# ---- block 1 ----
===== config.mk =====
export PLATFORM = sky130hd
export DESIGN_NAME = johnson_sequence_checker_decode
export DESIGN_NICKNAME = d
export VERILOG_FILES = /design/src/rtl/johnson_sequence_checker_decode.sv
export SDC_FILE = /design/constraint.sdc
export NUM_CORES = 1
export LEC_CHECK = 0
export ABC_AREA = 1
export CAP_MARGIN = 5
export CORE_AREA = 5 5 42 44
export DETAILED_ROUTE_END_ITERATION = 10
export DIE_AREA = 0 0 47 49
export GPL_TIMING_DRIVEN = 0
export PLACE_DENSITY = 0.45
export REMOVE_ABC_BUFFERS = 1
export SLEW_MARGIN = 0
export SYNTH_ARGS = -nofsm -noshare
export SYNTH_HDL_FRONTEND = slang
export SYNTH_SLANG_ARGS = --single-unit

===== constraint.sdc =====
create_clock -name vclk -period 1.7
set_input_delay 0.51 -clock vclk [all_inputs]
set_output_delay 0.51 -clock vclk [all_outputs]
set_load 0.02 [all_outputs]

===== src/rtl/johnson_sequence_checker_decode.sv =====
// Combinational Johnson-code decoder.
// Compares the sampled code against every one of the 2*WIDTH legal Johnson
// patterns and reports the matching index.
// Ports:
//   code_i   - Johnson-coded sample
//   idx_o    - index of the matching pattern (0 when no match)
//   legal_o  - 1 when code_i is one of the legal patterns
module johnson_sequence_checker_decode #(
    parameter int WIDTH = 8,
    parameter int IDX_W = $clog2(2 * WIDTH)
) (
    input  logic [WIDTH-1:0] code_i,
    output logic [IDX_W-1:0] idx_o,
    output logic             legal_o
);

    // Pattern for index k of a counter shifting {q[W-2:0], ~q[W-1]}:
    // k <= W fills ones from the bottom, k > W then fills zeros from the bottom.
    function automatic logic [WIDTH-1:0] johnson_pattern(input int k);
        logic [WIDTH-1:0] p;
        p = '0;
        for (int b = 0; b < WIDTH; b++) begin
            p[b] = (k <= WIDTH) ? (b < k) : (b >= k - WIDTH);
        end
        return p;
    endfunction

    logic [2*WIDTH-1:0] match;

    generate
        for (genvar gi = 0; gi < 2 * WIDTH; gi++) begin : g_match
            localparam logic [WIDTH-1:0] PATTERN = johnson_pattern(gi);
            assign match[gi] = (code_i == PATTERN);
        end
    endgenerate

    // Patterns are distinct, so at most one match bit is ever set.
    always_comb begin
        idx_o = '0;
        for (int i = 0; i < 2 * WIDTH; i++) begin
            if (match[i]) begin
                idx_o = IDX_W'(i);
            end
        end
    end

    assign legal_o = |match;

endmodule


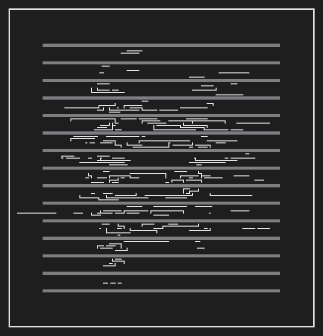
*The metal 1 layer, block 1*
Supply wires on this layer in gray.
The longest straight run is 8.70 um. 83 nets have wire on it. The layer carries 415 um of wire. The wires run mostly horizontal.
vias post-DR: 467
final WL: 1.06 mm
M1 GR Usage: 0.107

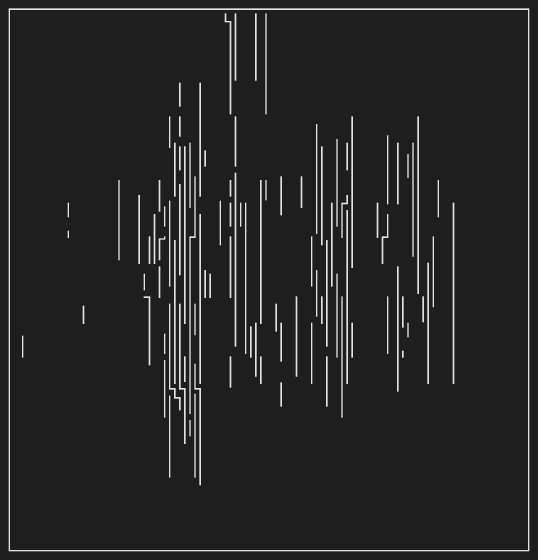
*Signal wires on met2, block 1*
84 nets have wire on it. The wires run mostly vertical. The layer carries 578 um of wire.
GR Util met2: 0.186

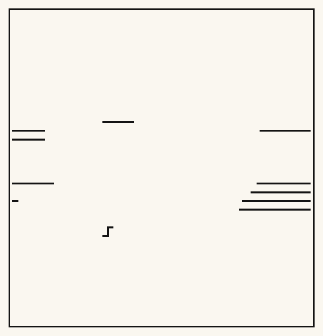
*Signal wires on met3, block 1*
The longest straight run is 10.8 um. The wires run mostly horizontal. 11 nets have wire on it.
met3 GRT Util: 0

==> Changelog: implementation <==
## Implementation

- Final Util: 0.444
- Core area: 1400 um^2
- Yosys Instances: 66
- Synth Area per Inst: 4.46 um^2
- Flops: 0
- Crit path DRT: between 1000 and 1500 ps
- Final instance area: about 620 um^2
- Fp util: 0.210
- Final min period: 1880 ps
- Status: finished with violations
- Dominant cell area share: 0.204
- Worst slew pin tran: ~240 ps
- Non-clock buffer area fraction after layout: 0.340
- Top cell category: combinational gates
- Relative max-transition margin: 0.841
- RSZ-0062 raised after global routing: true
- Port buffer count: 13
- Final global-route overflow total: 0
- Tool warning count: 34
- Setup ws final: -181 ps
- Commonest non-fill, non-tap cells in the layout: inv_1, buf_6, nand2_1
- Leak: 0.353 nW
- Setup violations, final: 5
- Failing checks: negative setup slack
- WP data arrival: around 1400 ps
- Final ANT Viol Nets: 0
- Initial drt markers: 6
- Nets@finish: 95
- Multi-input gate area: roughly 320 um^2
- Crit path buffers/inverters: 3
- Tap cell count: 16
- Cell Pwr Density: about 180 nW/um^2
- Largest net degree at the start of global routing: 6
-- cell families after synthesis --
logic type	synth area share
AOI/OAI and AO/OA	0.0978
buffers and inverters	0.230
and+or+nand+nor	0.672
-- layer usage --
| metal | wire [um] | vias up | track usage |
|---|---|---|---|
| met2 | 578 | 13 | 0.186 |
| li1 | - | 243 | - |
| met3 | 69 | 0 | 0 |
| met5 | 0 | - | 0 |
| met4 | 0 | 0 | 0 |
| met1 | 415 | 211 | 0.107 |
-- synthesized netlist by cell type --
cell type	n
inv_1	16
nand2_1	13
nor2_1	11
nand3_1	8
nor2_2	4
nand4_1	3
inv_2	2
nand2_2	2
a21oi_1	1
a31oi_1	1
nor3_1	1
o211ai_1	1
o21ai_0	1
o21ai_1	1
or2_1	1
-- repair_timing --
item / 4_1_cts / 5_1_grt
pin swaps: 16 / 11
resized: 105 / 7
hold buffers: 0 / 0
setup buffers: 4 / 2
endpoints found under the hold margin: 0 / 0
setup endpoints to repair: 5 / 5
-- final timing paths --
path / from / end / slack [ps] / cells past startpoint
max: code_i[0] / idx_o[2] / -180 / 8
min: code_i[6] / idx_o[0] / 1480 / 5
-- power by group --
part	switching, W	internal (W)
clock	0	0
sequential	0	0
combinational	0.0000570	0.0000529

# ---- block 2 ----
### The metal 1 layer, block 2

Supply wires on this layer in gray.
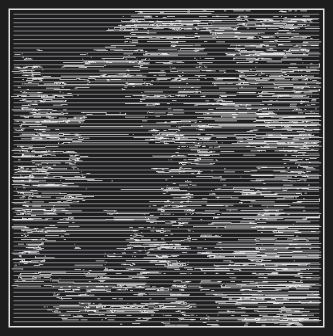
### Signal wires on met2, block 2

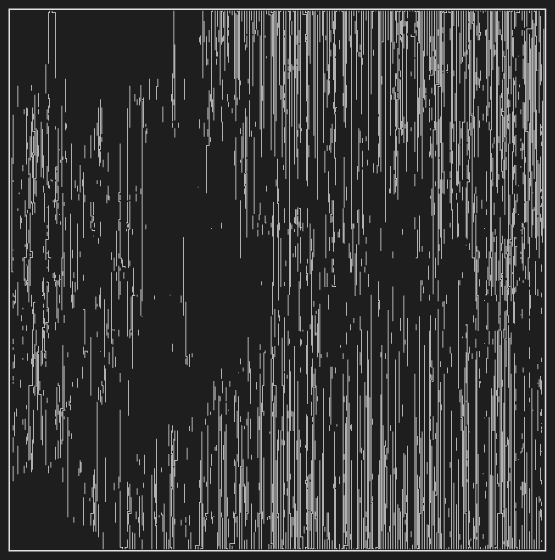
## src/rtl/mem_port_arbiter.sv

```systemverilog
// Arbitrates one memory port between instruction fetch and load/store.
// Load/store has priority; a starvation counter forces a fetch grant after STARVE_MAX LSU wins.
module mem_port_arbiter #(
   parameter int unsigned STARVE_MAX = 4
) (
   input  logic        clock,
   input  logic        reset,
   input  logic        if_req_i,
   input  logic [63:0] if_addr_i,
   output logic        if_gnt_o,
   output logic        if_rvalid_o,
   output logic [31:0] if_rdata_o,
   input  logic        lsu_req_i,
   input  logic        lsu_we_i,
   input  logic [63:0] lsu_addr_i,
   input  logic [63:0] lsu_wdata_i,
   input  logic [7:0]  lsu_wmask_i,
   output logic        lsu_gnt_o,
   output logic        lsu_rvalid_o,
   output logic [63:0] lsu_rdata_o,
   output logic        mem_req_o,
   output logic        mem_we_o,
   output logic [63:0] mem_addr_o,
   output logic [63:0] mem_wdata_o,
   output logic [7:0]  mem_wmask_o,
   input  logic        mem_ready_i,
   input  logic        mem_rvalid_i,
   input  logic [63:0] mem_rdata_i,
   output logic        busy_o
);

   localparam int unsigned CW = $clog2(STARVE_MAX + 1);
   localparam logic [CW-1:0] CNT_MAX = CW'(STARVE_MAX);

   typedef enum logic [1:0] {
      IDLE,
      WAIT_IF,
      WAIT_LSU
   } state_t;

   state_t        state;
   state_t        state_next;
   logic [CW-1:0] starve_cnt;
   logic          word_sel;
   logic          pick_if;
   logic          unused_addr_bits;

   assign unused_addr_bits = ^if_addr_i[1:0];

   // Fetch wins when alone, or when it has been passed over STARVE_MAX times.
   assign pick_if = if_req_i && (!lsu_req_i || (starve_cnt == CNT_MAX));
   assign busy_o  = (state != IDLE);

   always_ff @(posedge clock) begin
      if (reset) begin
         state <= IDLE;
      end else begin
         state <= state_next;
      end
   end

   always_comb begin
      state_next  = state;
      mem_req_o   = 1'b0;
      mem_we_o    = 1'b0;
      mem_addr_o  = '0;
      mem_wdata_o = '0;
      mem_wmask_o = '0;
      if_gnt_o    = 1'b0;
      lsu_gnt_o   = 1'b0;
      if (!reset) begin
         case (state)
            IDLE: begin
               if (if_req_i || lsu_req_i) begin
                  mem_req_o = 1'b1;
                  if (pick_if) begin
                     mem_addr_o = {if_addr_i[63:3], 3'b000};
                     if_gnt_o   = mem_ready_i;
                     if (mem_ready_i) begin
                        state_next = WAIT_IF;
                     end
                  end else begin
                     mem_we_o    = lsu_we_i;
                     mem_addr_o  = lsu_addr_i;
                     mem_wdata_o = lsu_wdata_i;
                     mem_wmask_o = lsu_we_i ? lsu_wmask_i : '0;
                     lsu_gnt_o   = mem_ready_i;
                     if (mem_ready_i) begin
                        state_next = WAIT_LSU;
                     end
                  end
               end
            end
            WAIT_IF: begin
               if (mem_rvalid_i) begin
                  state_next = IDLE;
               end
            end
            WAIT_LSU: begin
               if (mem_rvalid_i) begin
                  state_next = IDLE;
               end
            end
            default: state_next = IDLE;
         endcase
      end
   end

   always_ff @(posedge clock) begin
      if (reset) begin
         starve_cnt   <= '0;
         word_sel     <= 1'b0;
         if_rvalid_o  <= 1'b0;
         if_rdata_o   <= '0;
         lsu_rvalid_o <= 1'b0;
         lsu_rdata_o  <= '0;
      end else begin
         if_rvalid_o  <= 1'b0;
         lsu_rvalid_o <= 1'b0;
         if (if_gnt_o) begin
            word_sel   <= if_addr_i[2];
            starve_cnt <= '0;
         end
         if (lsu_gnt_o && if_req_i && (starve_cnt != CNT_MAX)) begin
            starve_cnt <= starve_cnt + CW'(1);
         end
         // Responses only count while a transaction is owned; IDLE rvalids are stale.
         if (mem_rvalid_i && (state == WAIT_IF)) begin
            if_rvalid_o <= 1'b1;
            if_rdata_o  <= word_sel ? mem_rdata_i[63:32] : mem_rdata_i[31:0];
         end
         if (mem_rvalid_i && (state == WAIT_LSU)) begin
            lsu_rvalid_o <= 1'b1;
            lsu_rdata_o  <= mem_rdata_i;
         end
      end
   end

endmodule

```

## config.mk

```make
export PLATFORM = sky130hd
export DESIGN_NAME = mem_port_arbiter
export DESIGN_NICKNAME = d
export VERILOG_FILES = /design/src/rtl/mem_port_arbiter.sv
export SDC_FILE = /design/constraint.sdc
export NUM_CORES = 1
export LEC_CHECK = 0
export CAP_MARGIN = 20
export CELL_PAD_IN_SITES_DETAIL_PLACEMENT = 0
export CELL_PAD_IN_SITES_GLOBAL_PLACEMENT = 1
export CORE_AREA = 2 2 200 202
export CTS_BUF_LIST = sky130_fd_sc_hd__clkbuf_8
export DETAILED_ROUTE_END_ITERATION = 6
export DIE_AREA = 0 0 202 204
export PLACE_DENSITY_LB_ADDON = 0.1
export SYNTH_ARGS = -nofsm -noshare
export SYNTH_HDL_FRONTEND = slang
export SYNTH_SLANG_ARGS = --single-unit
```

## constraint.sdc

```tcl
create_clock -name clock -period 2.8 [get_ports clock]
set_clock_uncertainty 0.2 [all_clocks]
set_input_delay 0.7 -clock clock [delete_from_list [all_inputs] [get_ports clock]]
set_output_delay 0.7 -clock clock [all_outputs]
set_load 0.1 [all_outputs]
```

==> Changelog: implementation <==
## Implementation

- Placed Cells incl. Taps: 1,772
- Number of remaining DRC errors: 0
- Final min period: approximately 3000 ps
- Dominant cell area share: 0.383
- Crit path top cell by count: buf_12
- Share of cells above drive strength 1: 0.415
- # IOs: 510
- Final instance area: 14,300 um^2
- Hold Crit Start: lsu_rdata_o[0]
- Cell row count: 73
- Failing checks: negative setup slack
- Comb power: 0.00298 W
- FFs w/ async S/R, synth: 0
- Dpl ws: -528 ps
- Setup ws final: -162 ps
- Final Util: 0.366
- GRT Resource Usage Total: 0.179
- Crit path from: if_req_i
- Post-Layout Cell Count: 1,824
- CTS Hold Bufs: 0
- Routed len/inst: 21.3 um
- Late-Pin Clk Latency: 380 ps
- Setup crit end: mem_wdata_o[53]
- Reg2reg path depth: 11
- Final global-route overflow total: 0
- # clock sinks: 104
- Flops after synth: around 100
- Int Pwr: approximately 0.003 W
- Status: finished with violations
- Sequential cell power: 0.00155 W
- Setup violations, final: 138
- CTS Buf Count: 9
- Crit path DRT: 1900 ps
- Reg power frac: 0.283
- Worst slew pin tran: between 600 and 700 ps
- Fin. Hold Viols: 0
- Worst path slowest cell: clkdlybuf4s15_2
- Tool warning count: 34
- Hold path cells: 2
- Top cells by area: dfxtp_1, nand2_1, a21oi_1, and2_1, mux2i_1
## Picture notes: 'The metal 1 layer' of block 2
The layer carries 15,200 um of wire. The wires run mostly horizontal.
M1 GR Usage: 0.204
final WL: 38.8 mm
vias post-DR: 7,188

## Picture notes: 'Signal wires on met2' of block 2
The layer carries 20,000 um of wire. The layer holds 52% of the routed length.
GR Util met2: 0.319

-- state kept, by name (all words and copies together) (netlist names) --
register	flops
lsu_rdata_o	64
if_rdata_o	32
starve_cnt	3
state	2
if_rvalid_o	1
lsu_rvalid_o	1
word_sel	1
-- final cells by class --
class	instances	area (um^2)
sequential	104	2090
multi-input combinational	588	3950
fill	3985	24900
clock inverter	7	58.8
inverter	6	26.3
clock buffer	9	124
tap	525	657
antenna	3	7.51
timing repair buffer	582	7420
-- cell families after synthesis --
family	Yosys count	share of synthesized area
and+or+nand+nor	382	0.306
AOI/OAI and AO/OA	168	0.173
DFF	104	0.383
buffers and inverters	70	0.0660
muxes	33	0.0607
adders and majority gates	5	0.0115
-- metal layers --
layer	GRT usage	vias up	part of all wire
met5	0	-	0.00083
li1	-	3562	-
met3	0.0622	25	0.079
met2	0.319	253	0.52
met1	0.204	3342	0.39
met4	0.0423	6	0.013
-- cell usage after synthesis, drive strengths merged (3+ instances only) --
cell type,instances
buf,36
inv,6
mux2i,33
and3,10
a22oi,3
dfxtp,104
a21oi,127
nand2,254
ha,5
and2,71
clkbuf,28
a211oi,32
nor2b,3
nor2,39
o21ai,3

# ---- block 3 ----
<file path="src/rtl/mips_multicycle_ctrl.sv">
// rtl/mips_multicycle_ctrl.sv - multicycle MIPS main control FSM
//
// Sequences each instruction through fetch, decode, execute, memory and
// writeback. Outputs are a Moore decode of the state, except pc_en/ir_write
// in FETCH (qualified by mem_ready) and pc_en in BRANCH (qualified by zero_flag).
//
// Ports:
//   clk, rst_n          clock, asynchronous active-low reset
//   opcode, funct       instruction fields from the instruction register
//   zero_flag           ALU zero result
//   mem_ready           memory has completed the current access
//   alu_op              ALU operation (010 add, 110 sub, 000 and, 001 or, 111 slt)
//   alu_src_a/b         ALU operand selects
//   pc_src, pc_en       PC next-value select and load enable
//   iord                memory address select (0 PC, 1 ALUOut)
//   mem_read/mem_write  memory requests
//   ir_write            instruction register load
//   reg_write, reg_dst  register file write and destination select
//   mem_to_reg          writeback data select
//   illegal_op          one-cycle pulse on an unsupported opcode/funct
//   state               current state, for debug

module mips_multicycle_ctrl #(
  parameter int STATE_W = 4
) (
  input  logic               clk,
  input  logic               rst_n,
  input  logic [5:0]         opcode,
  input  logic [5:0]         funct,
  input  logic               zero_flag,
  input  logic               mem_ready,
  output logic [2:0]         alu_op,
  output logic               alu_src_a,
  output logic [1:0]         alu_src_b,
  output logic [1:0]         pc_src,
  output logic               pc_en,
  output logic               iord,
  output logic               mem_read,
  output logic               mem_write,
  output logic               ir_write,
  output logic               reg_write,
  output logic               reg_dst,
  output logic               mem_to_reg,
  output logic               illegal_op,
  output logic [STATE_W-1:0] state
);

  localparam logic [STATE_W-1:0] S_FETCH  = STATE_W'(0);
  localparam logic [STATE_W-1:0] S_DECODE = STATE_W'(1);
  localparam logic [STATE_W-1:0] S_MEMADR = STATE_W'(2);
  localparam logic [STATE_W-1:0] S_MEMRD  = STATE_W'(3);
  localparam logic [STATE_W-1:0] S_MEMWB  = STATE_W'(4);
  localparam logic [STATE_W-1:0] S_MEMWR  = STATE_W'(5);
  localparam logic [STATE_W-1:0] S_EXEC   = STATE_W'(6);
  localparam logic [STATE_W-1:0] S_ALUWB  = STATE_W'(7);
  localparam logic [STATE_W-1:0] S_BRANCH = STATE_W'(8);
  localparam logic [STATE_W-1:0] S_ADDIEX = STATE_W'(9);
  localparam logic [STATE_W-1:0] S_ADDIWB = STATE_W'(10);
  localparam logic [STATE_W-1:0] S_JUMP   = STATE_W'(11);

  localparam logic [5:0] OP_RTYPE = 6'b000000;
  localparam logic [5:0] OP_LW    = 6'b100011;
  localparam logic [5:0] OP_SW    = 6'b101011;
  localparam logic [5:0] OP_BEQ   = 6'b000100;
  localparam logic [5:0] OP_ADDI  = 6'b001000;
  localparam logic [5:0] OP_J     = 6'b000010;

  logic [STATE_W-1:0] next_state;
  logic               funct_ok;
  logic [2:0]         funct_alu_op;
  logic               illegal_raw;
  logic               pc_en_raw, ir_write_raw, reg_write_raw;
  logic               mem_read_raw, mem_write_raw;

  always_comb begin
    funct_ok     = 1'b1;
    funct_alu_op = 3'b010;
    case (funct)
      6'b100000: funct_alu_op = 3'b010;
      6'b100010: funct_alu_op = 3'b110;
      6'b100100: funct_alu_op = 3'b000;
      6'b100101: funct_alu_op = 3'b001;
      6'b101010: funct_alu_op = 3'b111;
      default:   funct_ok     = 1'b0;
    endcase
  end

  always_ff @(posedge clk or negedge rst_n) begin
    if (!rst_n) state <= S_FETCH;
    else        state <= next_state;
  end

  always_comb begin
    next_state    = S_FETCH;
    illegal_raw   = 1'b0;
    alu_op        = 3'b000;
    alu_src_a     = 1'b0;
    alu_src_b     = 2'b00;
    pc_src        = 2'b00;
    pc_en_raw     = 1'b0;
    iord          = 1'b0;
    mem_read_raw  = 1'b0;
    mem_write_raw = 1'b0;
    ir_write_raw  = 1'b0;
    reg_write_raw = 1'b0;
    reg_dst       = 1'b0;
    mem_to_reg    = 1'b0;
    case (state)
      S_FETCH: begin
        mem_read_raw = 1'b1;
        alu_src_b    = 2'b01;
        alu_op       = 3'b010;
        ir_write_raw = mem_ready;
        pc_en_raw    = mem_ready;
        next_state   = mem_ready ? S_DECODE : S_FETCH;
      end
      S_DECODE: begin
        // Branch target is precomputed here while the opcode is decoded.
        alu_src_b = 2'b11;
        alu_op    = 3'b010;
        case (opcode)
          OP_LW, OP_SW: next_state = S_MEMADR;
          OP_RTYPE: begin
            next_state  = funct_ok ? S_EXEC : S_FETCH;
            illegal_raw = !funct_ok;
          end
          OP_BEQ:  next_state = S_BRANCH;
          OP_ADDI: next_state = S_ADDIEX;
          OP_J:    next_state = S_JUMP;
          default: illegal_raw = 1'b1;
        endcase
      end
      S_MEMADR: begin
        alu_src_a  = 1'b1;
        alu_src_b  = 2'b10;
        alu_op     = 3'b010;
        next_state = (opcode == OP_SW) ? S_MEMWR : S_MEMRD;
      end
      S_MEMRD: begin
        iord         = 1'b1;
        mem_read_raw = 1'b1;
        next_state   = mem_ready ? S_MEMWB : S_MEMRD;
      end
      S_MEMWB: begin
        reg_write_raw = 1'b1;
        mem_to_reg    = 1'b1;
      end
      S_MEMWR: begin
        iord          = 1'b1;
        mem_write_raw = 1'b1;
        next_state    = mem_ready ? S_FETCH : S_MEMWR;
      end
      S_EXEC: begin
        alu_src_a  = 1'b1;
        alu_op     = funct_alu_op;
        next_state = S_ALUWB;
      end
      S_ALUWB: begin
        reg_write_raw = 1'b1;
        reg_dst       = 1'b1;
      end
      S_BRANCH: begin
        alu_src_a = 1'b1;
        alu_op    = 3'b110;
        pc_src    = 2'b01;
        pc_en_raw = zero_flag;
      end
      S_ADDIEX: begin
        alu_src_a  = 1'b1;
        alu_src_b  = 2'b10;
        alu_op     = 3'b010;
        next_state = S_ADDIWB;
      end
      S_ADDIWB: reg_write_raw = 1'b1;
      S_JUMP: begin
        pc_src    = 2'b10;
        pc_en_raw = 1'b1;
      end
      default: next_state = S_FETCH;
    endcase
  end

  // While reset is held the state already decodes as FETCH; the side-effecting
  // strobes are additionally masked so nothing is issued during reset.
  assign pc_en      = rst_n & pc_en_raw;
  assign ir_write   = rst_n & ir_write_raw;
  assign reg_write  = rst_n & reg_write_raw;
  assign mem_read   = rst_n & mem_read_raw;
  assign mem_write  = rst_n & mem_write_raw;
  assign illegal_op = rst_n & illegal_raw;

endmodule
</file>
<file path="config.mk">
export PLATFORM = sky130hd
export DESIGN_NAME = mips_multicycle_ctrl
export DESIGN_NICKNAME = d
export VERILOG_FILES = /design/src/rtl/mips_multicycle_ctrl.sv
export SDC_FILE = /design/constraint.sdc
export NUM_CORES = 1
export LEC_CHECK = 0
export CAP_MARGIN = 20
export CELL_PAD_IN_SITES_DETAIL_PLACEMENT = 0
export CELL_PAD_IN_SITES_GLOBAL_PLACEMENT = 1
export CORE_MARGIN = 5
export CORE_UTILIZATION = 25
export DETAILED_ROUTE_END_ITERATION = 16
export PLACE_DENSITY_LB_ADDON = 0.1
export RECOVER_POWER = 50
export SYNTH_ARGS = -nofsm -noshare
export SYNTH_HDL_FRONTEND = slang
export SYNTH_SLANG_ARGS = --single-unit
</file>
<file path="constraint.sdc">
create_clock -name clk -period 3.2 [get_ports clk]
set_clock_uncertainty 0.1 [all_clocks]
set_input_delay 0.96 -clock clk [delete_from_list [all_inputs] [get_ports clk]]
set_output_delay 0.96 -clock clk [all_outputs]
set_load 0.01 [all_outputs]
</file>
==> Changelog: implementation <==
## Implementation

- Clock network area share: 0.0180
- First-pass GRT wire length: 3.64 mm
- Max reg flops: 4
- Sequential cell power: roughly 0.000088 W
- DPL Wire Length: 1.83 mm
- Relative max-transition margin: 0.753
- Placed Cells incl. Taps: around 180
- Reg2reg path depth: 5
- Fp util: 0.265
- Comb area leader: simple AND/OR/NAND/NOR gates
- Final global-route overflow total: 0
- Status: finished with violations
- Cell row count: 18
- Worst-path clk slew: 40 ps
- Antenna violations before repair: 0
- Final ANT Viol Nets: 0
- CTS H-tree depth: 1
- Antenna fix cells: 0
- Combinational fraction of design power: 0.716
- RSZ-0062 raised after global routing: true
- Core area: 2520 um^2
- Setup ws final: -33.6 ps
- WP data arrival: 2170 ps
- Highest metal used: met4
- Post-Layout Cell Count: 179
- Crit-path max cell delay: 340 ps
- Failing checks: negative setup slack
- Flops after synth: 4
- Setup violations, final: 1
- Int Pwr: 0.000298 W
- Crit path DRT: ~2100 ps
- Inverters: 2
- Post-Syn Instances: 92
- Non-clock buffer area fraction after layout: 0.405
- Reg power frac: 0.166
## worst register-to-register path, cell delays in order, from the launching register on
cell	delay (ps)
dfrtp_1	500
buf_4	230
or4_1	500
nor2_1	110
nand2_1	60
o211ai_1	170
## cells by family (layout without fill, tap and decap cells)
| group | after synthesis | count (layout) |
|---|---|---|
| simple gates | 51 | 51 |
| compound gates | 23 | 23 |
| buf+inv | 8 | 65 |
| mux | 3 | 3 |
| flops | 4 | 4 |
| fa+ha+maj | 1 | 1 |
| xor+xnor | 2 | 2 |
## cells in the mapped netlist, types with 2 or more instances
library cell / number / share of area
a21oi_1: 4 / 0.030
nand3b_1: 2 / 0.022
dfrtp_1: 4 / 0.15
nor4_1: 2 / 0.019
and3_1: 2 / 0.019
mux2i_1: 3 / 0.045
nor2_1: 13 / 0.073
a31oi_1: 3 / 0.028
nand2_1: 4 / 0.022
o21ai_0: 3 / 0.022
buf_2: 4 / 0.030
nor3_1: 11 / 0.082
or2_2: 2 / 0.019
inv_1: 2 / 0.011
nor3b_1: 3 / 0.034
nand2b_1: 5 / 0.047
clkbuf_1: 2 / 0.011
xnor2_1: 2 / 0.026
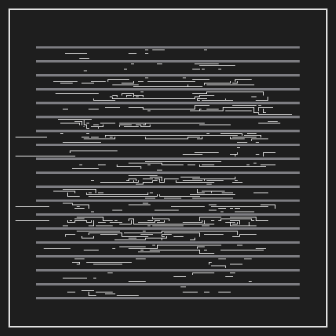
*The metal 1 layer, block 3*
Supply wires on this layer in gray.
The layer carries 1,010 um of wire. The wires run mostly horizontal. The longest straight run is 25.8 um. The layer holds 45% of the routed length.
M1 GR Usage: 0.161
final WL: 2.24 mm

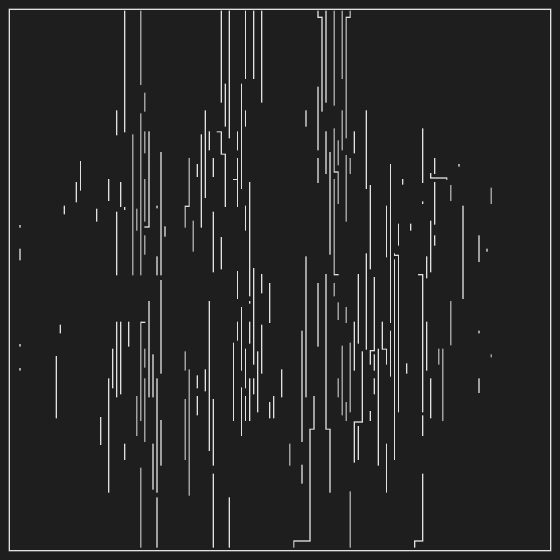
*Signal wires on met2, block 3*
134 nets have wire on it. The wires run mostly vertical. The layer holds 47% of the routed length. The longest straight run is 22.8 um. The layer carries 1,070 um of wire.
vias post-DR: 870
GR Util met2: 0.208

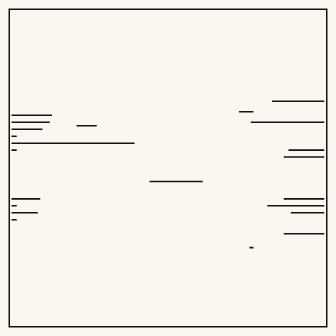
*Signal wires on met3, block 3*
21 nets have wire on it. The wires run mostly horizontal.
met3 GRT Util: 0.0248


# ---- block 4 ----
### The metal 1 layer, block 4

Supply wires on this layer in gray.
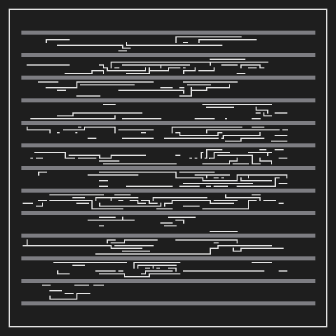
### Signal wires on met2, block 4

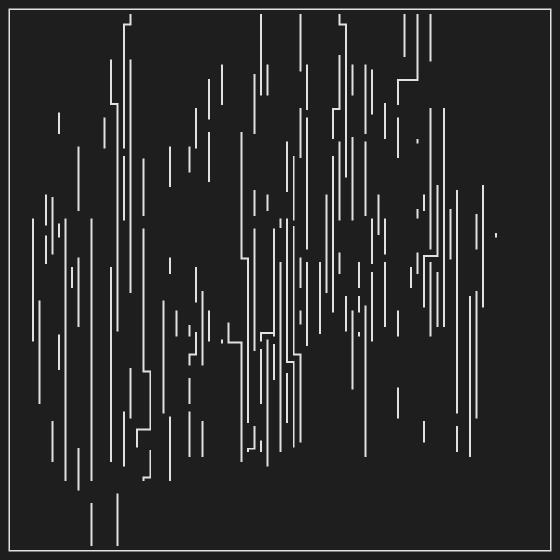
### config.mk
export PLATFORM = sky130hd
export DESIGN_NAME = priority_bit_scanner
export DESIGN_NICKNAME = d
export VERILOG_FILES = /design/src/rtl/enc_pkg.sv /design/src/rtl/prio_enc_n.sv /design/src/rtl/priority_bit_scanner.sv
export SDC_FILE = /design/constraint.sdc
export NUM_CORES = 1
export LEC_CHECK = 0
export CAP_MARGIN = 20
export CORE_UTILIZATION = 52
export CTS_CLUSTER_DIAMETER = 100
export CTS_CLUSTER_SIZE = 25
export DETAILED_ROUTE_END_ITERATION = 16
export DONT_BUFFER_PORTS = 1
export PLACE_DENSITY_LB_ADDON = 0.1
export SLEW_MARGIN = 5
export SYNTH_ARGS = -nofsm -noshare
export SYNTH_HDL_FRONTEND = slang
export SYNTH_HIERARCHICAL = 1
export SYNTH_SLANG_ARGS = --single-unit
### constraint.sdc
create_clock -name clk -period 2.6 [get_ports clk]
set_input_delay 0.39 -clock clk [delete_from_list [all_inputs] [get_ports clk]]
set_output_delay 0.39 -clock clk [all_outputs]
set_load 0.01 [all_outputs]
### src/rtl/enc_pkg.sv
// Shared definitions for the priority bit scanner.
// Provides FSM state encodings and a constant-evaluable clog2 helper.
package enc_pkg;

  localparam logic ST_IDLE = 1'b0;
  localparam logic ST_SCAN = 1'b1;

  // Ceiling log2, usable in parameter expressions; returns 1 for v <= 2
  // so that an index port is never zero bits wide.
  function automatic int clog2(input int v);
    int r;
    int x;
    r = 0;
    x = v - 1;
    while (x > 0) begin
      r = r + 1;
      x = x >> 1;
    end
    if (r < 1) r = 1;
    return r;
  endfunction

endpackage

### src/rtl/prio_enc_n.sv
// Combinational generalised priority encoder.
// Ports: vec (WIDTH) in; idx (IDX_W) index of the winning set bit; any = vec != 0.
module prio_enc_n
  import enc_pkg::*;
#(
  parameter int  WIDTH     = 8,
  parameter int  MSB_FIRST = 1,
  localparam int IDX_W     = clog2(WIDTH)
) (
  input  logic [WIDTH-1:0] vec,
  output logic [IDX_W-1:0] idx,
  output logic             any
);

  // Scan order is chosen so the winning bit is the last one written:
  // ascending for MSB-first, descending for LSB-first. All-zero gives 0.
  always_comb begin
    idx = '0;
    if (MSB_FIRST != 0) begin
      for (int i = 0; i < WIDTH; i++) begin
        if (vec[i]) idx = IDX_W'(i);
      end
    end else begin
      for (int i = WIDTH - 1; i >= 0; i--) begin
        if (vec[i]) idx = IDX_W'(i);
      end
    end
  end

  assign any = |vec;

endmodule

### src/rtl/priority_bit_scanner.sv
// Latches a request vector over valid/ready and drains its set bits one per beat.
// Ports: clk, rst(async high), in_valid/in_ready/in_vec, out_valid/out_ready/out_idx/out_last/out_none.
module priority_bit_scanner
  import enc_pkg::*;
#(
  parameter int  WIDTH     = 8,
  parameter int  MSB_FIRST = 1,
  localparam int IDX_W     = clog2(WIDTH)
) (
  input  logic             clk,
  input  logic             rst,
  input  logic             in_valid,
  output logic             in_ready,
  input  logic [WIDTH-1:0] in_vec,
  output logic             out_valid,
  input  logic             out_ready,
  output logic [IDX_W-1:0] out_idx,
  output logic             out_last,
  output logic             out_none
);

  logic             state;
  logic             state_nxt;
  logic [WIDTH-1:0] pend;
  logic             none_q;
  logic [IDX_W-1:0] enc_idx;
  logic             enc_any;
  logic             last_c;
  logic             accept;
  logic             pop;
  logic [WIDTH-1:0] one;
  logic [WIDTH-1:0] clr_mask;

  prio_enc_n #(
    .WIDTH     (WIDTH),
    .MSB_FIRST (MSB_FIRST)
  ) u_enc (
    .vec (pend),
    .idx (enc_idx),
    .any (enc_any)
  );

  // At most one bit set: clearing the lowest set bit leaves nothing.
  assign last_c   = (pend & (pend - WIDTH'(1))) == '0;
  assign one      = WIDTH'(1);
  assign clr_mask = ~(one << enc_idx);

  assign accept = in_valid && in_ready;
  assign pop    = out_valid && out_ready;

  // State register
  always_ff @(posedge clk or posedge rst) begin
    if (rst) begin
      state <= ST_IDLE;
    end else begin
      state <= state_nxt;
    end
  end

  // Next-state logic; a vector taken on the final beat re-enters SCAN.
  always_comb begin
    state_nxt = state;
    unique case (state)
      ST_IDLE: begin
        if (accept) state_nxt = ST_SCAN;
      end
      ST_SCAN: begin
        if (pop && out_last) begin
          state_nxt = accept ? ST_SCAN : ST_IDLE;
        end
      end
      default: state_nxt = ST_IDLE;
    endcase
  end

  // Outputs are forced to zero outside SCAN so stale none_q never leaks.
  always_comb begin
    out_valid = 1'b0;
    out_idx   = '0;
    out_last  = 1'b0;
    out_none  = 1'b0;
    in_ready  = 1'b0;
    unique case (state)
      ST_IDLE: begin
        in_ready = 1'b1;
      end
      ST_SCAN: begin
        out_valid = 1'b1;
        out_idx   = enc_any ? enc_idx : '0;
        out_last  = last_c;
        out_none  = none_q;
        in_ready  = out_ready && last_c;
      end
      default: begin
        in_ready = 1'b0;
      end
    endcase
  end

  // Pending vector and all-zero flag
  always_ff @(posedge clk or posedge rst) begin
    if (rst) begin
      pend   <= '0;
      none_q <= 1'b0;
    end else if (accept) begin
      pend   <= in_vec;
      none_q <= (in_vec == '0);
    end else if (pop) begin
      pend <= pend & clr_mask;
      if (out_last) none_q <= 1'b0;
    end
  end

endmodule

==> Changelog: implementation <==
## Implementation

- Status: finished, final reports clean
- VDD IR max: 0.669 mV
- Worst-path clk slew: 60 ps
- Final worst-path cycle share: 0.883
- Final min period: 2300 ps
- Post-Layout Cell Count: 96
- DPL Wire Length: roughly 1.1 mm
- Initial drt markers: 20
- Met3 GRT Util: 0.0174
- Endpoint type of the worst setup path: output port
- Flops after synth: 10
- Flops: 10
- Area fraction in mux cells: 0.122
- HP Class: primary input to flip-flop
- # clock sinks: 10
- # IOs: 19
- Antenna fix cells: 0
- Xor/xnor share: 0
- Commonest non-fill, non-tap cells in the layout: dfrtp_1, inv_1, o21ai_0
- Setup TNS Final: 0 ps
- Relative max-transition margin: 0.512
- Post-CTS Resized: 0
- Reg2reg path depth: 5
Notes on 'The metal 1 layer' of block 4 above:
82 nets have wire on it. The longest straight run is 18.9 um.
M1 GR Usage: 0.332
final WL: 1.36 mm
vias post-DR: 581

Notes on 'Signal wires on met2' of block 4 above:
78 nets have wire on it. The layer carries 631 um of wire. The longest straight run is 18.4 um. The layer holds 46% of the routed length. The wires run mostly vertical.
GR Util met2: 0.318

[registers in the layout, summed over array words and instances, names as in the netlist]
register  count
none_q        1
pend          8
state         1
[synth_stat cells]
| cell | number |
|---|---|
| dfrtp_1 | 10 |
| inv_1 | 9 |
| o21ai_0 | 8 |
| nand2_1 | 7 |
| nor2_1 | 7 |
| mux2i_1 | 6 |
| and3_1 | 3 |
| nand3_1 | 3 |
| nor4_1 | 3 |
| and2_1 | 2 |
| mux2_2 | 2 |
| nand2b_1 | 2 |
| o31a_1 | 2 |
| a21oi_1 | 1 |
| a21oi_2 | 1 |
| a222oi_1 | 1 |
| a41oi_4 | 1 |
| and3_2 | 1 |
| clkbuf_1 | 1 |
| inv_2 | 1 |
| nand3b_1 | 1 |
| nand4_1 | 1 |
| o211ai_1 | 1 |
| o221ai_1 | 1 |
| o22ai_1 | 1 |
| o31ai_1 | 1 |
| o31ai_2 | 1 |
[worst min-delay path by stage]
stage	slack, ps	endpoint	startpoint
5_1_grt	250	pend[6]	in_vec[6]
4_1_cts	250	pend[6]	in_vec[6]
6_report	250	pend[6]	in_vec[6]
3_3_place_gp	270	state	rst
2_1_floorplan	230	none_q	rst
3_5_place_dp	270	none_q	rst

# ---- block 5 ----
--- config.mk ---
export PLATFORM = sky130hd
export DESIGN_NAME = mem_access_unit
export DESIGN_NICKNAME = d
export VERILOG_FILES = /design/src/rtl/mem_access_unit.sv
export SDC_FILE = /design/constraint.sdc
export NUM_CORES = 1
export LEC_CHECK = 0
export ABC_AREA = 1
export ABC_CLOCK_PERIOD_IN_PS = 3850
export CAP_MARGIN = 25
export CORE_UTILIZATION = 40
export DETAILED_ROUTE_END_ITERATION = 10
export SYNTH_ARGS = -nofsm -noshare
export SYNTH_HDL_FRONTEND = slang
export SYNTH_SLANG_ARGS = --single-unit
--- constraint.sdc ---
create_clock -name clk -period 3.85 [get_ports clk]
set_clock_uncertainty 0.15 [all_clocks]
set_input_delay 0.5775 -clock clk [delete_from_list [all_inputs] [get_ports clk]]
set_output_delay 0.5775 -clock clk [all_outputs]
set_load 0.03 [all_outputs]
--- src/rtl/mem_access_unit.sv ---
// mem_access_unit: sits between the CPU load/store datapath and a 32-bit
// word-addressed data RAM with a one-cycle synchronous read.
// Takes one byte-addressed load/store at a time. If an access crosses a word
// boundary, it is split into two word accesses; with ALLOW_MISALIGNED=0 such an
// access is rejected instead. Load data is returned aligned and sign- or
// zero-extended.
//
// Ports:
//   clk, reset        clock, synchronous active-high reset
//   req_valid/ready   request handshake, ready only while idle
//   req_addr          byte address
//   req_write         1 = store, 0 = load
//   req_size          0 byte, 1 half, 2 word, 3 illegal
//   req_unsigned      zero-extend byte/half loads
//   req_wdata         right-aligned store data
//   resp_valid        one-cycle completion pulse
//   resp_rdata        formatted load data (0 for stores/errors)
//   resp_error        illegal size or rejected misaligned access
//   memAddress        word address to RAM
//   memWriteData      lane-aligned write data
//   memWrite          RAM write enable
//   byteMask          per-lane write enable
//   memReadData       RAM read data, valid the cycle after the address
module mem_access_unit #(
    parameter bit ALLOW_MISALIGNED = 1'b1
) (
    input  logic        clk,
    input  logic        reset,
    input  logic        req_valid,
    output logic        req_ready,
    input  logic [31:0] req_addr,
    input  logic        req_write,
    input  logic [1:0]  req_size,
    input  logic        req_unsigned,
    input  logic [31:0] req_wdata,
    output logic        resp_valid,
    output logic [31:0] resp_rdata,
    output logic        resp_error,
    output logic [31:0] memAddress,
    output logic [31:0] memWriteData,
    output logic        memWrite,
    output logic [3:0]  byteMask,
    input  logic [31:0] memReadData
);

    typedef enum logic [2:0] {StIdle, StAcc0, StRd0, StAcc1, StRd1, StResp} state_t;

    state_t      state;
    logic [31:0] acc_addr;
    logic [1:0]  acc_size;
    logic        acc_write;
    logic        acc_unsigned;
    logic [31:0] acc_wdata;
    logic [31:0] lo_word;      // first word of a split load

    function automatic logic [2:0] size_bytes(input logic [1:0] size);
        case (size)
            2'd0:    return 3'd1;
            2'd1:    return 3'd2;
            default: return 3'd4;
        endcase
    endfunction

    function automatic logic crosses_word(input logic [1:0] off, input logic [1:0] size);
        return ({1'b0, off} + size_bytes(size)) > 3'd4;
    endfunction

    // Byte enables over the two-word window {W1, W0}.
    function automatic logic [7:0] lane_mask_f(input logic [1:0] off, input logic [1:0] size);
        logic [7:0] m;
        case (size)
            2'd0:    m = 8'h01;
            2'd1:    m = 8'h03;
            default: m = 8'h0F;
        endcase
        return m << off;
    endfunction

    // Store data over the two-word window; lanes outside the access are zero.
    function automatic logic [63:0] lane_data_f(input logic [1:0] off, input logic [1:0] size,
                                                input logic [31:0] d);
        logic [63:0] v;
        case (size)
            2'd0:    v = {56'b0, d[7:0]};
            2'd1:    v = {48'b0, d[15:0]};
            default: v = {32'b0, d};
        endcase
        return v << {off, 3'b000};
    endfunction

    // words = {W1 data, W0 data}; bring byte 0 of the access down to bit 0.
    function automatic logic [31:0] format_load(input logic [63:0] words, input logic [1:0] off,
                                                input logic [1:0] size, input logic uns);
        logic [31:0] sh;
        sh = 32'(words >> {off, 3'b000});
        case (size)
            2'd0:    return uns ? {24'b0, sh[7:0]} : {{24{sh[7]}}, sh[7:0]};
            2'd1:    return uns ? {16'b0, sh[15:0]} : {{16{sh[15]}}, sh[15:0]};
            default: return sh;
        endcase
    endfunction

    // While idle the incoming request drives the lane logic, afterwards the latched one.
    logic        idle;
    logic [1:0]  sel_off;
    logic [1:0]  sel_size;
    logic [31:0] sel_wdata;
    logic        sel_mis;
    logic [7:0]  lane_mask;
    logic [63:0] lane_data;
    logic [31:0] word0;
    logic [31:0] word1;

    assign idle      = (state == StIdle);
    assign req_ready = idle;

    always_comb begin
        sel_off   = idle ? req_addr[1:0] : acc_addr[1:0];
        sel_size  = idle ? req_size : acc_size;
        sel_wdata = idle ? req_wdata : acc_wdata;
        sel_mis   = crosses_word(sel_off, sel_size);
        lane_mask = lane_mask_f(sel_off, sel_size);
        lane_data = lane_data_f(sel_off, sel_size, sel_wdata);
        word0     = {2'b00, acc_addr[31:2]};
        word1     = {2'b00, acc_addr[31:2] + 30'd1};   // wraps modulo 2^30
    end

    always_ff @(posedge clk) begin
        if (reset) begin
            state        <= StIdle;
            acc_addr     <= '0;
            acc_size     <= '0;
            acc_write    <= 1'b0;
            acc_unsigned <= 1'b0;
            acc_wdata    <= '0;
            lo_word      <= '0;
            resp_valid   <= 1'b0;
            resp_rdata   <= '0;
            resp_error   <= 1'b0;
            memAddress   <= '0;
            memWriteData <= '0;
            memWrite     <= 1'b0;
            byteMask     <= '0;
        end else begin
            // Outputs are registered for the state being entered; default is quiet.
            resp_valid   <= 1'b0;
            resp_rdata   <= '0;
            resp_error   <= 1'b0;
            memAddress   <= '0;
            memWriteData <= '0;
            memWrite     <= 1'b0;
            byteMask     <= '0;

            case (state)
                StIdle: begin
                    if (req_valid) begin
                        acc_addr     <= req_addr;
                        acc_size     <= req_size;
                        acc_write    <= req_write;
                        acc_unsigned <= req_unsigned;
                        acc_wdata    <= req_wdata;
                        if (req_size == 2'd3 || (sel_mis && !ALLOW_MISALIGNED)) begin
                            state      <= StResp;
                            resp_valid <= 1'b1;
                            resp_error <= 1'b1;
                        end else begin
                            state      <= StAcc0;
                            memAddress <= {2'b00, req_addr[31:2]};
                            if (req_write) begin
                                memWrite     <= 1'b1;
                                byteMask     <= lane_mask[3:0];
                                memWriteData <= lane_data[31:0];
                            end
                        end
                    end
                end
                StAcc0: begin
                    if (acc_write) begin
                        if (sel_mis) begin
                            state        <= StAcc1;
                            memAddress   <= word1;
                            memWrite     <= 1'b1;
                            byteMask     <= lane_mask[7:4];
                            memWriteData <= lane_data[63:32];
                        end else begin
                            state      <= StResp;
                            resp_valid <= 1'b1;
                        end
                    end else begin
                        state      <= StRd0;
                        memAddress <= word0;
                    end
                end
                StRd0: begin
                    if (sel_mis) begin
                        state      <= StAcc1;
                        memAddress <= word1;
                        lo_word    <= memReadData;
                    end else begin
                        state      <= StResp;
                        resp_valid <= 1'b1;
                        resp_rdata <= format_load({32'b0, memReadData}, acc_addr[1:0],
                                                  acc_size, acc_unsigned);
                    end
                end
                StAcc1: begin
                    if (acc_write) begin
                        state      <= StResp;
                        resp_valid <= 1'b1;
                    end else begin
                        state      <= StRd1;
                        memAddress <= word1;
                    end
                end
                StRd1: begin
                    state      <= StResp;
                    resp_valid <= 1'b1;
                    resp_rdata <= format_load({memReadData, lo_word}, acc_addr[1:0],
                                              acc_size, acc_unsigned);
                end
                StResp:  state <= StIdle;
                default: state <= StIdle;
            endcase
        end
    end

endmodule

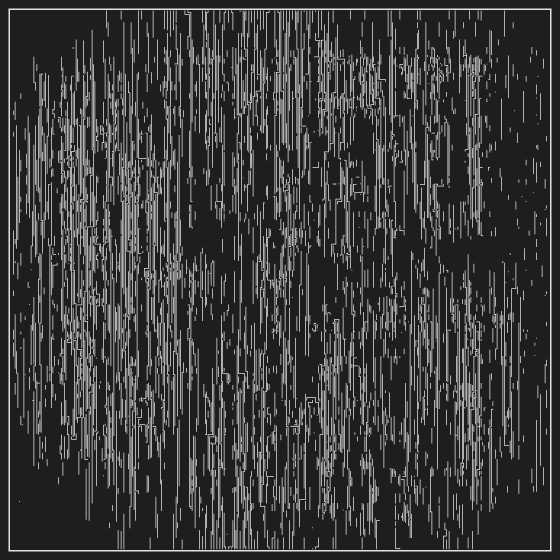
*Signal wires on met2, block 5*
The longest straight run is 59.9 um. The layer holds 46% of the routed length. The wires run mostly vertical. 1,616 nets have wire on it.
final WL: 40.0 mm
vias post-DR: 12,409
GR Util met2: 0.439

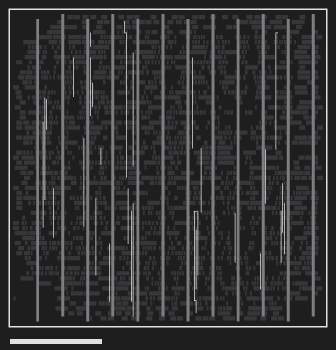
*Metal 4, block 5*
Scale bar: 50 um. Supply wires on this layer in gray. Cells faint in the background.
The layer holds 2.7% of the routed length. The wires run mostly vertical. 19 nets have wire on it. The layer carries 1,070 um of wire. The longest straight run is 78.1 um.

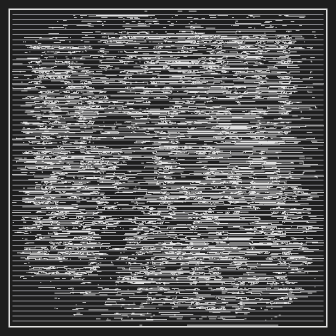
*The metal 1 layer, block 5*
Supply wires on this layer in gray.
The layer carries 18,100 um of wire. The longest straight run is 58.9 um. The wires run mostly horizontal.
M1 GR Usage: 0.367

==> Changelog: implementation <==
## Implementation

- Status: finished, final reports clean
- Post-synth top area cell: dfxtp_1
- Dpl cell area: about 14,000 um^2
- Post-synth top cells: nand2_1, nor2_1, dfxtp_1, a21oi_1, o21ai_0
- CTS tree: yes
- Routed vias/inst: a little over 5
- Comb_multi_in: 1,376
- Highest metal used: met4
- Yosys Instances: 1,851
- Endpoint type of the worst setup path: flip-flop
- # clock sinks: a little over 200
- Final instance area: roughly 15,000 um^2
- Initial drt markers: 1,061
- YS warnings: 0
- Post-Syn Instances: ~1,900
- Top-count cell post-synth: nand2_1
- Cell Type Count: 44
- CTS H-tree depth: 1
- Number of setup buffers added after CTS: 0
- Hold path cells: 2
- Crit path DRT: just over 4000 ps
- Startpoint types: flip-flop
- Die H: 171 um
- EDFF count, synth: 0
- Fin. Hold Viols: 0
- Crit-path max FO: 19
critical path: stages (launching register included):
cell	delay (ps)
dfxtp_1	360
nor2_4	200
nand2_4	190
nand2_1	150
nand2_1	110
nor2_4	210
ha_1	180
inv_1	50
fa_1	530
nand2_1	100
nand2_2	150
nand2_2	100
inv_2	90
buf_4	240
o211ai_1	130
a21oi_1	240
routing by layer:
metal,GRT usage,up-vias
met2,0.439,414
li1,-,6249
met1,0.367,5680
met3,0.0372,66
met5,0,-
met4,0.0753,0
cell usage in the layout (no fill, tap or decap), types with 16 or more instances in the layout:
cell type        instances
o211ai_1                16
nand2_1                527
clkbuf_16               25
nand3_1                113
dfxtp_1                203
clkdlybuf4s50_1        203
o21ai_1                 17
a21oi_1                197
nor2_1                 248
inv_1                  147
buf_4                   32
o21ai_0                176
where the power goes:
group	internal [W]	total, W	leakage, nW	switching [W]
clock	0.00142	0.00239	0.405	0.000967
combinational	0.00108	0.00353	3.82	0.00245
sequential	0.00240	0.00258	1.66	0.000186
total	0.00491	0.00851	5.88	0.00360

# ---- block 6 ----
### The metal 1 layer, block 6

Supply wires on this layer in gray.
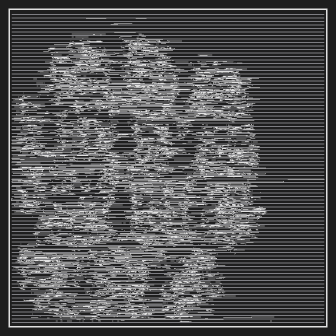
$ cat config.mk
export PLATFORM = sky130hd
export DESIGN_NAME = note_lane_engine
export DESIGN_NICKNAME = d
export VERILOG_FILES = /design/src/rtl/note_lane_engine_pkg.sv /design/src/rtl/note_lane_engine_slot.sv /design/src/rtl/note_lane_engine.sv
export SDC_FILE = /design/constraint.sdc
export NUM_CORES = 1
export LEC_CHECK = 0
export CORE_UTILIZATION = 33
export CTS_BUF_LIST = sky130_fd_sc_hd__clkbuf_4
export CTS_CLUSTER_DIAMETER = 100
export CTS_CLUSTER_SIZE = 40
export DETAILED_ROUTE_END_ITERATION = 6
export PLACE_DENSITY = 0.57
export SLEW_MARGIN = 25
export SYNTH_ARGS = -nofsm -noshare
export SYNTH_HDL_FRONTEND = slang
export SYNTH_SLANG_ARGS = --single-unit
$ cat constraint.sdc
create_clock -name clk -period 9.76 [get_ports clk]
set_input_delay 1.464 -clock clk [delete_from_list [all_inputs] [get_ports clk]]
set_output_delay 1.464 -clock clk [all_outputs]
set_load 0.05 [all_outputs]
$ cat src/rtl/note_lane_engine_pkg.sv
// Shared geometry defaults, slot record and counter helper for the note lane engine.
package note_lane_engine_pkg;

    localparam int PKG_YW       = 11;
    localparam int DEF_NOTE_H   = 50;
    localparam int DEF_HIT_Y    = 350;
    localparam int DEF_HIT_H    = 20;
    localparam int DEF_SCREEN_H = 480;
    localparam int DEF_SPEED    = 1;

    typedef struct packed {
        logic                     valid;
        logic signed [PKG_YW-1:0] y;
    } slot_t;

    function automatic logic [15:0] sat_add16(input logic [15:0] a, input logic [15:0] b);
        logic [16:0] sum_s;
        sum_s = {1'b0, a} + {1'b0, b};
        if (sum_s[16]) begin
            return 16'hFFFF;
        end else begin
            return sum_s[15:0];
        end
    endfunction

endpackage

$ cat src/rtl/note_lane_engine_slot.sv
// One note slot: position state, scroll/expiry, spawn/clear, and its scan-line and hit-bar compares.
module note_slot
    import note_lane_engine_pkg::*;
#(
    parameter int YW       = PKG_YW,
    parameter int NOTE_H   = DEF_NOTE_H,
    parameter int HIT_Y    = DEF_HIT_Y,
    parameter int HIT_H    = DEF_HIT_H,
    parameter int SCREEN_H = DEF_SCREEN_H,
    parameter int SPEED    = DEF_SPEED
) (
    input  logic       clk,
    input  logic       reset,
    input  logic       tick,
    input  logic       spawn,
    input  logic       clear,
    input  logic [9:0] query_y,
    output logic       valid,
    output logic       in_note,
    output logic       in_window,
    output logic       expire
);

    localparam logic signed [YW-1:0] NOTE_H_Y  = YW'(NOTE_H);
    localparam logic signed [YW-1:0] HIT_Y_Y   = YW'(HIT_Y);
    localparam logic signed [YW-1:0] WIN_END_Y = YW'(HIT_Y + HIT_H);
    localparam logic signed [YW-1:0] SCREEN_Y  = YW'(SCREEN_H);
    localparam logic signed [YW-1:0] SPEED_Y   = YW'(SPEED);

    slot_t                slot_r;
    logic signed [YW-1:0] y_s;
    logic signed [YW-1:0] next_y_s;
    logic signed [YW-1:0] bottom_s;
    logic signed [YW-1:0] qy_s;
    logic                 off_screen_s;

    assign y_s          = YW'(slot_r.y);
    assign next_y_s     = y_s + SPEED_Y;
    assign bottom_s     = y_s + NOTE_H_Y;
    assign qy_s         = YW'($signed({1'b0, query_y}));
    assign off_screen_s = (next_y_s >= SCREEN_Y);

    assign valid     = slot_r.valid;
    assign in_note   = slot_r.valid & (qy_s >= y_s) & (qy_s < bottom_s);
    assign in_window = slot_r.valid & (y_s < WIN_END_Y) & (bottom_s > HIT_Y_Y);
    // A strum clear wins over the tick, so a struck note never counts as expired.
    assign expire    = tick & slot_r.valid & ~clear & off_screen_s;

    // Slot state: reset > strum clear > spawn > scroll.
    always_ff @(posedge clk) begin
        if (reset) begin
            slot_r <= '0;
        end else if (clear) begin
            slot_r.valid <= 1'b0;
        end else if (spawn) begin
            slot_r.valid <= 1'b1;
            slot_r.y     <= PKG_YW'(-NOTE_H_Y);
        end else if (tick && slot_r.valid) begin
            if (off_screen_s) begin
                slot_r.valid <= 1'b0;
            end else begin
                slot_r.y <= PKG_YW'(next_y_s);
            end
        end else begin
            slot_r <= slot_r;
        end
    end

endmodule

$ cat src/rtl/note_lane_engine.sv
// Rhythm-game note lanes: spawn allocation, strum judging, hit/miss pulses and event counters.
module note_lane_engine
    import note_lane_engine_pkg::*;
#(
    parameter int LANES    = 4,
    parameter int SLOTS    = 3,
    parameter int YW       = PKG_YW,
    parameter int NOTE_H   = DEF_NOTE_H,
    parameter int HIT_Y    = DEF_HIT_Y,
    parameter int HIT_H    = DEF_HIT_H,
    parameter int SCREEN_H = DEF_SCREEN_H,
    parameter int SPEED    = DEF_SPEED,
    localparam int LW      = (LANES > 1) ? $clog2(LANES) : 1
) (
    input  logic             clk,
    input  logic             reset,
    input  logic             tick,
    input  logic             spawn_valid,
    input  logic [LW-1:0]    spawn_lane,
    output logic             spawn_ready,
    input  logic             strum,
    input  logic [LANES-1:0] buttons,
    input  logic [9:0]       query_y,
    output logic [LANES-1:0] in_note,
    output logic [LANES-1:0] in_window,
    output logic             hit,
    output logic             miss,
    output logic [15:0]      hit_count,
    output logic [15:0]      miss_count
);

    localparam int NS = LANES * SLOTS;

    logic [NS-1:0]    valid_s;
    logic [NS-1:0]    note_s;
    logic [NS-1:0]    win_s;
    logic [NS-1:0]    expire_s;
    logic [NS-1:0]    spawn_sel_s;
    logic [NS-1:0]    clear_s;
    logic [LANES-1:0] lane_free_s;
    logic [LANES-1:0] lane_window_s;
    logic [LANES-1:0] lane_hit_s;
    logic             strum_act_s;
    logic             strum_miss_s;
    logic             spawn_taken_s;
    logic             lane_found_s;
    logic [15:0]      hit_inc_s;
    logic [15:0]      miss_inc_s;
    logic             hit_r;
    logic             miss_r;
    logic [15:0]      hit_count_r;
    logic [15:0]      miss_count_r;

    for (genvar l = 0; l < LANES; l++) begin : g_lane
        for (genvar s = 0; s < SLOTS; s++) begin : g_slot
            note_slot #(
                .YW(YW), .NOTE_H(NOTE_H), .HIT_Y(HIT_Y), .HIT_H(HIT_H),
                .SCREEN_H(SCREEN_H), .SPEED(SPEED)
            ) u_slot (
                .clk      (clk),
                .reset    (reset),
                .tick     (tick),
                .spawn    (spawn_sel_s[l*SLOTS+s]),
                .clear    (clear_s[l*SLOTS+s]),
                .query_y  (query_y),
                .valid    (valid_s[l*SLOTS+s]),
                .in_note  (note_s[l*SLOTS+s]),
                .in_window(win_s[l*SLOTS+s]),
                .expire   (expire_s[l*SLOTS+s])
            );
        end
        assign lane_free_s[l]   = ~&valid_s[l*SLOTS +: SLOTS];
        assign lane_window_s[l] = |win_s[l*SLOTS +: SLOTS];
        assign in_note[l]       = |note_s[l*SLOTS +: SLOTS];
    end

    assign in_window   = lane_window_s;
    assign spawn_ready = lane_free_s[spawn_lane];

    // A strum with nothing anywhere in the hit bar is treated as noise.
    assign strum_act_s  = strum & (|lane_window_s);
    assign lane_hit_s   = {LANES{strum_act_s}} & buttons & lane_window_s;
    assign strum_miss_s = strum_act_s &
                          ((|(buttons & ~lane_window_s)) | (buttons == {LANES{1'b0}}));

    // Spawn goes to the lowest free slot of the selected lane, judged on pre-edge occupancy.
    always_comb begin
        spawn_sel_s   = '0;
        spawn_taken_s = 1'b0;
        for (int l = 0; l < LANES; l++) begin
            for (int s = 0; s < SLOTS; s++) begin
                if (spawn_valid && spawn_ready && (LW'(l) == spawn_lane) &&
                    !spawn_taken_s && !valid_s[l*SLOTS+s]) begin
                    spawn_sel_s[l*SLOTS+s] = 1'b1;
                    spawn_taken_s          = 1'b1;
                end else begin
                    spawn_sel_s[l*SLOTS+s] = spawn_sel_s[l*SLOTS+s];
                end
            end
        end
    end

    // Each hit lane loses its lowest-index note inside the hit bar.
    always_comb begin
        clear_s      = '0;
        lane_found_s = 1'b0;
        for (int l = 0; l < LANES; l++) begin
            lane_found_s = 1'b0;
            for (int s = 0; s < SLOTS; s++) begin
                if (lane_hit_s[l] && !lane_found_s && win_s[l*SLOTS+s]) begin
                    clear_s[l*SLOTS+s] = 1'b1;
                    lane_found_s       = 1'b1;
                end else begin
                    clear_s[l*SLOTS+s] = clear_s[l*SLOTS+s];
                end
            end
        end
    end

    // Per-cycle counter increments: one per struck note, one per expired slot plus one per missed strum.
    always_comb begin
        hit_inc_s  = 16'd0;
        miss_inc_s = {15'd0, strum_miss_s};
        for (int l = 0; l < LANES; l++) begin
            hit_inc_s = hit_inc_s + {15'd0, lane_hit_s[l]};
        end
        for (int i = 0; i < NS; i++) begin
            miss_inc_s = miss_inc_s + {15'd0, expire_s[i]};
        end
    end

    // Registered pulses and saturating counters.
    always_ff @(posedge clk) begin
        if (reset) begin
            hit_r        <= 1'b0;
            miss_r       <= 1'b0;
            hit_count_r  <= 16'd0;
            miss_count_r <= 16'd0;
        end else begin
            hit_r        <= |lane_hit_s;
            miss_r       <= strum_miss_s | (|expire_s);
            hit_count_r  <= sat_add16(hit_count_r, hit_inc_s);
            miss_count_r <= sat_add16(miss_count_r, miss_inc_s);
        end
    end

    assign hit        = hit_r;
    assign miss       = miss_r;
    assign hit_count  = hit_count_r;
    assign miss_count = miss_count_r;

endmodule

==> Changelog: implementation <==
## Implementation

- Status: finished, final reports clean
- Final worst-path cycle share: 0.785
- Combinational fraction of design power: 0.185
- Setup TNS Final: 0 ps
- Die Span X: 246 um
- Synthesized area: 19,600 um^2
- Hold Crit Endpoint: miss_count[14]
- Non-CTS buffers: 74
- Layout area overhead: 6.83%
- Worst path depth: 25
- Fillers: 6,121
- Tot Pwr: around 0.0015 W
- Post-Syn Instances: roughly 2,500
- Non-clock buffer area fraction after layout: 0.0325
- Endpoint type of the worst setup path: flip-flop
- Crit path DRT: 10,450 ps
- Crit-path max FO: 14
- Setup crit end: miss_count[9]
- Dpl cell area: 20,600 um^2
- Vias in the first global route: 17,246
- CTS max path bufs: 2
- Setup violations, final: 0
- Number of setup buffers added after CTS: 0
- Die H: 246 um
- Leak: 7.34 nW
- Top Consumer: sequential cells
- Adder Area Share: 0.200
- Top cells by area: ha_1, dfxtp_1, xnor2_1, a21oi_1, inv_1
- Late-Pin Clk Latency: 760 ps
- Synth Area per Inst: 7.80 um^2
Notes on 'The metal 1 layer' of block 6 above:
The wires run mostly horizontal. The layer carries 27.4 mm of wire.
M1 GR Usage: 0.256
final WL: 56.9 mm
vias post-DR: 18,253

==> metal layers <==
metal	global-route usage	vias up	share of wire
li1	-	9057	-
met1	0.256	8633	0.48
met2	0.295	468	0.44
met3	0.0331	89	0.050
met4	0.0727	6	0.029
met5	0	-	0.00076
==> placed cells by master, fill, tap and decap left out, types with 19 or more instances in the layout <==
cell type and instances:
nor2b_1 36, nand2b_1 22, nand3_1 100, nand2_1 138
nor4_1 23, or3_1 22, and2_1 19, and3_1 28
clkdlybuf4s50_1 55, nor3_1 90, o21a_1 27, dfxtp_1 178
o21ai_0 107, ha_1 291, a2111oi_0 23, a31oi_1 27
xnor2_1 180, a21o_1 41, a211oi_1 45, a21oi_1 197
o21bai_1 27, inv_1 186, nand4_1 53, nor2_1 159
==> worst reg2reg max path: stages, from the launching register on <==
cell	delay, ps
dfxtp_1	660
ha_1	520
and2_1	200
o21ai_0	70
a311o_1	330
a221o_1	450
or2_1	300
o211ai_1	260
o221a_1	280
o221a_2	200
nor3_1	60
fa_1	520
inv_1	50
fa_1	500
fa_1	550
inv_1	50
fa_1	540
ha_1	190
fa_1	210
a21oi_1	70
o21bai_1	200
a21oi_1	130
or3_1	400
nor2_1	150
nand3_1	420
a21oi_1	280

# ---- block 7 ----
### The metal 1 layer, block 7

Supply wires on this layer in gray.
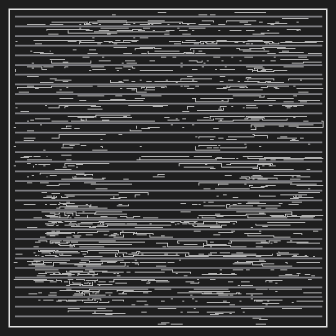
### Signal wires on met2, block 7

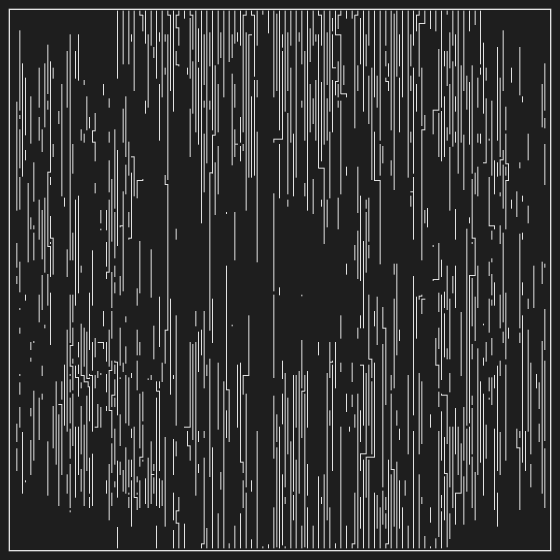
[src/rtl/ast_we_arb_pkg.sv]
// ast_we_arb_pkg: shared types and round-robin helpers for the packet arbiter.
package ast_we_arb_pkg;
    localparam int MAX_SRC = 16;
    localparam int MAX_IDX_W = 4;
    typedef enum logic {IDLE, PKT} state_t;
    typedef struct packed {
        logic                 found;
        logic [MAX_IDX_W-1:0] idx;
    } pick_t;
    function automatic int idx_w(input int n);
        return (n > 1) ? $clog2(n) : 1;
    endfunction
    // Scans ptr, ptr+1, ... mod n; walking backwards lets the earliest hit win.
    function automatic pick_t rr_next(input int n, input logic [MAX_IDX_W-1:0] ptr, input logic [MAX_SRC-1:0] req);
        pick_t r;
        int j;
        r = '0;
        for (int k = MAX_SRC - 1; k >= 0; k--) begin
            j = (int'(ptr) + k) % n;
            if (k < n && req[j]) begin
                r.found = 1'b1;
                r.idx = MAX_IDX_W'(j);
            end
        end
        return r;
    endfunction
endpackage

[src/rtl/ast_we_packet_arbiter_if.sv]
// ast_we_packet_arbiter_if: per-source Avalon-ST sinks plus the shared source toward the width extender.
interface ast_we_packet_arbiter_if #(
    parameter int NUM_SRC = 4,
    parameter int DATA_W = 32,
    parameter int EMPTY_W = 2,
    parameter int CHANNEL_W = 4
);
    logic [NUM_SRC*DATA_W-1:0]  snk_data;
    logic [NUM_SRC*EMPTY_W-1:0] snk_empty;
    logic [NUM_SRC-1:0]         snk_startofpacket;
    logic [NUM_SRC-1:0]         snk_endofpacket;
    logic [NUM_SRC-1:0]         snk_valid;
    logic [NUM_SRC-1:0]         snk_ready;
    logic [DATA_W-1:0]          src_data;
    logic [EMPTY_W-1:0]         src_empty;
    logic                       src_startofpacket;
    logic                       src_endofpacket;
    logic [CHANNEL_W-1:0]       src_channel;
    logic                       src_valid;
    logic                       src_ready;
    modport master (
        output snk_data, snk_empty, snk_startofpacket, snk_endofpacket, snk_valid, src_ready,
        input  snk_ready, src_data, src_empty, src_startofpacket, src_endofpacket, src_channel, src_valid
    );
    modport slave (
        input  snk_data, snk_empty, snk_startofpacket, snk_endofpacket, snk_valid, src_ready,
        output snk_ready, src_data, src_empty, src_startofpacket, src_endofpacket, src_channel, src_valid
    );
endinterface

[src/rtl/ast_rr_picker.sv]
// ast_rr_picker: combinational round-robin pick of the first request at or after ptr.
module ast_rr_picker import ast_we_arb_pkg::*; #(
    parameter int NUM_SRC = 4,
    localparam int IDX_W = idx_w(NUM_SRC)
) (
    input  logic [NUM_SRC-1:0] req,
    input  logic [IDX_W-1:0]   ptr,
    output logic               found,
    output logic [IDX_W-1:0]   idx
);
    pick_t p;
    assign p = rr_next(NUM_SRC, MAX_IDX_W'(ptr), MAX_SRC'(req));
    assign found = p.found;
    assign idx = IDX_W'(p.idx);
endmodule

[src/rtl/ast_we_packet_arbiter.sv]
// ast_we_packet_arbiter: packet-locked round-robin arbiter feeding one Avalon-ST width extender,
// dropping orphan beats so framing errors upstream cannot stall the shared sink.
module ast_we_packet_arbiter import ast_we_arb_pkg::*; #(
    parameter int NUM_SRC = 4,
    parameter int DATA_W = 32,
    parameter int EMPTY_W = 2,
    parameter int CHANNEL_W = 4,
    localparam int IDX_W = idx_w(NUM_SRC)
) (
    input  logic               clk,
    input  logic               arst_n,
    input  logic [NUM_SRC-1:0] src_en,
    ast_we_packet_arbiter_if.slave bus,
    output logic [IDX_W-1:0]   grant_idx,
    output logic               busy,
    output logic               err_orphan
);
    state_t state, state_nxt;
    logic [IDX_W-1:0] rr_ptr, pick_idx, orph_idx;
    logic found, load, acc, eop, orph_hit;
    logic [NUM_SRC-1:0] cand, orph, ready;

    assign cand = src_en & bus.snk_valid & bus.snk_startofpacket;
    assign orph = bus.snk_valid & ~bus.snk_startofpacket;
    assign orph_hit = |orph;
    assign load = !bus.src_valid || bus.src_ready;
    assign acc = state == PKT && bus.snk_valid[grant_idx] && load;
    assign eop = bus.snk_endofpacket[grant_idx];
    assign bus.snk_ready = ready;

    ast_rr_picker #(.NUM_SRC(NUM_SRC)) u_pick (
        .req(cand),
        .ptr(rr_ptr),
        .found(found),
        .idx(pick_idx)
    );

    always_comb begin
        orph_idx = '0;
        for (int i = NUM_SRC - 1; i >= 0; i--) if (orph[i]) orph_idx = IDX_W'(i);
    end

    always_ff @(posedge clk or negedge arst_n)
        if (!arst_n) state <= IDLE;
        else state <= state_nxt;

    always_comb
        state_nxt = (state == IDLE) ? (found ? PKT : IDLE) : ((acc && eop) ? IDLE : PKT);

    // Orphans are only swept between packets, so a granted packet is never starved by them.
    always_comb begin
        ready = '0;
        if (arst_n && state == IDLE && orph_hit) ready[orph_idx] = 1'b1;
        if (arst_n && state == PKT) ready[grant_idx] = load;
        err_orphan = arst_n && state == IDLE && orph_hit;
        busy = state == PKT;
    end

    always_ff @(posedge clk or negedge arst_n) begin
        if (!arst_n) begin
            grant_idx <= '0;
            rr_ptr <= '0;
        end else begin
            if (state == IDLE && found) grant_idx <= pick_idx;
            if (acc && eop) rr_ptr <= (grant_idx == IDX_W'(NUM_SRC - 1)) ? '0 : grant_idx + 1'b1;
        end
    end

    always_ff @(posedge clk or negedge arst_n) begin
        if (!arst_n) begin
            bus.src_valid <= 1'b0;
            bus.src_data <= '0;
            bus.src_empty <= '0;
            bus.src_startofpacket <= 1'b0;
            bus.src_endofpacket <= 1'b0;
            bus.src_channel <= '0;
        end else if (load) begin
            bus.src_valid <= acc;
            if (acc) begin
                bus.src_data <= bus.snk_data[grant_idx*DATA_W +: DATA_W];
                bus.src_empty <= bus.snk_empty[grant_idx*EMPTY_W +: EMPTY_W];
                bus.src_startofpacket <= bus.snk_startofpacket[grant_idx];
                bus.src_endofpacket <= eop;
                bus.src_channel <= CHANNEL_W'(grant_idx);
            end
        end
    end
endmodule

[src/flat_wrapper.sv]
// flat-port wrapper written by rule: the top's interface ports become plain ports
module ast_we_packet_arbiter_flat import ast_we_arb_pkg::*;
#(
    parameter int NUM_SRC = 4,
    parameter int DATA_W = 32,
    parameter int EMPTY_W = 2,
    parameter int CHANNEL_W = 4,
    localparam int IDX_W = idx_w(NUM_SRC)
)
  (clk, arst_n, src_en, grant_idx, busy, err_orphan, bus_snk_data, bus_snk_empty, bus_snk_startofpacket, bus_snk_endofpacket, bus_snk_valid, bus_src_ready, bus_snk_ready, bus_src_data, bus_src_empty, bus_src_startofpacket, bus_src_endofpacket, bus_src_channel, bus_src_valid);
  ast_we_packet_arbiter_if #(.NUM_SRC(NUM_SRC), .DATA_W(DATA_W), .EMPTY_W(EMPTY_W), .CHANNEL_W(CHANNEL_W)) bus_i ();
  input  logic clk;
  input  logic arst_n;
  input  logic [NUM_SRC-1:0] src_en;
  output logic [IDX_W-1:0] grant_idx;
  output logic busy;
  output logic err_orphan;
  input wire logic [$bits(bus_i.snk_data)-1:0] bus_snk_data;
  input wire logic [$bits(bus_i.snk_empty)-1:0] bus_snk_empty;
  input wire logic [$bits(bus_i.snk_startofpacket)-1:0] bus_snk_startofpacket;
  input wire logic [$bits(bus_i.snk_endofpacket)-1:0] bus_snk_endofpacket;
  input wire logic [$bits(bus_i.snk_valid)-1:0] bus_snk_valid;
  input wire logic [$bits(bus_i.src_ready)-1:0] bus_src_ready;
  output wire logic [$bits(bus_i.snk_ready)-1:0] bus_snk_ready;
  output wire logic [$bits(bus_i.src_data)-1:0] bus_src_data;
  output wire logic [$bits(bus_i.src_empty)-1:0] bus_src_empty;
  output wire logic [$bits(bus_i.src_startofpacket)-1:0] bus_src_startofpacket;
  output wire logic [$bits(bus_i.src_endofpacket)-1:0] bus_src_endofpacket;
  output wire logic [$bits(bus_i.src_channel)-1:0] bus_src_channel;
  output wire logic [$bits(bus_i.src_valid)-1:0] bus_src_valid;
  assign bus_i.snk_data = bus_snk_data;
  assign bus_i.snk_empty = bus_snk_empty;
  assign bus_i.snk_startofpacket = bus_snk_startofpacket;
  assign bus_i.snk_endofpacket = bus_snk_endofpacket;
  assign bus_i.snk_valid = bus_snk_valid;
  assign bus_i.src_ready = bus_src_ready;
  assign bus_snk_ready = bus_i.snk_ready;
  assign bus_src_data = bus_i.src_data;
  assign bus_src_empty = bus_i.src_empty;
  assign bus_src_startofpacket = bus_i.src_startofpacket;
  assign bus_src_endofpacket = bus_i.src_endofpacket;
  assign bus_src_channel = bus_i.src_channel;
  assign bus_src_valid = bus_i.src_valid;
  ast_we_packet_arbiter #(.NUM_SRC(NUM_SRC), .DATA_W(DATA_W), .EMPTY_W(EMPTY_W), .CHANNEL_W(CHANNEL_W)) u_core (.clk(clk), .arst_n(arst_n), .src_en(src_en), .bus(bus_i), .grant_idx(grant_idx), .busy(busy), .err_orphan(err_orphan));
endmodule
[config.mk]
export PLATFORM = sky130hd
export DESIGN_NAME = ast_we_packet_arbiter_flat
export DESIGN_NICKNAME = d
export VERILOG_FILES = /design/src/rtl/ast_we_arb_pkg.sv /design/src/rtl/ast_we_packet_arbiter_if.sv /design/src/rtl/ast_rr_picker.sv /design/src/rtl/ast_we_packet_arbiter.sv /design/src/flat_wrapper.sv
export SDC_FILE = /design/constraint.sdc
export NUM_CORES = 1
export LEC_CHECK = 0
export ABC_CLOCK_PERIOD_IN_PS = 2950
export CORE_UTILIZATION = 40
export CTS_BUF_LIST = sky130_fd_sc_hd__clkbuf_8
export CTS_CLUSTER_DIAMETER = 100
export DETAILED_ROUTE_END_ITERATION = 12
export PLACE_DENSITY = 0.87
export SETUP_SLACK_MARGIN = 0.3
export SKIP_CTS_REPAIR_TIMING = 1
export SLEW_MARGIN = 15
export SYNTH_ARGS = -nofsm -noshare
export SYNTH_HDL_FRONTEND = slang
export SYNTH_SLANG_ARGS = --single-unit
export TNS_END_PERCENT = 10
[constraint.sdc]
create_clock -name clk -period 2.95 [get_ports clk]
set_input_delay 0.59 -clock clk [delete_from_list [all_inputs] [get_ports clk]]
set_output_delay 0.59 -clock clk [all_outputs]
set_load 0.01 [all_outputs]
==> Changelog: implementation <==
## Implementation

- Status: finished, final reports clean
- Commonest non-fill, non-tap cells in the layout: clkdlybuf4s50_1, dfrtp_1, mux2_4
- Worst path depth: 6
- Cell Chain, Critical Path: clkdlybuf4s50_1 > nor2b_4 > nor3b_2 > a21oi_1 > nor2b_1 > clkdlybuf4s50_1
- Antenna violations before repair: 0
- CTS tree: yes
- CTS max path bufs: 2
- Tot Pwr: 0.00446 W
- Cell Type Count: 39
- Initial drt markers: 65
- EDFF count, synth: 0
- Drt pass-1 iters: 4
- Share of cells above drive strength 1: 0.236
- Comb power: 0.00279 W
- Crit Path Class: primary input to output port
- Synthesized area: 3020 um^2
- YS warnings: 0
- First-pass GRT wire length: ~14 mm
- Dpl ws: -13.7 ps
- Max Clk Rate: 357 MHz
- Number of remaining DRC errors: 0
- Cell row count: 31
- # IOs: 204
- Crit path from: bus_snk_valid[1]
- WP data arrival: between 2000 and 2500 ps
- Yosys Instances: 195
- Startpoint types: primary input
- Chip Area: 7910 um^2
- Crit-path max cell delay: 540 ps
- DPL Wire Length: 7.68 mm
- Port buffer count: around 200
- Setup violations, final: 0
## Picture notes: 'The metal 1 layer' of block 7
The layer holds 35% of the routed length. The wires run mostly horizontal. The layer carries 3,310 um of wire. The longest straight run is 26.2 um.
final WL: 9.47 mm
M1 GR Usage: 0.240
vias post-DR: 2,640

## Picture notes: 'Signal wires on met2' of block 7
The layer carries 5,320 um of wire. The longest straight run is 37.1 um.
GR Util met2: 0.462

==> stage by stage <==
step	utilization	cell area, um^2
global placement	0.698	5090
finish	0.719	5240
floorplan	-	3030
global route	0.719	5240
detailed placement	0.698	5090
CTS	0.714	5210
==> layer usage <==
layer  part of all wire  track usage  vias to the layer above
met1               0.35        0.240                     1311
met3              0.068       0.0452                       19
met5                  0            0                        -
li1                   -            -                     1179
met4              0.020       0.0851                        0
met2               0.56        0.462                      131
==> layout make-up <==
| type | instances | area, um^2 | area share |
|---|---|---|---|
| Clock inverter | 3 | 47.5 | 0.00907 |
| Clock buffer | 5 | 68.8 | 0.0131 |
| Multi-Input combinational cell | 132 | 1780 | 0.340 |
| Sequential cell | 44 | 1100 | 0.211 |
| Timing Repair Buffer | 209 | 2090 | 0.400 |
| Tap cell | 99 | 124 | 0.0236 |
| Inverter | 5 | 18.8 | 0.00358 |
==> worst register-to-register path, delay by kind of cell, from the launching register on <==
family / cells / cell delay, ps
buffers and inverters: 1 / 220
and+or+nand+nor: 1 / 290
muxes: 2 / 930
DFF: 1 / 570

# ---- block 8 ----
### The metal 1 layer, block 8

Supply wires on this layer in gray.
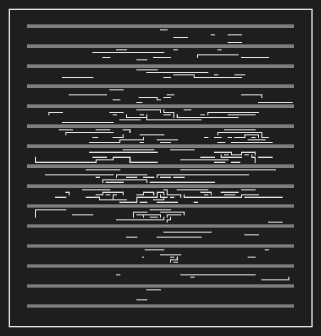
### Signal wires on met3, block 8

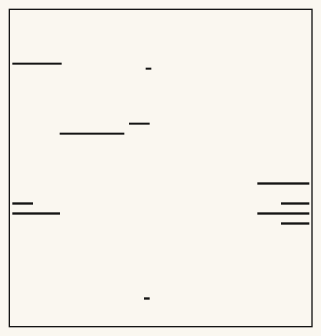
**src/rtl/phase_rr_arbiter_pkg.sv**
```systemverilog
// Shared definitions for the 2-phase round-robin arbiter: FSM state encoding and
// the grant-index width helper.
package hs_ctrl_pkg;

    typedef enum logic [1:0] {
        IDLE = 2'd0,
        WAIT = 2'd1,
        DONE = 2'd2
    } arbState_t;

    // A single requester still needs a 1-bit index so port widths never collapse to zero.
    function automatic int idWidth(input int n);
        return (n > 1) ? $clog2(n) : 1;
    endfunction

endpackage

```
**src/rtl/phase_rr_arbiter_if.sv**
```systemverilog
// Bundle of upstream and downstream 2-phase handshake signals around the arbiter.
// The master side drives requests and the downstream ack; the slave side is the arbiter.
interface phase_rr_arbiter_if
    import hs_ctrl_pkg::*;
#(
    parameter int N_REQ = 4,
    parameter int ID_W  = idWidth(N_REQ)
);

    logic [N_REQ-1:0] inR;
    logic [N_REQ-1:0] inA;
    logic             outR;
    logic             outA;
    logic [ID_W-1:0]  grant_id;
    logic             busy;

    modport master (
        output inR,
        output outA,
        input  inA,
        input  outR,
        input  grant_id,
        input  busy
    );

    modport slave (
        input  inR,
        input  outA,
        output inA,
        output outR,
        output grant_id,
        output busy
    );

endinterface

```
**src/rtl/phase_rr_arbiter_rr_pick.sv**
```systemverilog
// Combinational round-robin picker: returns the first pending index found when
// searching last+1, last+2, ... modulo N_REQ.
module rr_pick
    import hs_ctrl_pkg::*;
#(
    parameter int N_REQ = 4,
    parameter int ID_W  = idWidth(N_REQ)
) (
    input  logic [N_REQ-1:0] pending,
    input  logic [ID_W-1:0]  last,
    output logic [ID_W-1:0]  sel,
    output logic             any
);

    logic [ID_W-1:0] idx;

    // The modulo keeps the candidate index in range even for non-power-of-two N_REQ.
    always_comb begin
        sel = '0;
        any = 1'b0;
        idx = '0;
        for (int k = 0; k < N_REQ; k++) begin
            idx = ID_W'((int'(last) + 1 + k) % N_REQ);
            if (!any && pending[idx]) begin
                any = 1'b1;
                sel = idx;
            end
        end
    end

endmodule

```
**src/rtl/phase_rr_arbiter.sv**
```systemverilog
// Serialises N_REQ upstream 2-phase channels onto one downstream 2-phase channel, round-robin.
// Define ARB_SYNC_EN to pass inR/outA through 2-flop synchronisers (inputs may then be asynchronous).
module phase_rr_arbiter
    import hs_ctrl_pkg::*;
#(
    parameter int N_REQ = 4,
    parameter int ID_W  = idWidth(N_REQ)
) (
    input  logic             clk,
    input  logic             rst,
    phase_rr_arbiter_if.slave bus
);

    logic [N_REQ-1:0] inRS;
    logic             outAS;

`ifdef ARB_SYNC_EN
    logic [N_REQ-1:0] inRMeta;
    logic [N_REQ-1:0] inRSync;
    logic             outAMeta;
    logic             outASync;

    for (genvar gi = 0; gi < N_REQ; gi++) begin : gReqSync
        always_ff @(posedge clk or posedge rst) begin
            if (rst) begin
                inRMeta[gi] <= 1'b0;
                inRSync[gi] <= 1'b0;
            end else begin
                inRMeta[gi] <= bus.inR[gi];
                inRSync[gi] <= inRMeta[gi];
            end
        end
    end

    always_ff @(posedge clk or posedge rst) begin
        if (rst) begin
            outAMeta <= 1'b0;
            outASync <= 1'b0;
        end else begin
            outAMeta <= bus.outA;
            outASync <= outAMeta;
        end
    end

    assign inRS  = inRSync;
    assign outAS = outASync;
`else
    assign inRS  = bus.inR;
    assign outAS = bus.outA;
`endif

    arbState_t        stateReg;
    logic [N_REQ-1:0] inAReg;
    logic             outRReg;
    logic [ID_W-1:0]  grantReg;
    logic [ID_W-1:0]  lastReg;
    logic             busyReg;

    logic [N_REQ-1:0] pending;
    logic [ID_W-1:0]  sel;
    logic             anyPending;
    logic             dsDone;

    // A requester is pending whenever its request phase differs from our ack phase.
    for (genvar gi = 0; gi < N_REQ; gi++) begin : gPending
        assign pending[gi] = inRS[gi] ^ inAReg[gi];
    end

    assign dsDone = (outAS == outRReg);

    rr_pick #(
        .N_REQ (N_REQ),
        .ID_W  (ID_W)
    ) uPick (
        .pending (pending),
        .last    (lastReg),
        .sel     (sel),
        .any     (anyPending)
    );

    // lastReg resets to N_REQ-1 so the very first search starts at requester 0.
    always_ff @(posedge clk or posedge rst) begin
        if (rst) begin
            stateReg <= IDLE;
            inAReg   <= '0;
            outRReg  <= 1'b0;
            grantReg <= '0;
            lastReg  <= ID_W'(N_REQ - 1);
            busyReg  <= 1'b0;
        end else begin
            case (stateReg)
                IDLE: begin
                    if (anyPending) begin
                        grantReg <= sel;
                        outRReg  <= ~outRReg;
                        busyReg  <= 1'b1;
                        stateReg <= WAIT;
                    end
                end
                WAIT: begin
                    if (dsDone) begin
                        stateReg <= DONE;
                    end
                end
                DONE: begin
                    inAReg[grantReg] <= ~inAReg[grantReg];
                    lastReg          <= grantReg;
                    busyReg          <= 1'b0;
                    stateReg         <= IDLE;
                end
                default: begin
                    stateReg <= IDLE;
                end
            endcase
        end
    end

    assign bus.inA      = inAReg;
    assign bus.outR     = outRReg;
    assign bus.grant_id = grantReg;
    assign bus.busy     = busyReg;

endmodule

```
**src/flat_wrapper.sv**
```systemverilog
// flat-port wrapper written by rule: the top's interface ports become plain ports
module phase_rr_arbiter_flat import hs_ctrl_pkg::*;
#(
    parameter int N_REQ = 4,
    parameter int ID_W  = idWidth(N_REQ)
)
  (clk, rst, bus_inR, bus_outA, bus_inA, bus_outR, bus_grant_id, bus_busy);
  phase_rr_arbiter_if #(.N_REQ(N_REQ), .ID_W(ID_W)) bus_i ();
  input  logic clk;
  input  logic rst;
  input wire logic [$bits(bus_i.inR)-1:0] bus_inR;
  input wire logic [$bits(bus_i.outA)-1:0] bus_outA;
  output wire logic [$bits(bus_i.inA)-1:0] bus_inA;
  output wire logic [$bits(bus_i.outR)-1:0] bus_outR;
  output wire logic [$bits(bus_i.grant_id)-1:0] bus_grant_id;
  output wire logic [$bits(bus_i.busy)-1:0] bus_busy;
  assign bus_i.inR = bus_inR;
  assign bus_i.outA = bus_outA;
  assign bus_inA = bus_i.inA;
  assign bus_outR = bus_i.outR;
  assign bus_grant_id = bus_i.grant_id;
  assign bus_busy = bus_i.busy;
  phase_rr_arbiter #(.N_REQ(N_REQ), .ID_W(ID_W)) u_core (.clk(clk), .rst(rst), .bus(bus_i));
endmodule
```
**config.mk**
```make
export PLATFORM = sky130hd
export DESIGN_NAME = phase_rr_arbiter_flat
export DESIGN_NICKNAME = d
export VERILOG_FILES = /design/src/rtl/phase_rr_arbiter_pkg.sv /design/src/rtl/phase_rr_arbiter_if.sv /design/src/rtl/phase_rr_arbiter_rr_pick.sv /design/src/rtl/phase_rr_arbiter.sv /design/src/flat_wrapper.sv
export SDC_FILE = /design/constraint.sdc
export NUM_CORES = 1
export LEC_CHECK = 0
export CORE_AREA = 2 2 39 41
export DETAILED_ROUTE_END_ITERATION = 10
export DIE_AREA = 0 0 41 43
export HOLD_SLACK_MARGIN = 0.03
export PLACE_DENSITY = 0.85
export SLEW_MARGIN = 40
export SYNTH_ARGS = -nofsm -noshare
export SYNTH_HDL_FRONTEND = slang
export SYNTH_SLANG_ARGS = --single-unit
```
**constraint.sdc**
```tcl
create_clock -name clk -period 2.9 [get_ports clk]
set_clock_uncertainty 0.05 [all_clocks]
set_input_delay 0.725 -clock clk [delete_from_list [all_inputs] [get_ports clk]]
set_output_delay 0.725 -clock clk [all_outputs]
set_load 0.01 [all_outputs]
```
==> Changelog: implementation <==
## Implementation

- Status: finished, final reports clean
- Reg power frac: 0.381
- Leak: 0.343 nW
- Simple-gate share of the synthesized area: 0.174
- Clock network area share: 0.0454
- GR Util met2: 0.241
- Max Clk Rate: 479 MHz
- Share of cells above drive strength 1: 0.151
- EDFF count, synth: 0
- WL met3: 47 um
- Final Util: 0.578
- Non-CTS buffers: 14
- Port buffer count: 14
- Initial drt markers: 12
- Worst path depth: 1
- CTS tree: yes
- Hold path cells: 2
- DPL Wire Length: 863 um
- Cell row count: 14
- CTS Hold Bufs: 0
- Worst slew pin tran: 450 ps
- Setup violations, final: 0
- Tap cell count: 16
- Top-count cell post-synth: dfrtp_1
- Area fraction in mux cells: 0.0187
- Setup TNS Final: 0 ps
- M1 GR Usage: 0.199
- NetSw: 0.000361 W
- GRT Resource Usage Total: 0.166
- Routed length on met2: around 570 um
- Flops after synth: 12
- Antenna violations before repair: 0
- Routed vias/inst: 5.20
- Comb_multi_in: 40
- Synth Area per Inst: between 10 and 15 um^2
- Seq share, synth: 0.502
## Picture notes: 'The metal 1 layer' of block 8
The layer holds 41% of the routed length. The layer carries 465 um of wire. The wires run mostly horizontal. The longest straight run is 12.9 um. 71 nets have wire on it.
final WL: 1.12 mm
vias post-DR: 463

## Picture notes: 'Signal wires on met3' of block 8
The longest straight run is 8.50 um. The layer carries 47.4 um of wire. 8 nets have wire on it. The wires run mostly horizontal. The layer holds 4.2% of the routed length.
met3 GRT Util: 0.0314

==> power by group through the flow <==
stage / Combinational, W / Clock, W / Sequential (W)
5_1_grt: 0.000500 / 0.000144 / 0.000377
3_3_place_gp: 0.000439 / 0 / 0.000363
3_5_place_dp: 0.000452 / 0 / 0.000365
6_report: 0.000451 / 0.000135 / 0.000361
2_1_floorplan: 0.000260 / 0 / 0.000375
4_1_cts: 0.000455 / 0.000139 / 0.000362
==> worst min-delay path, cell delays in order, from the launching register on <==
cell and delay, ps:
dfstp_2 400, nand2_1 60, nand2_1 40
==> flip-flops by register name (all words and copies together), names as in the netlist <==
name	flops
u_core.lastReg	2
u_core.bus.grant_id	2
u_core.bus.inA	4
u_core.bus.busy	1
u_core.bus.outR	1
u_core.stateReg	2
==> cells by family (layout without fill, tap and decap cells) <==
kind of cell	Yosys count	after routing
XOR/XNOR	11	11
AND/OR/NAND/NOR	21	21
AND-OR/OR-AND	7	7
flip-flops	12	12
multiplexers	1	1
buffers and inverters	3	21

# ---- block 9 ----
### config.mk
export PLATFORM = sky130hd
export DESIGN_NAME = fetch_sequencer
export DESIGN_NICKNAME = d
export VERILOG_FILES = /design/src/rtl/fetch_sequencer.sv
export SDC_FILE = /design/constraint.sdc
export NUM_CORES = 1
export LEC_CHECK = 0
export ABC_AREA = 1
export CAP_MARGIN = 40
export CORE_UTILIZATION = 40
export DETAILED_ROUTE_END_ITERATION = 8
export PLACE_DENSITY = 0.77
export RECOVER_POWER = 100
export SYNTH_ARGS = -nofsm -noshare
export SYNTH_HDL_FRONTEND = slang
export SYNTH_SLANG_ARGS = --single-unit
### constraint.sdc
create_clock -name MainClock -period 2.41 [get_ports MainClock]
set_input_delay 0.241 -clock MainClock [delete_from_list [all_inputs] [get_ports MainClock]]
set_output_delay 0.241 -clock MainClock [all_outputs]
set_load 0.02 [all_outputs]
### src/rtl/fetch_sequencer.sv
// Fetch/decode/execute sequencer wrapped around the 4-bit program counter.
// Drives the fetch address, latches and decodes the instruction, and emits counter strobes.
module fetch_sequencer #(
    parameter int ADDR_WIDTH = 4,
    parameter int DATA_WIDTH = 8
) (
    input  logic                  MainClock,
    input  logic                  MainReset,
    input  logic                  Run,
    input  logic [ADDR_WIDTH-1:0] PC,
    input  logic [DATA_WIDTH-1:0] InstrData,
    output logic [ADDR_WIDTH-1:0] ProgAddr,
    output logic [DATA_WIDTH-1:0] IR,
    output logic                  EnableCount,
    output logic                  ClearCounter,
    output logic                  ExecStrobe,
    output logic                  Halted,
    output logic [2:0]            State
);

    localparam int OPW = DATA_WIDTH - 4;
    localparam logic [OPW-1:0] WAIT_ONE = OPW'(1);
    localparam logic [3:0] OP_WAIT = 4'hD;
    localparam logic [3:0] OP_RST  = 4'hE;
    localparam logic [3:0] OP_HALT = 4'hF;

    typedef enum logic [2:0] {
        S_IDLE   = 3'd0,
        S_FETCH  = 3'd1,
        S_DECODE = 3'd2,
        S_EXEC   = 3'd3,
        S_HALT   = 3'd4
    } state_e;

    state_e                state_q, state_d;
    state_e                after_exec;
    logic [ADDR_WIDTH-1:0] addr_q, addr_d;
    logic [DATA_WIDTH-1:0] ir_q, ir_d;
    logic [OPW-1:0]        wait_q, wait_d;
    logic                  en_q, en_d;
    logic                  clr_q, clr_d;
    logic                  xs_q, xs_d;
    logic                  halt_q, halt_d;
    logic [3:0]            opcode;

    assign opcode = ir_q[DATA_WIDTH-1 -: 4];
    // Dropping Run lets the current instruction finish, then parks in IDLE.
    assign after_exec = Run ? S_FETCH : S_IDLE;

    always_comb begin
        state_d = state_q;
        addr_d  = addr_q;
        ir_d    = ir_q;
        wait_d  = wait_q;
        en_d    = 1'b0;
        clr_d   = 1'b0;
        xs_d    = 1'b0;
        case (state_q)
            S_IDLE: begin
                if (Run) begin
                    clr_d   = 1'b1;
                    state_d = S_FETCH;
                end
            end
            S_FETCH: begin
                addr_d  = PC;
                state_d = S_DECODE;
            end
            S_DECODE: begin
                ir_d    = InstrData;
                wait_d  = InstrData[OPW-1:0];
                state_d = S_EXEC;
            end
            S_EXEC: begin
                case (opcode)
                    OP_WAIT: begin
                        if (wait_q != '0) begin
                            wait_d = wait_q - WAIT_ONE;
                        end else begin
                            en_d    = 1'b1;
                            xs_d    = 1'b1;
                            state_d = after_exec;
                        end
                    end
                    OP_RST: begin
                        clr_d   = 1'b1;
                        xs_d    = 1'b1;
                        state_d = after_exec;
                    end
                    OP_HALT: begin
                        xs_d    = 1'b1;
                        state_d = S_HALT;
                    end
                    default: begin
                        en_d    = 1'b1;
                        xs_d    = 1'b1;
                        state_d = after_exec;
                    end
                endcase
            end
            S_HALT: begin
                if (!Run) state_d = S_IDLE;
            end
            default: state_d = S_IDLE;
        endcase
        halt_d = (state_d == S_HALT);
    end

    always_ff @(posedge MainClock) begin
        if (MainReset) begin
            state_q <= S_IDLE;
            addr_q  <= '0;
            ir_q    <= '0;
            wait_q  <= '0;
            en_q    <= 1'b0;
            clr_q   <= 1'b0;
            xs_q    <= 1'b0;
            halt_q  <= 1'b0;
        end else begin
            state_q <= state_d;
            addr_q  <= addr_d;
            ir_q    <= ir_d;
            wait_q  <= wait_d;
            en_q    <= en_d;
            clr_q   <= clr_d;
            xs_q    <= xs_d;
            halt_q  <= halt_d;
        end
    end

    assign ProgAddr     = addr_q;
    assign IR           = ir_q;
    assign EnableCount  = en_q;
    assign ClearCounter = clr_q;
    assign ExecStrobe   = xs_q;
    assign Halted       = halt_q;
    assign State        = state_q;

endmodule

==> Changelog: implementation <==
## Implementation

- Status: finished, final reports clean
- Setup ws final: between 700 and 800 ps
- CTS max path bufs: 2
- Die Span X: about 52 um
- Crit Path Class: flip-flop to output port
- Reg2reg path depth: 6
- Top cells by area: dfxtp_1, nor2_1, o21ai_0, nand2_1, nand3_1
- Core area: 2280 um^2
- Post-Layout Cell Count: about 200
- Adder Area Share: 0.0126
- Routed length on met2: approximately 1.1 mm
- Tool warning count: 26
- Tot Pwr: 0.000858 W
- Relative max-transition margin: 0.633
- Final worst-path cycle share: 0.704
- Post-synth top cells: nor2_1, dfxtp_1, nand2_1, o21ai_0
- Share of cells above drive strength 1: 0.0289
- Most used flip-flop cell: dfxtp_1
- HP Class: flip-flop to flip-flop
- Final Slew Violations: 0
- Hold Crit Endpoint: ProgAddr[2]
- Port buffer count: 33
- Crit path DRT: 2170 ps
- CTS tree: yes
- Number of remaining DRC errors: 0
- Antenna fix cells: 0
- Synth Net Count: about 150
- Number of setup buffers added after CTS: 0
- Vias in the first global route: 990
- Nets@finish: 190
- EDFF count, synth: 0
where the power goes:
part / switching (W) / internal, W / total (W)
logic: 0.000133 / 0.0000990 / 0.000232
registers: 0.0000261 / 0.000416 / 0.000442
clock network: 0.000122 / 0.0000623 / 0.000185
area by class of cell:
| type | instances | area, um^2 | area share |
|---|---|---|---|
| clock buffer | 3 | 22.5 | 0.0166 |
| inverter | 13 | 48.8 | 0.0360 |
| multi-input combinational | 100 | 453 | 0.334 |
| timing repair buffer | 33 | 330 | 0.244 |
| sequential | 23 | 460 | 0.340 |
| clock inverter | 1 | 5.00 | 0.00369 |
| tap | 28 | 35.0 | 0.0259 |
routing by layer:
layer,track usage,vias up
li1,-,524
met1,0.261,460
met2,0.348,46
met3,0.0322,5
met4,0.144,0
met5,0,-
state kept, by name (all words and copies together), names as in the netlist:
| register | cells |
|---|---|
| ProgAddr | 4 |
| EnableCount | 1 |
| wait_q | 4 |
| IR | 8 |
| Halted | 1 |
| State | 3 |
| ClearCounter | 1 |
| ExecStrobe | 1 |
tightest hold or removal path, delay by kind of cell (launching register included):
kind | cells | cell delay, ps
buffers and inverters | 1 | 50
AOI/OAI and AO/OA | 1 | 50
DFF | 1 | 330
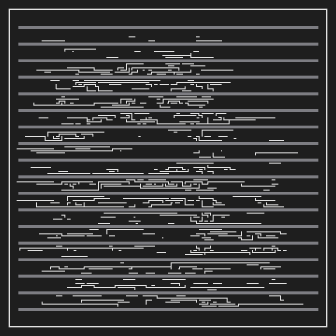
*The metal 1 layer, block 9*
Supply wires on this layer in gray.
The longest straight run is 20.2 um. The layer holds 44% of the routed length.
final WL: 2.41 mm
vias post-DR: 1,035
M1 GR Usage: 0.261

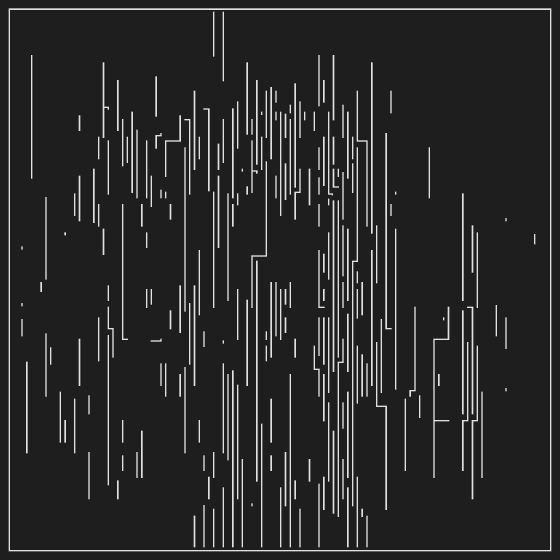
*Signal wires on met2, block 9*
The longest straight run is 23.5 um. The layer carries 1,150 um of wire. The wires run mostly vertical. The layer holds 48% of the routed length. 157 nets have wire on it.
GR Util met2: 0.348

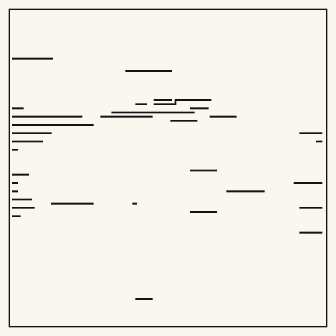
*Signal wires on met3, block 9*
The longest straight run is 13.3 um. 26 nets have wire on it. The wires run mostly horizontal. The layer holds 6.2% of the routed length. The layer carries 149 um of wire.
met3 GRT Util: 0.0322


# ---- block 10 ----
--- src/rtl/mem_arbiter.sv ---
// mem_arbiter: round-robin arbiter sharing one memory port between a data port (0) and a fetch port (1)
// Ports: clk_i/rst_ni clock and async active-low reset; req_i/we_i/addr*_i/wdata*_i per-port requests;
// gnt_o acceptance pulse; rvalid_o/rdata_o/err_o completion; busy_o high in WAIT; mem_* shared-memory side.
module mem_arbiter #(
  parameter int BITNESS = 32,
  parameter int TIMEOUT = 15
) (
  input  logic               clk_i,
  input  logic               rst_ni,
  input  logic [1:0]         req_i,
  input  logic [1:0]         we_i,
  input  logic [BITNESS-1:0] addr0_i,
  input  logic [BITNESS-1:0] addr1_i,
  input  logic [BITNESS-1:0] wdata0_i,
  input  logic [BITNESS-1:0] wdata1_i,
  output logic [1:0]         gnt_o,
  output logic [1:0]         rvalid_o,
  output logic [BITNESS-1:0] rdata_o,
  output logic               err_o,
  output logic               busy_o,
  output logic               mem_req_o,
  output logic               mem_we_o,
  output logic [BITNESS-1:0] mem_addr_o,
  output logic [BITNESS-1:0] mem_wdata_o,
  input  logic [BITNESS-1:0] mem_rdata_i,
  input  logic               mem_ready_i
);
  localparam int CW = $clog2(TIMEOUT + 1);
  typedef enum logic {IDLE, WAIT} state_t;
  state_t             state;
  logic [CW-1:0]      cnt;
  logic               last, owner, we_q, sel, grant, tmo, done;
  logic [BITNESS-1:0] addr_q, wdata_q;
  // gnt_o is combinational, so it is gated by rst_ni to stay low while reset is held
  always_comb begin
    sel   = &req_i ? ~last : req_i[1];
    grant = rst_ni && state == IDLE && |req_i;
    gnt_o = grant ? (sel ? 2'b10 : 2'b01) : 2'b00;
    tmo   = state == WAIT && !mem_ready_i && cnt == CW'(TIMEOUT - 1);
    done  = state == WAIT && (mem_ready_i || tmo);
  end
  assign busy_o      = state == WAIT;
  assign mem_req_o   = busy_o;
  assign mem_we_o    = busy_o & we_q;
  assign mem_addr_o  = busy_o ? addr_q : '0;
  assign mem_wdata_o = busy_o ? wdata_q : '0;
  always_ff @(posedge clk_i or negedge rst_ni) begin
    if (!rst_ni) begin
      state    <= IDLE;
      cnt      <= '0;
      last     <= 1'b1;
      owner    <= 1'b0;
      we_q     <= 1'b0;
      addr_q   <= '0;
      wdata_q  <= '0;
      rvalid_o <= 2'b00;
      rdata_o  <= '0;
      err_o    <= 1'b0;
    end else begin
      rvalid_o <= done ? (owner ? 2'b10 : 2'b01) : 2'b00;
      err_o    <= tmo;
      rdata_o  <= (state == WAIT && mem_ready_i && !we_q) ? mem_rdata_i : '0;
      if (grant) begin
        state   <= WAIT;
        cnt     <= '0;
        last    <= sel;
        owner   <= sel;
        we_q    <= sel ? we_i[1] : we_i[0];
        addr_q  <= sel ? addr1_i : addr0_i;
        wdata_q <= sel ? wdata1_i : wdata0_i;
      end else if (done) begin
        state <= IDLE;
      end else if (busy_o) begin
        cnt <= cnt + 1'b1;
      end
    end
  end
endmodule

--- config.mk ---
export PLATFORM = sky130hd
export DESIGN_NAME = mem_arbiter
export DESIGN_NICKNAME = d
export VERILOG_FILES = /design/src/rtl/mem_arbiter.sv
export SDC_FILE = /design/constraint.sdc
export NUM_CORES = 1
export LEC_CHECK = 0
export CAP_MARGIN = 20
export CORE_MARGIN = 4
export CORE_UTILIZATION = 39
export DETAILED_ROUTE_END_ITERATION = 8
export GPL_TIMING_DRIVEN = 0
export MAX_ROUTING_LAYER = met4
export PLACE_DENSITY = 0.85
export SETUP_SLACK_MARGIN = 0.3
export SLEW_MARGIN = 10
export SYNTH_ARGS = -nofsm -noshare
export SYNTH_HDL_FRONTEND = slang
export SYNTH_SLANG_ARGS = --single-unit
--- constraint.sdc ---
create_clock -name clk_i -period 1.8 [get_ports clk_i]
set_input_delay 0.36 -clock clk_i [delete_from_list [all_inputs] [get_ports clk_i]]
set_output_delay 0.36 -clock clk_i [all_outputs]
set_load 0.01 [all_outputs]
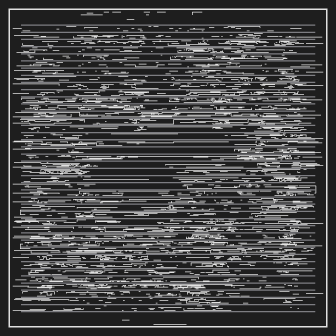
*The metal 1 layer, block 10*
Supply wires on this layer in gray.
The layer carries 7,290 um of wire. 803 nets have wire on it.
M1 GR Usage: 0.299
vias post-DR: 4,821
final WL: 19.3 mm

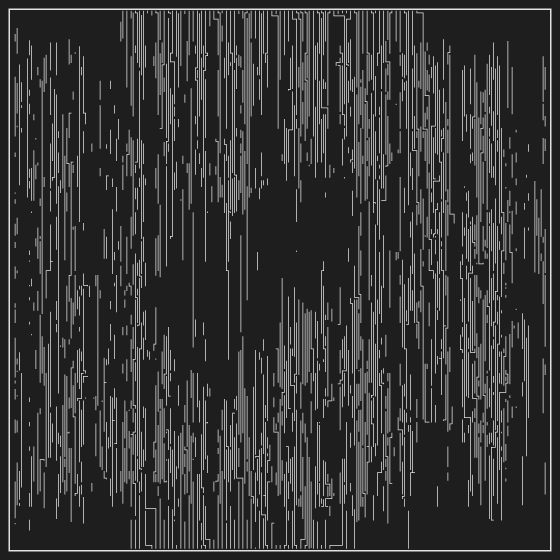
*Signal wires on met2, block 10*
The longest straight run is 51.7 um. 821 nets have wire on it.
GR Util met2: 0.441

==> Changelog: implementation <==
## Implementation

- Post-Layout Cell Count: roughly 900
- Final worst-path cycle share: 1.05
- Crit Path Class: flip-flop to output port
- Reg area: roughly 2700 um^2
- Failing checks: negative setup slack
- Setup crit end: gnt_o[1]
- Non-clock buffer area fraction after layout: 0.415
- Nets@finish: a little over 900
- Synth Area per Inst: 11.9 um^2
- Routability congestion estimate: roughly 0.82
- Crit path top cell by count: buf_6
- Combinational fraction of design power: 0.371
- Final instance area: 9020 um^2
- Setup ws final: -86.5 ps
- Tool warning count: 30
- Hold Slack: 83.1 ps
- Yosys Instances: 412
- # IOs: roughly 270
- Root Driver: clkbuf_16
- Status: finished with violations
- WL met3: 1.52 mm
- Final Util: 0.742
- Routed len/inst: 21.2 um
- Setup violations, final: 110
- Crit path DRT: 1440 ps
- Leak: 4.29 nW
- Layout clock buffers: 11
- Crit-path max FO: 5
- GR peak layer: met2
- CTS max path bufs: 2
- Worst path depth: 6
- Startpoint types: flip-flop
-- cell usage after synthesis (all sizes together) --
cell	instances	area, um^2
buf	22	159
inv	2	7.51
nor2	5	18.8
a221o	65	651
nand2b	3	26.3
o311a	1	10.0
dfstp	1	26.3
o21bai	1	7.51
clkbuf	20	76.3
and3	3	18.8
nand3b	2	15.0
or3b	1	8.76
a21o	2	15.0
o21a	65	488
o21ai	5	25.0
mux2i	2	20.0
and2	97	607
ha	2	25.0
nand2	5	18.8
nor2b	1	6.26
o221ai	1	8.76
dfrtp	106	2650
-- logic make-up (layout without fill, tap and decap cells) --
group                    after synthesis  count (layout)  synth area share
flip-flops                           107             107             0.548
buffers and inverters                 44             375            0.0496
multiplexers                           2               2           0.00409
AND-OR/OR-AND                        140             140             0.246
adder cells (fa/ha/maj)                2               2           0.00512
AND/OR/NAND/NOR                      117             117             0.147
-- what timing repair did --
| action | in CTS | in global routing |
|---|---|---|
| gates cloned | 14 | 3 |
| pin swaps | 9 | 26 |
| resized | 405 | 94 |
| setup buffers | 15 | 11 |
| hold endpoints to repair | 20 | 0 |
| hold buffers | 2 | 0 |
| endpoints found under the setup margin | 204 | 187 |

# ---- block 11 ----
**src/rtl/ss_scan_driver.sv**
```systemverilog
// Four-digit multiplexed seven-segment scan driver with per-frame input snapshot.
// Optional SS_DIMMING_EN adds a 4-bit Brightness input that shortens each digit's on-time.
module ss_scan_driver #(
  parameter int CLK_HZ   = 100_000_000,
  parameter int FRAME_HZ = 250
) (
  input  logic       CLK100MHZ,
  input  logic       Reset,
  input  logic [3:0] BCD3,
  input  logic [3:0] BCD2,
  input  logic [3:0] BCD1,
  input  logic [3:0] BCD0,
  input  logic [3:0] DP,
  input  logic       LZBlank,
`ifdef SS_DIMMING_EN
  input  logic [3:0] Brightness,
`endif
  output logic [3:0] SegmentDrivers,
  output logic [7:0] SevenSegment,
  output logic       FrameStart
);

  localparam int SLOT = CLK_HZ / (4 * FRAME_HZ);
  localparam int CW   = (SLOT > 2) ? $clog2(SLOT) : 1;
  localparam int PW   = CW + 5;
  localparam logic [CW-1:0] SLOT_LAST = CW'(SLOT - 1);

  logic [CW-1:0]   cnt_q, cnt_d;
  logic [1:0]      idx_q, idx_d;
  logic            first_q;
  logic [3:0][3:0] bcd_q;
  logic [3:0]      dp_q;
  logic            lzb_q;
  logic [3:0]      an_q, an_d;
  logic [7:0]      seg_q, seg_d;
  logic            fs_q;
  logic            frame_start, slot_wrap, digit_on, dim_ok;
`ifdef SS_DIMMING_EN
  logic [3:0]      bri_q;
`endif

  function automatic logic [6:0] glyph(input logic [3:0] v);
    case (v)
      4'h0: glyph = 7'b100_0000;
      4'h1: glyph = 7'b111_1001;
      4'h2: glyph = 7'b010_0100;
      4'h3: glyph = 7'b011_0000;
      4'h4: glyph = 7'b001_1001;
      4'h5: glyph = 7'b001_0010;
      4'h6: glyph = 7'b000_0010;
      4'h7: glyph = 7'b111_1000;
      4'h8: glyph = 7'b000_0000;
      4'h9: glyph = 7'b001_0000;
      4'hA: glyph = 7'b000_1000;
      4'hB: glyph = 7'b000_0011;
      4'hC: glyph = 7'b100_0110;
      4'hD: glyph = 7'b010_0001;
      4'hE: glyph = 7'b000_0110;
      default: glyph = 7'b000_1110;
    endcase
  endfunction

  // first_q makes the first edge after reset a frame start without disturbing cnt/idx.
  always_comb begin
    slot_wrap   = (cnt_q == SLOT_LAST);
    frame_start = first_q | (slot_wrap && idx_q == 2'd3);
    cnt_d       = (slot_wrap || first_q) ? '0 : cnt_q + 1'b1;
    idx_d       = first_q ? 2'd0 : (slot_wrap ? idx_q + 2'd1 : idx_q);
  end

  always_comb begin
    dim_ok = 1'b1;
`ifdef SS_DIMMING_EN
    dim_ok = ((PW'(cnt_q)) << 4) < (PW'({1'b0, bri_q} + 5'd1) * PW'(SLOT));
`endif
    digit_on = (cnt_q != '0) && dim_ok &&
               !(idx_q == 2'd3 && lzb_q && bcd_q[3] == 4'h0);
    an_d  = 4'hF;
    seg_d = 8'hFF;
    if (digit_on) begin
      an_d  = ~(4'b0001 << idx_q);
      seg_d = {~dp_q[idx_q], glyph(bcd_q[idx_q])};
    end
  end

  always_ff @(posedge CLK100MHZ) begin
    if (Reset) begin
      cnt_q   <= '0;
      idx_q   <= 2'd0;
      first_q <= 1'b1;
      bcd_q   <= '0;
      dp_q    <= 4'h0;
      lzb_q   <= 1'b0;
      an_q    <= 4'hF;
      seg_q   <= 8'hFF;
      fs_q    <= 1'b0;
`ifdef SS_DIMMING_EN
      bri_q   <= 4'h0;
`endif
    end else begin
      cnt_q   <= cnt_d;
      idx_q   <= idx_d;
      first_q <= 1'b0;
      an_q    <= an_d;
      seg_q   <= seg_d;
      fs_q    <= frame_start;
      if (frame_start) begin
        bcd_q <= {BCD3, BCD2, BCD1, BCD0};
        dp_q  <= DP;
        lzb_q <= LZBlank;
`ifdef SS_DIMMING_EN
        bri_q <= Brightness;
`endif
      end
    end
  end

  assign SegmentDrivers = an_q;
  assign SevenSegment   = seg_q;
  assign FrameStart     = fs_q;

endmodule
```
**config.mk**
```make
export PLATFORM = sky130hd
export DESIGN_NAME = ss_scan_driver
export DESIGN_NICKNAME = d
export VERILOG_FILES = /design/src/rtl/ss_scan_driver.sv
export SDC_FILE = /design/constraint.sdc
export NUM_CORES = 1
export LEC_CHECK = 0
export CORE_UTILIZATION = 45
export DETAILED_ROUTE_END_ITERATION = 7
export PLACE_DENSITY = 0.67
export RECOVER_POWER = 25
export REMOVE_ABC_BUFFERS = 1
export SLEW_MARGIN = 10
export SYNTH_ARGS = -nofsm -noshare
export SYNTH_HDL_FRONTEND = slang
export SYNTH_SLANG_ARGS = --single-unit
```
**constraint.sdc**
```tcl
create_clock -name CLK100MHZ -period 4.2 [get_ports CLK100MHZ]
set_input_delay 1.05 -clock CLK100MHZ [delete_from_list [all_inputs] [get_ports CLK100MHZ]]
set_output_delay 1.05 -clock CLK100MHZ [all_outputs]
set_load 0.01 [all_outputs]
```
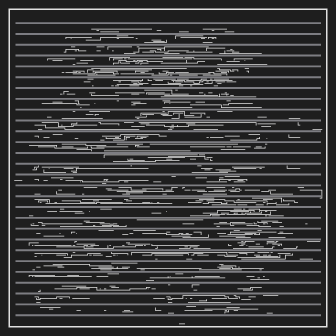
*The metal 1 layer, block 11*
Supply wires on this layer in gray.
The wires run mostly horizontal. The longest straight run is 29.4 um.
M1 GR Usage: 0.236
final WL: 4.58 mm
vias post-DR: 1,905

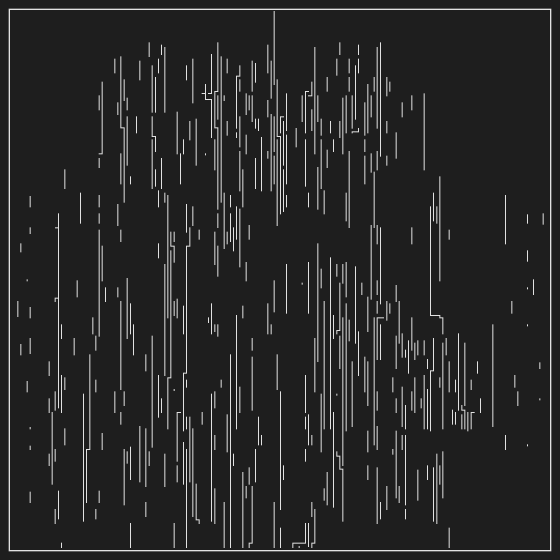
*Signal wires on met2, block 11*
The layer holds 43% of the routed length. The layer carries 1,980 um of wire.
GR Util met2: 0.250

-- state kept, by name, indices dropped and copies added (netlist names) --
signal,count
SegmentDrivers,4
dp_q,4
idx_q,2
lzb_q,1
SevenSegment,8
bcd_q,16
cnt_q,17
FrameStart,1
first_q,1
-- per-stage QoR --
| stage | worst slack [ps] | hold slack, ps | total power (W) | instances |
|---|---|---|---|---|
| 6_report | 1440 | 478 | 0.000929 | 375 |
| 5_1_grt | 1220 | 494 | 0.000981 | 375 |
| 4_1_cts | 1690 | 482 | 0.000940 | 375 |
| 3_5_place_dp | 1560 | 463 | 0.000667 | 368 |
| 3_3_place_gp | 1600 | 458 | 0.000666 | 368 |
| 2_1_floorplan | 1940 | 438 | 0.000618 | 259 |
-- report_power, final --
| part | leakage [nW] | switching, W | internal [W] |
|---|---|---|---|
| Sequential | 0.442 | 0.0000111 | 0.000531 |
| Combinational | 0.686 | 0.0000479 | 0.0000638 |
| Clock | 0.0438 | 0.000163 | 0.000112 |
-- cells by family after synthesis --
family / synth area share
flip-flops: 0.400
AND/OR/NAND/NOR: 0.238
buffers and inverters: 0.0487
adder cells (fa/ha/maj): 0.0556
multiplexers: 0.146
AND-OR/OR-AND: 0.0593
XOR/XNOR: 0.0519
==> Changelog: implementation <==
## Implementation

- Tap cell count: 72
- Final instance area: 3130 um^2
- Fillers: roughly 530
- Port buffer count: 35
- Synthesized area: 2700 um^2
- Flops: approximately 54
- Final Slew Violations: 0
- Cell Type Count: 43
- YS chip area: 2700 um^2
- WL met3: approximately 120 um
- Routed length on met2: 1.98 mm
- Worst-path clk slew: 90 ps
- Fin. Hold Viols: 0
- CTS H-tree depth: 2
- Top cells by area: dfxtp_1, mux2i_1, nand2b_1, ha_1, mux4_2
- Clock network area share: 0.0252
- GRT Resource Usage Total: 0.166
- Most used flip-flop cell: dfxtp_1
- Leak: around 1.2 nW
- Drt pass-1 iters: 4
- WP data arrival: slightly below 3000 ps
- Status: finished, final reports clean
- Synth Area per Inst: 9.82 um^2
- Non-CTS buffers: 37
- Worst path slowest cell: clkbuf_1
- HP Class: flip-flop to flip-flop
- Maxcap violations: 0
- Chip Area: 6310 um^2
- CTS Hold Bufs: 0
- Hold path cells: 1
- Antenna violations before repair: 0
- Cell Pwr Density: 296 nW/um^2
- Routed vias/inst: 5.08
- Die Span X: ~79 um
- Crit path from: Reset
- Layout area overhead: 16.0%
- Dpl cell area: 3060 um^2
- Multi-input gate area: between 1000 and 1500 um^2
- Final ANT Viol Nets: 0
- Dominant cell area share: 0.400
- Reg-to-reg startpoint: idx_q[0]

# ---- block 12 ----
$ cat src/rtl/typing_pkg.sv
// Shared types and constants for the typing-test session controller.
// Pure declarations: no logic, no latency, no flow control.
package typing_pkg;

  typedef enum logic [2:0] {
    ST_IDLE   = 3'd0,
    ST_ARMED  = 3'd1,
    ST_RUN    = 3'd2,
    ST_PAUSED = 3'd3,
    ST_DONE   = 3'd4
  } state_e;

  localparam int TEXT_LEN_DEFAULT = 64;
  localparam int BCD_W            = 4;

endpackage

$ cat src/rtl/typing_test_ctrl_if.sv
// Request/keystroke/stopwatch bus between the session controller and its neighbours.
// Wires only; the controller registers every output and has no backpressure.
interface typing_test_ctrl_if #(
  parameter int CNT_W = 8
);
  import typing_pkg::*;

  logic             begin_req;
  logic             abort_req;
  logic             pause_req;
  logic             key_valid;
  logic             key_correct;
  logic             sw_at_end;
  logic [BCD_W-1:0] sw_deci;
  logic [BCD_W-1:0] sw_sec;
  logic [BCD_W-1:0] sw_deca;

  logic             sw_rst;
  logic             sw_start;
  logic [2:0]       state;
  logic             busy;
  logic             done;
  logic [CNT_W-1:0] correct_cnt;
  logic [CNT_W-1:0] error_cnt;
  logic [BCD_W-1:0] t_deci;
  logic [BCD_W-1:0] t_sec;
  logic [BCD_W-1:0] t_deca;

  modport slave (
    input  begin_req, abort_req, pause_req, key_valid, key_correct,
    input  sw_at_end, sw_deci, sw_sec, sw_deca,
    output sw_rst, sw_start, state, busy, done,
    output correct_cnt, error_cnt, t_deci, t_sec, t_deca
  );

  modport master (
    output begin_req, abort_req, pause_req, key_valid, key_correct,
    output sw_at_end, sw_deci, sw_sec, sw_deca,
    input  sw_rst, sw_start, state, busy, done,
    input  correct_cnt, error_cnt, t_deci, t_sec, t_deca
  );

endinterface

$ cat src/rtl/sat_counter.sv
// Saturating up-counter with synchronous clear (clear wins over increment).
// One-cycle update latency; holds at all-ones instead of wrapping.
module sat_counter #(
  parameter int W = 8
) (
  input  logic         i_clk,
  input  logic         i_rst,
  input  logic         i_clr,
  input  logic         i_inc,
  output logic [W-1:0] o_q
);

  localparam logic [W-1:0] MAX = '1;

  logic [W-1:0] r_q;

  always_ff @(posedge i_clk or negedge i_rst) begin
    if (!i_rst) begin
      r_q <= '0;
    end else if (i_clr) begin
      r_q <= '0;
    end else if (i_inc && (r_q != MAX)) begin
      r_q <= r_q + W'(1);
    end
  end

  assign o_q = r_q;

endmodule

$ cat src/rtl/typing_test_ctrl.sv
// Typing-test session FSM: drives the stopwatch, counts keystrokes, snapshots elapsed time.
// All outputs registered, one cycle after the causing input; no backpressure (pulse inputs).
module typing_test_ctrl
  import typing_pkg::*;
#(
  parameter int TEXT_LEN = TEXT_LEN_DEFAULT,
  parameter int CNT_W    = 8
) (
  input  logic               i_clk,
  input  logic               i_rst,
  typing_test_ctrl_if.slave  bus
);

  localparam logic [CNT_W-1:0] CNT_MAX = '1;
  localparam logic [CNT_W:0]   LEN_W   = (CNT_W+1)'(TEXT_LEN);

  state_e           r_state;
  logic             r_sw_rst;
  logic             r_sw_start;
  logic             r_busy;
  logic             r_done;
  logic [BCD_W-1:0] r_t_deci;
  logic [BCD_W-1:0] r_t_sec;
  logic [BCD_W-1:0] r_t_deca;

  state_e           w_nxt;
  logic             w_key_cnt;
  logic             w_inc_corr;
  logic             w_inc_err;
  logic             w_clr;
  logic             w_hit;
  logic             w_enter_done;
  logic [CNT_W-1:0] w_correct_cnt;
  logic [CNT_W-1:0] w_error_cnt;
  logic [CNT_W-1:0] w_corr_nx;
  logic [CNT_W-1:0] w_err_nx;
  logic [CNT_W:0]   w_sum;

  // A key counts in ARMED, or in RUN unless the stopwatch ran out this same cycle.
  assign w_key_cnt  = bus.key_valid && !bus.abort_req &&
                      ((r_state == ST_ARMED) || ((r_state == ST_RUN) && !bus.sw_at_end));
  assign w_inc_corr = w_key_cnt &&  bus.key_correct;
  assign w_inc_err  = w_key_cnt && !bus.key_correct;
  assign w_clr      = bus.abort_req ||
                      (bus.begin_req && ((r_state == ST_IDLE) || (r_state == ST_DONE)));

  assign w_corr_nx = (w_inc_corr && (w_correct_cnt != CNT_MAX)) ? w_correct_cnt + CNT_W'(1)
                                                                : w_correct_cnt;
  assign w_err_nx  = (w_inc_err && (w_error_cnt != CNT_MAX)) ? w_error_cnt + CNT_W'(1)
                                                             : w_error_cnt;
  assign w_sum     = {1'b0, w_corr_nx} + {1'b0, w_err_nx};
  assign w_hit     = (w_sum == LEN_W);

  always_comb begin
    w_nxt = r_state;
    if (bus.abort_req) begin
      w_nxt = ST_IDLE;
    end else begin
      case (r_state)
        ST_IDLE:   if (bus.begin_req) w_nxt = ST_ARMED;
        ST_ARMED:  if (bus.key_valid) w_nxt = w_hit ? ST_DONE : ST_RUN;
        ST_RUN: begin
          if (bus.sw_at_end)                 w_nxt = ST_DONE;
          else if (bus.key_valid && w_hit)   w_nxt = ST_DONE;
          else if (bus.pause_req)            w_nxt = ST_PAUSED;
        end
        ST_PAUSED: if (bus.pause_req) w_nxt = ST_RUN;
        ST_DONE:   if (bus.begin_req) w_nxt = ST_ARMED;
        default:   w_nxt = ST_IDLE;
      endcase
    end
  end

  assign w_enter_done = (w_nxt == ST_DONE) && (r_state != ST_DONE);

  always_ff @(posedge i_clk or negedge i_rst) begin
    if (!i_rst) begin
      r_state    <= ST_IDLE;
      r_sw_rst   <= 1'b1;
      r_sw_start <= 1'b0;
      r_busy     <= 1'b0;
      r_done     <= 1'b0;
      r_t_deci   <= '0;
      r_t_sec    <= '0;
      r_t_deca   <= '0;
    end else begin
      r_state    <= w_nxt;
      // Stopwatch is held clear in IDLE and for the first ARMED cycle only.
      r_sw_rst   <= (w_nxt == ST_IDLE) || ((w_nxt == ST_ARMED) && (r_state != ST_ARMED));
      r_sw_start <= (w_nxt == ST_RUN);
      r_busy     <= (w_nxt == ST_ARMED) || (w_nxt == ST_RUN) || (w_nxt == ST_PAUSED);
      r_done     <= w_enter_done;
      if (w_clr) begin
        r_t_deci <= '0;
        r_t_sec  <= '0;
        r_t_deca <= '0;
      end else if (w_enter_done) begin
        r_t_deci <= bus.sw_deci;
        r_t_sec  <= bus.sw_sec;
        r_t_deca <= bus.sw_deca;
      end
    end
  end

  sat_counter #(.W(CNT_W)) u_corr_cnt (
    .i_clk (i_clk),
    .i_rst (i_rst),
    .i_clr (w_clr),
    .i_inc (w_inc_corr),
    .o_q   (w_correct_cnt)
  );

  sat_counter #(.W(CNT_W)) u_err_cnt (
    .i_clk (i_clk),
    .i_rst (i_rst),
    .i_clr (w_clr),
    .i_inc (w_inc_err),
    .o_q   (w_error_cnt)
  );

  assign bus.state       = r_state;
  assign bus.sw_rst      = r_sw_rst;
  assign bus.sw_start    = r_sw_start;
  assign bus.busy        = r_busy;
  assign bus.done        = r_done;
  assign bus.correct_cnt = w_correct_cnt;
  assign bus.error_cnt   = w_error_cnt;
  assign bus.t_deci      = r_t_deci;
  assign bus.t_sec       = r_t_sec;
  assign bus.t_deca      = r_t_deca;

endmodule

$ cat src/flat_wrapper.sv
// flat-port wrapper written by rule: the top's interface ports become plain ports
module typing_test_ctrl_flat import typing_pkg::*;
#(
  parameter int TEXT_LEN = TEXT_LEN_DEFAULT,
  parameter int CNT_W    = 8
)
  (i_clk, i_rst, bus_begin_req, bus_abort_req, bus_pause_req, bus_key_valid, bus_key_correct, bus_sw_at_end, bus_sw_deci, bus_sw_sec, bus_sw_deca, bus_sw_rst, bus_sw_start, bus_state, bus_busy, bus_done, bus_correct_cnt, bus_error_cnt, bus_t_deci, bus_t_sec, bus_t_deca);
  typing_test_ctrl_if #(.CNT_W(CNT_W)) bus_i ();
  input  logic i_clk;
  input  logic i_rst;
  input wire logic [$bits(bus_i.begin_req)-1:0] bus_begin_req;
  input wire logic [$bits(bus_i.abort_req)-1:0] bus_abort_req;
  input wire logic [$bits(bus_i.pause_req)-1:0] bus_pause_req;
  input wire logic [$bits(bus_i.key_valid)-1:0] bus_key_valid;
  input wire logic [$bits(bus_i.key_correct)-1:0] bus_key_correct;
  input wire logic [$bits(bus_i.sw_at_end)-1:0] bus_sw_at_end;
  input wire logic [$bits(bus_i.sw_deci)-1:0] bus_sw_deci;
  input wire logic [$bits(bus_i.sw_sec)-1:0] bus_sw_sec;
  input wire logic [$bits(bus_i.sw_deca)-1:0] bus_sw_deca;
  output wire logic [$bits(bus_i.sw_rst)-1:0] bus_sw_rst;
  output wire logic [$bits(bus_i.sw_start)-1:0] bus_sw_start;
  output wire logic [$bits(bus_i.state)-1:0] bus_state;
  output wire logic [$bits(bus_i.busy)-1:0] bus_busy;
  output wire logic [$bits(bus_i.done)-1:0] bus_done;
  output wire logic [$bits(bus_i.correct_cnt)-1:0] bus_correct_cnt;
  output wire logic [$bits(bus_i.error_cnt)-1:0] bus_error_cnt;
  output wire logic [$bits(bus_i.t_deci)-1:0] bus_t_deci;
  output wire logic [$bits(bus_i.t_sec)-1:0] bus_t_sec;
  output wire logic [$bits(bus_i.t_deca)-1:0] bus_t_deca;
  assign bus_i.begin_req = bus_begin_req;
  assign bus_i.abort_req = bus_abort_req;
  assign bus_i.pause_req = bus_pause_req;
  assign bus_i.key_valid = bus_key_valid;
  assign bus_i.key_correct = bus_key_correct;
  assign bus_i.sw_at_end = bus_sw_at_end;
  assign bus_i.sw_deci = bus_sw_deci;
  assign bus_i.sw_sec = bus_sw_sec;
  assign bus_i.sw_deca = bus_sw_deca;
  assign bus_sw_rst = bus_i.sw_rst;
  assign bus_sw_start = bus_i.sw_start;
  assign bus_state = bus_i.state;
  assign bus_busy = bus_i.busy;
  assign bus_done = bus_i.done;
  assign bus_correct_cnt = bus_i.correct_cnt;
  assign bus_error_cnt = bus_i.error_cnt;
  assign bus_t_deci = bus_i.t_deci;
  assign bus_t_sec = bus_i.t_sec;
  assign bus_t_deca = bus_i.t_deca;
  typing_test_ctrl #(.TEXT_LEN(TEXT_LEN), .CNT_W(CNT_W)) u_core (.i_clk(i_clk), .i_rst(i_rst), .bus(bus_i));
endmodule
$ cat config.mk
export PLATFORM = sky130hd
export DESIGN_NAME = typing_test_ctrl_flat
export DESIGN_NICKNAME = d
export VERILOG_FILES = /design/src/rtl/typing_pkg.sv /design/src/rtl/typing_test_ctrl_if.sv /design/src/rtl/sat_counter.sv /design/src/rtl/typing_test_ctrl.sv /design/src/flat_wrapper.sv
export SDC_FILE = /design/constraint.sdc
export NUM_CORES = 1
export LEC_CHECK = 0
export CELL_PAD_IN_SITES_DETAIL_PLACEMENT = 1
export CELL_PAD_IN_SITES_GLOBAL_PLACEMENT = 1
export CORE_ASPECT_RATIO = 0.75
export CORE_MARGIN = 5
export CORE_UTILIZATION = 35
export DETAILED_ROUTE_END_ITERATION = 10
export PLACE_DENSITY_LB_ADDON = 0.1
export SYNTH_ARGS = -nofsm -noshare
export SYNTH_HDL_FRONTEND = slang
export SYNTH_HIERARCHICAL = 1
export SYNTH_SLANG_ARGS = --single-unit
export TNS_END_PERCENT = 1
$ cat constraint.sdc
create_clock -name i_clk -period 3.76 [get_ports i_clk]
set_clock_uncertainty 0.05 [all_clocks]
set_input_delay 0.376 -clock i_clk [delete_from_list [all_inputs] [get_ports i_clk]]
set_output_delay 0.376 -clock i_clk [all_outputs]
set_load 0.005 [all_outputs]
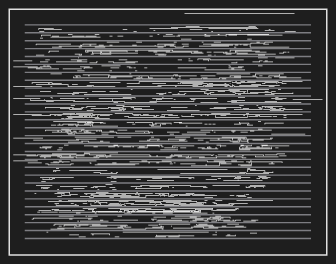
*The metal 1 layer, block 12*
Supply wires on this layer in gray.
The layer holds 51% of the routed length. The wires run mostly horizontal. The longest straight run is 38.2 um. 368 nets have wire on it. The layer carries 4,120 um of wire.
vias post-DR: 2,379
M1 GR Usage: 0.279

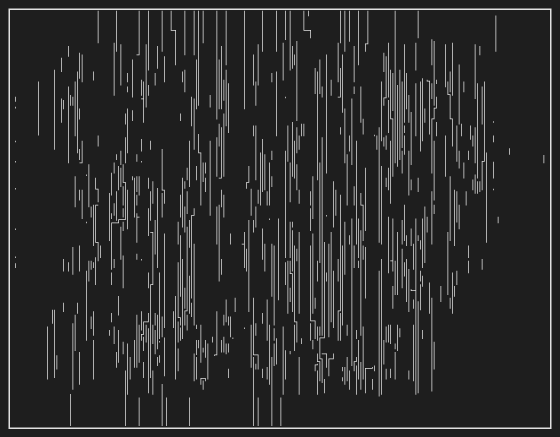
*Signal wires on met2, block 12*
The layer carries 3,630 um of wire. The layer holds 45% of the routed length. 354 nets have wire on it. The wires run mostly vertical. The longest straight run is 39.8 um.
final WL: 8.14 mm
GR Util met2: 0.258

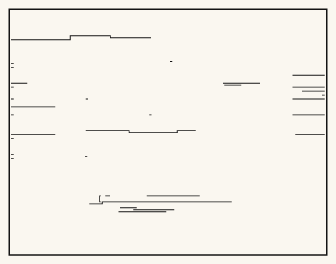
*Signal wires on met3, block 12*
The layer carries 316 um of wire. 28 nets have wire on it. The wires run mostly horizontal.
met3 GRT Util: 0.0356

==> Changelog: implementation <==
## Implementation

- Status: finished, final reports clean
- Root Driver: clkbuf_8
- Setup TNS Final: 0 ps
- Worst path slowest cell: dfrtp_2
- WL met3: 316 um
- Net Sw Frac: 0.254
- Post-synth top cells: dfrtp_1, nand2_1, inv_1, nor2_1, mux2i_1
- CP delay by family, top: AND-OR/OR-AND gates
- Chip Area: 9130 um^2
- Max Clk Rate: 266 MHz
- Share of cells above drive strength 1: 0.245
- Top cells by area: dfrtp_1, ha_1, mux2i_1, xnor2_1, nand2_1
- Antenna fix cells: 0
- Nets@finish: 395
- Endpoint type of the worst setup path: flip-flop
- Dpl cell area: 3420 um^2
- Flops: 35
- CTS Buf Count: 5
- Reg area: 878 um^2
- Combinational fraction of design power: 0.140
- Dominant cell area share: 0.333
- Cell Pwr Density: 231 nW/um^2
-- layout by cell type, fill, tap and decap left out, types with 8 or more instances in the layout --
cell,Yosys,final
buf_4,1,32
a21oi_1,12,9
nand2_1,29,28
xor2_1,8,8
mux2i_1,15,15
nor2_1,17,15
nor3_1,10,9
ha_1,12,10
xnor2_1,13,8
dfrtp_1,34,33
inv_1,22,22
clkdlybuf4s50_1,0,51
-- worst reg2reg max path, cell delays in order, from the launching register on --
cell	delay, ps
dfrtp_2	460
nor3b_4	270
o211ai_2	130
a311oi_4	410
mux2_4	360
fa_2	410
a211oi_4	250
nor2_1	80
xor2_1	190
nor3_4	230
nand4_4	180
o32ai_4	190
buf_6	160
buf_16	120
mux2i_1	200
-- flip-flops by register name, indices dropped and copies added (netlist names) --
signal / count
u_core/bus.done: 1
u_core/bus.busy: 1
u_core/bus.sw_rst: 1
u_core/u_err_cnt/o_q: 8
u_core/u_corr_cnt/o_q: 8
u_core/bus.t_deci: 4
u_core/bus.state: 3
u_core/bus.t_sec: 4
u_core/bus.sw_start: 1
u_core/bus.t_deca: 4

# ---- block 13 ----
### The metal 1 layer, block 13

Supply wires on this layer in gray.
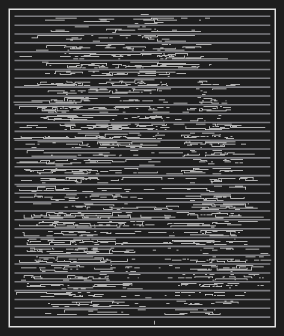
### Signal wires on met2, block 13

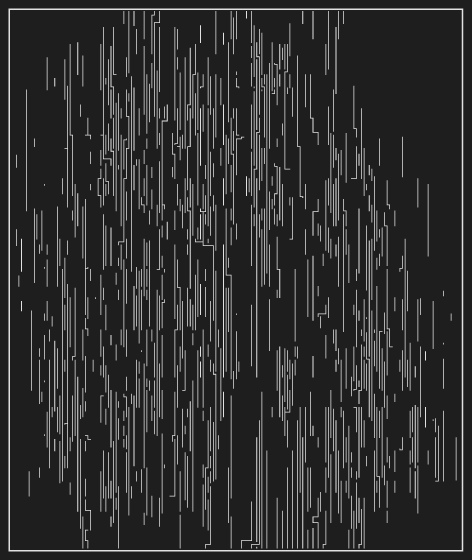
### Signal wires on met3, block 13

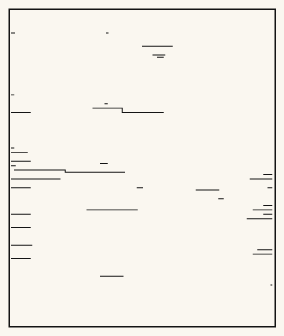
**config.mk**
```make
export PLATFORM = sky130hd
export DESIGN_NAME = pipeline_stall_controller
export DESIGN_NICKNAME = d
export VERILOG_FILES = /design/src/rtl/pipeline_stall_controller_pkg.sv /design/src/rtl/pipeline_stall_controller_sat_counter.sv /design/src/rtl/pipeline_stall_controller.sv
export SDC_FILE = /design/constraint.sdc
export NUM_CORES = 1
export LEC_CHECK = 0
export ABC_AREA = 1
export CAP_MARGIN = 20
export CELL_PAD_IN_SITES_DETAIL_PLACEMENT = 1
export CELL_PAD_IN_SITES_GLOBAL_PLACEMENT = 1
export CORE_ASPECT_RATIO = 1.2
export CORE_UTILIZATION = 40
export CTS_CLUSTER_SIZE = 28
export DETAILED_ROUTE_END_ITERATION = 6
export PLACE_DENSITY = 0.92
export SLEW_MARGIN = 0
export SYNTH_ARGS = -nofsm -noshare
export SYNTH_HDL_FRONTEND = slang
export SYNTH_SLANG_ARGS = --single-unit
```
**constraint.sdc**
```tcl
create_clock -name clk -period 4.1 [get_ports clk]
set_input_delay 1.025 -clock clk [delete_from_list [all_inputs] [get_ports clk]]
set_output_delay 1.025 -clock clk [all_outputs]
set_load 0.05 [all_outputs]
```
**src/rtl/pipeline_stall_controller_pkg.sv**
```systemverilog
// rtl/pipeline_stall_controller_pkg.sv - shared encodings for the pipeline stall controller
package pipeline_stall_controller_pkg;

  localparam int REG_W_DEF = 5;

  typedef enum logic [1:0] {
    ST_RUN      = 2'b00,
    ST_MEM_WAIT = 2'b01,
    ST_ERROR    = 2'b10
  } state_t;

  typedef enum logic [1:0] {
    BR_NONE = 2'b00,
    BR_EQ   = 2'b01,
    BR_NE   = 2'b10,
    BR_JMP  = 2'b11
  } branch_t;

endpackage

```
**src/rtl/pipeline_stall_controller_sat_counter.sv**
```systemverilog
// rtl/pipeline_stall_controller_sat_counter.sv - saturating event counter with clear
module sat_counter #(
  parameter int W = 16
) (
  input  logic         clk,
  input  logic         rst_n,
  input  logic         inc,
  input  logic         clr,
  output logic [W-1:0] q
);

  logic [W-1:0] r_q;

  // Clear wins over increment; stop at all-ones instead of wrapping.
  always_ff @(posedge clk or negedge rst_n) begin
    if (!rst_n) begin
      r_q <= '0;
    end else if (clr) begin
      r_q <= '0;
    end else if (inc && (r_q != {W{1'b1}})) begin
      r_q <= r_q + 1'b1;
    end
  end

  assign q = r_q;

endmodule

```
**src/rtl/pipeline_stall_controller.sv**
```systemverilog
// rtl/pipeline_stall_controller.sv - hold/bubble/flush sequencing with memory-wait freeze
module pipeline_stall_controller
  import pipeline_stall_controller_pkg::*;
#(
  parameter int REG_W       = REG_W_DEF,
  parameter int CNT_W       = 16,
  parameter int MEM_TIMEOUT = 255
) (
  input  logic             clk,
  input  logic             rst,
  input  logic [REG_W-1:0] IF_ID_rs,
  input  logic [REG_W-1:0] IF_ID_rt,
  input  logic [REG_W-1:0] ID_EX_rt,
  input  logic             ID_EX_mem_read,
  input  logic [1:0]       branch,
  input  logic             equal,
  input  logic             mem_req,
  input  logic             mem_ready,
  input  logic             clr_cnt,
  output logic             pc_write,
  output logic             IF_ID_write,
  output logic             mux_hz_unit,
  output logic             flush,
  output logic             pipe_freeze,
  output logic             mem_error,
  output logic [1:0]       state,
  output logic [CNT_W-1:0] stall_cnt,
  output logic [CNT_W-1:0] flush_cnt
);

  localparam logic [7:0] LP_TIMEOUT = 8'(MEM_TIMEOUT);

  state_t     r_state;
  state_t     w_next_state;
  logic [7:0] r_wait_cnt;
  logic [7:0] w_next_wait;
  logic       w_mem_stall;
  logic       w_load_use;
  logic       w_taken;

  assign w_mem_stall = mem_req & ~mem_ready;
  assign w_load_use  = ID_EX_mem_read && (ID_EX_rt != '0) &&
                       ((IF_ID_rs == ID_EX_rt) || (IF_ID_rt == ID_EX_rt));
  assign w_taken     = ((branch == BR_EQ) && equal) ||
                       ((branch == BR_NE) && !equal) ||
                       (branch == BR_JMP);

  // State and memory-wait cycle counter.
  always_ff @(posedge clk or negedge rst) begin
    if (!rst) begin
      r_state    <= ST_RUN;
      r_wait_cnt <= '0;
    end else begin
      r_state    <= w_next_state;
      r_wait_cnt <= w_next_wait;
    end
  end

  // Next state and pipeline controls; freeze beats load-use beats taken branch.
  always_comb begin
    pc_write     = 1'b1;
    IF_ID_write  = 1'b1;
    mux_hz_unit  = 1'b1;
    flush        = 1'b0;
    pipe_freeze  = 1'b0;
    w_next_state = r_state;
    w_next_wait  = r_wait_cnt;
    unique case (r_state)
      ST_RUN: begin
        if (w_mem_stall) begin
          pipe_freeze  = 1'b1;
          pc_write     = 1'b0;
          IF_ID_write  = 1'b0;
          w_next_state = ST_MEM_WAIT;
          w_next_wait  = 8'd1;
        end else if (w_load_use) begin
          pc_write    = 1'b0;
          IF_ID_write = 1'b0;
          mux_hz_unit = 1'b0;
        end else if (w_taken) begin
          flush = 1'b1;
        end
      end
      ST_MEM_WAIT: begin
        if (!mem_ready) begin
          pipe_freeze = 1'b1;
          pc_write    = 1'b0;
          IF_ID_write = 1'b0;
          if (r_wait_cnt == LP_TIMEOUT) begin
            w_next_state = ST_ERROR;
          end else begin
            w_next_wait = r_wait_cnt + 8'd1;
          end
        end else begin
          w_next_state = ST_RUN;
          w_next_wait  = '0;
          if (w_load_use) begin
            pc_write    = 1'b0;
            IF_ID_write = 1'b0;
            mux_hz_unit = 1'b0;
          end else if (w_taken) begin
            flush = 1'b1;
          end
        end
      end
      ST_ERROR: begin
        pc_write    = 1'b0;
        IF_ID_write = 1'b0;
        mux_hz_unit = 1'b0;
        pipe_freeze = 1'b1;
      end
      default: begin
        w_next_state = ST_RUN;
        w_next_wait  = '0;
      end
    endcase
    // Hold everything still while reset is asserted.
    if (!rst) begin
      pc_write    = 1'b0;
      IF_ID_write = 1'b0;
      mux_hz_unit = 1'b0;
      flush       = 1'b0;
      pipe_freeze = 1'b1;
    end
  end

  assign state     = r_state;
  assign mem_error = (r_state == ST_ERROR);

  sat_counter #(.W(CNT_W)) u_stall_cnt (
    .clk   (clk),
    .rst_n (rst),
    .inc   (~pc_write),
    .clr   (clr_cnt),
    .q     (stall_cnt)
  );

  sat_counter #(.W(CNT_W)) u_flush_cnt (
    .clk   (clk),
    .rst_n (rst),
    .inc   (flush),
    .clr   (clr_cnt),
    .q     (flush_cnt)
  );

endmodule

```
==> Changelog: implementation <==
## Implementation

- Status: finished, final reports clean
- Max Clk Rate: 269 MHz
- VDD IR max: 0.177 mV
- Cell row count: 34
- Startpoint types: primary input
- Reg power frac: 0.528
- Tool warning count: 26
- Maxcap violations: 0
- Clock group power: 0.000268 W
- Number of remaining DRC errors: 0
- Crit-path max FO: 4
- Adder Area Share: 0.0124
- Crit path DRT: 3070 ps
- Non-clock buffer area fraction after layout: 0.180
- Worst-path clk slew: roughly 90 ps
- CTS H-tree depth: 2
- Combinational share of cell area: 0.434
- Seq/total area: 0.275
- Yosys Instances: approximately 420
- Layout clock buffers: 6
- Reg area: roughly 1100 um^2
- Simple-gate share of the synthesized area: 0.407
- Synthesized area: 3020 um^2
- Routed vias/inst: 5.18
- Worst slew pin tran: 598 ps
- CTS max path bufs: 2
- Relative max-transition margin: 0.600
- WP data arrival: 2690 ps
- Top cells by area: dfrtp_1, nand2_1, xor2_1, inv_1, nor2_1
- Root Driver: clkbuf_8
- Combinational fraction of design power: 0.142
- RSZ-0062 raised after global routing: false
- Ao+oa area frac: 0.0514
- Routed len/inst: 14.7 um
Notes on 'The metal 1 layer' of block 13 above:
The layer holds 42% of the routed length. 469 nets have wire on it. The longest straight run is 20.2 um. The layer carries 3,510 um of wire.
final WL: 8.37 mm
M1 GR Usage: 0.282

Notes on 'Signal wires on met2' of block 13 above:
444 nets have wire on it. The layer carries 4,520 um of wire. The layer holds 54% of the routed length. The wires run mostly vertical.
GR Util met2: 0.412
vias post-DR: 2,954

Notes on 'Signal wires on met3' of block 13 above:
The wires run mostly horizontal. 31 nets have wire on it.
met3 GRT Util: 0.0357

-- final timing paths --
| path | from | to | slack (ps) | cells past startpoint |
|---|---|---|---|---|
| min | u_flush_cnt.q[13] | u_flush_cnt.q[13] | 520 | 2 |
| max | ID_EX_rt[0] | mux_hz_unit | 380 | 10 |
| min in group asynchronous | rst | state[0] | 550 | 1 |
| min reg2reg | u_flush_cnt.q[13] | u_flush_cnt.q[13] | 520 | 2 |
| max in group asynchronous | rst | u_flush_cnt.q[3] | 3020 | 2 |
| max reg2reg | u_flush_cnt.q[0] | u_flush_cnt.q[1] | 2000 | 11 |
-- routing by layer --
| layer | vias to the layer above | track usage | wire, um |
|---|---|---|---|
| met5 | - | 0 | 0 |
| met4 | 0 | 0.0673 | 128 |
| li1 | 1441 | - | - |
| met2 | 42 | 0.412 | 4520 |
| met1 | 1462 | 0.282 | 3510 |
| met3 | 9 | 0.0357 | 210 |
-- sequential cells by signal (all words and copies together) (netlist names) --
signal and count:
r_wait_cnt 8, state 2, u_flush_cnt.q 16, u_stall_cnt.q 16

# ---- block 14 ----
### The clock network, block 14

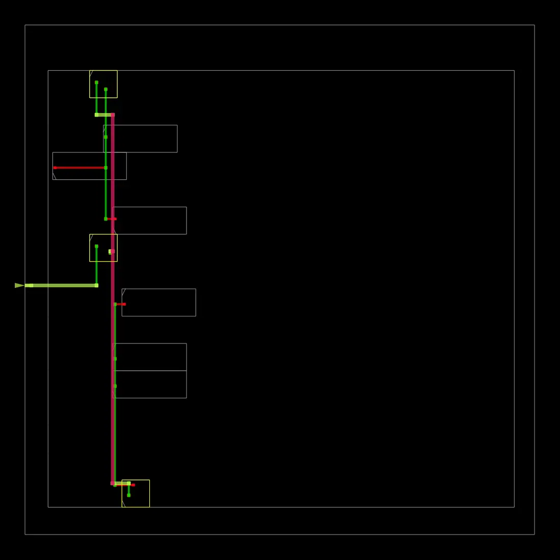
### Signal wires on met2, block 14

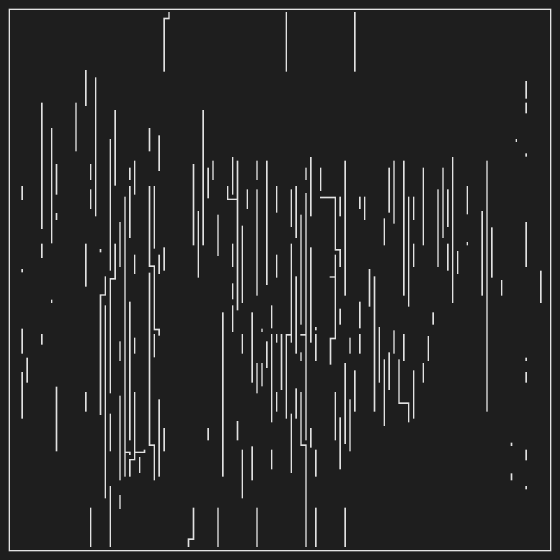
`src/rtl/delta_mod_pkg.sv`:
```
// delta_mod_pkg: shared widths, spike encodings and TT pin-slice positions for the delta modulator.
package delta_mod_pkg;
    localparam int DATA_W = 4;
    localparam logic [1:0] SPK_NONE = 2'b00;
    localparam logic [1:0] SPK_ON   = 2'b01;
    localparam logic [1:0] SPK_OFF  = 2'b10;
    localparam int TH_LSB     = 0;
    localparam int DATA_LSB   = 4;
    localparam int OFF_EN_BIT = 0;
    localparam int LOAD_BIT   = 1;
    localparam int FORCE_LSB  = 4;
    localparam int SPIKE_LSB  = 0;
    localparam int PREV_LSB   = 4;
endpackage

```
`src/rtl/delta_modulation_if.sv`:
```
// delta_modulation_if: Tiny Tapeout pin bundle (enable plus dedicated and bidirectional pins).
interface delta_modulation_if;
    logic       ena;
    logic [7:0] ui_in;
    logic [7:0] uio_in;
    logic [7:0] uo_out;
    logic [7:0] uio_out;
    logic [7:0] uio_oe;
    modport master (output ena, ui_in, uio_in, input uo_out, uio_out, uio_oe);
    modport slave  (input ena, ui_in, uio_in, output uo_out, uio_out, uio_oe);
endinterface

```
`src/rtl/delta_mod_core.sv`:
```
// delta_mod_core: reference register, threshold comparators and registered ON/OFF spike pulses.
// Build option DELTA_STEP_EN: on a spike the reference steps by the threshold instead of jumping to data.
module delta_mod_core
    import delta_mod_pkg::*;
(
    input  logic              clk,
    input  logic              rst_n,
    input  logic              en,
    input  logic [DATA_W-1:0] data,
    input  logic [DATA_W-1:0] threshold,
    input  logic              off_en,
    input  logic              load,
    input  logic [DATA_W-1:0] load_val,
    output logic [1:0]        spike,
    output logic [DATA_W-1:0] prev
);
    logic [DATA_W-1:0] r_prev;
    logic [1:0]        r_spike;
    logic [DATA_W:0]   w_th;
    logic [DATA_W:0]   w_up;
    logic [DATA_W:0]   w_dn;
    logic              w_rise;
    logic              w_fall;
    logic [DATA_W-1:0] w_on_val;
    logic [DATA_W-1:0] w_off_val;
    logic [DATA_W-1:0] w_nxt_prev;
    logic [1:0]        w_nxt_spike;
    // a zero threshold acts as one so equal samples never fire
    assign w_th   = {1'b0, (threshold == '0) ? DATA_W'(1) : threshold};
    assign w_up   = {1'b0, data} - {1'b0, r_prev};
    assign w_dn   = {1'b0, r_prev} - {1'b0, data};
    assign w_rise = (data >= r_prev) && (w_up >= w_th);
    assign w_fall = (r_prev > data) && (w_dn >= w_th);
`ifdef DELTA_STEP_EN
    assign w_on_val  = r_prev + w_th[DATA_W-1:0];
    assign w_off_val = r_prev - w_th[DATA_W-1:0];
`else
    assign w_on_val  = data;
    assign w_off_val = data;
`endif
    assign w_nxt_prev  = !en    ? r_prev   :
                         load   ? load_val :
                         w_rise ? w_on_val :
                         w_fall ? w_off_val : r_prev;
    assign w_nxt_spike = (!en || load)     ? SPK_NONE :
                         w_rise            ? SPK_ON   :
                         (w_fall && off_en) ? SPK_OFF : SPK_NONE;
    always_ff @(posedge clk) begin
        if (!rst_n) begin
            r_prev  <= '0;
            r_spike <= SPK_NONE;
        end else begin
            r_prev  <= w_nxt_prev;
            r_spike <= w_nxt_spike;
        end
    end
    assign spike = r_spike;
    assign prev  = r_prev;
endmodule

```
`src/rtl/delta_modulation.sv`:
```
// delta_modulation: TT tile wrapper mapping pins onto delta_mod_core; bidirectional pins are unused inputs.
// Honours build option DELTA_STEP_EN through the core.
module delta_modulation
    import delta_mod_pkg::*;
(
    input  logic              clk,
    input  logic              rst_n,
    delta_modulation_if.slave bus
);
    logic [1:0]        w_spike;
    logic [DATA_W-1:0] w_prev;
    logic [7:0]        w_uo;
    logic              w_unused;
    delta_mod_core u_core (
        .clk       (clk),
        .rst_n     (rst_n),
        .en        (bus.ena),
        .data      (bus.ui_in[DATA_LSB +: DATA_W]),
        .threshold (bus.ui_in[TH_LSB +: DATA_W]),
        .off_en    (bus.uio_in[OFF_EN_BIT]),
        .load      (bus.uio_in[LOAD_BIT]),
        .load_val  (bus.uio_in[FORCE_LSB +: DATA_W]),
        .spike     (w_spike),
        .prev      (w_prev)
    );
    always_comb begin
        w_uo = '0;
        w_uo[SPIKE_LSB +: 2]     = w_spike;
        w_uo[PREV_LSB +: DATA_W] = w_prev;
    end
    assign bus.uo_out  = w_uo;
    assign bus.uio_out = '0;
    assign bus.uio_oe  = '0;
    assign w_unused    = &{1'b0, bus.uio_in[3:2]};
endmodule

```
`src/flat_wrapper.sv`:
```
// flat-port wrapper written by rule: the top's interface ports become plain ports
module delta_modulation_flat import delta_mod_pkg::*;
  (clk, rst_n, bus_ena, bus_ui_in, bus_uio_in, bus_uo_out, bus_uio_out, bus_uio_oe);
  delta_modulation_if bus_i ();
  input  logic clk;
  input  logic rst_n;
  input wire logic [$bits(bus_i.ena)-1:0] bus_ena;
  input wire logic [$bits(bus_i.ui_in)-1:0] bus_ui_in;
  input wire logic [$bits(bus_i.uio_in)-1:0] bus_uio_in;
  output wire logic [$bits(bus_i.uo_out)-1:0] bus_uo_out;
  output wire logic [$bits(bus_i.uio_out)-1:0] bus_uio_out;
  output wire logic [$bits(bus_i.uio_oe)-1:0] bus_uio_oe;
  assign bus_i.ena = bus_ena;
  assign bus_i.ui_in = bus_ui_in;
  assign bus_i.uio_in = bus_uio_in;
  assign bus_uo_out = bus_i.uo_out;
  assign bus_uio_out = bus_i.uio_out;
  assign bus_uio_oe = bus_i.uio_oe;
  delta_modulation u_core (.clk(clk), .rst_n(rst_n), .bus(bus_i));
endmodule
```
`config.mk`:
```
export PLATFORM = sky130hd
export DESIGN_NAME = delta_modulation_flat
export DESIGN_NICKNAME = d
export VERILOG_FILES = /design/src/rtl/delta_mod_pkg.sv /design/src/rtl/delta_modulation_if.sv /design/src/rtl/delta_mod_core.sv /design/src/rtl/delta_modulation.sv /design/src/flat_wrapper.sv
export SDC_FILE = /design/constraint.sdc
export NUM_CORES = 1
export LEC_CHECK = 0
export CAP_MARGIN = 25
export CORE_MARGIN = 2
export CORE_UTILIZATION = 41
export DETAILED_ROUTE_END_ITERATION = 8
export PLACE_DENSITY = 0.81
export SLEW_MARGIN = 20
export SYNTH_ARGS = -nofsm -noshare
export SYNTH_HDL_FRONTEND = slang
export SYNTH_SLANG_ARGS = --single-unit
```
`constraint.sdc`:
```
create_clock -name clk -period 3.65 [get_ports clk]
set_input_delay 0.73 -clock clk [delete_from_list [all_inputs] [get_ports clk]]
set_output_delay 0.73 -clock clk [all_outputs]
set_load 0.05 [all_outputs]
```
==> Changelog: implementation <==
## Implementation

- Commonest non-fill, non-tap cells in the layout: clkdlybuf4s50_1, conb_1, ha_1
- Routability congestion estimate: 0.823
- Post-Layout Cell Count: 158
- Final Slew Violations: 0
- Setup violations, final: 0
- CTS H-tree depth: 1
- Endpoint type of the worst setup path: flip-flop
- Net Sw Frac: 0.464
- Crit path DRT: 3790 ps
- Status: finished, final reports clean
- WL met3: 114 um
- Layout area overhead: 21.2%
- Largest net degree at the start of global routing: 12
- Crit-path max FO: 4
- Final global-route overflow total: 0
- Vias in the first global route: around 730
- Final min period: 3380 ps
- EDFF count, synth: 0
- Hold Crit Start: u_core.u_core.prev[3]
- DPL Wire Length: approximately 1.5 mm
- Top Consumer: combinational cells
- Reg-to-reg startpoint: u_core.u_core.prev[0]
- Port buffer count: 22
- Share of cells above drive strength 1: 0.0687
- Antenna fix cells: 0
- Fp util: 0.444
- Routed vias/inst: 4.84
- Combinational fraction of design power: 0.602
- Initial drt markers: 5
- VDD IR max: between 0.15 and 0.2 mV
- Reg2reg path depth: 11
- Antenna violations before repair: 0
About 'The clock network' of block 14:
Flops: 6
# clock sinks: 6

About 'Signal wires on met2' of block 14:
The longest straight run is 26.2 um. 143 nets have wire on it.
final WL: 1.73 mm
GR Util met2: 0.270

## worst max-delay path by stage
stage                 start               endpoint  slack [ps]  cells past startpoint
3_3_place_gp   bus_ui_in[4]  u_core.u_core.prev[0]          70                     13
4_1_cts        bus_ui_in[4]  u_core.u_core.prev[0]         280                     13
3_5_place_dp   bus_ui_in[4]  u_core.u_core.prev[0]          30                     13
5_1_grt        bus_ui_in[4]  u_core.u_core.prev[0]          40                     13
2_1_floorplan  bus_ui_in[4]  u_core.u_core.prev[0]         720                     12
6_report       bus_ui_in[4]  u_core.u_core.prev[0]         270                     13
## final cells by class
type                            instances  area [um^2]  area share
Tap cell                               27         33.8      0.0311
Clock buffer                            3         22.5      0.0207
Inverter                               14         52.6      0.0483
Timing Repair Buffer                   22          220       0.203
Multi-Input combinational cell         86          638       0.587
Sequential cell                         6          120       0.110
## stage by stage
stage                     utilization  total power, W  hold slack, ps  area, um^2
after global placement          0.527        0.000280             545        1060
after floorplan                     -        0.000253             818         961
after detailed placement        0.527        0.000287             563        1060
after CTS                       0.538        0.000353             578        1090
after global routing            0.538        0.000375             606        1090
final                           0.538        0.000348             577        1090

# ---- block 15 ----
### The metal 1 layer, block 15

Supply wires on this layer in gray.
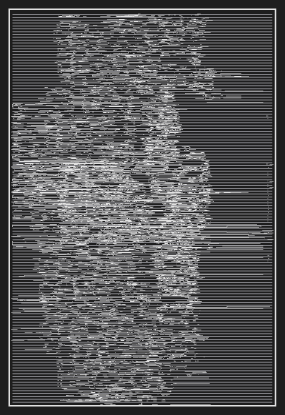
### Signal wires on met2, block 15

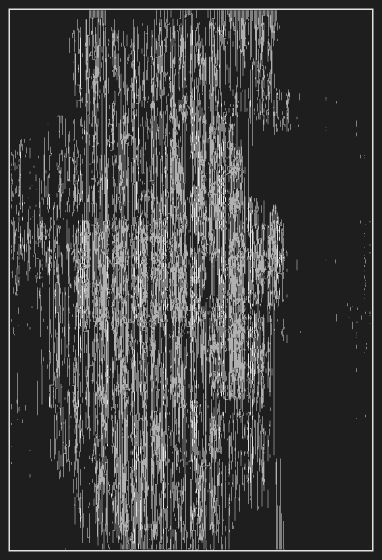
### Signal wires on met3, block 15

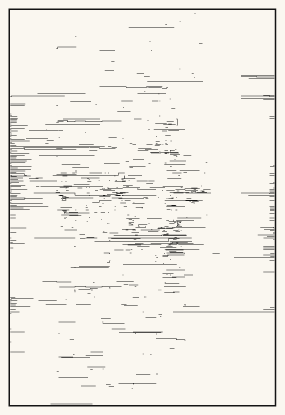
File: src/rtl/buffered_mesh_router.sv
// Package and router for one tile of an N x N XY mesh.
//
// router_pkg
//   packet_t   : {dest[7:0], payload[15:0]}
//   port_e     : 0=local, 1=north, 2=south, 3=east, 4=west
//
// buffered_mesh_router
//   An input FIFO per port. A round-robin arbiter and a one-entry output
//   register per output. Dimension-ordered (X then Y) routing.
//   clk         rising-edge clock
//   rst         synchronous active-low reset
//   data_in     5 x packet_t, input packets by port
//   valid_in    5, input valid by port
//   ready_out   5, input FIFO not full by port
//   data_out    5 x packet_t, registered output packets
//   valid_out   5, output register occupied
//   ready_in    5, downstream accepts data_out this cycle
//   drop_count  16, saturating count of discarded illegal-dest packets

package router_pkg;
  localparam int NUM_PORTS = 5;

  typedef struct packed {
    logic [7:0]  dest;
    logic [15:0] payload;
  } packet_t;

  typedef enum logic [2:0] {
    PORT_LOCAL = 3'd0,
    PORT_NORTH = 3'd1,
    PORT_SOUTH = 3'd2,
    PORT_EAST  = 3'd3,
    PORT_WEST  = 3'd4
  } port_e;
endpackage

module buffered_mesh_router
  import router_pkg::*;
#(
  parameter int ROUTER_ID  = 0,
  parameter int X          = 0,
  parameter int Y          = 0,
  parameter int N          = 2,
  parameter int FIFO_DEPTH = 4
) (
  input  logic                     clk,
  input  logic                     rst,
  input  packet_t [NUM_PORTS-1:0]  data_in,
  input  logic    [NUM_PORTS-1:0]  valid_in,
  output logic    [NUM_PORTS-1:0]  ready_out,
  output packet_t [NUM_PORTS-1:0]  data_out,
  output logic    [NUM_PORTS-1:0]  valid_out,
  input  logic    [NUM_PORTS-1:0]  ready_in,
  output logic    [15:0]           drop_count
);

  localparam int AW = $clog2(FIFO_DEPTH);

  localparam logic [7:0] N_L      = 8'(N);
  localparam logic [7:0] X_L      = 8'(X);
  localparam logic [7:0] Y_L      = 8'(Y);
  localparam logic [8:0] NUM_DEST = 9'(N * N);

  // Catch mis-parameterised instances at elaboration.
  if (ROUTER_ID != Y * N + X) begin : g_bad_router_id
    $error("buffered_mesh_router: ROUTER_ID must equal Y*N+X");
  end
  if ((FIFO_DEPTH < 2) || ((FIFO_DEPTH & (FIFO_DEPTH - 1)) != 0)) begin : g_bad_depth
    $error("buffered_mesh_router: FIFO_DEPTH must be a power of 2, >= 2");
  end

  // ---------------------------------------------------------------------
  // Input FIFOs
  // ---------------------------------------------------------------------
  packet_t     mem    [NUM_PORTS][FIFO_DEPTH];
  logic [AW:0] wr_ptr [NUM_PORTS];
  logic [AW:0] rd_ptr [NUM_PORTS];
  packet_t     head   [NUM_PORTS];

  logic [NUM_PORTS-1:0] empty;
  logic [NUM_PORTS-1:0] full;
  logic [NUM_PORTS-1:0] push;
  logic [NUM_PORTS-1:0] pop;

  always_comb begin
    for (int p = 0; p < NUM_PORTS; p++) begin
      empty[p] = (wr_ptr[p] == rd_ptr[p]);
      // The extra pointer bit tells a full FIFO apart from an empty one.
      full[p]  = (wr_ptr[p][AW] != rd_ptr[p][AW]) &&
                 (wr_ptr[p][AW-1:0] == rd_ptr[p][AW-1:0]);
      head[p]  = mem[p][rd_ptr[p][AW-1:0]];
    end
  end

  // ready_out comes only from registered state, so a full FIFO refuses
  // a push even in a cycle where it pops.
  assign ready_out = ~full;
  assign push      = valid_in & ~full;

  // NOTE: storage has no reset. Only the pointers define what is valid,
  // and leaving the array unreset lets it map onto plain RAM cells.
  always_ff @(posedge clk) begin
    for (int p = 0; p < NUM_PORTS; p++) begin
      if (push[p]) mem[p][wr_ptr[p][AW-1:0]] <= data_in[p];
    end
  end

  // ---------------------------------------------------------------------
  // Route computation for each FIFO head
  // ---------------------------------------------------------------------
  port_e                route   [NUM_PORTS];
  logic [NUM_PORTS-1:0] illegal;

  always_comb begin
    logic [7:0] dx;
    logic [7:0] dy;
    dx = '0;
    dy = '0;
    for (int p = 0; p < NUM_PORTS; p++) begin
      dx         = head[p].dest % N_L;
      dy         = head[p].dest / N_L;
      illegal[p] = !empty[p] && ({1'b0, head[p].dest} >= NUM_DEST);
      if      (dx > X_L) route[p] = PORT_EAST;
      else if (dx < X_L) route[p] = PORT_WEST;
      else if (dy > Y_L) route[p] = PORT_NORTH;
      else if (dy < Y_L) route[p] = PORT_SOUTH;
      else               route[p] = PORT_LOCAL;
    end
  end

  // ---------------------------------------------------------------------
  // Round-robin arbitration for each output
  // ---------------------------------------------------------------------
  logic [2:0]           rr_ptr [NUM_PORTS];
  logic [NUM_PORTS-1:0] grant;
  logic [2:0]           winner [NUM_PORTS];

  always_comb begin
    logic [3:0] sum;
    logic [2:0] idx;
    logic       free;
    logic       req;
    sum   = '0;
    idx   = '0;
    free  = 1'b0;
    req   = 1'b0;
    grant = '0;
    pop   = illegal;  // an illegal head is discarded in its first cycle at head
    for (int o = 0; o < NUM_PORTS; o++) begin
      winner[o] = '0;
      free      = !valid_out[o] || ready_in[o];
      // Scan upward from rr_ptr, mod 5. The first requester found wins.
      for (int i = 0; i < NUM_PORTS; i++) begin
        sum = {1'b0, rr_ptr[o]} + 4'(i);
        idx = (sum >= 4'd5) ? 3'(sum - 4'd5) : sum[2:0];
        req = !empty[idx] && !illegal[idx] && (route[idx] == port_e'(o));
        if (free && req && !grant[o]) begin
          grant[o]  = 1'b1;
          winner[o] = idx;
        end
      end
      // Each head has exactly one route, so at most one output pops a FIFO.
      if (grant[o]) pop[winner[o]] = 1'b1;
    end
  end

  // ---------------------------------------------------------------------
  // Drop counter (several ports may discard in one cycle)
  // ---------------------------------------------------------------------
  logic [2:0]  drops_now;
  logic [16:0] drop_sum;

  always_comb begin
    drops_now = '0;
    for (int p = 0; p < NUM_PORTS; p++) drops_now = drops_now + 3'(illegal[p]);
    drop_sum = {1'b0, drop_count} + 17'(drops_now);
  end

  // ---------------------------------------------------------------------
  // State registers: pointers, output registers, arbiter pointers
  // ---------------------------------------------------------------------
  always_ff @(posedge clk) begin
    if (!rst) begin
      for (int p = 0; p < NUM_PORTS; p++) begin
        wr_ptr[p] <= '0;
        rd_ptr[p] <= '0;
        rr_ptr[p] <= '0;
      end
      valid_out  <= '0;
      data_out   <= '0;
      drop_count <= '0;
    end else begin
      for (int p = 0; p < NUM_PORTS; p++) begin
        if (push[p]) wr_ptr[p] <= wr_ptr[p] + 1'b1;
        if (pop[p])  rd_ptr[p] <= rd_ptr[p] + 1'b1;
      end
      for (int o = 0; o < NUM_PORTS; o++) begin
        if (grant[o]) begin
          valid_out[o] <= 1'b1;
          data_out[o]  <= head[winner[o]];
          rr_ptr[o]    <= (winner[o] == 3'd4) ? 3'd0 : winner[o] + 3'd1;
        end else if (ready_in[o]) begin
          valid_out[o] <= 1'b0;
        end
      end
      drop_count <= drop_sum[16] ? 16'hFFFF : drop_sum[15:0];
    end
  end

endmodule
File: config.mk
export PLATFORM = sky130hd
export DESIGN_NAME = buffered_mesh_router
export DESIGN_NICKNAME = d
export VERILOG_FILES = /design/src/rtl/buffered_mesh_router.sv
export SDC_FILE = /design/constraint.sdc
export NUM_CORES = 1
export LEC_CHECK = 0
export CORE_ASPECT_RATIO = 1.5
export CORE_MARGIN = 2
export CORE_UTILIZATION = 32
export DETAILED_ROUTE_END_ITERATION = 8
export GPL_TIMING_DRIVEN = 0
export PLACE_DENSITY = 0.62
export SKIP_CTS_REPAIR_TIMING = 1
export SYNTH_ARGS = -nofsm -noshare
export SYNTH_HDL_FRONTEND = slang
export SYNTH_SLANG_ARGS = --single-unit
File: constraint.sdc
create_clock -name clk -period 5.1 [get_ports clk]
set_clock_uncertainty 0.1 [all_clocks]
set_input_delay 0.51 -clock clk [delete_from_list [all_inputs] [get_ports clk]]
set_output_delay 0.51 -clock clk [all_outputs]
set_load 0.005 [all_outputs]
==> Changelog: implementation <==
## Implementation

- Hold path cells: 2
- # IOs: between 200 and 300
- Status: finished, final reports clean
- Largest net degree at the start of global routing: 25
- Tap cell count: approximately 1,200
- Share of cells above drive strength 1: 0.185
- Area fraction in mux cells: 0.0898
- Commonest Layout Cell: edfxtp_1
- Reg-to-reg startpoint: rr_ptr[0][0]
- Crit path buffers/inverters: 6
- Cell Chain, Critical Path: buf_6 > inv_6 > ha_2 > ha_4 > a211o_1 > a21oi_1 > nor4b_1 > a2bb2oi_1 > a221oi_2 > buf_4 > o31a_1 > o22ai_2 > a2111oi_4 > and2_1 > buf_4 > o41ai_4 > and4_4 > buf_6 > buf_8 > a211oi_2
- Crit-path max cell delay: between 400 and 500 ps
- Routability congestion estimate: 0.970
- RSZ-0062 raised after global routing: true
- EDFF count, synth: 519
About 'The metal 1 layer' of block 15:
The layer carries 35.0 mm of wire. The layer holds 36% of the routed length. The longest straight run is 109 um.
vias post-DR: 21,022
M1 GR Usage: 0.218

About 'Signal wires on met2' of block 15:
The longest straight run is 144 um. The layer carries 48.9 mm of wire. 2,455 nets have wire on it. The wires run mostly vertical. The layer holds 51% of the routed length.
final WL: 96.5 mm
GR Util met2: 0.342

About 'Signal wires on met3' of block 15:
The layer carries 5,800 um of wire. 405 nets have wire on it. The longest straight run is 96.5 um.
met3 GRT Util: 0.0350

## synthesized netlist by cell type (all sizes together) (21+ instances only)
cell type    n  share of area
a211o       42          0.012
a211oi      40          0.011
a21oi      101          0.017
a221oi      38          0.012
a22oi       38         0.0096
and2        53          0.011
and3        44         0.0093
buf         72          0.015
clkbuf      72         0.0091
dfxtp      116          0.078
edfxtp     519           0.53
ha          59          0.025
inv         64         0.0081
mux2i       48          0.016
mux4        94          0.071
nand2      121          0.015
nand2b      21         0.0044
nand3       50         0.0084
nor2       169          0.021
nor3        35         0.0073
o21a        22         0.0056
o21ai       65          0.011
o22ai       23         0.0051
or2         21         0.0044
xnor2       25         0.0074
xor2        26         0.0077
## flip-flops by register name, summed over array words and instances, names as in the netlist
name        flops
drop_count     16
wr_ptr         15
valid_out       4
rr_ptr          9
rd_ptr         15
mem           480
data_out       96

# ---- block 16 ----
[src/rtl/branch_pkg.sv]
// Shared types and constants for the fetch-side branch bookkeeping logic.
package branch_pkg;

  // Address width of a queued branch entry. It matches the default top-level XLEN.
  localparam int BR_XLEN = 32;

  // Fixed instruction size. The fall-through PC is pc + INSTR_BYTES.
  localparam int INSTR_BYTES = 4;

  // Width of the saturating mispredict counter.
  localparam int MISP_CNT_W = 16;

  // One in-flight predicted branch: where it was fetched and what was predicted.
  typedef struct packed {
    logic [BR_XLEN-1:0] br_pc;
    logic               pred_taken;
    logic [BR_XLEN-1:0] pred_target;
  } br_entry_t;

endpackage

[src/rtl/branch_queue.sv]
// Circular FIFO of in-flight predicted branches. It supports synchronous clear,
// push and pop. Clear wins over push and pop in the same cycle.
module branch_queue
  import branch_pkg::*;
#(
  parameter int DEPTH = 4
) (
  input  logic                     clk,
  input  logic                     rst_n,
  input  logic                     i_clr,
  input  logic                     i_push,
  input  logic                     i_pop,
  input  br_entry_t                i_wdata,
  output br_entry_t                o_head,
  output logic [$clog2(DEPTH):0]   o_count,
  output logic                     o_full,
  output logic                     o_empty
);

  localparam int PTR_W = $clog2(DEPTH);

  br_entry_t        r_mem [DEPTH];
  logic [PTR_W-1:0] r_wr_ptr;
  logic [PTR_W-1:0] r_rd_ptr;
  logic [PTR_W:0]   r_count;
  logic             w_wr;
  logic             w_rd;

  assign o_full  = (r_count == (PTR_W+1)'(DEPTH));
  assign o_empty = (r_count == '0);
  assign o_count = r_count;
  assign o_head  = r_mem[r_rd_ptr];

  // A push into a full queue or a pop from an empty one has no effect.
  assign w_wr = i_push & ~o_full  & ~i_clr;
  assign w_rd = i_pop  & ~o_empty & ~i_clr;

  // Entry storage. It is not reset: the pointers and count define which entries are valid.
  always_ff @(posedge clk) begin
    if (w_wr) r_mem[r_wr_ptr] <= i_wdata;
  end

  // Update the pointers and the count. A power-of-two depth lets the pointers wrap naturally.
  always_ff @(posedge clk or negedge rst_n) begin
    if (!rst_n) begin
      r_wr_ptr <= '0;
      r_rd_ptr <= '0;
      r_count  <= '0;
    end else if (i_clr) begin
      r_wr_ptr <= '0;
      r_rd_ptr <= '0;
      r_count  <= '0;
    end else begin
      if (w_wr) r_wr_ptr <= r_wr_ptr + 1'b1;
      if (w_rd) r_rd_ptr <= r_rd_ptr + 1'b1;
      case ({w_wr, w_rd})
        2'b10:   r_count <= r_count + 1'b1;
        2'b01:   r_count <= r_count - 1'b1;
        default: r_count <= r_count;
      endcase
    end
  end

endmodule

[src/rtl/branch_recovery_unit.sv]
// Fetch PC sequencer. It follows predictions, keeps in-flight branches in order,
// detects mispredictions at resolve time, and then redirects, flushes and trains.
module branch_recovery_unit
  import branch_pkg::*;
#(
  parameter int              XLEN     = 32,
  parameter int              DEPTH    = 4,
  parameter logic [XLEN-1:0] RESET_PC = '0
) (
  input  logic            clock,
  input  logic            reset_n,
  input  logic            fetch_valid,
  input  logic            fetch_branch,
  input  logic            prediction,
  input  logic [XLEN-1:0] pred_target,
  input  logic            resolve_valid,
  input  logic            resolve_taken,
  input  logic [XLEN-1:0] resolve_target,
  output logic [XLEN-1:0] pc,
  output logic            stall,
  output logic            flush,
  output logic            branch,
  output logic            branch_taken,
  output logic [15:0]     mispredict_count
);

  localparam int PTR_W = $clog2(DEPTH);

  // The counter holds at all-ones instead of wrapping.
  function automatic logic [MISP_CNT_W-1:0] sat_inc(input logic [MISP_CNT_W-1:0] v);
    if (&v) return v;
    return v + 1'b1;
  endfunction

  logic [XLEN-1:0]       r_pc;
  logic                  r_flush;
  logic                  r_branch;
  logic                  r_br_taken;
  logic [MISP_CNT_W-1:0] r_misp_cnt;

  br_entry_t             w_head;
  br_entry_t             w_wentry;
  logic [PTR_W:0]        w_count;
  logic                  w_full;
  logic                  w_empty;
  logic                  w_resolve;
  logic                  w_misp;
  logic                  w_push;
  logic [XLEN-1:0]       w_pc_nxt;

  // Stall comes from the registered count only, so a same-cycle pop does not release it.
  assign stall = (w_count == (PTR_W+1)'(DEPTH));

  // A resolve arriving while nothing is in flight is ignored.
  assign w_resolve = resolve_valid & ~w_empty;

  // Wrong direction, or taken to a different target than predicted.
  assign w_misp = w_resolve &
                  ((resolve_taken != w_head.pred_taken) |
                   (resolve_taken & (resolve_target != w_head.pred_target)));

  // Never record a branch fetched on the cycle a mispredict squashes the queue.
  assign w_push = fetch_valid & fetch_branch & ~w_full & ~w_misp;

  assign w_wentry.br_pc       = r_pc;
  assign w_wentry.pred_taken  = prediction;
  assign w_wentry.pred_target = pred_target;

  branch_queue #(
    .DEPTH (DEPTH)
  ) u_queue (
    .clk     (clock),
    .rst_n   (reset_n),
    .i_clr   (w_misp),
    .i_push  (w_push),
    .i_pop   (w_resolve),
    .i_wdata (w_wentry),
    .o_head  (w_head),
    .o_count (w_count),
    .o_full  (w_full),
    .o_empty (w_empty)
  );

  // Next PC: recovery beats the fetch stream; a stalled or idle fetch holds.
  always_comb begin
    w_pc_nxt = r_pc;
    if (w_misp) begin
      w_pc_nxt = resolve_taken ? resolve_target : (w_head.br_pc + XLEN'(INSTR_BYTES));
    end else if (fetch_valid & ~stall) begin
      w_pc_nxt = (fetch_branch & prediction) ? pred_target : (r_pc + XLEN'(INSTR_BYTES));
    end
  end

  // PC register.
  always_ff @(posedge clock or negedge reset_n) begin
    if (!reset_n) r_pc <= RESET_PC;
    else          r_pc <= w_pc_nxt;
  end

  // One-cycle flush and training pulses, plus the saturating mispredict counter.
  always_ff @(posedge clock or negedge reset_n) begin
    if (!reset_n) begin
      r_flush    <= 1'b0;
      r_branch   <= 1'b0;
      r_br_taken <= 1'b0;
      r_misp_cnt <= '0;
    end else begin
      r_flush    <= w_misp;
      r_branch   <= w_resolve;
      r_br_taken <= w_resolve & resolve_taken;
      if (w_misp) r_misp_cnt <= sat_inc(r_misp_cnt);
    end
  end

  assign pc               = r_pc;
  assign flush            = r_flush;
  assign branch           = r_branch;
  assign branch_taken     = r_br_taken;
  assign mispredict_count = r_misp_cnt;

endmodule
[config.mk]
export PLATFORM = sky130hd
export DESIGN_NAME = branch_recovery_unit
export DESIGN_NICKNAME = d
export VERILOG_FILES = /design/src/rtl/branch_pkg.sv /design/src/rtl/branch_queue.sv /design/src/rtl/branch_recovery_unit.sv
export SDC_FILE = /design/constraint.sdc
export NUM_CORES = 1
export LEC_CHECK = 0
export CELL_PAD_IN_SITES_DETAIL_PLACEMENT = 2
export CELL_PAD_IN_SITES_GLOBAL_PLACEMENT = 2
export CORE_MARGIN = 10
export CORE_UTILIZATION = 45
export CTS_CLUSTER_SIZE = 14
export DETAILED_ROUTE_END_ITERATION = 12
export HOLD_SLACK_MARGIN = 0.06
export PLACE_DENSITY_LB_ADDON = 0.25
export SLEW_MARGIN = 20
export SYNTH_ARGS = -nofsm -noshare
export SYNTH_HDL_FRONTEND = slang
export SYNTH_SLANG_ARGS = --single-unit
[constraint.sdc]
create_clock -name clock -period 12.7 [get_ports clock]
set_input_delay 1.27 -clock clock [delete_from_list [all_inputs] [get_ports clock]]
set_output_delay 1.27 -clock clock [all_outputs]
set_load 0.02 [all_outputs]
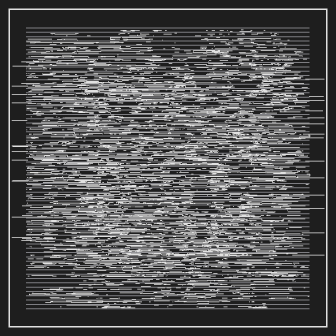
*The metal 1 layer, block 16*
Supply wires on this layer in gray.
The layer carries 18,700 um of wire. 1,094 nets have wire on it.
vias post-DR: 9,252
M1 GR Usage: 0.292

==> Changelog: implementation <==
## Implementation

- Status: finished, final reports clean
- Final Slew Violations: 0
- # clock sinks: ~320
- GRT Resource Usage Total: 0.233
- Final ANT Viol Nets: 0
- CTS H-tree depth: 2
- Reg-to-reg startpoint: u_queue.r_rd_ptr[0]
- Tot Pwr: 0.00376 W
- Worst-path clk slew: 60 ps
- CTS tree: yes
- CP delay by family, top: simple AND/OR/NAND/NOR gates
- Routability congestion estimate: around 0.75
- DPL Wire Length: 29.7 mm
- Fp util: 0.457
- FF-to-FF End: u_queue.r_mem[1][0]
- Crit path buffers/inverters: 3
- YS warnings: 0
- Layout area overhead: 19.4%
- Post-Syn Instances: 959
- Setup ws final: 6450 ps
- Seq share, synth: 0.642
- Crit path top cell by count: buf_4
- FFs w/ async S/R, synth: 0.182
- R2r setup slk: between 6000 and 7000 ps
- EDFF count, synth: 260
- Hold Crit Endpoint: mispredict_count[11]
- Top-count cell post-synth: edfxtp_1
- Synthesized area: 14,400 um^2
- GR Util met2: 0.398
- WP data arrival: 6390 ps
- Initial drt markers: 685
- Setup crit end: u_queue.r_mem[1][0]
- Number of remaining DRC errors: 0
-- registers in the layout, summed over array words and instances (netlist names) --
name	flops
u_queue.r_wr_ptr	2
u_queue.r_mem	260
flush	1
branch_taken	1
u_queue.r_rd_ptr	2
branch	1
pc	32
u_queue.o_count	3
mispredict_count	16
-- power groups by stage --
stage / registers (W) / clock network (W) / logic (W)
after floorplan: 0.00156 / 0 / 0.000709
after global placement: 0.00160 / 0 / 0.00108
after detailed placement: 0.00163 / 0 / 0.00112
after CTS: 0.00161 / 0.00105 / 0.00114
after global routing: 0.00164 / 0.00110 / 0.00121
final: 0.00160 / 0.00103 / 0.00112
-- cell families after synthesis --
| group | Yosys count | synth area share |
|---|---|---|
| xor+xnor | 72 | 0.0437 |
| flops | 318 | 0.642 |
| mux | 126 | 0.139 |
| fa+ha+maj | 9 | 0.00833 |
| buf+inv | 60 | 0.0216 |
| simple gates | 247 | 0.0914 |
| compound gates | 127 | 0.0540 |
-- area by class of cell --
cell class	count	area (um^2)	area share
sequential	318	9270	0.538
multi-input combinational	581	4890	0.284
timing repair buffer	140	1360	0.0789
clock buffer	54	1030	0.0598
tap	402	503	0.0292
clock inverter	10	126	0.00734
inverter	14	55.1	0.00320

# ---- block 17 ----
<file path="src/rtl/fetch_wide_pkg.sv">
// Shared types and default parameters for the wide fetch unit.
// The packet layout is fixed here so the fetch unit, its buffer and the
// instruction queue downstream all agree on it.
package params;

  localparam int          DEF_FETCH_WIDTH = 2;
  localparam int          DEF_FBUF_DEPTH  = 8;
  localparam int          DEF_GHR_W       = 8;
  localparam logic [31:0] DEF_RESET_PC    = 32'h1eceb000;

  // One fetched instruction with the history seen when it was buffered.
  typedef struct packed {
    logic [31:0]          pc;
    logic [31:0]          inst;
    logic [DEF_GHR_W-1:0] ghr;
  } fetch_pkt_t;

  // IDLE: no request out. WAIT: request live and wanted.
  // WAIT_STALE: request live but its answer must be dropped.
  typedef enum logic [1:0] {
    ST_IDLE       = 2'd0,
    ST_WAIT       = 2'd1,
    ST_WAIT_STALE = 2'd2
  } fetch_state_e;

endpackage

</file>
<file path="src/rtl/fetch_wide_fifo.sv">
// Circular fetch buffer: accepts up to WR_W entries per cycle, hands out one
// per cycle, and can be emptied in a single cycle on a redirect.
module fetch_fifo
  import params::*;
#(
  parameter int DEPTH = DEF_FBUF_DEPTH,
  parameter int WR_W  = DEF_FETCH_WIDTH,
  parameter int CW    = $clog2(DEPTH) + 1
) (
  input  logic                  clk,
  input  logic                  rst,
  input  logic                  flush,
  input  logic [CW-1:0]         wr_cnt,
  input  fetch_pkt_t [WR_W-1:0] wr_data,
  input  logic                  rd_en,
  output fetch_pkt_t            rd_data,
  output logic [CW-1:0]         count,
  output logic                  empty
);

  localparam int AW = $clog2(DEPTH);

  fetch_pkt_t    mem [DEPTH];
  logic [AW-1:0] head;
  logic [AW-1:0] tail;

  // Pointer and occupancy bookkeeping; pointers wrap naturally at DEPTH.
  always_ff @(posedge clk) begin
    // NOTE: state registers use <= so every block samples pre-edge values.
    if (rst || flush) begin
      head  <= '0;
      tail  <= '0;
      count <= '0;
    end else begin
      tail  <= tail + AW'(wr_cnt);
      if (rd_en) head <= head + AW'(1);
      count <= count + wr_cnt - CW'(rd_en);
    end
  end

  // Storage writes, entry j of the batch lands at tail+j.
  always_ff @(posedge clk) begin
    // NOTE: the array itself is not reset; head/tail/count decide validity.
    if (!rst && !flush) begin
      if (wr_cnt != '0) assert (wr_cnt <= CW'(DEPTH) - count);
      for (int j = 0; j < WR_W; j++) begin
        if (CW'(j) < wr_cnt) mem[tail + AW'(j)] <= wr_data[j];
      end
    end
  end

  assign rd_data = mem[head];
  assign empty   = (count == '0);

endmodule

</file>
<file path="src/rtl/fetch_wide.sv">
// Wide instruction fetch: requests one icache block at a time, buffers the
// usable slots with their PCs and drains them one per cycle into the
// instruction queue. Flush and decode redirects retarget fetch and empty the
// buffer; a request already in flight is answered and thrown away.
// Build option: define FETCH_GHR_EN to keep a global branch history register
// and tag each buffered packet with it; otherwise ghr is tied to zero.
module fetch_wide
  import params::*;
#(
  parameter int          FETCH_WIDTH = DEF_FETCH_WIDTH,
  parameter int          FBUF_DEPTH  = DEF_FBUF_DEPTH,
  parameter logic [31:0] RESET_PC    = DEF_RESET_PC,
  parameter int          GHR_W       = DEF_GHR_W
) (
  input  logic                     clk,
  input  logic                     rst,
  output logic [31:0]              icache_ufp_addr,
  output logic                     icache_ufp_read,
  input  logic                     icache_ufp_resp,
  input  logic [32*FETCH_WIDTH-1:0] icache_ufp_rdata,
  output fetch_pkt_t               inst_q_wdata,
  output logic                     inst_q_enqueue,
  input  logic                     inst_q_full,
  input  logic                     flush,
  input  logic [31:0]              updated_pc,
  input  logic                     decode_pc_we,
  input  logic [31:0]              predicted_pc_next,
  input  logic                     branch_we,
  input  logic                     branch_taken,
  output logic [GHR_W-1:0]         ghr
);

  localparam int          AB        = $clog2(FETCH_WIDTH) + 2;
  localparam int          CW        = $clog2(FBUF_DEPTH) + 1;
  localparam logic [31:0] BLK_MASK  = 32'hffff_ffff << AB;
  localparam logic [31:0] BLK_BYTES = 32'(4 * FETCH_WIDTH);

  fetch_state_e state;
  fetch_state_e state_next;

  logic [31:0] fetch_pc;
  logic [31:0] req_addr;
  logic [31:0] blk_base;
  logic [31:0] redirect_target;
  logic        redirect;
  logic        can_issue;
  logic        accept;
  int          slot_off;

  logic [CW-1:0]                fifo_count;
  logic [CW-1:0]                fifo_free;
  logic                         fifo_empty;
  logic [CW-1:0]                wr_cnt;
  fetch_pkt_t [FETCH_WIDTH-1:0] wr_data;

  // Slot index within the block for the j-th entry of a batch.
  function automatic int slot_of(input int off, input int j);
    return (off + j) % FETCH_WIDTH;
  endfunction

  // Flush wins over the decode redirect when both fire together.
  assign redirect        = flush | decode_pc_we;
  assign redirect_target = flush ? updated_pc : predicted_pc_next;

  assign blk_base  = fetch_pc & BLK_MASK;
  assign fifo_free = CW'(FBUF_DEPTH) - fifo_count;
  assign can_issue = (fifo_free >= CW'(FETCH_WIDTH)) && !redirect;

  // FSM state register.
  always_ff @(posedge clk) begin
    if (rst) state <= ST_IDLE;
    else     state <= state_next;
  end

  // FSM next state: any response ends the request; a redirect taints it.
  always_comb begin
    // NOTE: default first so no path through the case leaves a latch.
    state_next = state;
    unique case (state)
      ST_IDLE:       if (can_issue)       state_next = ST_WAIT;
      ST_WAIT: begin
        if (icache_ufp_resp)              state_next = ST_IDLE;
        else if (redirect)                state_next = ST_WAIT_STALE;
      end
      ST_WAIT_STALE: if (icache_ufp_resp) state_next = ST_IDLE;
      default:                            state_next = ST_IDLE;
    endcase
  end

  // FSM outputs: request strobe and how many slots a good response delivers.
  always_comb begin
    icache_ufp_read = (state != ST_IDLE) && !rst;
    slot_off        = int'((fetch_pc >> 2) & 32'(FETCH_WIDTH - 1));
    accept          = (state == ST_WAIT) && icache_ufp_resp && !redirect;
    wr_cnt          = '0;
    if (accept) wr_cnt = CW'(FETCH_WIDTH - slot_off);
  end

  // Build the batch in slot order starting at the fetch PC's slot.
  always_comb begin
    for (int j = 0; j < FETCH_WIDTH; j++) begin
      wr_data[j].pc   = blk_base + 32'(4 * slot_of(slot_off, j));
      wr_data[j].inst = icache_ufp_rdata[32*slot_of(slot_off, j) +: 32];
      wr_data[j].ghr  = DEF_GHR_W'(ghr);
    end
  end

  // Fetch PC and latched request address; the address must not move while
  // the request is outstanding, even if fetch_pc is redirected meanwhile.
  always_ff @(posedge clk) begin
    if (rst) begin
      fetch_pc <= RESET_PC;
      req_addr <= RESET_PC & BLK_MASK;
    end else begin
      if (redirect)    fetch_pc <= redirect_target;
      else if (accept) fetch_pc <= blk_base + BLK_BYTES;
      if (state == ST_IDLE && can_issue) req_addr <= blk_base;
    end
  end

  assign icache_ufp_addr = req_addr;
  assign inst_q_enqueue  = !fifo_empty && !inst_q_full && !flush &&
                           !decode_pc_we && !rst;

  fetch_fifo #(
    .DEPTH (FBUF_DEPTH),
    .WR_W  (FETCH_WIDTH),
    .CW    (CW)
  ) u_fifo (
    .clk     (clk),
    .rst     (rst),
    .flush   (redirect),
    .wr_cnt  (wr_cnt),
    .wr_data (wr_data),
    .rd_en   (inst_q_enqueue),
    .rd_data (inst_q_wdata),
    .count   (fifo_count),
    .empty   (fifo_empty)
  );

`ifdef FETCH_GHR_EN
  logic [GHR_W-1:0] ghr_q;

  // Global history: shift in each resolved branch outcome.
  always_ff @(posedge clk) begin
    if (rst)            ghr_q <= '0;
    else if (branch_we) ghr_q <= {ghr_q[GHR_W-2:0], branch_taken};
  end

  assign ghr = ghr_q;
`else
  logic unused_branch;

  assign ghr           = '0;
  assign unused_branch = branch_we ^ branch_taken;
`endif

endmodule

</file>
<file path="config.mk">
export PLATFORM = sky130hd
export DESIGN_NAME = fetch_wide
export DESIGN_NICKNAME = d
export VERILOG_FILES = /design/src/rtl/fetch_wide_pkg.sv /design/src/rtl/fetch_wide_fifo.sv /design/src/rtl/fetch_wide.sv
export SDC_FILE = /design/constraint.sdc
export NUM_CORES = 1
export LEC_CHECK = 0
export CORE_ASPECT_RATIO = 1.25
export CORE_MARGIN = 2
export CORE_UTILIZATION = 64
export DETAILED_ROUTE_END_ITERATION = 10
export DONT_BUFFER_PORTS = 1
export GPL_TIMING_DRIVEN = 0
export HOLD_SLACK_MARGIN = 0.03
export PLACE_DENSITY = 0.8
export SETUP_SLACK_MARGIN = 0.15
export SYNTH_ARGS = -nofsm -noshare
export SYNTH_HDL_FRONTEND = slang
export SYNTH_SLANG_ARGS = --single-unit
</file>
<file path="constraint.sdc">
create_clock -name clk -period 8 [get_ports clk]
set_input_delay 1.2 -clock clk [delete_from_list [all_inputs] [get_ports clk]]
set_output_delay 1.2 -clock clk [all_outputs]
set_load 0.005 [all_outputs]
</file>
==> Changelog: implementation <==
## Implementation

- Reg area: ~16,000 um^2
- Routed length on met2: approximately 32 mm
- Reg power frac: 0.544
- Hold Crit Endpoint: icache_ufp_addr[15]
- Post-synth top cells: edfxtp_1, mux2_2, mux4_2, dfxtp_1, nand2_1
- Tool warning count: 33
- Setup crit end: inst_q_wdata[18]
- Non-CTS buffers: around 140
- Dpl cell area: 27,400 um^2
- R2r setup slk: around 4800 ps
- Highest metal used: met5
- Late-Pin Clk Latency: 590 ps
- WP data arrival: roughly 3500 ps
- Crit-path max FO: 10
- Core area: between 40,000 and 50,000 um^2
- Status: finished, final reports clean
- CTS tree: yes
- Placed Cells incl. Taps: around 2,100
- DPL Wire Length: 41.1 mm
- VDD IR max: 0.203 mV
- Tap cell count: 504
- Post-Syn Instances: 1,505
- Crit Path Class: flip-flop to output port
- Leak: 9.54 nW
- Net Sw Frac: 0.207
- Combinational share of cell area: 0.309
- Initial drt markers: 1,418
- First-pass GRT wire length: 92.3 mm
- Commonest Layout Cell: edfxtp_1
- Relative max-transition margin: 0.250
- Final ANT Viol Nets: 0
- Post-synth top area cell: edfxtp_1
- Reg2reg path depth: 6
- Cell Type Count: 62
[routing by layer]
metal / GRT usage / vias up
met5: 0 / -
met2: 0.518 / 660
met1: 0.375 / 7488
met3: 0.0634 / 135
met4: 0.0883 / 2
li1: - / 6200
[worst max-delay path, cell delays in order (launching register included)]
cell      delay [ps]
dfxtp_1          300
clkbuf_1         430
clkbuf_1         680
buf_1            700
mux4_2           450
mux2_2           320
[kinds of logic (layout without fill, tap and decap cells)]
| logic type | Yosys count | in the layout | share of synthesized area |
|---|---|---|---|
| adders and majority gates | 13 | 13 | 0.00686 |
| muxes | 477 | 477 | 0.260 |
| xor gates and xnor gates | 27 | 27 | 0.00913 |
| buffers and inverters | 140 | 269 | 0.0282 |
| and+or+nand+nor | 174 | 174 | 0.0363 |
| DFF | 570 | 570 | 0.632 |
| other | 1 | 21 | 0.000145 |
| AOI/OAI and AO/OA | 103 | 103 | 0.0272 |
[registers in the layout, indices dropped and copies added (netlist names), named ones only]
| name | count |
|---|---|
| fetch_pc | 30 |
| icache_ufp_addr | 29 |
| state | 2 |
| u_fifo.count | 4 |
| u_fifo.head | 3 |
| u_fifo.mem | 496 |
| u_fifo.tail | 3 |
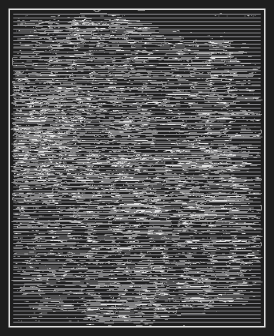
*The metal 1 layer, block 17*
Supply wires on this layer in gray.
1,679 nets have wire on it. The longest straight run is 63.9 um. The layer holds 36% of the routed length. The wires run mostly horizontal. The layer carries 22.6 mm of wire.
M1 GR Usage: 0.375
vias post-DR: 14,485
final WL: 62.1 mm


# ---- block 18 ----
[config.mk]
export PLATFORM = sky130hd
export DESIGN_NAME = pid_chan_sched_flat
export DESIGN_NICKNAME = d
export VERILOG_FILES = /design/src/rtl/pid_pkg.sv /design/src/rtl/pid_chan_sched_if.sv /design/src/rtl/rr_arbiter.sv /design/src/rtl/pid_chan_sched.sv /design/src/flat_wrapper.sv
export SDC_FILE = /design/constraint.sdc
export NUM_CORES = 1
export LEC_CHECK = 0
export CORE_ASPECT_RATIO = 2
export CORE_MARGIN = 5
export CORE_UTILIZATION = 30
export DETAILED_ROUTE_END_ITERATION = 6
export GPL_TIMING_DRIVEN = 0
export PLACE_DENSITY = 0.58
export SYNTH_ARGS = -nofsm -noshare
export SYNTH_HDL_FRONTEND = slang
export SYNTH_HIERARCHICAL = 1
export SYNTH_SLANG_ARGS = --single-unit
[constraint.sdc]
create_clock -name clk_in -period 6.6 [get_ports clk_in]
set_input_delay 0.99 -clock clk_in [delete_from_list [all_inputs] [get_ports clk_in]]
set_output_delay 0.99 -clock clk_in [all_outputs]
set_load 0.01 [all_outputs]
[src/rtl/pid_pkg.sv]
// pid_pkg: scheduler state encodings and the clog2 helper used for channel index width
package pid_pkg;
  typedef enum logic [1:0] {ST_IDLE, ST_ISSUE, ST_WAIT, ST_SEND} state_t;
  function automatic int clog2(input int n);
    int r;
    r = 0;
    while ((1 << r) < n) r++;
    return r;
  endfunction
endpackage

[src/rtl/pid_chan_sched_if.sv]
// pid_chan_sched_if: scheduler<->pid_core bus; master=scheduler (issues samples), slave=core (returns results)
interface pid_chan_sched_if #(
  parameter int W_IN  = 18,
  parameter int W_OUT = 32,
  parameter int W_CH  = 3
);
  logic [W_IN-1:0]  pid_data_out;
  logic             pid_valid_out;
  logic [W_CH-1:0]  pid_chan_out;
  logic [W_OUT-1:0] pid_data_in;
  logic             pid_valid_in;
  modport master(output pid_data_out, pid_valid_out, pid_chan_out, input pid_data_in, pid_valid_in);
  modport slave(input pid_data_out, pid_valid_out, pid_chan_out, output pid_data_in, pid_valid_in);
endinterface

[src/rtl/rr_arbiter.sv]
// rr_arbiter: combinational round-robin pick of the first set req_i after ptr_i (wrapping); grant_o index, any_o when any request
module rr_arbiter #(
  parameter int N = 8,
  parameter int W = 3
) (
  input  logic [N-1:0] req_i,
  input  logic [W-1:0] ptr_i,
  output logic [W-1:0] grant_o,
  output logic         any_o
);
  logic [W-1:0] idx;
  always_comb begin
    grant_o = '0;
    idx = '0;
    for (int i = N; i >= 1; i--) begin
      idx = W'((int'(ptr_i) + i) % N);
      if (req_i[idx]) grant_o = idx;
    end
    any_o = |req_i;
  end
endmodule

[src/rtl/pid_chan_sched.sv]
// pid_chan_sched: round-robin share of one pid_core among N_CHAN channels; ch_* in, core bus via interface, tagged result/ovr/timeout out
module pid_chan_sched
  import pid_pkg::*;
#(
  parameter int N_CHAN  = 8,
  parameter int W_CH    = clog2(N_CHAN),
  parameter int W_IN    = 18,
  parameter int W_OUT   = 32,
  parameter int TIMEOUT = 16
) (
  input  logic                   clk_in,
  input  logic                   reset_in,
  input  logic [N_CHAN*W_IN-1:0] ch_data_in,
  input  logic [N_CHAN-1:0]      ch_valid_in,
  input  logic [N_CHAN-1:0]      chan_en_in,
  input  logic                   clear_ovr_in,
  pid_chan_sched_if.master       core,
  output logic [W_OUT-1:0]       data_out,
  output logic [W_CH-1:0]        chan_out,
  output logic                   data_valid_out,
  output logic [N_CHAN-1:0]      ovr_out,
  output logic                   timeout_out
);
  localparam int W_CNT = clog2(TIMEOUT);
  state_t                       state_q;
  logic [N_CHAN-1:0][W_IN-1:0] sbuf_q, sbuf_d;
  logic [N_CHAN-1:0]            pend_q, pend_d, ovr_q, ovr_d, hit;
  logic [W_CH-1:0]              ptr_q, grant_q, arb_grant;
  logic [W_OUT-1:0]             res_q;
  logic [W_CNT-1:0]             cnt_q;
  logic                         arb_any, expire;
  rr_arbiter #(.N(N_CHAN), .W(W_CH)) u_arb (
    .req_i  (pend_q & chan_en_in),
    .ptr_i  (ptr_q),
    .grant_o(arb_grant),
    .any_o  (arb_any)
  );
  // the channel being issued this cycle gets its pend cleared; a fresh strobe in the same cycle re-arms it without an overrun
  assign hit = (state_q == ST_ISSUE) ? N_CHAN'(1) << grant_q : '0;
  assign expire = (state_q == ST_WAIT) && (cnt_q == W_CNT'(TIMEOUT - 1)) && !core.pid_valid_in;
  always_comb begin
    pend_d = pend_q;
    ovr_d = clear_ovr_in ? '0 : ovr_q;
    sbuf_d = sbuf_q;
    for (int k = 0; k < N_CHAN; k++) begin
      if (!chan_en_in[k]) pend_d[k] = 1'b0;
      else if (ch_valid_in[k]) begin
        sbuf_d[k] = ch_data_in[k*W_IN +: W_IN];
        pend_d[k] = 1'b1;
        if (pend_q[k] && !hit[k]) ovr_d[k] = 1'b1;
      end else if (hit[k]) pend_d[k] = 1'b0;
    end
  end
  always_ff @(posedge clk_in) begin
    if (reset_in) begin
      state_q <= ST_IDLE;
      sbuf_q <= '0;
      pend_q <= '0;
      ovr_q <= '0;
      ptr_q <= W_CH'(N_CHAN - 1);
      grant_q <= '0;
      res_q <= '0;
      cnt_q <= '0;
    end else begin
      sbuf_q <= sbuf_d;
      pend_q <= pend_d;
      ovr_q <= ovr_d;
      case (state_q)
        ST_IDLE: if (arb_any) begin
          grant_q <= arb_grant;
          state_q <= ST_ISSUE;
        end
        ST_ISSUE: begin
          ptr_q <= grant_q;
          cnt_q <= '0;
          state_q <= ST_WAIT;
        end
        ST_WAIT: if (core.pid_valid_in) begin
          res_q <= core.pid_data_in;
          state_q <= ST_SEND;
        end else if (expire) state_q <= ST_IDLE;
        else cnt_q <= cnt_q + 1'b1;
        default: state_q <= ST_IDLE;
      endcase
    end
  end
  assign core.pid_valid_out = state_q == ST_ISSUE;
  assign core.pid_data_out = core.pid_valid_out ? sbuf_q[grant_q] : '0;
  assign core.pid_chan_out = grant_q;
  assign data_out = res_q;
  assign chan_out = grant_q;
  assign data_valid_out = state_q == ST_SEND;
  assign ovr_out = ovr_q;
  assign timeout_out = expire;
endmodule

[src/flat_wrapper.sv]
// flat-port wrapper written by rule: the top's interface ports become plain ports
module pid_chan_sched_flat import pid_pkg::*;
#(
  parameter int N_CHAN  = 8,
  parameter int W_CH    = clog2(N_CHAN),
  parameter int W_IN    = 18,
  parameter int W_OUT   = 32,
  parameter int TIMEOUT = 16
)
  (clk_in, reset_in, ch_data_in, ch_valid_in, chan_en_in, clear_ovr_in, data_out, chan_out, data_valid_out, ovr_out, timeout_out, core_pid_data_out, core_pid_valid_out, core_pid_chan_out, core_pid_data_in, core_pid_valid_in);
  pid_chan_sched_if #(.W_IN(W_IN), .W_OUT(W_OUT), .W_CH(W_CH)) core_i ();
  input  logic clk_in;
  input  logic reset_in;
  input  logic [N_CHAN*W_IN-1:0] ch_data_in;
  input  logic [N_CHAN-1:0] ch_valid_in;
  input  logic [N_CHAN-1:0] chan_en_in;
  input  logic clear_ovr_in;
  output logic [W_OUT-1:0] data_out;
  output logic [W_CH-1:0] chan_out;
  output logic data_valid_out;
  output logic [N_CHAN-1:0] ovr_out;
  output logic timeout_out;
  output wire logic [$bits(core_i.pid_data_out)-1:0] core_pid_data_out;
  output wire logic [$bits(core_i.pid_valid_out)-1:0] core_pid_valid_out;
  output wire logic [$bits(core_i.pid_chan_out)-1:0] core_pid_chan_out;
  input wire logic [$bits(core_i.pid_data_in)-1:0] core_pid_data_in;
  input wire logic [$bits(core_i.pid_valid_in)-1:0] core_pid_valid_in;
  assign core_pid_data_out = core_i.pid_data_out;
  assign core_pid_valid_out = core_i.pid_valid_out;
  assign core_pid_chan_out = core_i.pid_chan_out;
  assign core_i.pid_data_in = core_pid_data_in;
  assign core_i.pid_valid_in = core_pid_valid_in;
  pid_chan_sched #(.N_CHAN(N_CHAN), .W_CH(W_CH), .W_IN(W_IN), .W_OUT(W_OUT), .TIMEOUT(TIMEOUT)) u_core (.clk_in(clk_in), .reset_in(reset_in), .ch_data_in(ch_data_in), .ch_valid_in(ch_valid_in), .chan_en_in(chan_en_in), .clear_ovr_in(clear_ovr_in), .core(core_i), .data_out(data_out), .chan_out(chan_out), .data_valid_out(data_valid_out), .ovr_out(ovr_out), .timeout_out(timeout_out));
endmodule
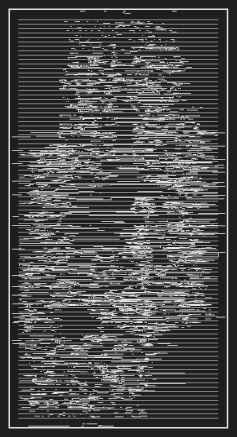
*The metal 1 layer, block 18*
Supply wires on this layer in gray.
The wires run mostly horizontal. 1,418 nets have wire on it. The layer carries 12,400 um of wire. The longest straight run is 70.4 um.
M1 GR Usage: 0.200
final WL: 36.3 mm
vias post-DR: 8,832

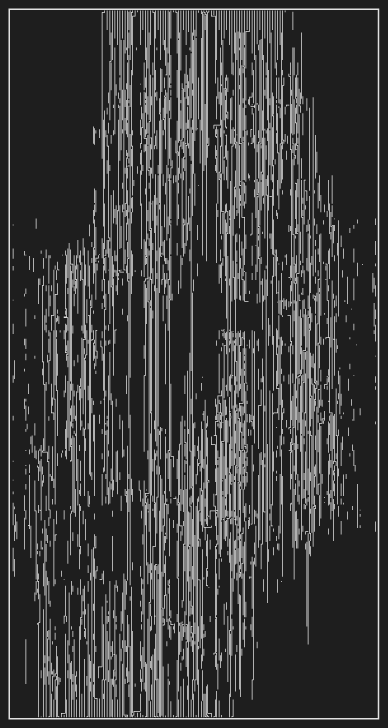
*Signal wires on met2, block 18*
The layer holds 56% of the routed length. 1,282 nets have wire on it.
GR Util met2: 0.406

==> Changelog: implementation <==
## Implementation

- Crit path buffers/inverters: 2
- Port buffer count: between 200 and 300
- Maxcap violations: 0
- Root Driver: clkbuf_16
- Endpoint type of the worst setup path: output port
- Cell row count: roughly 90
- Synth Net Count: 1,280
- Routed len/inst: around 21 um
- Hold Slack: between 400 and 500 ps
- Worst path depth: 5
- Setup ws final: ~2400 ps
- Crit Path Class: flip-flop to output port
- HP Class: flip-flop to flip-flop
- Net Sw Frac: 0.275
- R2r setup slk: 2750 ps
- Number of setup buffers added after CTS: 0
- Power share of the clock group: 0.369
- Simple-gate share of the synthesized area: 0.203
- Post-synth top area cell: dfxtp_1
- DPL Wire Length: 29.1 mm
- Final global-route overflow total: 0
- CTS Buf Count: 21
- Dpl ws: 2820 ps
- Share of cells above drive strength 1: 0.0712
- Placed Cells incl. Taps: 1,710
- YS chip area: roughly 9100 um^2
- Post-Layout Cell Count: 1,747
- Status: finished, final reports clean
- Chip Area: between 30,000 and 40,000 um^2
- Post-Syn Instances: 1,081
- Final Util: 0.426
- FF-to-FF End: u_core/chan_out[1]
- Core area: about 30,000 um^2
- Largest net degree at the start of global routing: 14
- CTS tree: yes
- Int Pwr: 0.00223 W
- Vias in the first global route: 9,007
- WL met3: 1.70 mm
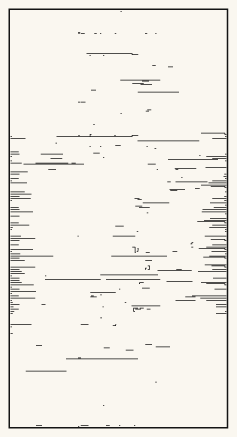
*Signal wires on met3, block 18*
186 nets have wire on it. The wires run mostly horizontal. The longest straight run is 46.2 um.
met3 GRT Util: 0.0239

-- final cells by class --
class / count / area, um^2 / area share
Inverter: 16 / 60.1 / 0.00469
Clock buffer: 28 / 572 / 0.0447
Antenna cell: 3 / 7.51 / 0.000586
Multi-Input combinational cell: 781 / 4610 / 0.360
Sequential cell: 204 / 4080 / 0.319
Timing Repair Buffer: 261 / 2610 / 0.204
Tap cell: 368 / 460 / 0.0360
Clock inverter: 6 / 57.6 / 0.00449
Buffer: 80 / 344 / 0.0269
-- worst min-delay path, cell delays in order (launching register included) --
cell and delay (ps):
dfxtp_1 310, nand2_1 50, a21oi_1 50
-- power groups by stage --
| stage | clock network [W] | logic (W) | registers (W) |
|---|---|---|---|
| 2_1_floorplan | 0 | 0.000325 | 0.00134 |
| 3_3_place_gp | 0 | 0.000613 | 0.00135 |
| 3_5_place_dp | 0 | 0.000618 | 0.00135 |
| 4_1_cts | 0.00117 | 0.000620 | 0.00132 |
| 5_1_grt | 0.00123 | 0.000663 | 0.00133 |
| 6_report | 0.00114 | 0.000618 | 0.00132 |

# ---- block 19 ----
==> config.mk <==
export PLATFORM = sky130hd
export DESIGN_NAME = key_switch_in_flat
export DESIGN_NICKNAME = d
export VERILOG_FILES = /design/src/rtl/key_switch_in_if.sv /design/src/rtl/key_switch_in.sv /design/src/flat_wrapper.sv
export SDC_FILE = /design/constraint.sdc
export NUM_CORES = 1
export LEC_CHECK = 0
export CAP_MARGIN = 10
export CORE_ASPECT_RATIO = 2
export CORE_MARGIN = 2
export CORE_UTILIZATION = 55
export CTS_CLUSTER_SIZE = 30
export DETAILED_ROUTE_END_ITERATION = 8
export PLACE_DENSITY = 0.74
export SYNTH_ARGS = -nofsm -noshare
export SYNTH_HDL_FRONTEND = slang
export SYNTH_SLANG_ARGS = --single-unit
==> constraint.sdc <==
create_clock -name clk -period 4.26 [get_ports clk]
set_input_delay 0.852 -clock clk [delete_from_list [all_inputs] [get_ports clk]]
set_output_delay 0.852 -clock clk [all_outputs]
set_load 0.1 [all_outputs]
==> src/rtl/key_switch_in_if.sv <==
`default_nettype none
// ---------------------------------------------------------------------------
// key_switch_in_if
// Register bus between a bus master and the key/switch input block.
// Rev 1.0
// ---------------------------------------------------------------------------
interface key_switch_in_if;
  logic [31:0] WBwritadress;
  logic [31:0] WBwritdata;
  logic        KEYWrite;
  logic        KEYRead;
  logic [31:0] KEY_Read_data;

  modport master (
    output WBwritadress,
    output WBwritdata,
    output KEYWrite,
    output KEYRead,
    input  KEY_Read_data
  );

  modport slave (
    input  WBwritadress,
    input  WBwritdata,
    input  KEYWrite,
    input  KEYRead,
    output KEY_Read_data
  );
endinterface
`default_nettype wire

==> src/rtl/key_switch_in.sv <==
`default_nettype none
// ---------------------------------------------------------------------------
// key_switch_in
// Synchronizes and debounces 8 slide switches and 4 push buttons, latches
// button press events in a sticky W1C register and raises a level interrupt.
// Registers: STATUS at BASE_ADDR, EDGE at +4, CTRL at +8.
// Rev 1.0
// ---------------------------------------------------------------------------
module key_switch_in #(
  parameter int          DB_COUNT  = 100000,
  parameter logic [31:0] BASE_ADDR = 32'h40000014
) (
  input  logic            clk,
  input  logic            reset,
  key_switch_in_if.slave  bus,
  input  logic [7:0]      sw,
  input  logic [3:0]      btn,
  output logic            irq
);

  localparam int          N_IN        = 12;
  localparam int          CW          = 20;
  localparam logic [CW-1:0] CNT_LAST  = CW'(DB_COUNT - 1);
  localparam logic [31:0] STATUS_ADDR = BASE_ADDR;
  localparam logic [31:0] EDGE_ADDR   = BASE_ADDR + 32'd4;
  localparam logic [31:0] CTRL_ADDR   = BASE_ADDR + 32'd8;

  logic [N_IN-1:0] raw;
  logic [N_IN-1:0] sync1;
  logic [N_IN-1:0] sync2;
  logic [N_IN-1:0] db;
  logic [3:0]      btn_prev;
  logic [3:0]      rise;
  logic [3:0]      edge_flags;
  logic            irq_en;
  logic [31:0]     read_data;
  logic [31:0]     read_mux;
  logic            hit_status;
  logic            hit_edge;
  logic            hit_ctrl;
  logic            unused_wdata;

  // Buttons occupy the upper nibble so STATUS is a straight copy of db.
  assign raw = {btn, sw};

  // Two-flop synchronizer on every raw input bit.
  always_ff @(posedge clk or negedge reset) begin
    if (!reset) begin
      sync1 <= '0;
      sync2 <= '0;
    end else begin
      sync1 <= raw;
      sync2 <= sync1;
    end
  end

  for (genvar i = 0; i < N_IN; i++) begin : g_bit
    logic [CW-1:0] cnt;
    logic          state;

    // Per-bit debounce: follow the synchronized input only after it has
    // disagreed with the debounced state for DB_COUNT consecutive cycles.
    always_ff @(posedge clk or negedge reset) begin
      if (!reset) begin
        cnt   <= '0;
        state <= 1'b0;
      end else if (sync2[i] == state) begin
        cnt <= '0;
      end else if (cnt == CNT_LAST) begin
        state <= sync2[i];
        cnt   <= '0;
      end else begin
        cnt <= cnt + 1'b1;
      end
    end

    assign db[i] = state;
  end

  // Full 32-bit address compare so no register aliases elsewhere.
  assign hit_status = (bus.WBwritadress == STATUS_ADDR);
  assign hit_edge   = (bus.WBwritadress == EDGE_ADDR);
  assign hit_ctrl   = (bus.WBwritadress == CTRL_ADDR);

  // Only the debounced buttons produce press events; releases are ignored.
  assign rise = db[11:8] & ~btn_prev;

  // Upper write-data bits carry no register fields.
  assign unused_wdata = ^bus.WBwritdata[31:4];

  // Read-data source for the addressed register; unmapped reads give zero.
  always_comb begin
    read_mux = 32'h0;
    if (hit_status) begin
      read_mux = {20'b0, db};
    end else if (hit_edge) begin
      read_mux = {28'b0, edge_flags};
    end else if (hit_ctrl) begin
      read_mux = {31'b0, irq_en};
    end
  end

  // Sticky edge flags, interrupt enable, interrupt and registered read data.
  // A new press always survives a simultaneous W1C of the same bit.
  always_ff @(posedge clk or negedge reset) begin
    if (!reset) begin
      btn_prev   <= '0;
      edge_flags <= '0;
      irq_en     <= 1'b0;
      irq        <= 1'b0;
      read_data  <= '0;
    end else begin
      btn_prev <= db[11:8];
      irq      <= irq_en & (|edge_flags);
      if (bus.KEYWrite && hit_edge) begin
        edge_flags <= (edge_flags & ~bus.WBwritdata[3:0]) | rise;
      end else begin
        edge_flags <= edge_flags | rise;
      end
      if (bus.KEYWrite && hit_ctrl) begin
        irq_en <= bus.WBwritdata[0];
      end
      if (bus.KEYRead && !bus.KEYWrite) begin
        read_data <= read_mux;
      end
    end
  end

  assign bus.KEY_Read_data = read_data;

endmodule
`default_nettype wire

==> src/flat_wrapper.sv <==
// flat-port wrapper written by rule: the top's interface ports become plain ports
module key_switch_in_flat 
#(
  parameter int          DB_COUNT  = 100000,
  parameter logic [31:0] BASE_ADDR = 32'h40000014
)
  (clk, reset, sw, btn, irq, bus_WBwritadress, bus_WBwritdata, bus_KEYWrite, bus_KEYRead, bus_KEY_Read_data);
  key_switch_in_if bus_i ();
  input  logic clk;
  input  logic reset;
  input  logic [7:0] sw;
  input  logic [3:0] btn;
  output logic irq;
  input wire logic [$bits(bus_i.WBwritadress)-1:0] bus_WBwritadress;
  input wire logic [$bits(bus_i.WBwritdata)-1:0] bus_WBwritdata;
  input wire logic [$bits(bus_i.KEYWrite)-1:0] bus_KEYWrite;
  input wire logic [$bits(bus_i.KEYRead)-1:0] bus_KEYRead;
  output wire logic [$bits(bus_i.KEY_Read_data)-1:0] bus_KEY_Read_data;
  assign bus_i.WBwritadress = bus_WBwritadress;
  assign bus_i.WBwritdata = bus_WBwritdata;
  assign bus_i.KEYWrite = bus_KEYWrite;
  assign bus_i.KEYRead = bus_KEYRead;
  assign bus_KEY_Read_data = bus_i.KEY_Read_data;
  key_switch_in #(.DB_COUNT(DB_COUNT), .BASE_ADDR(BASE_ADDR)) u_core (.clk(clk), .reset(reset), .bus(bus_i), .sw(sw), .btn(btn), .irq(irq));
endmodule
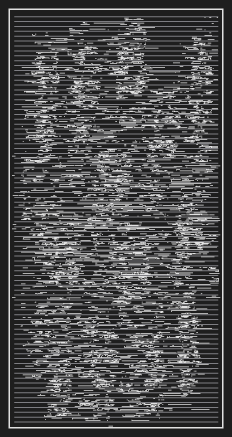
*The metal 1 layer, block 19*
Supply wires on this layer in gray.
The longest straight run is 47.2 um. The layer holds 39% of the routed length.
vias post-DR: 10,854
final WL: 29.0 mm
M1 GR Usage: 0.240

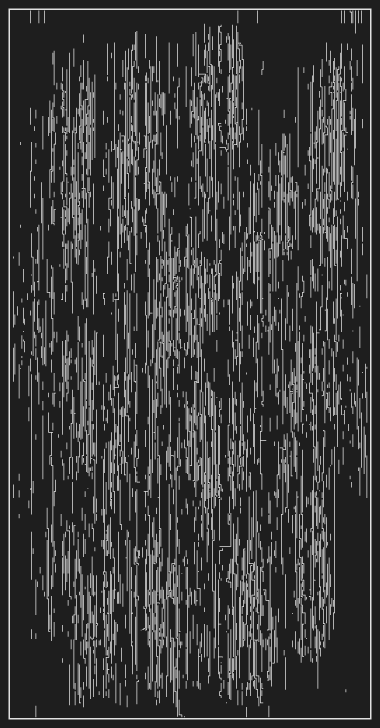
*Signal wires on met2, block 19*
The wires run mostly vertical. 1,373 nets have wire on it. The longest straight run is 55.9 um.
GR Util met2: 0.415

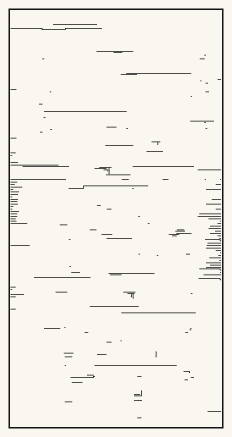
*Signal wires on met3, block 19*
The wires run mostly horizontal. The layer holds 3.8% of the routed length. 120 nets have wire on it.
met3 GRT Util: 0.0319

==> Changelog: implementation <==
## Implementation

- Relative max-transition margin: 0.283
- Post-Layout Cell Count: 1,859
- Die H: 232 um
- FF-to-FF End: u_core.g_bit[7].cnt[3]
- EDFF count, synth: 0
- First-pass GRT wire length: 50.5 mm
- # clock sinks: 298
- Final ANT Viol Nets: 0
- Flops after synth: 298
- Combinational share of cell area: 0.400
- Xor/xnor share: 0.0966
- Initial drt markers: 594
- Dpl ws: roughly 1200 ps
- Dominant cell area share: 0.521
- Synth Area per Inst: approximately 10 um^2
- Final worst-path cycle share: 0.695
- Cell Type Count: about 44
- Top cell category: sequential cells
- DRT met1 WL: about 11 mm
- WP data arrival: 2110 ps
- Port buffer count: 64
- GRT Resource Usage Total: 0.218
- Fp util: 0.558
- Leak: 6.65 nW
- Nets@finish: ~1,600
- Worst-path clk slew: about 60 ps
- DPL Wire Length: roughly 20 mm
- Startpoint types: flip-flop
- Status: finished, final reports clean
- Top-count cell post-synth: dfrtp_1
- GR peak layer: met2
- Antenna violations before repair: 0
- CTS max path bufs: 3
- Fillers: between 2,000 and 2,500
- Simple-gate share of the synthesized area: 0.257
- Final Util: 0.632
- Highest metal used: met4
- NetSw: between 0.001 and 0.0015 W
- Worst path depth: 1
- Crit path from: u_core.bus.KEY_Read_data[4]
- YS warnings: 0
- Die Span X: about 120 um
- FFs w/ async S/R, synth: 1.00
- CTS H-tree depth: 1
- Final global-route overflow total: 0
## flip-flops by register name, indices dropped and copies added, names as in the netlist
register                  flops
u_core.sync1                 12
u_core.irq                    1
u_core.edge_flags             4
u_core.g_bit.state           12
u_core.btn_prev               4
u_core.bus.KEY_Read_data     12
u_core.irq_en                 1
u_core.g_bit.cnt            240
u_core.sync2                 12
## per-stage QoR
step           hold WS, ps  area (um^2)
2_1_floorplan          331        14400
3_3_place_gp           334        15300
3_5_place_dp           336        15300
4_1_cts                265        16200
5_1_grt                287        16200
6_report               255        16200
## layout by cell type (no fill, tap or decap), types with 14 or more instances in the layout
master           synthesis  layout
a21oi_1                 71      71
and2_1                  20      20
and3_1                  19      19
and4_1                  44      44
clkbuf_16                0      27
clkdlybuf4s50_1          0      63
conb_1                   1      20
dfrtp_1                298     298
inv_1                   32      32
mux2_2                  14      14
nand2_1                104     104
nand3_1                 79      79
nand4_1                 78      78
nor2_1                 176     176
nor3_1                  17      17
nor4_1                  42      42
o21ai_0                 49      47
o31ai_1                 29      29
or3_1                   51      51
or4_1                   33      33
xnor2_1                 61      61
xor2_1                  97      97

# ---- block 20 ----
[config.mk]
export PLATFORM = sky130hd
export DESIGN_NAME = led_state_machine_flat
export DESIGN_NICKNAME = d
export VERILOG_FILES = /design/src/rtl/led_state_machine_if.sv /design/src/rtl/led_state_machine.sv /design/src/flat_wrapper.sv
export SDC_FILE = /design/constraint.sdc
export NUM_CORES = 1
export LEC_CHECK = 0
export ABC_CLOCK_PERIOD_IN_PS = 3300
export CORE_MARGIN = 1.5
export CORE_UTILIZATION = 55
export DETAILED_ROUTE_END_ITERATION = 12
export PLACE_DENSITY = 0.73
export SLEW_MARGIN = 0
export SYNTH_ARGS = -nofsm -noshare
export SYNTH_HDL_FRONTEND = slang
export SYNTH_SLANG_ARGS = --single-unit
[constraint.sdc]
create_clock -name clk -period 3.3 [get_ports clk]
set_input_delay 0.495 -clock clk [delete_from_list [all_inputs] [get_ports clk]]
set_output_delay 0.495 -clock clk [all_outputs]
set_load 0.05 [all_outputs]
[src/rtl/led_state_machine_if.sv]
// Purpose: carries the one-hot process-status LED bus from the scheduler to whatever drives the pins.
// Latency: none, this is wiring only.
// Backpressure: none; the LED bus is a plain level-valued output with no handshake.
//
// Signals:
//   out_led [2:0] : one-hot active-process LEDs (bit0 = process 1, bit1 = process 2, bit2 = process 3)
// Modports:
//   master : producer side (the scheduler drives out_led)
//   slave  : consumer side (reads out_led)
interface led_state_machine_if;
    logic [2:0] out_led;

    modport master (output out_led);
    modport slave  (input  out_led);
endinterface

[src/rtl/led_state_machine.sv]
// Purpose: three periodic request generators arbitrated by a 4-state FSM; the granted process is shown one-hot on out_led.
// Latency: one clock from a request level change to the LED change (grant and release).
// Backpressure: none; requests that rise and fall while another process is granted are dropped.
//
// Ports:
//   clk  : single clock, rising edge active
//   kill : asynchronous active-low reset (clears counters, state and LEDs immediately)
//   led  : led_state_machine_if master modport carrying out_led[2:0]
module led_state_machine #(
    parameter int P1_PERIOD = 70,
    parameter int P1_HIGH   = 20,
    parameter int P2_PERIOD = 90,
    parameter int P2_HIGH   = 10,
    parameter int P3_PERIOD = 34,
    parameter int P3_HIGH   = 4
) (
    input  logic                   clk,
    input  logic                   kill,
    led_state_machine_if.master    led
);

    // ------------------------------------------------------------------
    // Request generators: free-running modulo counters; each request is
    // high for the last Pn_HIGH counts of its period.
    // ------------------------------------------------------------------
    localparam int C1_W = $clog2(P1_PERIOD);
    localparam int C2_W = $clog2(P2_PERIOD);
    localparam int C3_W = $clog2(P3_PERIOD);

    localparam logic [C1_W-1:0] C1_LAST = C1_W'(P1_PERIOD - 1);
    localparam logic [C2_W-1:0] C2_LAST = C2_W'(P2_PERIOD - 1);
    localparam logic [C3_W-1:0] C3_LAST = C3_W'(P3_PERIOD - 1);

    localparam logic [C1_W-1:0] C1_ON = C1_W'(P1_PERIOD - P1_HIGH);
    localparam logic [C2_W-1:0] C2_ON = C2_W'(P2_PERIOD - P2_HIGH);
    localparam logic [C3_W-1:0] C3_ON = C3_W'(P3_PERIOD - P3_HIGH);

    logic [C1_W-1:0] cnt_1;
    logic [C2_W-1:0] cnt_2;
    logic [C3_W-1:0] cnt_3;
    logic            req_1;
    logic            req_2;
    logic            req_3;

    always_ff @(posedge clk or negedge kill) begin
        if (!kill) begin
            cnt_1 <= '0;
        end else if (cnt_1 == C1_LAST) begin
            cnt_1 <= '0;
        end else begin
            cnt_1 <= cnt_1 + 1'b1;
        end
    end

    always_ff @(posedge clk or negedge kill) begin
        if (!kill) begin
            cnt_2 <= '0;
        end else if (cnt_2 == C2_LAST) begin
            cnt_2 <= '0;
        end else begin
            cnt_2 <= cnt_2 + 1'b1;
        end
    end

    always_ff @(posedge clk or negedge kill) begin
        if (!kill) begin
            cnt_3 <= '0;
        end else if (cnt_3 == C3_LAST) begin
            cnt_3 <= '0;
        end else begin
            cnt_3 <= cnt_3 + 1'b1;
        end
    end

    assign req_1 = (cnt_1 >= C1_ON);
    assign req_2 = (cnt_2 >= C2_ON);
    assign req_3 = (cnt_3 >= C3_ON);

    // ------------------------------------------------------------------
    // Scheduler FSM
    // ------------------------------------------------------------------
    localparam logic [1:0] S_IDLE  = 2'b00;
    localparam logic [1:0] S_PROC1 = 2'b01;
    localparam logic [1:0] S_PROC2 = 2'b10;
    localparam logic [1:0] S_PROC3 = 2'b11;

    logic [1:0] state_q;
    logic [1:0] state_d;
    logic [2:0] led_q;
    logic [2:0] led_d;

    // A granted process holds the grant until its own request drops; there
    // is no PROCx->PROCy arc, so every grant is preceded by an IDLE cycle.
    always_comb begin
        state_d = S_IDLE;
        case (state_q)
            S_IDLE: begin
                if (req_1) begin
                    state_d = S_PROC1;
                end else if (req_2) begin
                    state_d = S_PROC2;
                end else if (req_3) begin
                    state_d = S_PROC3;
                end else begin
                    state_d = S_IDLE;
                end
            end
            S_PROC1: state_d = req_1 ? S_PROC1 : S_IDLE;
            S_PROC2: state_d = req_2 ? S_PROC2 : S_IDLE;
            S_PROC3: state_d = req_3 ? S_PROC3 : S_IDLE;
            default: state_d = S_IDLE;
        endcase
    end

    // LEDs are decoded from the next state and registered alongside the
    // state register, so they track the state without an extra cycle of lag
    // and still come straight from flops (glitch-free).
    always_comb begin
        led_d = 3'b000;
        case (state_d)
            S_PROC1: led_d = 3'b001;
            S_PROC2: led_d = 3'b010;
            S_PROC3: led_d = 3'b100;
            default: led_d = 3'b000;
        endcase
    end

    always_ff @(posedge clk or negedge kill) begin
        if (!kill) begin
            state_q <= S_IDLE;
            led_q   <= 3'b000;
        end else begin
            state_q <= state_d;
            led_q   <= led_d;
        end
    end

    assign led.out_led = led_q;

endmodule

[src/flat_wrapper.sv]
// flat-port wrapper written by rule: the top's interface ports become plain ports
module led_state_machine_flat 
#(
    parameter int P1_PERIOD = 70,
    parameter int P1_HIGH   = 20,
    parameter int P2_PERIOD = 90,
    parameter int P2_HIGH   = 10,
    parameter int P3_PERIOD = 34,
    parameter int P3_HIGH   = 4
)
  (clk, kill, led_out_led);
  led_state_machine_if led_i ();
  input  logic clk;
  input  logic kill;
  output wire logic [$bits(led_i.out_led)-1:0] led_out_led;
  assign led_out_led = led_i.out_led;
  led_state_machine #(.P1_PERIOD(P1_PERIOD), .P1_HIGH(P1_HIGH), .P2_PERIOD(P2_PERIOD), .P2_HIGH(P2_HIGH), .P3_PERIOD(P3_PERIOD), .P3_HIGH(P3_HIGH)) u_core (.clk(clk), .kill(kill), .led(led_i));
endmodule
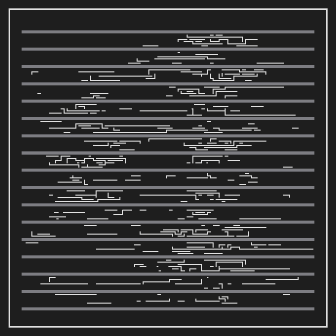
*The metal 1 layer, block 20*
Supply wires on this layer in gray.
118 nets have wire on it. The longest straight run is 11.5 um. The layer holds 45% of the routed length. The layer carries 764 um of wire.
final WL: 1.70 mm
M1 GR Usage: 0.200
vias post-DR: 790

==> Changelog: implementation <==
## Implementation

- Top-count cell post-synth: dfrtp_1
- Setup crit end: led_out_led[1]
- Crit path from: u_core.led.out_led[1]
- Initial drt markers: 16
- Setup TNS Final: 0 ps
- Setup violations, final: 0
- YS warnings: 0
- Status: finished, final reports clean
- WL met3: 76 um
- YS chip area: 1200 um^2
- CTS Buf Count: 3
- Cell Type Count: 29
- CTS tree: yes
- CTS Hold Bufs: 0
- Crit-path max cell delay: 790 ps
- Antenna violations before repair: 0
- Dpl cell area: 1270 um^2
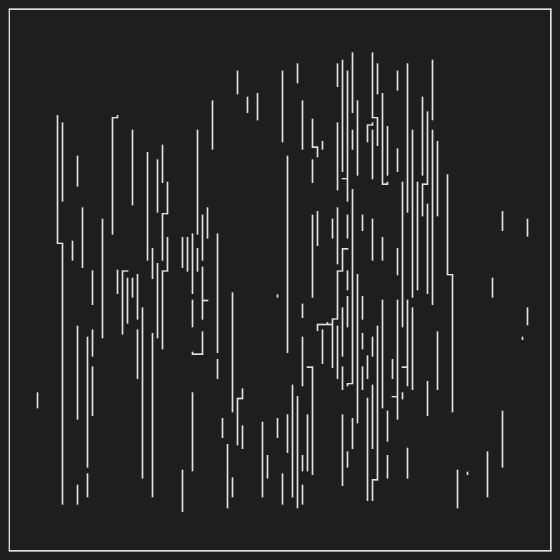
*Signal wires on met2, block 20*
The layer carries 844 um of wire. The wires run mostly vertical. The layer holds 50% of the routed length. The longest straight run is 24.0 um.
GR Util met2: 0.284

## worst min-delay path by stage
stage                       to
2_1_floorplan  u_core.cnt_1[0]
3_3_place_gp   u_core.cnt_3[0]
3_5_place_dp   u_core.cnt_3[0]
4_1_cts        u_core.cnt_3[0]
5_1_grt        u_core.cnt_3[0]
6_report       u_core.cnt_3[0]
## kinds of logic (layout without fill, tap and decap cells)
kind of cell	Yosys count	after routing
compound gates	14	14
simple gates	47	47
fa+ha+maj	9	9
flops	25	25
buf+inv	9	17
mux	1	1
xor+xnor	10	10
## area by class of cell
class                      count  share of cell area
clock inverter                 1             0.00576
timing repair buffer           4              0.0307
sequential                    25               0.480
tap                           27              0.0259
inverter                       9              0.0259
multi-input combinational     81               0.414
clock buffer                   3              0.0173
## stage by stage
step	power [W]	setup WS, ps	util	hold slack [ps]
final	0.000445	1370	0.651	502
after floorplan	0.000312	1770	-	199
after CTS	0.000454	1350	0.651	505
after detailed placement	0.000319	1480	0.636	486
after global routing	0.000468	1310	0.651	539
after global placement	0.000319	1500	0.636	482
## flip-flops by register name, indices dropped and copies added, names as in the netlist
signal,count
u_core.state_q,2
u_core.cnt_3,6
u_core.led.out_led,3
u_core.cnt_1,7
u_core.cnt_2,7

# ---- block 21 ----
**config.mk**
```make
export PLATFORM = sky130hd
export DESIGN_NAME = renode_axi_interconnect_arbiter
export DESIGN_NICKNAME = d
export VERILOG_FILES = /design/src/rtl/renode_axi_pkg.sv /design/src/rtl/renode_axi_rr_arbiter.sv /design/src/rtl/renode_axi_interconnect_arbiter.sv
export SDC_FILE = /design/constraint.sdc
export NUM_CORES = 1
export LEC_CHECK = 0
export ABC_AREA = 1
export CORE_AREA = 2 2 227 229
export DETAILED_ROUTE_END_ITERATION = 16
export DIE_AREA = 0 0 229 231
export GPL_TIMING_DRIVEN = 0
export PLACE_DENSITY = 0.39
export SLEW_MARGIN = 25
export SYNTH_ARGS = -nofsm -noshare
export SYNTH_HDL_FRONTEND = slang
export SYNTH_SLANG_ARGS = --single-unit
```
**constraint.sdc**
```tcl
create_clock -name aclk -period 1.8 [get_ports aclk]
set_input_delay 0.36 -clock aclk [delete_from_list [all_inputs] [get_ports aclk]]
set_output_delay 0.36 -clock aclk [all_outputs]
set_load 0.005 [all_outputs]
```
**src/rtl/renode_axi_pkg.sv**
```systemverilog
// Shared AXI4 types for the Renode AXI blocks, plus the round-robin candidate helper.
package renode_axi_pkg;

  typedef enum logic [1:0] {
    Idle     = 2'd0,
    Address  = 2'd1,
    Data     = 2'd2,
    Response = 2'd3
  } arbiter_state_e;

  typedef logic [2:0] burst_size_t;
  typedef logic [7:0] burst_length_t;

  typedef enum logic [1:0] {
    Fixed         = 2'd0,
    Incr          = 2'd1,
    Wrap          = 2'd2,
    BurstReserved = 2'd3
  } burst_type_e;

  typedef enum logic [1:0] {
    Okay   = 2'd0,
    ExOkay = 2'd1,
    SlvErr = 2'd2,
    DecErr = 2'd3
  } response_e;

  // Manager index examined at a given offset after the round-robin pointer.
  function automatic int rr_candidate(input int pointer, input int offset, input int num);
    return (pointer + offset) % num;
  endfunction

endpackage

```
**src/rtl/renode_axi_rr_arbiter.sv**
```systemverilog
// Combinational round-robin pick: first requester strictly after the pointer, wrapping.
module renode_axi_rr_arbiter
  import renode_axi_pkg::*;
#(
  parameter int NumManagers = 2,
  localparam int IndexWidth = $clog2(NumManagers)
) (
  input  logic [NumManagers-1:0] req,
  input  logic [IndexWidth-1:0]  pointer,
  output logic                   grant_valid,
  output logic [IndexWidth-1:0]  grant_index
);

  // Scan from the farthest offset down so the nearest requester is the last writer.
  always_comb begin
    grant_valid = 1'b0;
    grant_index = '0;
    for (int off = NumManagers; off >= 1; off--) begin
      if (req[IndexWidth'(rr_candidate(32'(pointer), off, NumManagers))]) begin
        grant_valid = 1'b1;
        grant_index = IndexWidth'(rr_candidate(32'(pointer), off, NumManagers));
      end
    end
  end

endmodule

```
**src/rtl/renode_axi_interconnect_arbiter.sv**
```systemverilog
// Shares one AXI4 subordinate between NumManagers managers with independent round-robin
// read and write paths, one transaction in flight per path, manager index prefixed to IDs.
module renode_axi_interconnect_arbiter
  import renode_axi_pkg::*;
#(
  parameter int NumManagers  = 2,
  parameter int AddressWidth = 32,
  parameter int DataWidth    = 32,
  parameter int IdWidth      = 4,
  localparam int IndexWidth  = $clog2(NumManagers),
  localparam int StrobeWidth = DataWidth / 8,
  localparam int SidWidth    = IdWidth + IndexWidth
) (
  input  logic                                     aclk,
  input  logic                                     areset,
  input  logic [NumManagers-1:0]                   m_awvalid,
  output logic [NumManagers-1:0]                   m_awready,
  input  logic [NumManagers-1:0][IdWidth-1:0]      m_awid,
  input  logic [NumManagers-1:0][AddressWidth-1:0] m_awaddr,
  input  logic [NumManagers-1:0][7:0]              m_awlen,
  input  logic [NumManagers-1:0][2:0]              m_awsize,
  input  logic [NumManagers-1:0][1:0]              m_awburst,
  input  logic [NumManagers-1:0]                   m_wvalid,
  output logic [NumManagers-1:0]                   m_wready,
  input  logic [NumManagers-1:0][DataWidth-1:0]    m_wdata,
  input  logic [NumManagers-1:0][StrobeWidth-1:0]  m_wstrb,
  input  logic [NumManagers-1:0]                   m_wlast,
  output logic [NumManagers-1:0]                   m_bvalid,
  input  logic [NumManagers-1:0]                   m_bready,
  output logic [NumManagers-1:0][IdWidth-1:0]      m_bid,
  output logic [NumManagers-1:0][1:0]              m_bresp,
  input  logic [NumManagers-1:0]                   m_arvalid,
  output logic [NumManagers-1:0]                   m_arready,
  input  logic [NumManagers-1:0][IdWidth-1:0]      m_arid,
  input  logic [NumManagers-1:0][AddressWidth-1:0] m_araddr,
  input  logic [NumManagers-1:0][7:0]              m_arlen,
  input  logic [NumManagers-1:0][2:0]              m_arsize,
  input  logic [NumManagers-1:0][1:0]              m_arburst,
  output logic [NumManagers-1:0]                   m_rvalid,
  input  logic [NumManagers-1:0]                   m_rready,
  output logic [NumManagers-1:0][IdWidth-1:0]      m_rid,
  output logic [NumManagers-1:0][DataWidth-1:0]    m_rdata,
  output logic [NumManagers-1:0][1:0]              m_rresp,
  output logic [NumManagers-1:0]                   m_rlast,
  output logic                                     s_awvalid,
  input  logic                                     s_awready,
  output logic [SidWidth-1:0]                      s_awid,
  output logic [AddressWidth-1:0]                  s_awaddr,
  output logic [7:0]                               s_awlen,
  output logic [2:0]                               s_awsize,
  output logic [1:0]                               s_awburst,
  output logic                                     s_wvalid,
  input  logic                                     s_wready,
  output logic [DataWidth-1:0]                     s_wdata,
  output logic [StrobeWidth-1:0]                   s_wstrb,
  output logic                                     s_wlast,
  input  logic                                     s_bvalid,
  output logic                                     s_bready,
  input  logic [SidWidth-1:0]                      s_bid,
  input  logic [1:0]                               s_bresp,
  output logic                                     s_arvalid,
  input  logic                                     s_arready,
  output logic [SidWidth-1:0]                      s_arid,
  output logic [AddressWidth-1:0]                  s_araddr,
  output logic [7:0]                               s_arlen,
  output logic [2:0]                               s_arsize,
  output logic [1:0]                               s_arburst,
  input  logic                                     s_rvalid,
  output logic                                     s_rready,
  input  logic [SidWidth-1:0]                      s_rid,
  input  logic [DataWidth-1:0]                     s_rdata,
  input  logic [1:0]                               s_rresp,
  input  logic                                     s_rlast,
  output logic                                     id_error,
  output logic [1:0]                               write_state,
  output logic [1:0]                               read_state
);

  // Handshakes: a beat transfers on a cycle where valid && ready; valid never waits on ready,
  // and every valid/ready is routed combinationally through the grant mux, only in its state.
  arbiter_state_e              w_state, w_state_d, r_state, r_state_d;
  logic [IndexWidth-1:0]       w_grant, w_grant_d, w_ptr, w_ptr_d;
  logic [IndexWidth-1:0]       r_grant, r_grant_d, r_ptr, r_ptr_d;
  logic                        w_arb_valid, r_arb_valid, w_id_error, r_id_error;
  logic [IndexWidth-1:0]       w_arb_index, r_arb_index;

  renode_axi_rr_arbiter #(.NumManagers(NumManagers)) u_write_arb (
    .req(m_awvalid), .pointer(w_ptr), .grant_valid(w_arb_valid), .grant_index(w_arb_index)
  );

  renode_axi_rr_arbiter #(.NumManagers(NumManagers)) u_read_arb (
    .req(m_arvalid), .pointer(r_ptr), .grant_valid(r_arb_valid), .grant_index(r_arb_index)
  );

  always_ff @(posedge aclk) begin
    if (areset) begin
      w_state <= Idle;
      r_state <= Idle;
      w_grant <= '0;
      r_grant <= '0;
      w_ptr   <= IndexWidth'(NumManagers - 1);
      r_ptr   <= IndexWidth'(NumManagers - 1);
    end else begin
      w_state <= w_state_d;
      r_state <= r_state_d;
      w_grant <= w_grant_d;
      r_grant <= r_grant_d;
      w_ptr   <= w_ptr_d;
      r_ptr   <= r_ptr_d;
    end
  end

  always_comb begin
    w_state_d  = w_state;
    w_grant_d  = w_grant;
    w_ptr_d    = w_ptr;
    w_id_error = 1'b0;
    m_awready  = '0;
    m_wready   = '0;
    m_bvalid   = '0;
    m_bid      = '0;
    m_bresp    = '0;
    s_awvalid  = 1'b0;
    s_awid     = '0;
    s_awaddr   = '0;
    s_awlen    = '0;
    s_awsize   = '0;
    s_awburst  = '0;
    s_wvalid   = 1'b0;
    s_wdata    = '0;
    s_wstrb    = '0;
    s_wlast    = 1'b0;
    s_bready   = 1'b0;
    case (w_state)
      Idle: begin
        if (w_arb_valid) begin
          w_grant_d = w_arb_index;
          w_state_d = Address;
        end
      end
      Address: begin
        s_awvalid          = m_awvalid[w_grant];
        s_awid             = {w_grant, m_awid[w_grant]};
        s_awaddr           = m_awaddr[w_grant];
        s_awlen            = m_awlen[w_grant];
        s_awsize           = m_awsize[w_grant];
        s_awburst          = m_awburst[w_grant];
        m_awready[w_grant] = s_awready;
        if (m_awvalid[w_grant] && s_awready) w_state_d = Data;
      end
      Data: begin
        s_wvalid          = m_wvalid[w_grant];
        s_wdata           = m_wdata[w_grant];
        s_wstrb           = m_wstrb[w_grant];
        s_wlast           = m_wlast[w_grant];
        m_wready[w_grant] = s_wready;
        if (m_wvalid[w_grant] && s_wready && m_wlast[w_grant]) w_state_d = Response;
      end
      Response: begin
        m_bvalid[w_grant] = s_bvalid;
        m_bid[w_grant]    = s_bid[IdWidth-1:0];
        m_bresp[w_grant]  = s_bresp;
        s_bready          = m_bready[w_grant];
        if (s_bvalid && m_bready[w_grant]) begin
          w_state_d  = Idle;
          w_ptr_d    = w_grant;
          w_id_error = (s_bid[SidWidth-1:IdWidth] != w_grant);
        end
      end
      default: ;
    endcase
  end

  always_comb begin
    r_state_d  = r_state;
    r_grant_d  = r_grant;
    r_ptr_d    = r_ptr;
    r_id_error = 1'b0;
    m_arready  = '0;
    m_rvalid   = '0;
    m_rid      = '0;
    m_rdata    = '0;
    m_rresp    = '0;
    m_rlast    = '0;
    s_arvalid  = 1'b0;
    s_arid     = '0;
    s_araddr   = '0;
    s_arlen    = '0;
    s_arsize   = '0;
    s_arburst  = '0;
    s_rready   = 1'b0;
    case (r_state)
      Idle: begin
        if (r_arb_valid) begin
          r_grant_d = r_arb_index;
          r_state_d = Address;
        end
      end
      Address: begin
        s_arvalid          = m_arvalid[r_grant];
        s_arid             = {r_grant, m_arid[r_grant]};
        s_araddr           = m_araddr[r_grant];
        s_arlen            = m_arlen[r_grant];
        s_arsize           = m_arsize[r_grant];
        s_arburst          = m_arburst[r_grant];
        m_arready[r_grant] = s_arready;
        if (m_arvalid[r_grant] && s_arready) r_state_d = Data;
      end
      Data: begin
        m_rvalid[r_grant] = s_rvalid;
        m_rid[r_grant]    = s_rid[IdWidth-1:0];
        m_rdata[r_grant]  = s_rdata;
        m_rresp[r_grant]  = s_rresp;
        m_rlast[r_grant]  = s_rlast;
        s_rready          = m_rready[r_grant];
        if (s_rvalid && m_rready[r_grant]) begin
          r_id_error = (s_rid[SidWidth-1:IdWidth] != r_grant);
          if (s_rlast) begin
            r_state_d = Idle;
            r_ptr_d   = r_grant;
          end
        end
      end
      default: ;
    endcase
  end

  assign id_error    = w_id_error | r_id_error;
  assign write_state = w_state;
  assign read_state  = r_state;

endmodule

```
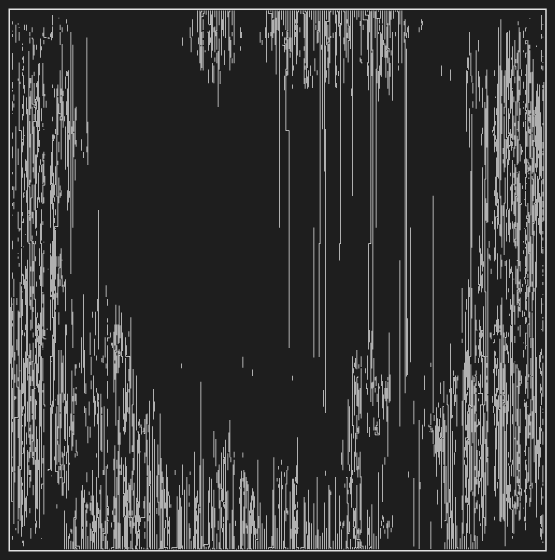
*Signal wires on met2, block 21*
The longest straight run is 151 um. The layer holds 55% of the routed length. The wires run mostly vertical. 1,570 nets have wire on it. The layer carries 21.1 mm of wire.
final WL: 38.1 mm
vias post-DR: 7,615
GR Util met2: 0.269

==> Changelog: implementation <==
## Implementation

- Status: finished with violations
- Failing checks: negative setup slack
- Commonest non-fill, non-tap cells in the layout: clkdlybuf4s50_1, nand2_1, buf_2
- Final worst-path cycle share: 1.12
- VDD IR max: about 0.38 mV
- Crit path from: read_state[1]
- Die Span X: 229 um
- Synthesized area: about 3200 um^2
- Tool warning count: 35
- Setup ws final: -216 ps
- First-pass GRT wire length: 51.8 mm
- Dpl ws: -872 ps
- Comb_multi_in: 589
- Root Driver: clkbuf_16
- Setup TNS Final: -14,560 ps
- Cell row count: 83
- Tap cell count: 680
- Hold Crit Endpoint: w_grant
- CTS Buf Count: 3
- Core area: a little over 50,000 um^2
- Worst slew pin tran: around 380 ps
- Routed vias/inst: 3.61
- Setup violations, final: 172
- Drt pass-1 iters: 4
- Comb power: 0.0110 W
- Largest net degree at the start of global routing: 11
- Placed Cells incl. Taps: 1,986
- FF-to-FF End: w_ptr
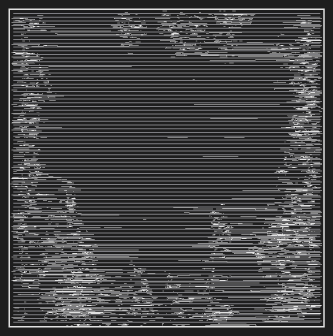
*The metal 1 layer, block 21*
Supply wires on this layer in gray.
The layer holds 34% of the routed length. The longest straight run is 95.7 um. The layer carries 13,100 um of wire. The wires run mostly horizontal.
M1 GR Usage: 0.130

==> synthesized netlist by cell type, drive strengths merged <==
| library cell | count | area share |
|---|---|---|
| nand3 | 107 | 0.17 |
| nor3 | 3 | 0.0046 |
| inv | 74 | 0.087 |
| or2 | 1 | 0.0027 |
| nor2 | 112 | 0.13 |
| clkbuf | 23 | 0.027 |
| nand2 | 304 | 0.35 |
| o21ai | 3 | 0.0046 |
| a311oi | 2 | 0.0054 |
| and3 | 1 | 0.0019 |
| ha | 9 | 0.035 |
| xnor2 | 1 | 0.0027 |
| nand4 | 2 | 0.0039 |
| a21oi | 43 | 0.067 |
| buf | 32 | 0.053 |
| o211ai | 1 | 0.0023 |
| dfxtp | 8 | 0.050 |
==> cell families after synthesis <==
logic type / Yosys count / share of synthesized area
simple gates: 530 / 0.667
buf+inv: 129 / 0.166
compound gates: 49 / 0.0791
fa+ha+maj: 9 / 0.0349
flops: 8 / 0.0496
xor+xnor: 1 / 0.00271
==> repair_timing <==
| action | CTS | global route |
|---|---|---|
| setup endpoints to repair | 243 | 228 |
| gates resized | 1280 | 478 |
| pin swaps | 34 | 71 |
| setup buffers | 79 | 42 |
| cloned | 15 | 9 |

# ---- block 22 ----
### The metal 1 layer, block 22

Supply wires on this layer in gray.
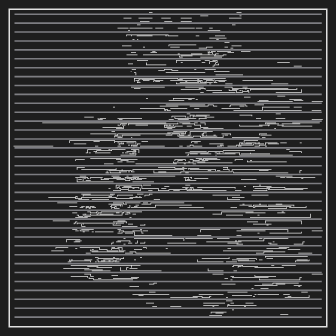
[config.mk]
export PLATFORM = sky130hd
export DESIGN_NAME = uart_host_ctrl
export DESIGN_NICKNAME = d
export VERILOG_FILES = /design/src/rtl/uart_host_ctrl.sv
export SDC_FILE = /design/constraint.sdc
export NUM_CORES = 1
export LEC_CHECK = 0
export CORE_UTILIZATION = 30
export CTS_BUF_LIST = sky130_fd_sc_hd__clkbuf_2
export CTS_CLUSTER_DIAMETER = 150
export CTS_CLUSTER_SIZE = 40
export DETAILED_ROUTE_END_ITERATION = 8
export PLACE_DENSITY_LB_ADDON = 0.3
export SLEW_MARGIN = 20
export SYNTH_ARGS = -nofsm -noshare
export SYNTH_HDL_FRONTEND = slang
export SYNTH_SLANG_ARGS = --single-unit
[constraint.sdc]
create_clock -name clk -period 3.23 [get_ports clk]
set_input_delay 0.4845 -clock clk [delete_from_list [all_inputs] [get_ports clk]]
set_output_delay 0.4845 -clock clk [all_outputs]
set_load 0.02 [all_outputs]
[src/rtl/uart_host_ctrl.sv]
// uart_host_ctrl: turns 'W'/'R' command frames from the UART receiver into
// single-byte debug-bus accesses and queues a one-byte response for the
// UART transmitter. Handles inter-byte timeout, unknown commands and
// bytes that arrive while a frame is still being serviced.
module uart_host_ctrl #(
  parameter int CLK_FREQ   = 50_000_000,
  parameter int TIMEOUT_US = 1000,
  parameter int ADDR_W     = 16
) (
  input  logic              clk,
  input  logic              rst,
  input  logic [7:0]        rx_data,
  input  logic              rx_valid,
  output logic              bus_req,
  output logic              bus_we,
  output logic [ADDR_W-1:0] bus_addr,
  output logic [7:0]        bus_wdata,
  input  logic              bus_ack,
  input  logic [7:0]        bus_rdata,
  output logic [7:0]        tx_data,
  output logic              tx_valid,
  input  logic              tx_ready,
  output logic              busy,
  output logic              err_cmd,
  output logic              err_timeout,
  output logic              err_overrun
);

  localparam int TIMEOUT_CYC = (CLK_FREQ / 1_000_000) * TIMEOUT_US;
  localparam int CNT_W       = $clog2(TIMEOUT_CYC + 1);
  localparam logic [CNT_W-1:0] CNT_LAST = CNT_W'(TIMEOUT_CYC - 1);
  localparam logic [CNT_W-1:0] CNT_ZERO = {CNT_W{1'b0}};

  localparam logic [7:0] CMD_WRITE = 8'h57;
  localparam logic [7:0] CMD_READ  = 8'h52;
  localparam logic [7:0] RSP_ACK   = 8'h06;
  localparam logic [7:0] RSP_NAK   = 8'h15;

  typedef enum logic [2:0] {
    IDLE   = 3'd0,
    ADDR_H = 3'd1,
    ADDR_L = 3'd2,
    DATA   = 3'd3,
    BUS    = 3'd4,
    RESP   = 3'd5
  } state_t;

  state_t            state_q, state_d;
  logic [CNT_W-1:0]  cnt_q, cnt_d;
  logic              bus_req_q, bus_req_d;
  logic              bus_we_q, bus_we_d;
  logic [ADDR_W-1:0] bus_addr_q, bus_addr_d;
  logic [7:0]        bus_wdata_q, bus_wdata_d;
  logic [7:0]        tx_data_q, tx_data_d;
  logic              tx_valid_q, tx_valid_d;
  logic              busy_q, busy_d;
  logic              err_cmd_q, err_cmd_d;
  logic              err_timeout_q, err_timeout_d;
  logic              err_overrun_q, err_overrun_d;

  // State, timeout counter and every output are registered; reset clears all.
  always_ff @(posedge clk or posedge rst) begin
    if (rst) begin
      state_q       <= IDLE;
      cnt_q         <= CNT_ZERO;
      bus_req_q     <= 1'b0;
      bus_we_q      <= 1'b0;
      bus_addr_q    <= {ADDR_W{1'b0}};
      bus_wdata_q   <= 8'h00;
      tx_data_q     <= 8'h00;
      tx_valid_q    <= 1'b0;
      busy_q        <= 1'b0;
      err_cmd_q     <= 1'b0;
      err_timeout_q <= 1'b0;
      err_overrun_q <= 1'b0;
    end else begin
      state_q       <= state_d;
      cnt_q         <= cnt_d;
      bus_req_q     <= bus_req_d;
      bus_we_q      <= bus_we_d;
      bus_addr_q    <= bus_addr_d;
      bus_wdata_q   <= bus_wdata_d;
      tx_data_q     <= tx_data_d;
      tx_valid_q    <= tx_valid_d;
      busy_q        <= busy_d;
      err_cmd_q     <= err_cmd_d;
      err_timeout_q <= err_timeout_d;
      err_overrun_q <= err_overrun_d;
    end
  end

  // Frame parser, bus handshake and response handshake; errors are one-cycle pulses.
  always_comb begin
    state_d       = state_q;
    cnt_d         = cnt_q;
    bus_req_d     = bus_req_q;
    bus_we_d      = bus_we_q;
    bus_addr_d    = bus_addr_q;
    bus_wdata_d   = bus_wdata_q;
    tx_data_d     = tx_data_q;
    tx_valid_d    = tx_valid_q;
    err_cmd_d     = 1'b0;
    err_timeout_d = 1'b0;
    err_overrun_d = 1'b0;

    case (state_q)
      IDLE: begin
        cnt_d = CNT_ZERO;
        if (rx_valid) begin
          if (rx_data == CMD_WRITE) begin
            state_d  = ADDR_H;
            bus_we_d = 1'b1;
          end else if (rx_data == CMD_READ) begin
            state_d  = ADDR_H;
            bus_we_d = 1'b0;
          end else begin
            state_d    = RESP;
            tx_data_d  = RSP_NAK;
            tx_valid_d = 1'b1;
            err_cmd_d  = 1'b1;
          end
        end else begin
          state_d = IDLE;
        end
      end

      ADDR_H, ADDR_L, DATA: begin
        if (rx_valid) begin
          // A byte on the expiry cycle still counts: acceptance beats timeout.
          cnt_d = CNT_ZERO;
          case (state_q)
            ADDR_H: begin
              bus_addr_d[15:8] = rx_data;
              state_d          = ADDR_L;
            end
            ADDR_L: begin
              bus_addr_d[7:0] = rx_data;
              if (bus_we_q) begin
                state_d = DATA;
              end else begin
                state_d   = BUS;
                bus_req_d = 1'b1;
              end
            end
            default: begin
              bus_wdata_d = rx_data;
              state_d     = BUS;
              bus_req_d   = 1'b1;
            end
          endcase
        end else if (cnt_q == CNT_LAST) begin
          cnt_d         = CNT_ZERO;
          state_d       = IDLE;
          err_timeout_d = 1'b1;
        end else begin
          cnt_d = cnt_q + CNT_W'(1);
        end
      end

      BUS: begin
        err_overrun_d = rx_valid;
        if (bus_ack) begin
          bus_req_d  = 1'b0;
          state_d    = RESP;
          tx_valid_d = 1'b1;
          tx_data_d  = bus_we_q ? RSP_ACK : bus_rdata;
        end else begin
          bus_req_d = 1'b1;
        end
      end

      RESP: begin
        err_overrun_d = rx_valid;
        if (tx_ready) begin
          state_d    = IDLE;
          tx_valid_d = 1'b0;
        end else begin
          tx_valid_d = 1'b1;
        end
      end

      default: begin
        state_d    = IDLE;
        bus_req_d  = 1'b0;
        tx_valid_d = 1'b0;
      end
    endcase

    busy_d = (state_d != IDLE);
  end

  assign bus_req     = bus_req_q;
  assign bus_we      = bus_we_q;
  assign bus_addr    = bus_addr_q;
  assign bus_wdata   = bus_wdata_q;
  assign tx_data     = tx_data_q;
  assign tx_valid    = tx_valid_q;
  assign busy        = busy_q;
  assign err_cmd     = err_cmd_q;
  assign err_timeout = err_timeout_q;
  assign err_overrun = err_overrun_q;

endmodule

==> Changelog: implementation <==
## Implementation

- Status: finished, final reports clean
- Dominant cell area share: 0.542
- Startpoint types: flip-flop
- Post-Syn Instances: about 240
- Final min period: 2210 ps
- Maxcap violations: 0
- Antenna violations before repair: 0
- First-pass GRT wire length: around 9.6 mm
- Leak: roughly 1.4 nW
- Seq share, synth: 0.542
- CTS H-tree depth: 3
- Worst-path clk slew: 190 ps
- Power share of the clock group: 0.139
- Tot Pwr: 0.00268 W
- WL met3: 262 um
- # IOs: ~60
- Crit-path max cell delay: 700 ps
- Vias in the first global route: approximately 1,900
- Dpl cell area: 3400 um^2
- Routed len/inst: 13.9 um
- Port buffer count: 59
- Final Slew Violations: 0
About 'The metal 1 layer' of block 22:
The longest straight run is 37.7 um. 292 nets have wire on it. The layer carries 2,690 um of wire. The layer holds 46% of the routed length. The wires run mostly horizontal.
vias post-DR: 1,976
final WL: 5.79 mm
M1 GR Usage: 0.179

[layer usage]
layer | up-vias | global-route usage
li1 | 982 | -
met1 | 945 | 0.179
met2 | 43 | 0.217
met3 | 6 | 0.0391
met4 | 0 | 0.0625
met5 | - | 0
[worst register-to-register path, stage by stage (launching register included)]
cell	delay (ps)
dfrtp_1	700
or4b_4	690
a41oi_4	270
a31oi_4	120
mux2_4	370
[logic make-up (layout without fill, tap and decap cells)]
kind of cell,count (synthesis),in the layout,share of synthesized area
and+or+nand+nor,79,79,0.164
DFF,58,58,0.542
AOI/OAI and AO/OA,37,37,0.105
muxes,29,29,0.121
buffers and inverters,22,95,0.0346
xor gates and xnor gates,9,9,0.0294
adders and majority gates,1,1,0.00467
[layout make-up]
type                    count  area, um^2  share of cell area
multi-input cells         155        1130               0.326
clock buffers              10        50.0              0.0144
well taps                 108         135              0.0388
repair buffers             62         613               0.176
clock inverters             6        33.8             0.00970
inverters                  17        63.8              0.0183
flip-flops and latches     58        1450               0.417

# ---- block 23 ----
**config.mk**
```make
export PLATFORM = sky130hd
export DESIGN_NAME = comp
export DESIGN_NICKNAME = d
export VERILOG_FILES = /design/src/rtl/comp.sv
export SDC_FILE = /design/constraint.sdc
export NUM_CORES = 1
export LEC_CHECK = 0
export ABC_CLOCK_PERIOD_IN_PS = 9800
export CORE_AREA = 2 2 51 53
export CTS_CLUSTER_SIZE = 24
export DETAILED_ROUTE_END_ITERATION = 8
export DIE_AREA = 0 0 53 55
export GPL_ROUTABILITY_DRIVEN = 0
export PLACE_DENSITY = 0.86
export SYNTH_ARGS = -nofsm -noshare
export SYNTH_HDL_FRONTEND = slang
export SYNTH_SLANG_ARGS = --single-unit
export TNS_END_PERCENT = 1
```
**constraint.sdc**
```tcl
create_clock -name clk -period 9.8 [get_ports clk]
set_input_delay 1.96 -clock clk [delete_from_list [all_inputs] [get_ports clk]]
set_output_delay 1.96 -clock clk [all_outputs]
set_load 0.01 [all_outputs]
```
**src/rtl/comp.sv**
```systemverilog
// Bit-error comparator: registered XOR mask, per-sample mismatch count and running error total.
// Define COMP_SATURATE_EN to make total_error saturate at 8'hFF instead of wrapping modulo 256.
module comp (
    input  logic       clk,
    input  logic       rst,
    input  logic [7:0] A,
    input  logic [7:0] B,
    output logic [7:0] error,
    output logic [7:0] count,
    output logic [7:0] total_error
);

    localparam int DATA_W = 8;

    logic [DATA_W-1:0] w_diff;
    logic [3:0]        w_ones;
    logic [DATA_W-1:0] r_error_p0;
    logic [DATA_W-1:0] r_count_p0;
    logic [DATA_W-1:0] r_total_p0;

    function automatic logic [3:0] popcount8(input logic [DATA_W-1:0] v);
        logic [3:0] n;
        n = 4'd0;
        for (int i = 0; i < DATA_W; i++) begin
            n = n + {3'b000, v[i]};
        end
        return n;
    endfunction

    function automatic logic [DATA_W-1:0] accumulate(input logic [DATA_W-1:0] acc,
                                                     input logic [3:0]        inc);
`ifdef COMP_SATURATE_EN
        logic [DATA_W:0] sum;
        sum = {1'b0, acc} + {5'b00000, inc};
        return sum[DATA_W] ? {DATA_W{1'b1}} : sum[DATA_W-1:0];
`else
        return acc + {4'b0000, inc};
`endif
    endfunction

    assign w_diff = A ^ B;
    assign w_ones = popcount8(w_diff);

    // Stage p0: all three outputs register the same A/B sample
    always_ff @(posedge clk) begin
        if (rst) begin
            r_error_p0 <= '0;
            r_count_p0 <= '0;
            r_total_p0 <= '0;
        end else begin
            r_error_p0 <= w_diff;
            r_count_p0 <= {4'b0000, w_ones};
            r_total_p0 <= accumulate(r_total_p0, w_ones);
        end
    end

    assign error       = r_error_p0;
    assign count       = r_count_p0;
    assign total_error = r_total_p0;

endmodule

```
==> Changelog: implementation <==
## Implementation

- Status: finished, final reports clean
- CTS Hold Bufs: 0
- Placed Cells incl. Taps: 162
- Startpoint types: primary input
- Dpl cell area: approximately 1400 um^2
- Root Driver: clkbuf_4
- Hold Crit Start: total_error[6]
- Cell row count: 18
- Worst-path clk slew: 110 ps
- Drt pass-1 iters: 4
- Share of cells above drive strength 1: 0.0662
- Dpl ws: 3420 ps
- GR peak layer: met2
- Setup TNS Final: 0 ps
- Reg-to-reg startpoint: total_error[0]
- Layout area overhead: 40.7%
- Top cells by area: dfxtp_1, fa_1, nor2b_1, ha_1, xor2_1
- Worst path depth: 14
- YS warnings: 0
- Number of setup buffers added after CTS: 0
- R2r setup slk: 8040 ps
- Cell Type Count: 28
[metal layers]
metal / share of wire / wire (um) / up-vias
li1: - / - / 400
met1: 0.38 / 770 / 363
met2: 0.53 / 1070 / 32
met4: 0.019 / 38 / 0
met3: 0.073 / 148 / 4
met5: 0 / 0 / -
[power breakdown]
| part | internal, W | switching [W] | total, W |
|---|---|---|---|
| Sequential | 0.0000986 | 0.00000879 | 0.000107 |
| Clock | 0.0000227 | 0.0000243 | 0.0000469 |
| Combinational | 0.0000968 | 0.0000871 | 0.000184 |
| Total | 0.000218 | 0.000120 | 0.000338 |
[layout by cell type (no fill, tap or decap), drive strengths merged, types with 2 or more instances in the layout]
cell type	Yosys	layout
conb	1	4
fa	5	5
or4b	2	2
clkbuf	2	4
a211oi	3	3
o21ai	2	2
nor2b	15	15
xor2	7	7
inv	3	3
mux2	2	2
a21o	3	3
ha	7	7
a21oi	3	3
dfxtp	20	20
nor2	7	7
xnor2	3	3
clkdlybuf4s50	0	37
[area by class of cell]
type	instances	area, um^2	share of cell area
Multi-Input combinational cell	72	588	0.407
Sequential cell	20	400	0.277
Timing Repair Buffer	37	370	0.256
Tap cell	30	37.5	0.0260
Clock buffer	4	36.3	0.0251
Inverter	3	11.3	0.00780
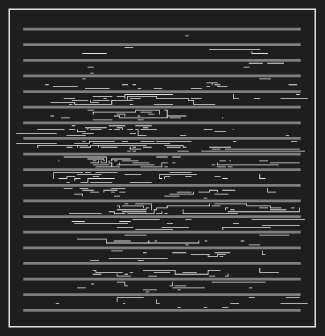
*The metal 1 layer, block 23*
Supply wires on this layer in gray.
The layer holds 38% of the routed length. The longest straight run is 17.9 um. The layer carries 770 um of wire.
vias post-DR: 799
final WL: 2.03 mm
M1 GR Usage: 0.153

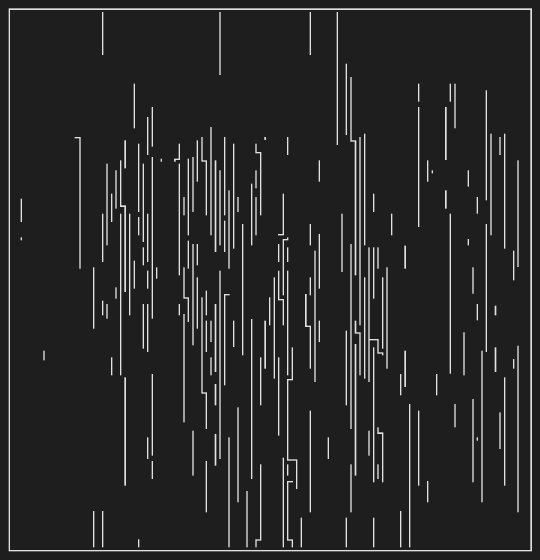
*Signal wires on met2, block 23*
The wires run mostly vertical. The layer holds 53% of the routed length.
GR Util met2: 0.317

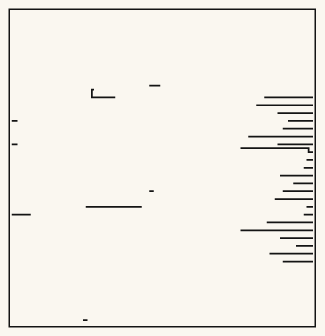
*Signal wires on met3, block 23*
The layer holds 7.3% of the routed length. The wires run mostly horizontal.
met3 GRT Util: 0.0215


# ---- block 24 ----
### src/rtl/seq_serializer.sv
// seq_serializer: FIFO-buffered, MSB-first parallel-to-serial feeder.
// Optional SER_PARITY_EN appends an even-parity bit after each word.
module seq_serializer #(
  parameter int DATA_W = 8,
  parameter int DEPTH  = 4
) (
  input  logic                       clk,
  input  logic                       rst_n,
  input  logic [DATA_W-1:0]          in_data,
  input  logic                       in_valid,
  output logic                       in_ready,
  output logic                       dout,
  output logic                       dout_valid,
  output logic [$clog2(DEPTH+1)-1:0] fifo_level
);
  localparam int LVL_W = $clog2(DEPTH+1);
  localparam int PTR_W = $clog2(DEPTH);
  localparam int CNT_W = (DATA_W > 1) ? $clog2(DATA_W) : 1;
  localparam logic [LVL_W-1:0] FULL = LVL_W'(DEPTH);
  localparam logic [CNT_W-1:0] LAST = CNT_W'(DATA_W - 1);

`ifdef SER_PARITY_EN
  typedef enum logic [1:0] {IDLE, SHIFT, PARITY} state_t;
`else
  typedef enum logic {IDLE, SHIFT} state_t;
`endif

  state_t            state_q, state_d;
  logic [DATA_W-1:0] mem_q [DEPTH];
  logic [PTR_W-1:0]  wr_ptr_q, wr_ptr_d;
  logic [PTR_W-1:0]  rd_ptr_q, rd_ptr_d;
  logic [LVL_W-1:0]  count_q, count_d;
  logic [DATA_W-1:0] shift_q, shift_d;
  logic [DATA_W-1:0] shift_nx, head;
  logic [CNT_W-1:0]  bitcnt_q, bitcnt_d;
  logic              dout_q, dout_d;
  logic              dv_q, dv_d;
  logic              push, pop, load;
  logic              word_end, not_empty;
`ifdef SER_PARITY_EN
  logic              par_q, par_d;
`endif

  assign in_ready   = rst_n && (count_q != FULL);
  assign push       = in_valid && in_ready;
  assign pop        = load;
  assign not_empty  = (count_q != '0);
  assign head       = mem_q[rd_ptr_q];
  assign shift_nx   = shift_q << 1;
  assign dout       = dout_q;
  assign dout_valid = dv_q;
  assign fifo_level = count_q;

  // FIFO pointer and occupancy update
  always_comb begin
    wr_ptr_d = wr_ptr_q + PTR_W'(push);
    rd_ptr_d = rd_ptr_q + PTR_W'(pop);
    count_d  = count_q;
    if (push && !pop)
      count_d = count_q + LVL_W'(1);
    else if (pop && !push)
      count_d = count_q - LVL_W'(1);
  end

  // Serializer FSM: shift, reload without gap, or fall back to idle
  always_comb begin
    state_d  = state_q;
    shift_d  = shift_q;
    bitcnt_d = bitcnt_q;
    dout_d   = 1'b0;
    dv_d     = 1'b0;
    word_end = 1'b0;
    load     = 1'b0;
`ifdef SER_PARITY_EN
    par_d    = par_q;
`endif
    unique case (state_q)
      IDLE: load = not_empty;
      SHIFT: begin
        if (bitcnt_q != '0) begin
          shift_d  = shift_nx;
          bitcnt_d = bitcnt_q - CNT_W'(1);
          dout_d   = shift_nx[DATA_W-1];
          dv_d     = 1'b1;
        end else begin
`ifdef SER_PARITY_EN
          state_d = PARITY;
          dout_d  = par_q;
          dv_d    = 1'b1;
`else
          word_end = 1'b1;
`endif
        end
      end
`ifdef SER_PARITY_EN
      PARITY: word_end = 1'b1;
`endif
      default: state_d = IDLE;
    endcase
    if (word_end) begin
      if (not_empty) begin
        load = 1'b1;
      end else begin
        state_d  = IDLE;
        shift_d  = '0;
        bitcnt_d = '0;
      end
    end
    if (load) begin
      state_d  = SHIFT;
      shift_d  = head;
      bitcnt_d = LAST;
      dout_d   = head[DATA_W-1];
      dv_d     = 1'b1;
`ifdef SER_PARITY_EN
      par_d    = ^head;
`endif
    end
  end

  // Word storage; writes only on an accepted push
  always_ff @(posedge clk) begin
    if (push)
      mem_q[wr_ptr_q] <= in_data;
  end

  // State registers with synchronous active-low reset
  always_ff @(posedge clk) begin
    if (!rst_n) begin
      state_q  <= IDLE;
      wr_ptr_q <= '0;
      rd_ptr_q <= '0;
      count_q  <= '0;
      shift_q  <= '0;
      bitcnt_q <= '0;
      dout_q   <= 1'b0;
      dv_q     <= 1'b0;
`ifdef SER_PARITY_EN
      par_q    <= 1'b0;
`endif
    end else begin
      state_q  <= state_d;
      wr_ptr_q <= wr_ptr_d;
      rd_ptr_q <= rd_ptr_d;
      count_q  <= count_d;
      shift_q  <= shift_d;
      bitcnt_q <= bitcnt_d;
      dout_q   <= dout_d;
      dv_q     <= dv_d;
`ifdef SER_PARITY_EN
      par_q    <= par_d;
`endif
    end
  end

endmodule

### config.mk
export PLATFORM = sky130hd
export DESIGN_NAME = seq_serializer
export DESIGN_NICKNAME = d
export VERILOG_FILES = /design/src/rtl/seq_serializer.sv
export SDC_FILE = /design/constraint.sdc
export NUM_CORES = 1
export LEC_CHECK = 0
export CAP_MARGIN = 20
export CORE_UTILIZATION = 51
export CTS_CLUSTER_SIZE = 14
export DETAILED_ROUTE_END_ITERATION = 10
export PLACE_DENSITY_LB_ADDON = 0.08
export SKIP_LAST_GASP = 1
export SLEW_MARGIN = 15
export SYNTH_ARGS = -nofsm -noshare
export SYNTH_HDL_FRONTEND = slang
export SYNTH_SLANG_ARGS = --single-unit
### constraint.sdc
create_clock -name clk -period 2.57 [get_ports clk]
set_clock_uncertainty 0.15 [all_clocks]
set_input_delay 0.771 -clock clk [delete_from_list [all_inputs] [get_ports clk]]
set_output_delay 0.771 -clock clk [all_outputs]
set_load 0.01 [all_outputs]
==> Changelog: implementation <==
## Implementation

- Seq share, synth: 0.645
- Post-Syn Instances: 145
- Layout clock buffers: 5
- Post-synth top cells: edfxtp_1, dfxtp_1, nor2_1, mux4_2, a21oi_1
- Antenna violations before repair: 0
- Crit-path max cell delay: 370 ps
- Tool warning count: 27
- VDD IR max: between 0.6 and 0.7 mV
- Comb_multi_in: approximately 80
- Final worst-path cycle share: 0.948
- Root Driver: clkbuf_8
- Non-CTS buffers: 27
- Crit Path Class: flip-flop to flip-flop
- CP delay by family, top: adder cells
- Combinational share of cell area: 0.280
- Max Clk Rate: between 400 and 500 MHz
- Status: finished, final reports clean
- Hold Crit Endpoint: dout
- Initial drt markers: 57
- Core area: 3970 um^2
- Final global-route overflow total: 0
- Crit path top cell by count: inv_1
- Worst path slowest cell: fa_1
- Maxcap violations: 0
- FFs w/ async S/R, synth: 0
- Simple-gate share of the synthesized area: 0.0925
- Post-CTS Resized: 3
## per-stage QoR
stage                     setup TNS (ps)  cell area [um^2]   util  setup WS [ps]  hold WS, ps
after CTS                              0              2530  0.636            120          371
after floorplan                        0              2140      -           6.70          317
final                                  0              2530  0.636            135          373
after global routing                   0              2530  0.636           1.58          430
after global placement              -790              2420  0.609           -381          346
after detailed placement            -866              2420  0.609           -397          352
## worst min-delay path, cell delays in order (launching register included)
cell,delay [ps]
dfxtp_1,330
a22oi_1,80
nor2_1,80
## cells in the final DEF (no fill, tap or decap), types with 6 or more instances in the layout
master | netlist | routed
dfxtp_1 | 20 | 20
buf_4 | 1 | 10
clkdlybuf4s50_1 | 0 | 14
nor2_1 | 12 | 12
mux4_2 | 8 | 8
a21oi_1 | 7 | 6
edfxtp_1 | 32 | 32
mux2i_1 | 6 | 6
## where the power goes
part	internal [W]	leakage (nW)	switching, W
clock network	0.000288	0.0541	0.000260
registers	0.00103	0.456	0.000152
logic	0.000463	0.391	0.000399
## state kept, by name, indices dropped and copies added, names as in the netlist, 2 cells and up
name	count
mem_q	32
shift_q	7
wr_ptr_q	2
bitcnt_q	3
fifo_level	3
rd_ptr_q	2
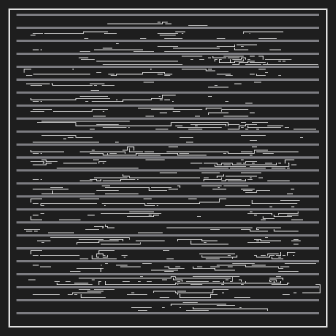
*The metal 1 layer, block 24*
Supply wires on this layer in gray.
176 nets have wire on it. The wires run mostly horizontal. The layer carries 1,620 um of wire.
final WL: 3.51 mm
M1 GR Usage: 0.249
vias post-DR: 1,178

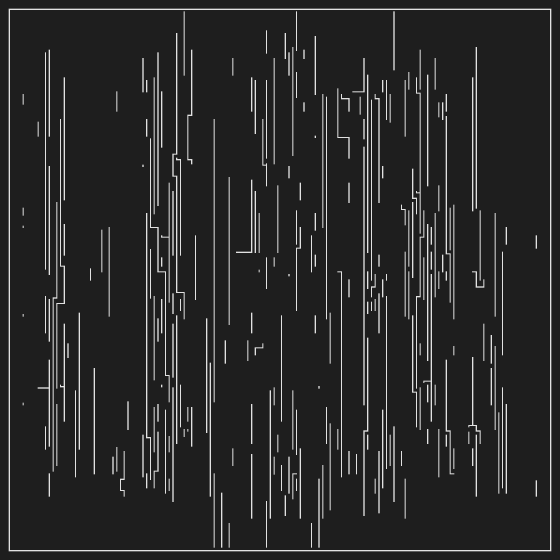
*Signal wires on met2, block 24*
The layer holds 49% of the routed length. 158 nets have wire on it. The wires run mostly vertical. The longest straight run is 34.7 um. The layer carries 1,730 um of wire.
GR Util met2: 0.309



## Gallery

Signal metal coverage by tile.
panel A
Scale bar: 20 um. 16 x 19 tiles, from dark purple (low) to yellow (high), scaled to the fullest tile. Values are wire area over tile area, all layers added.
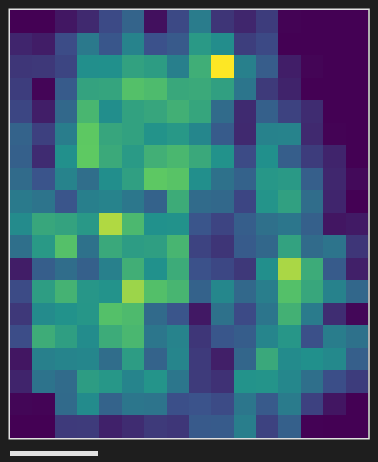
panel B
Scale bar: 10 um. 9 x 10 tiles, from dark purple (low) to yellow (high), scaled to the fullest tile. Values are wire area over tile area, all layers added.
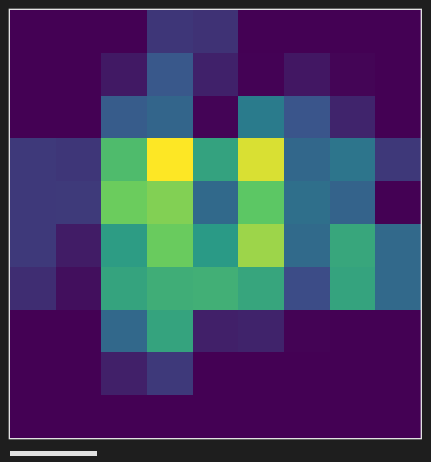
panel C
Scale bar: 20 um. 16 x 16 tiles, from dark purple (low) to yellow (high), scaled to the fullest tile. Values are wire area over tile area, all layers added.
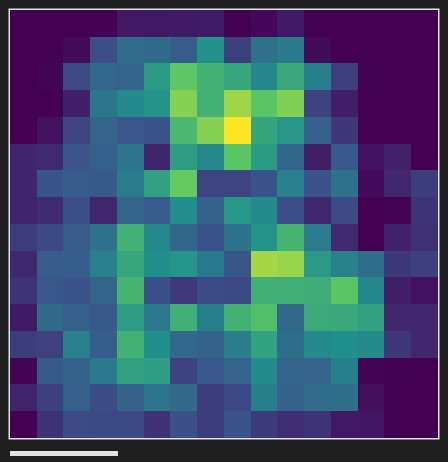
panel D
Scale bar: 20 um. 19 x 19 tiles, from dark purple (low) to yellow (high), scaled to the fullest tile. Values are wire area over tile area, all layers added.
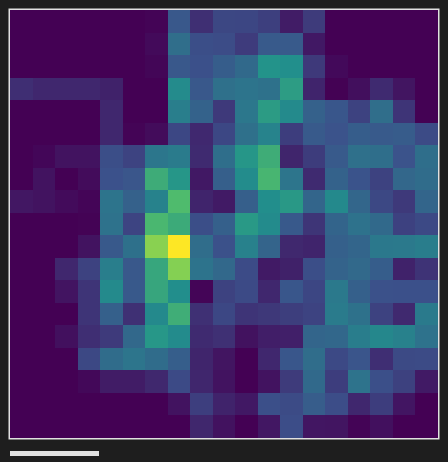
panel E
Scale bar: 10 um. 10 x 10 tiles, from dark purple (low) to yellow (high), scaled to the fullest tile. Values are wire area over tile area, all layers added.
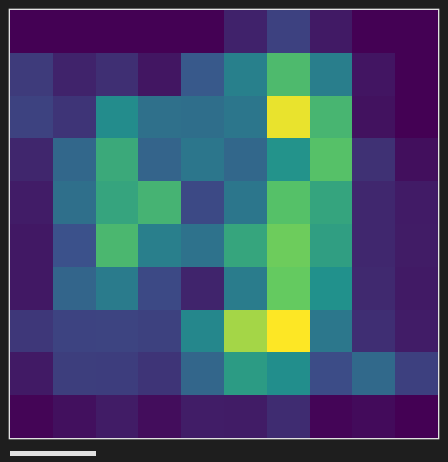
panel F
Scale bar: 20 um. 10 x 10 tiles, from dark purple (low) to yellow (high), scaled to the fullest tile. Values are wire area over tile area, all layers added.
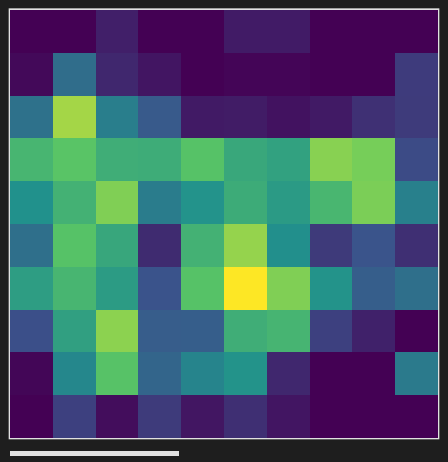
For block 1, see panel B.
For block 20, see panel E.
For block 22, see panel D.
For block 11, see panel C.
For block 13, see panel A.
For block 14, see panel F.


==> layout pictures side by side <==
The clock network.
(a)
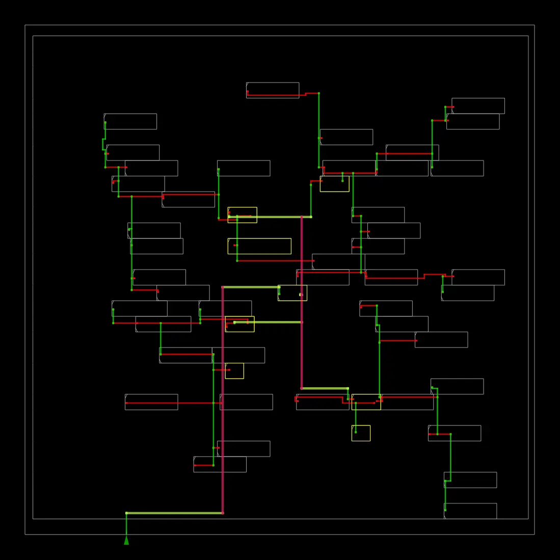
(b)
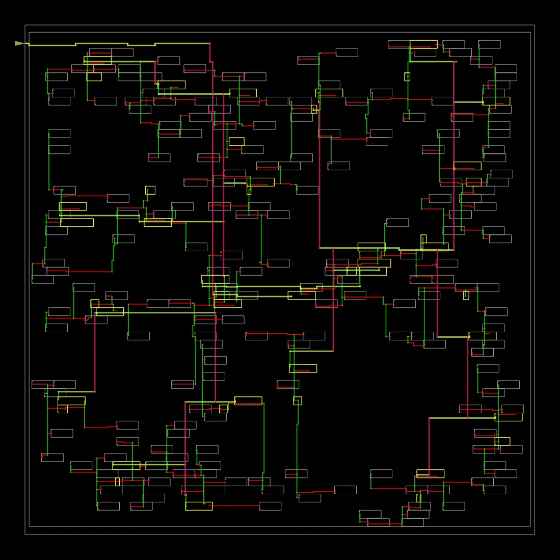
(c)
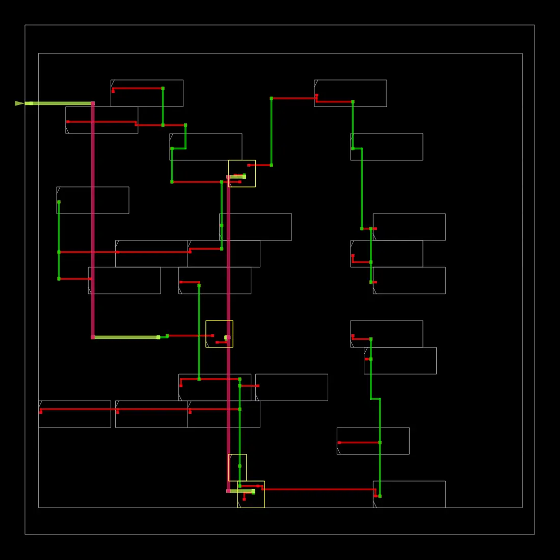
(d)
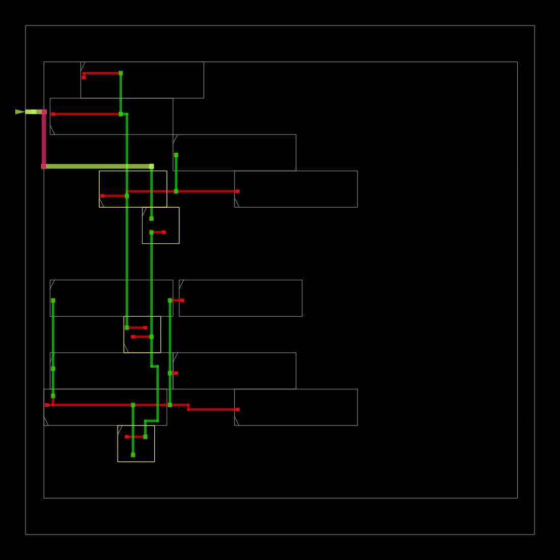
(e)
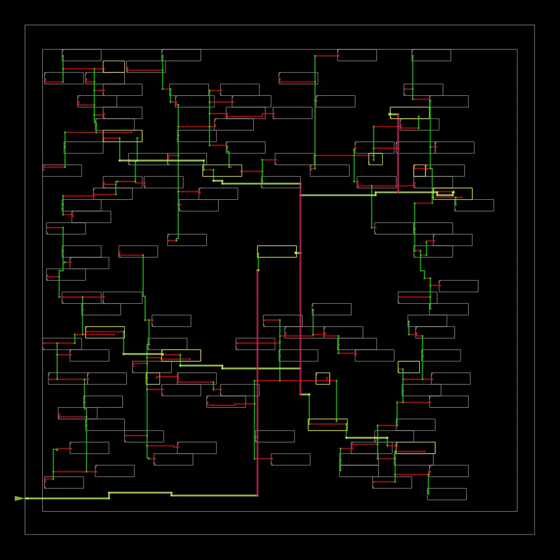
(f)
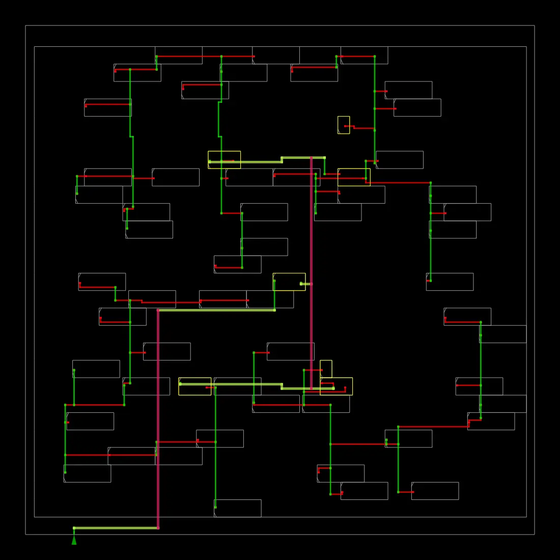
| picture | from |
|---|---|
| (f) | block 11 |
| (a) | block 7 |
| (d) | block 4 |
| (e) | block 10 |
| (b) | block 5 |
| (c) | block 9 |
Of these, most sequential cells: (b)
Of these, fewest sequential cells: (d)

Power and IR drop assume default switching activity.
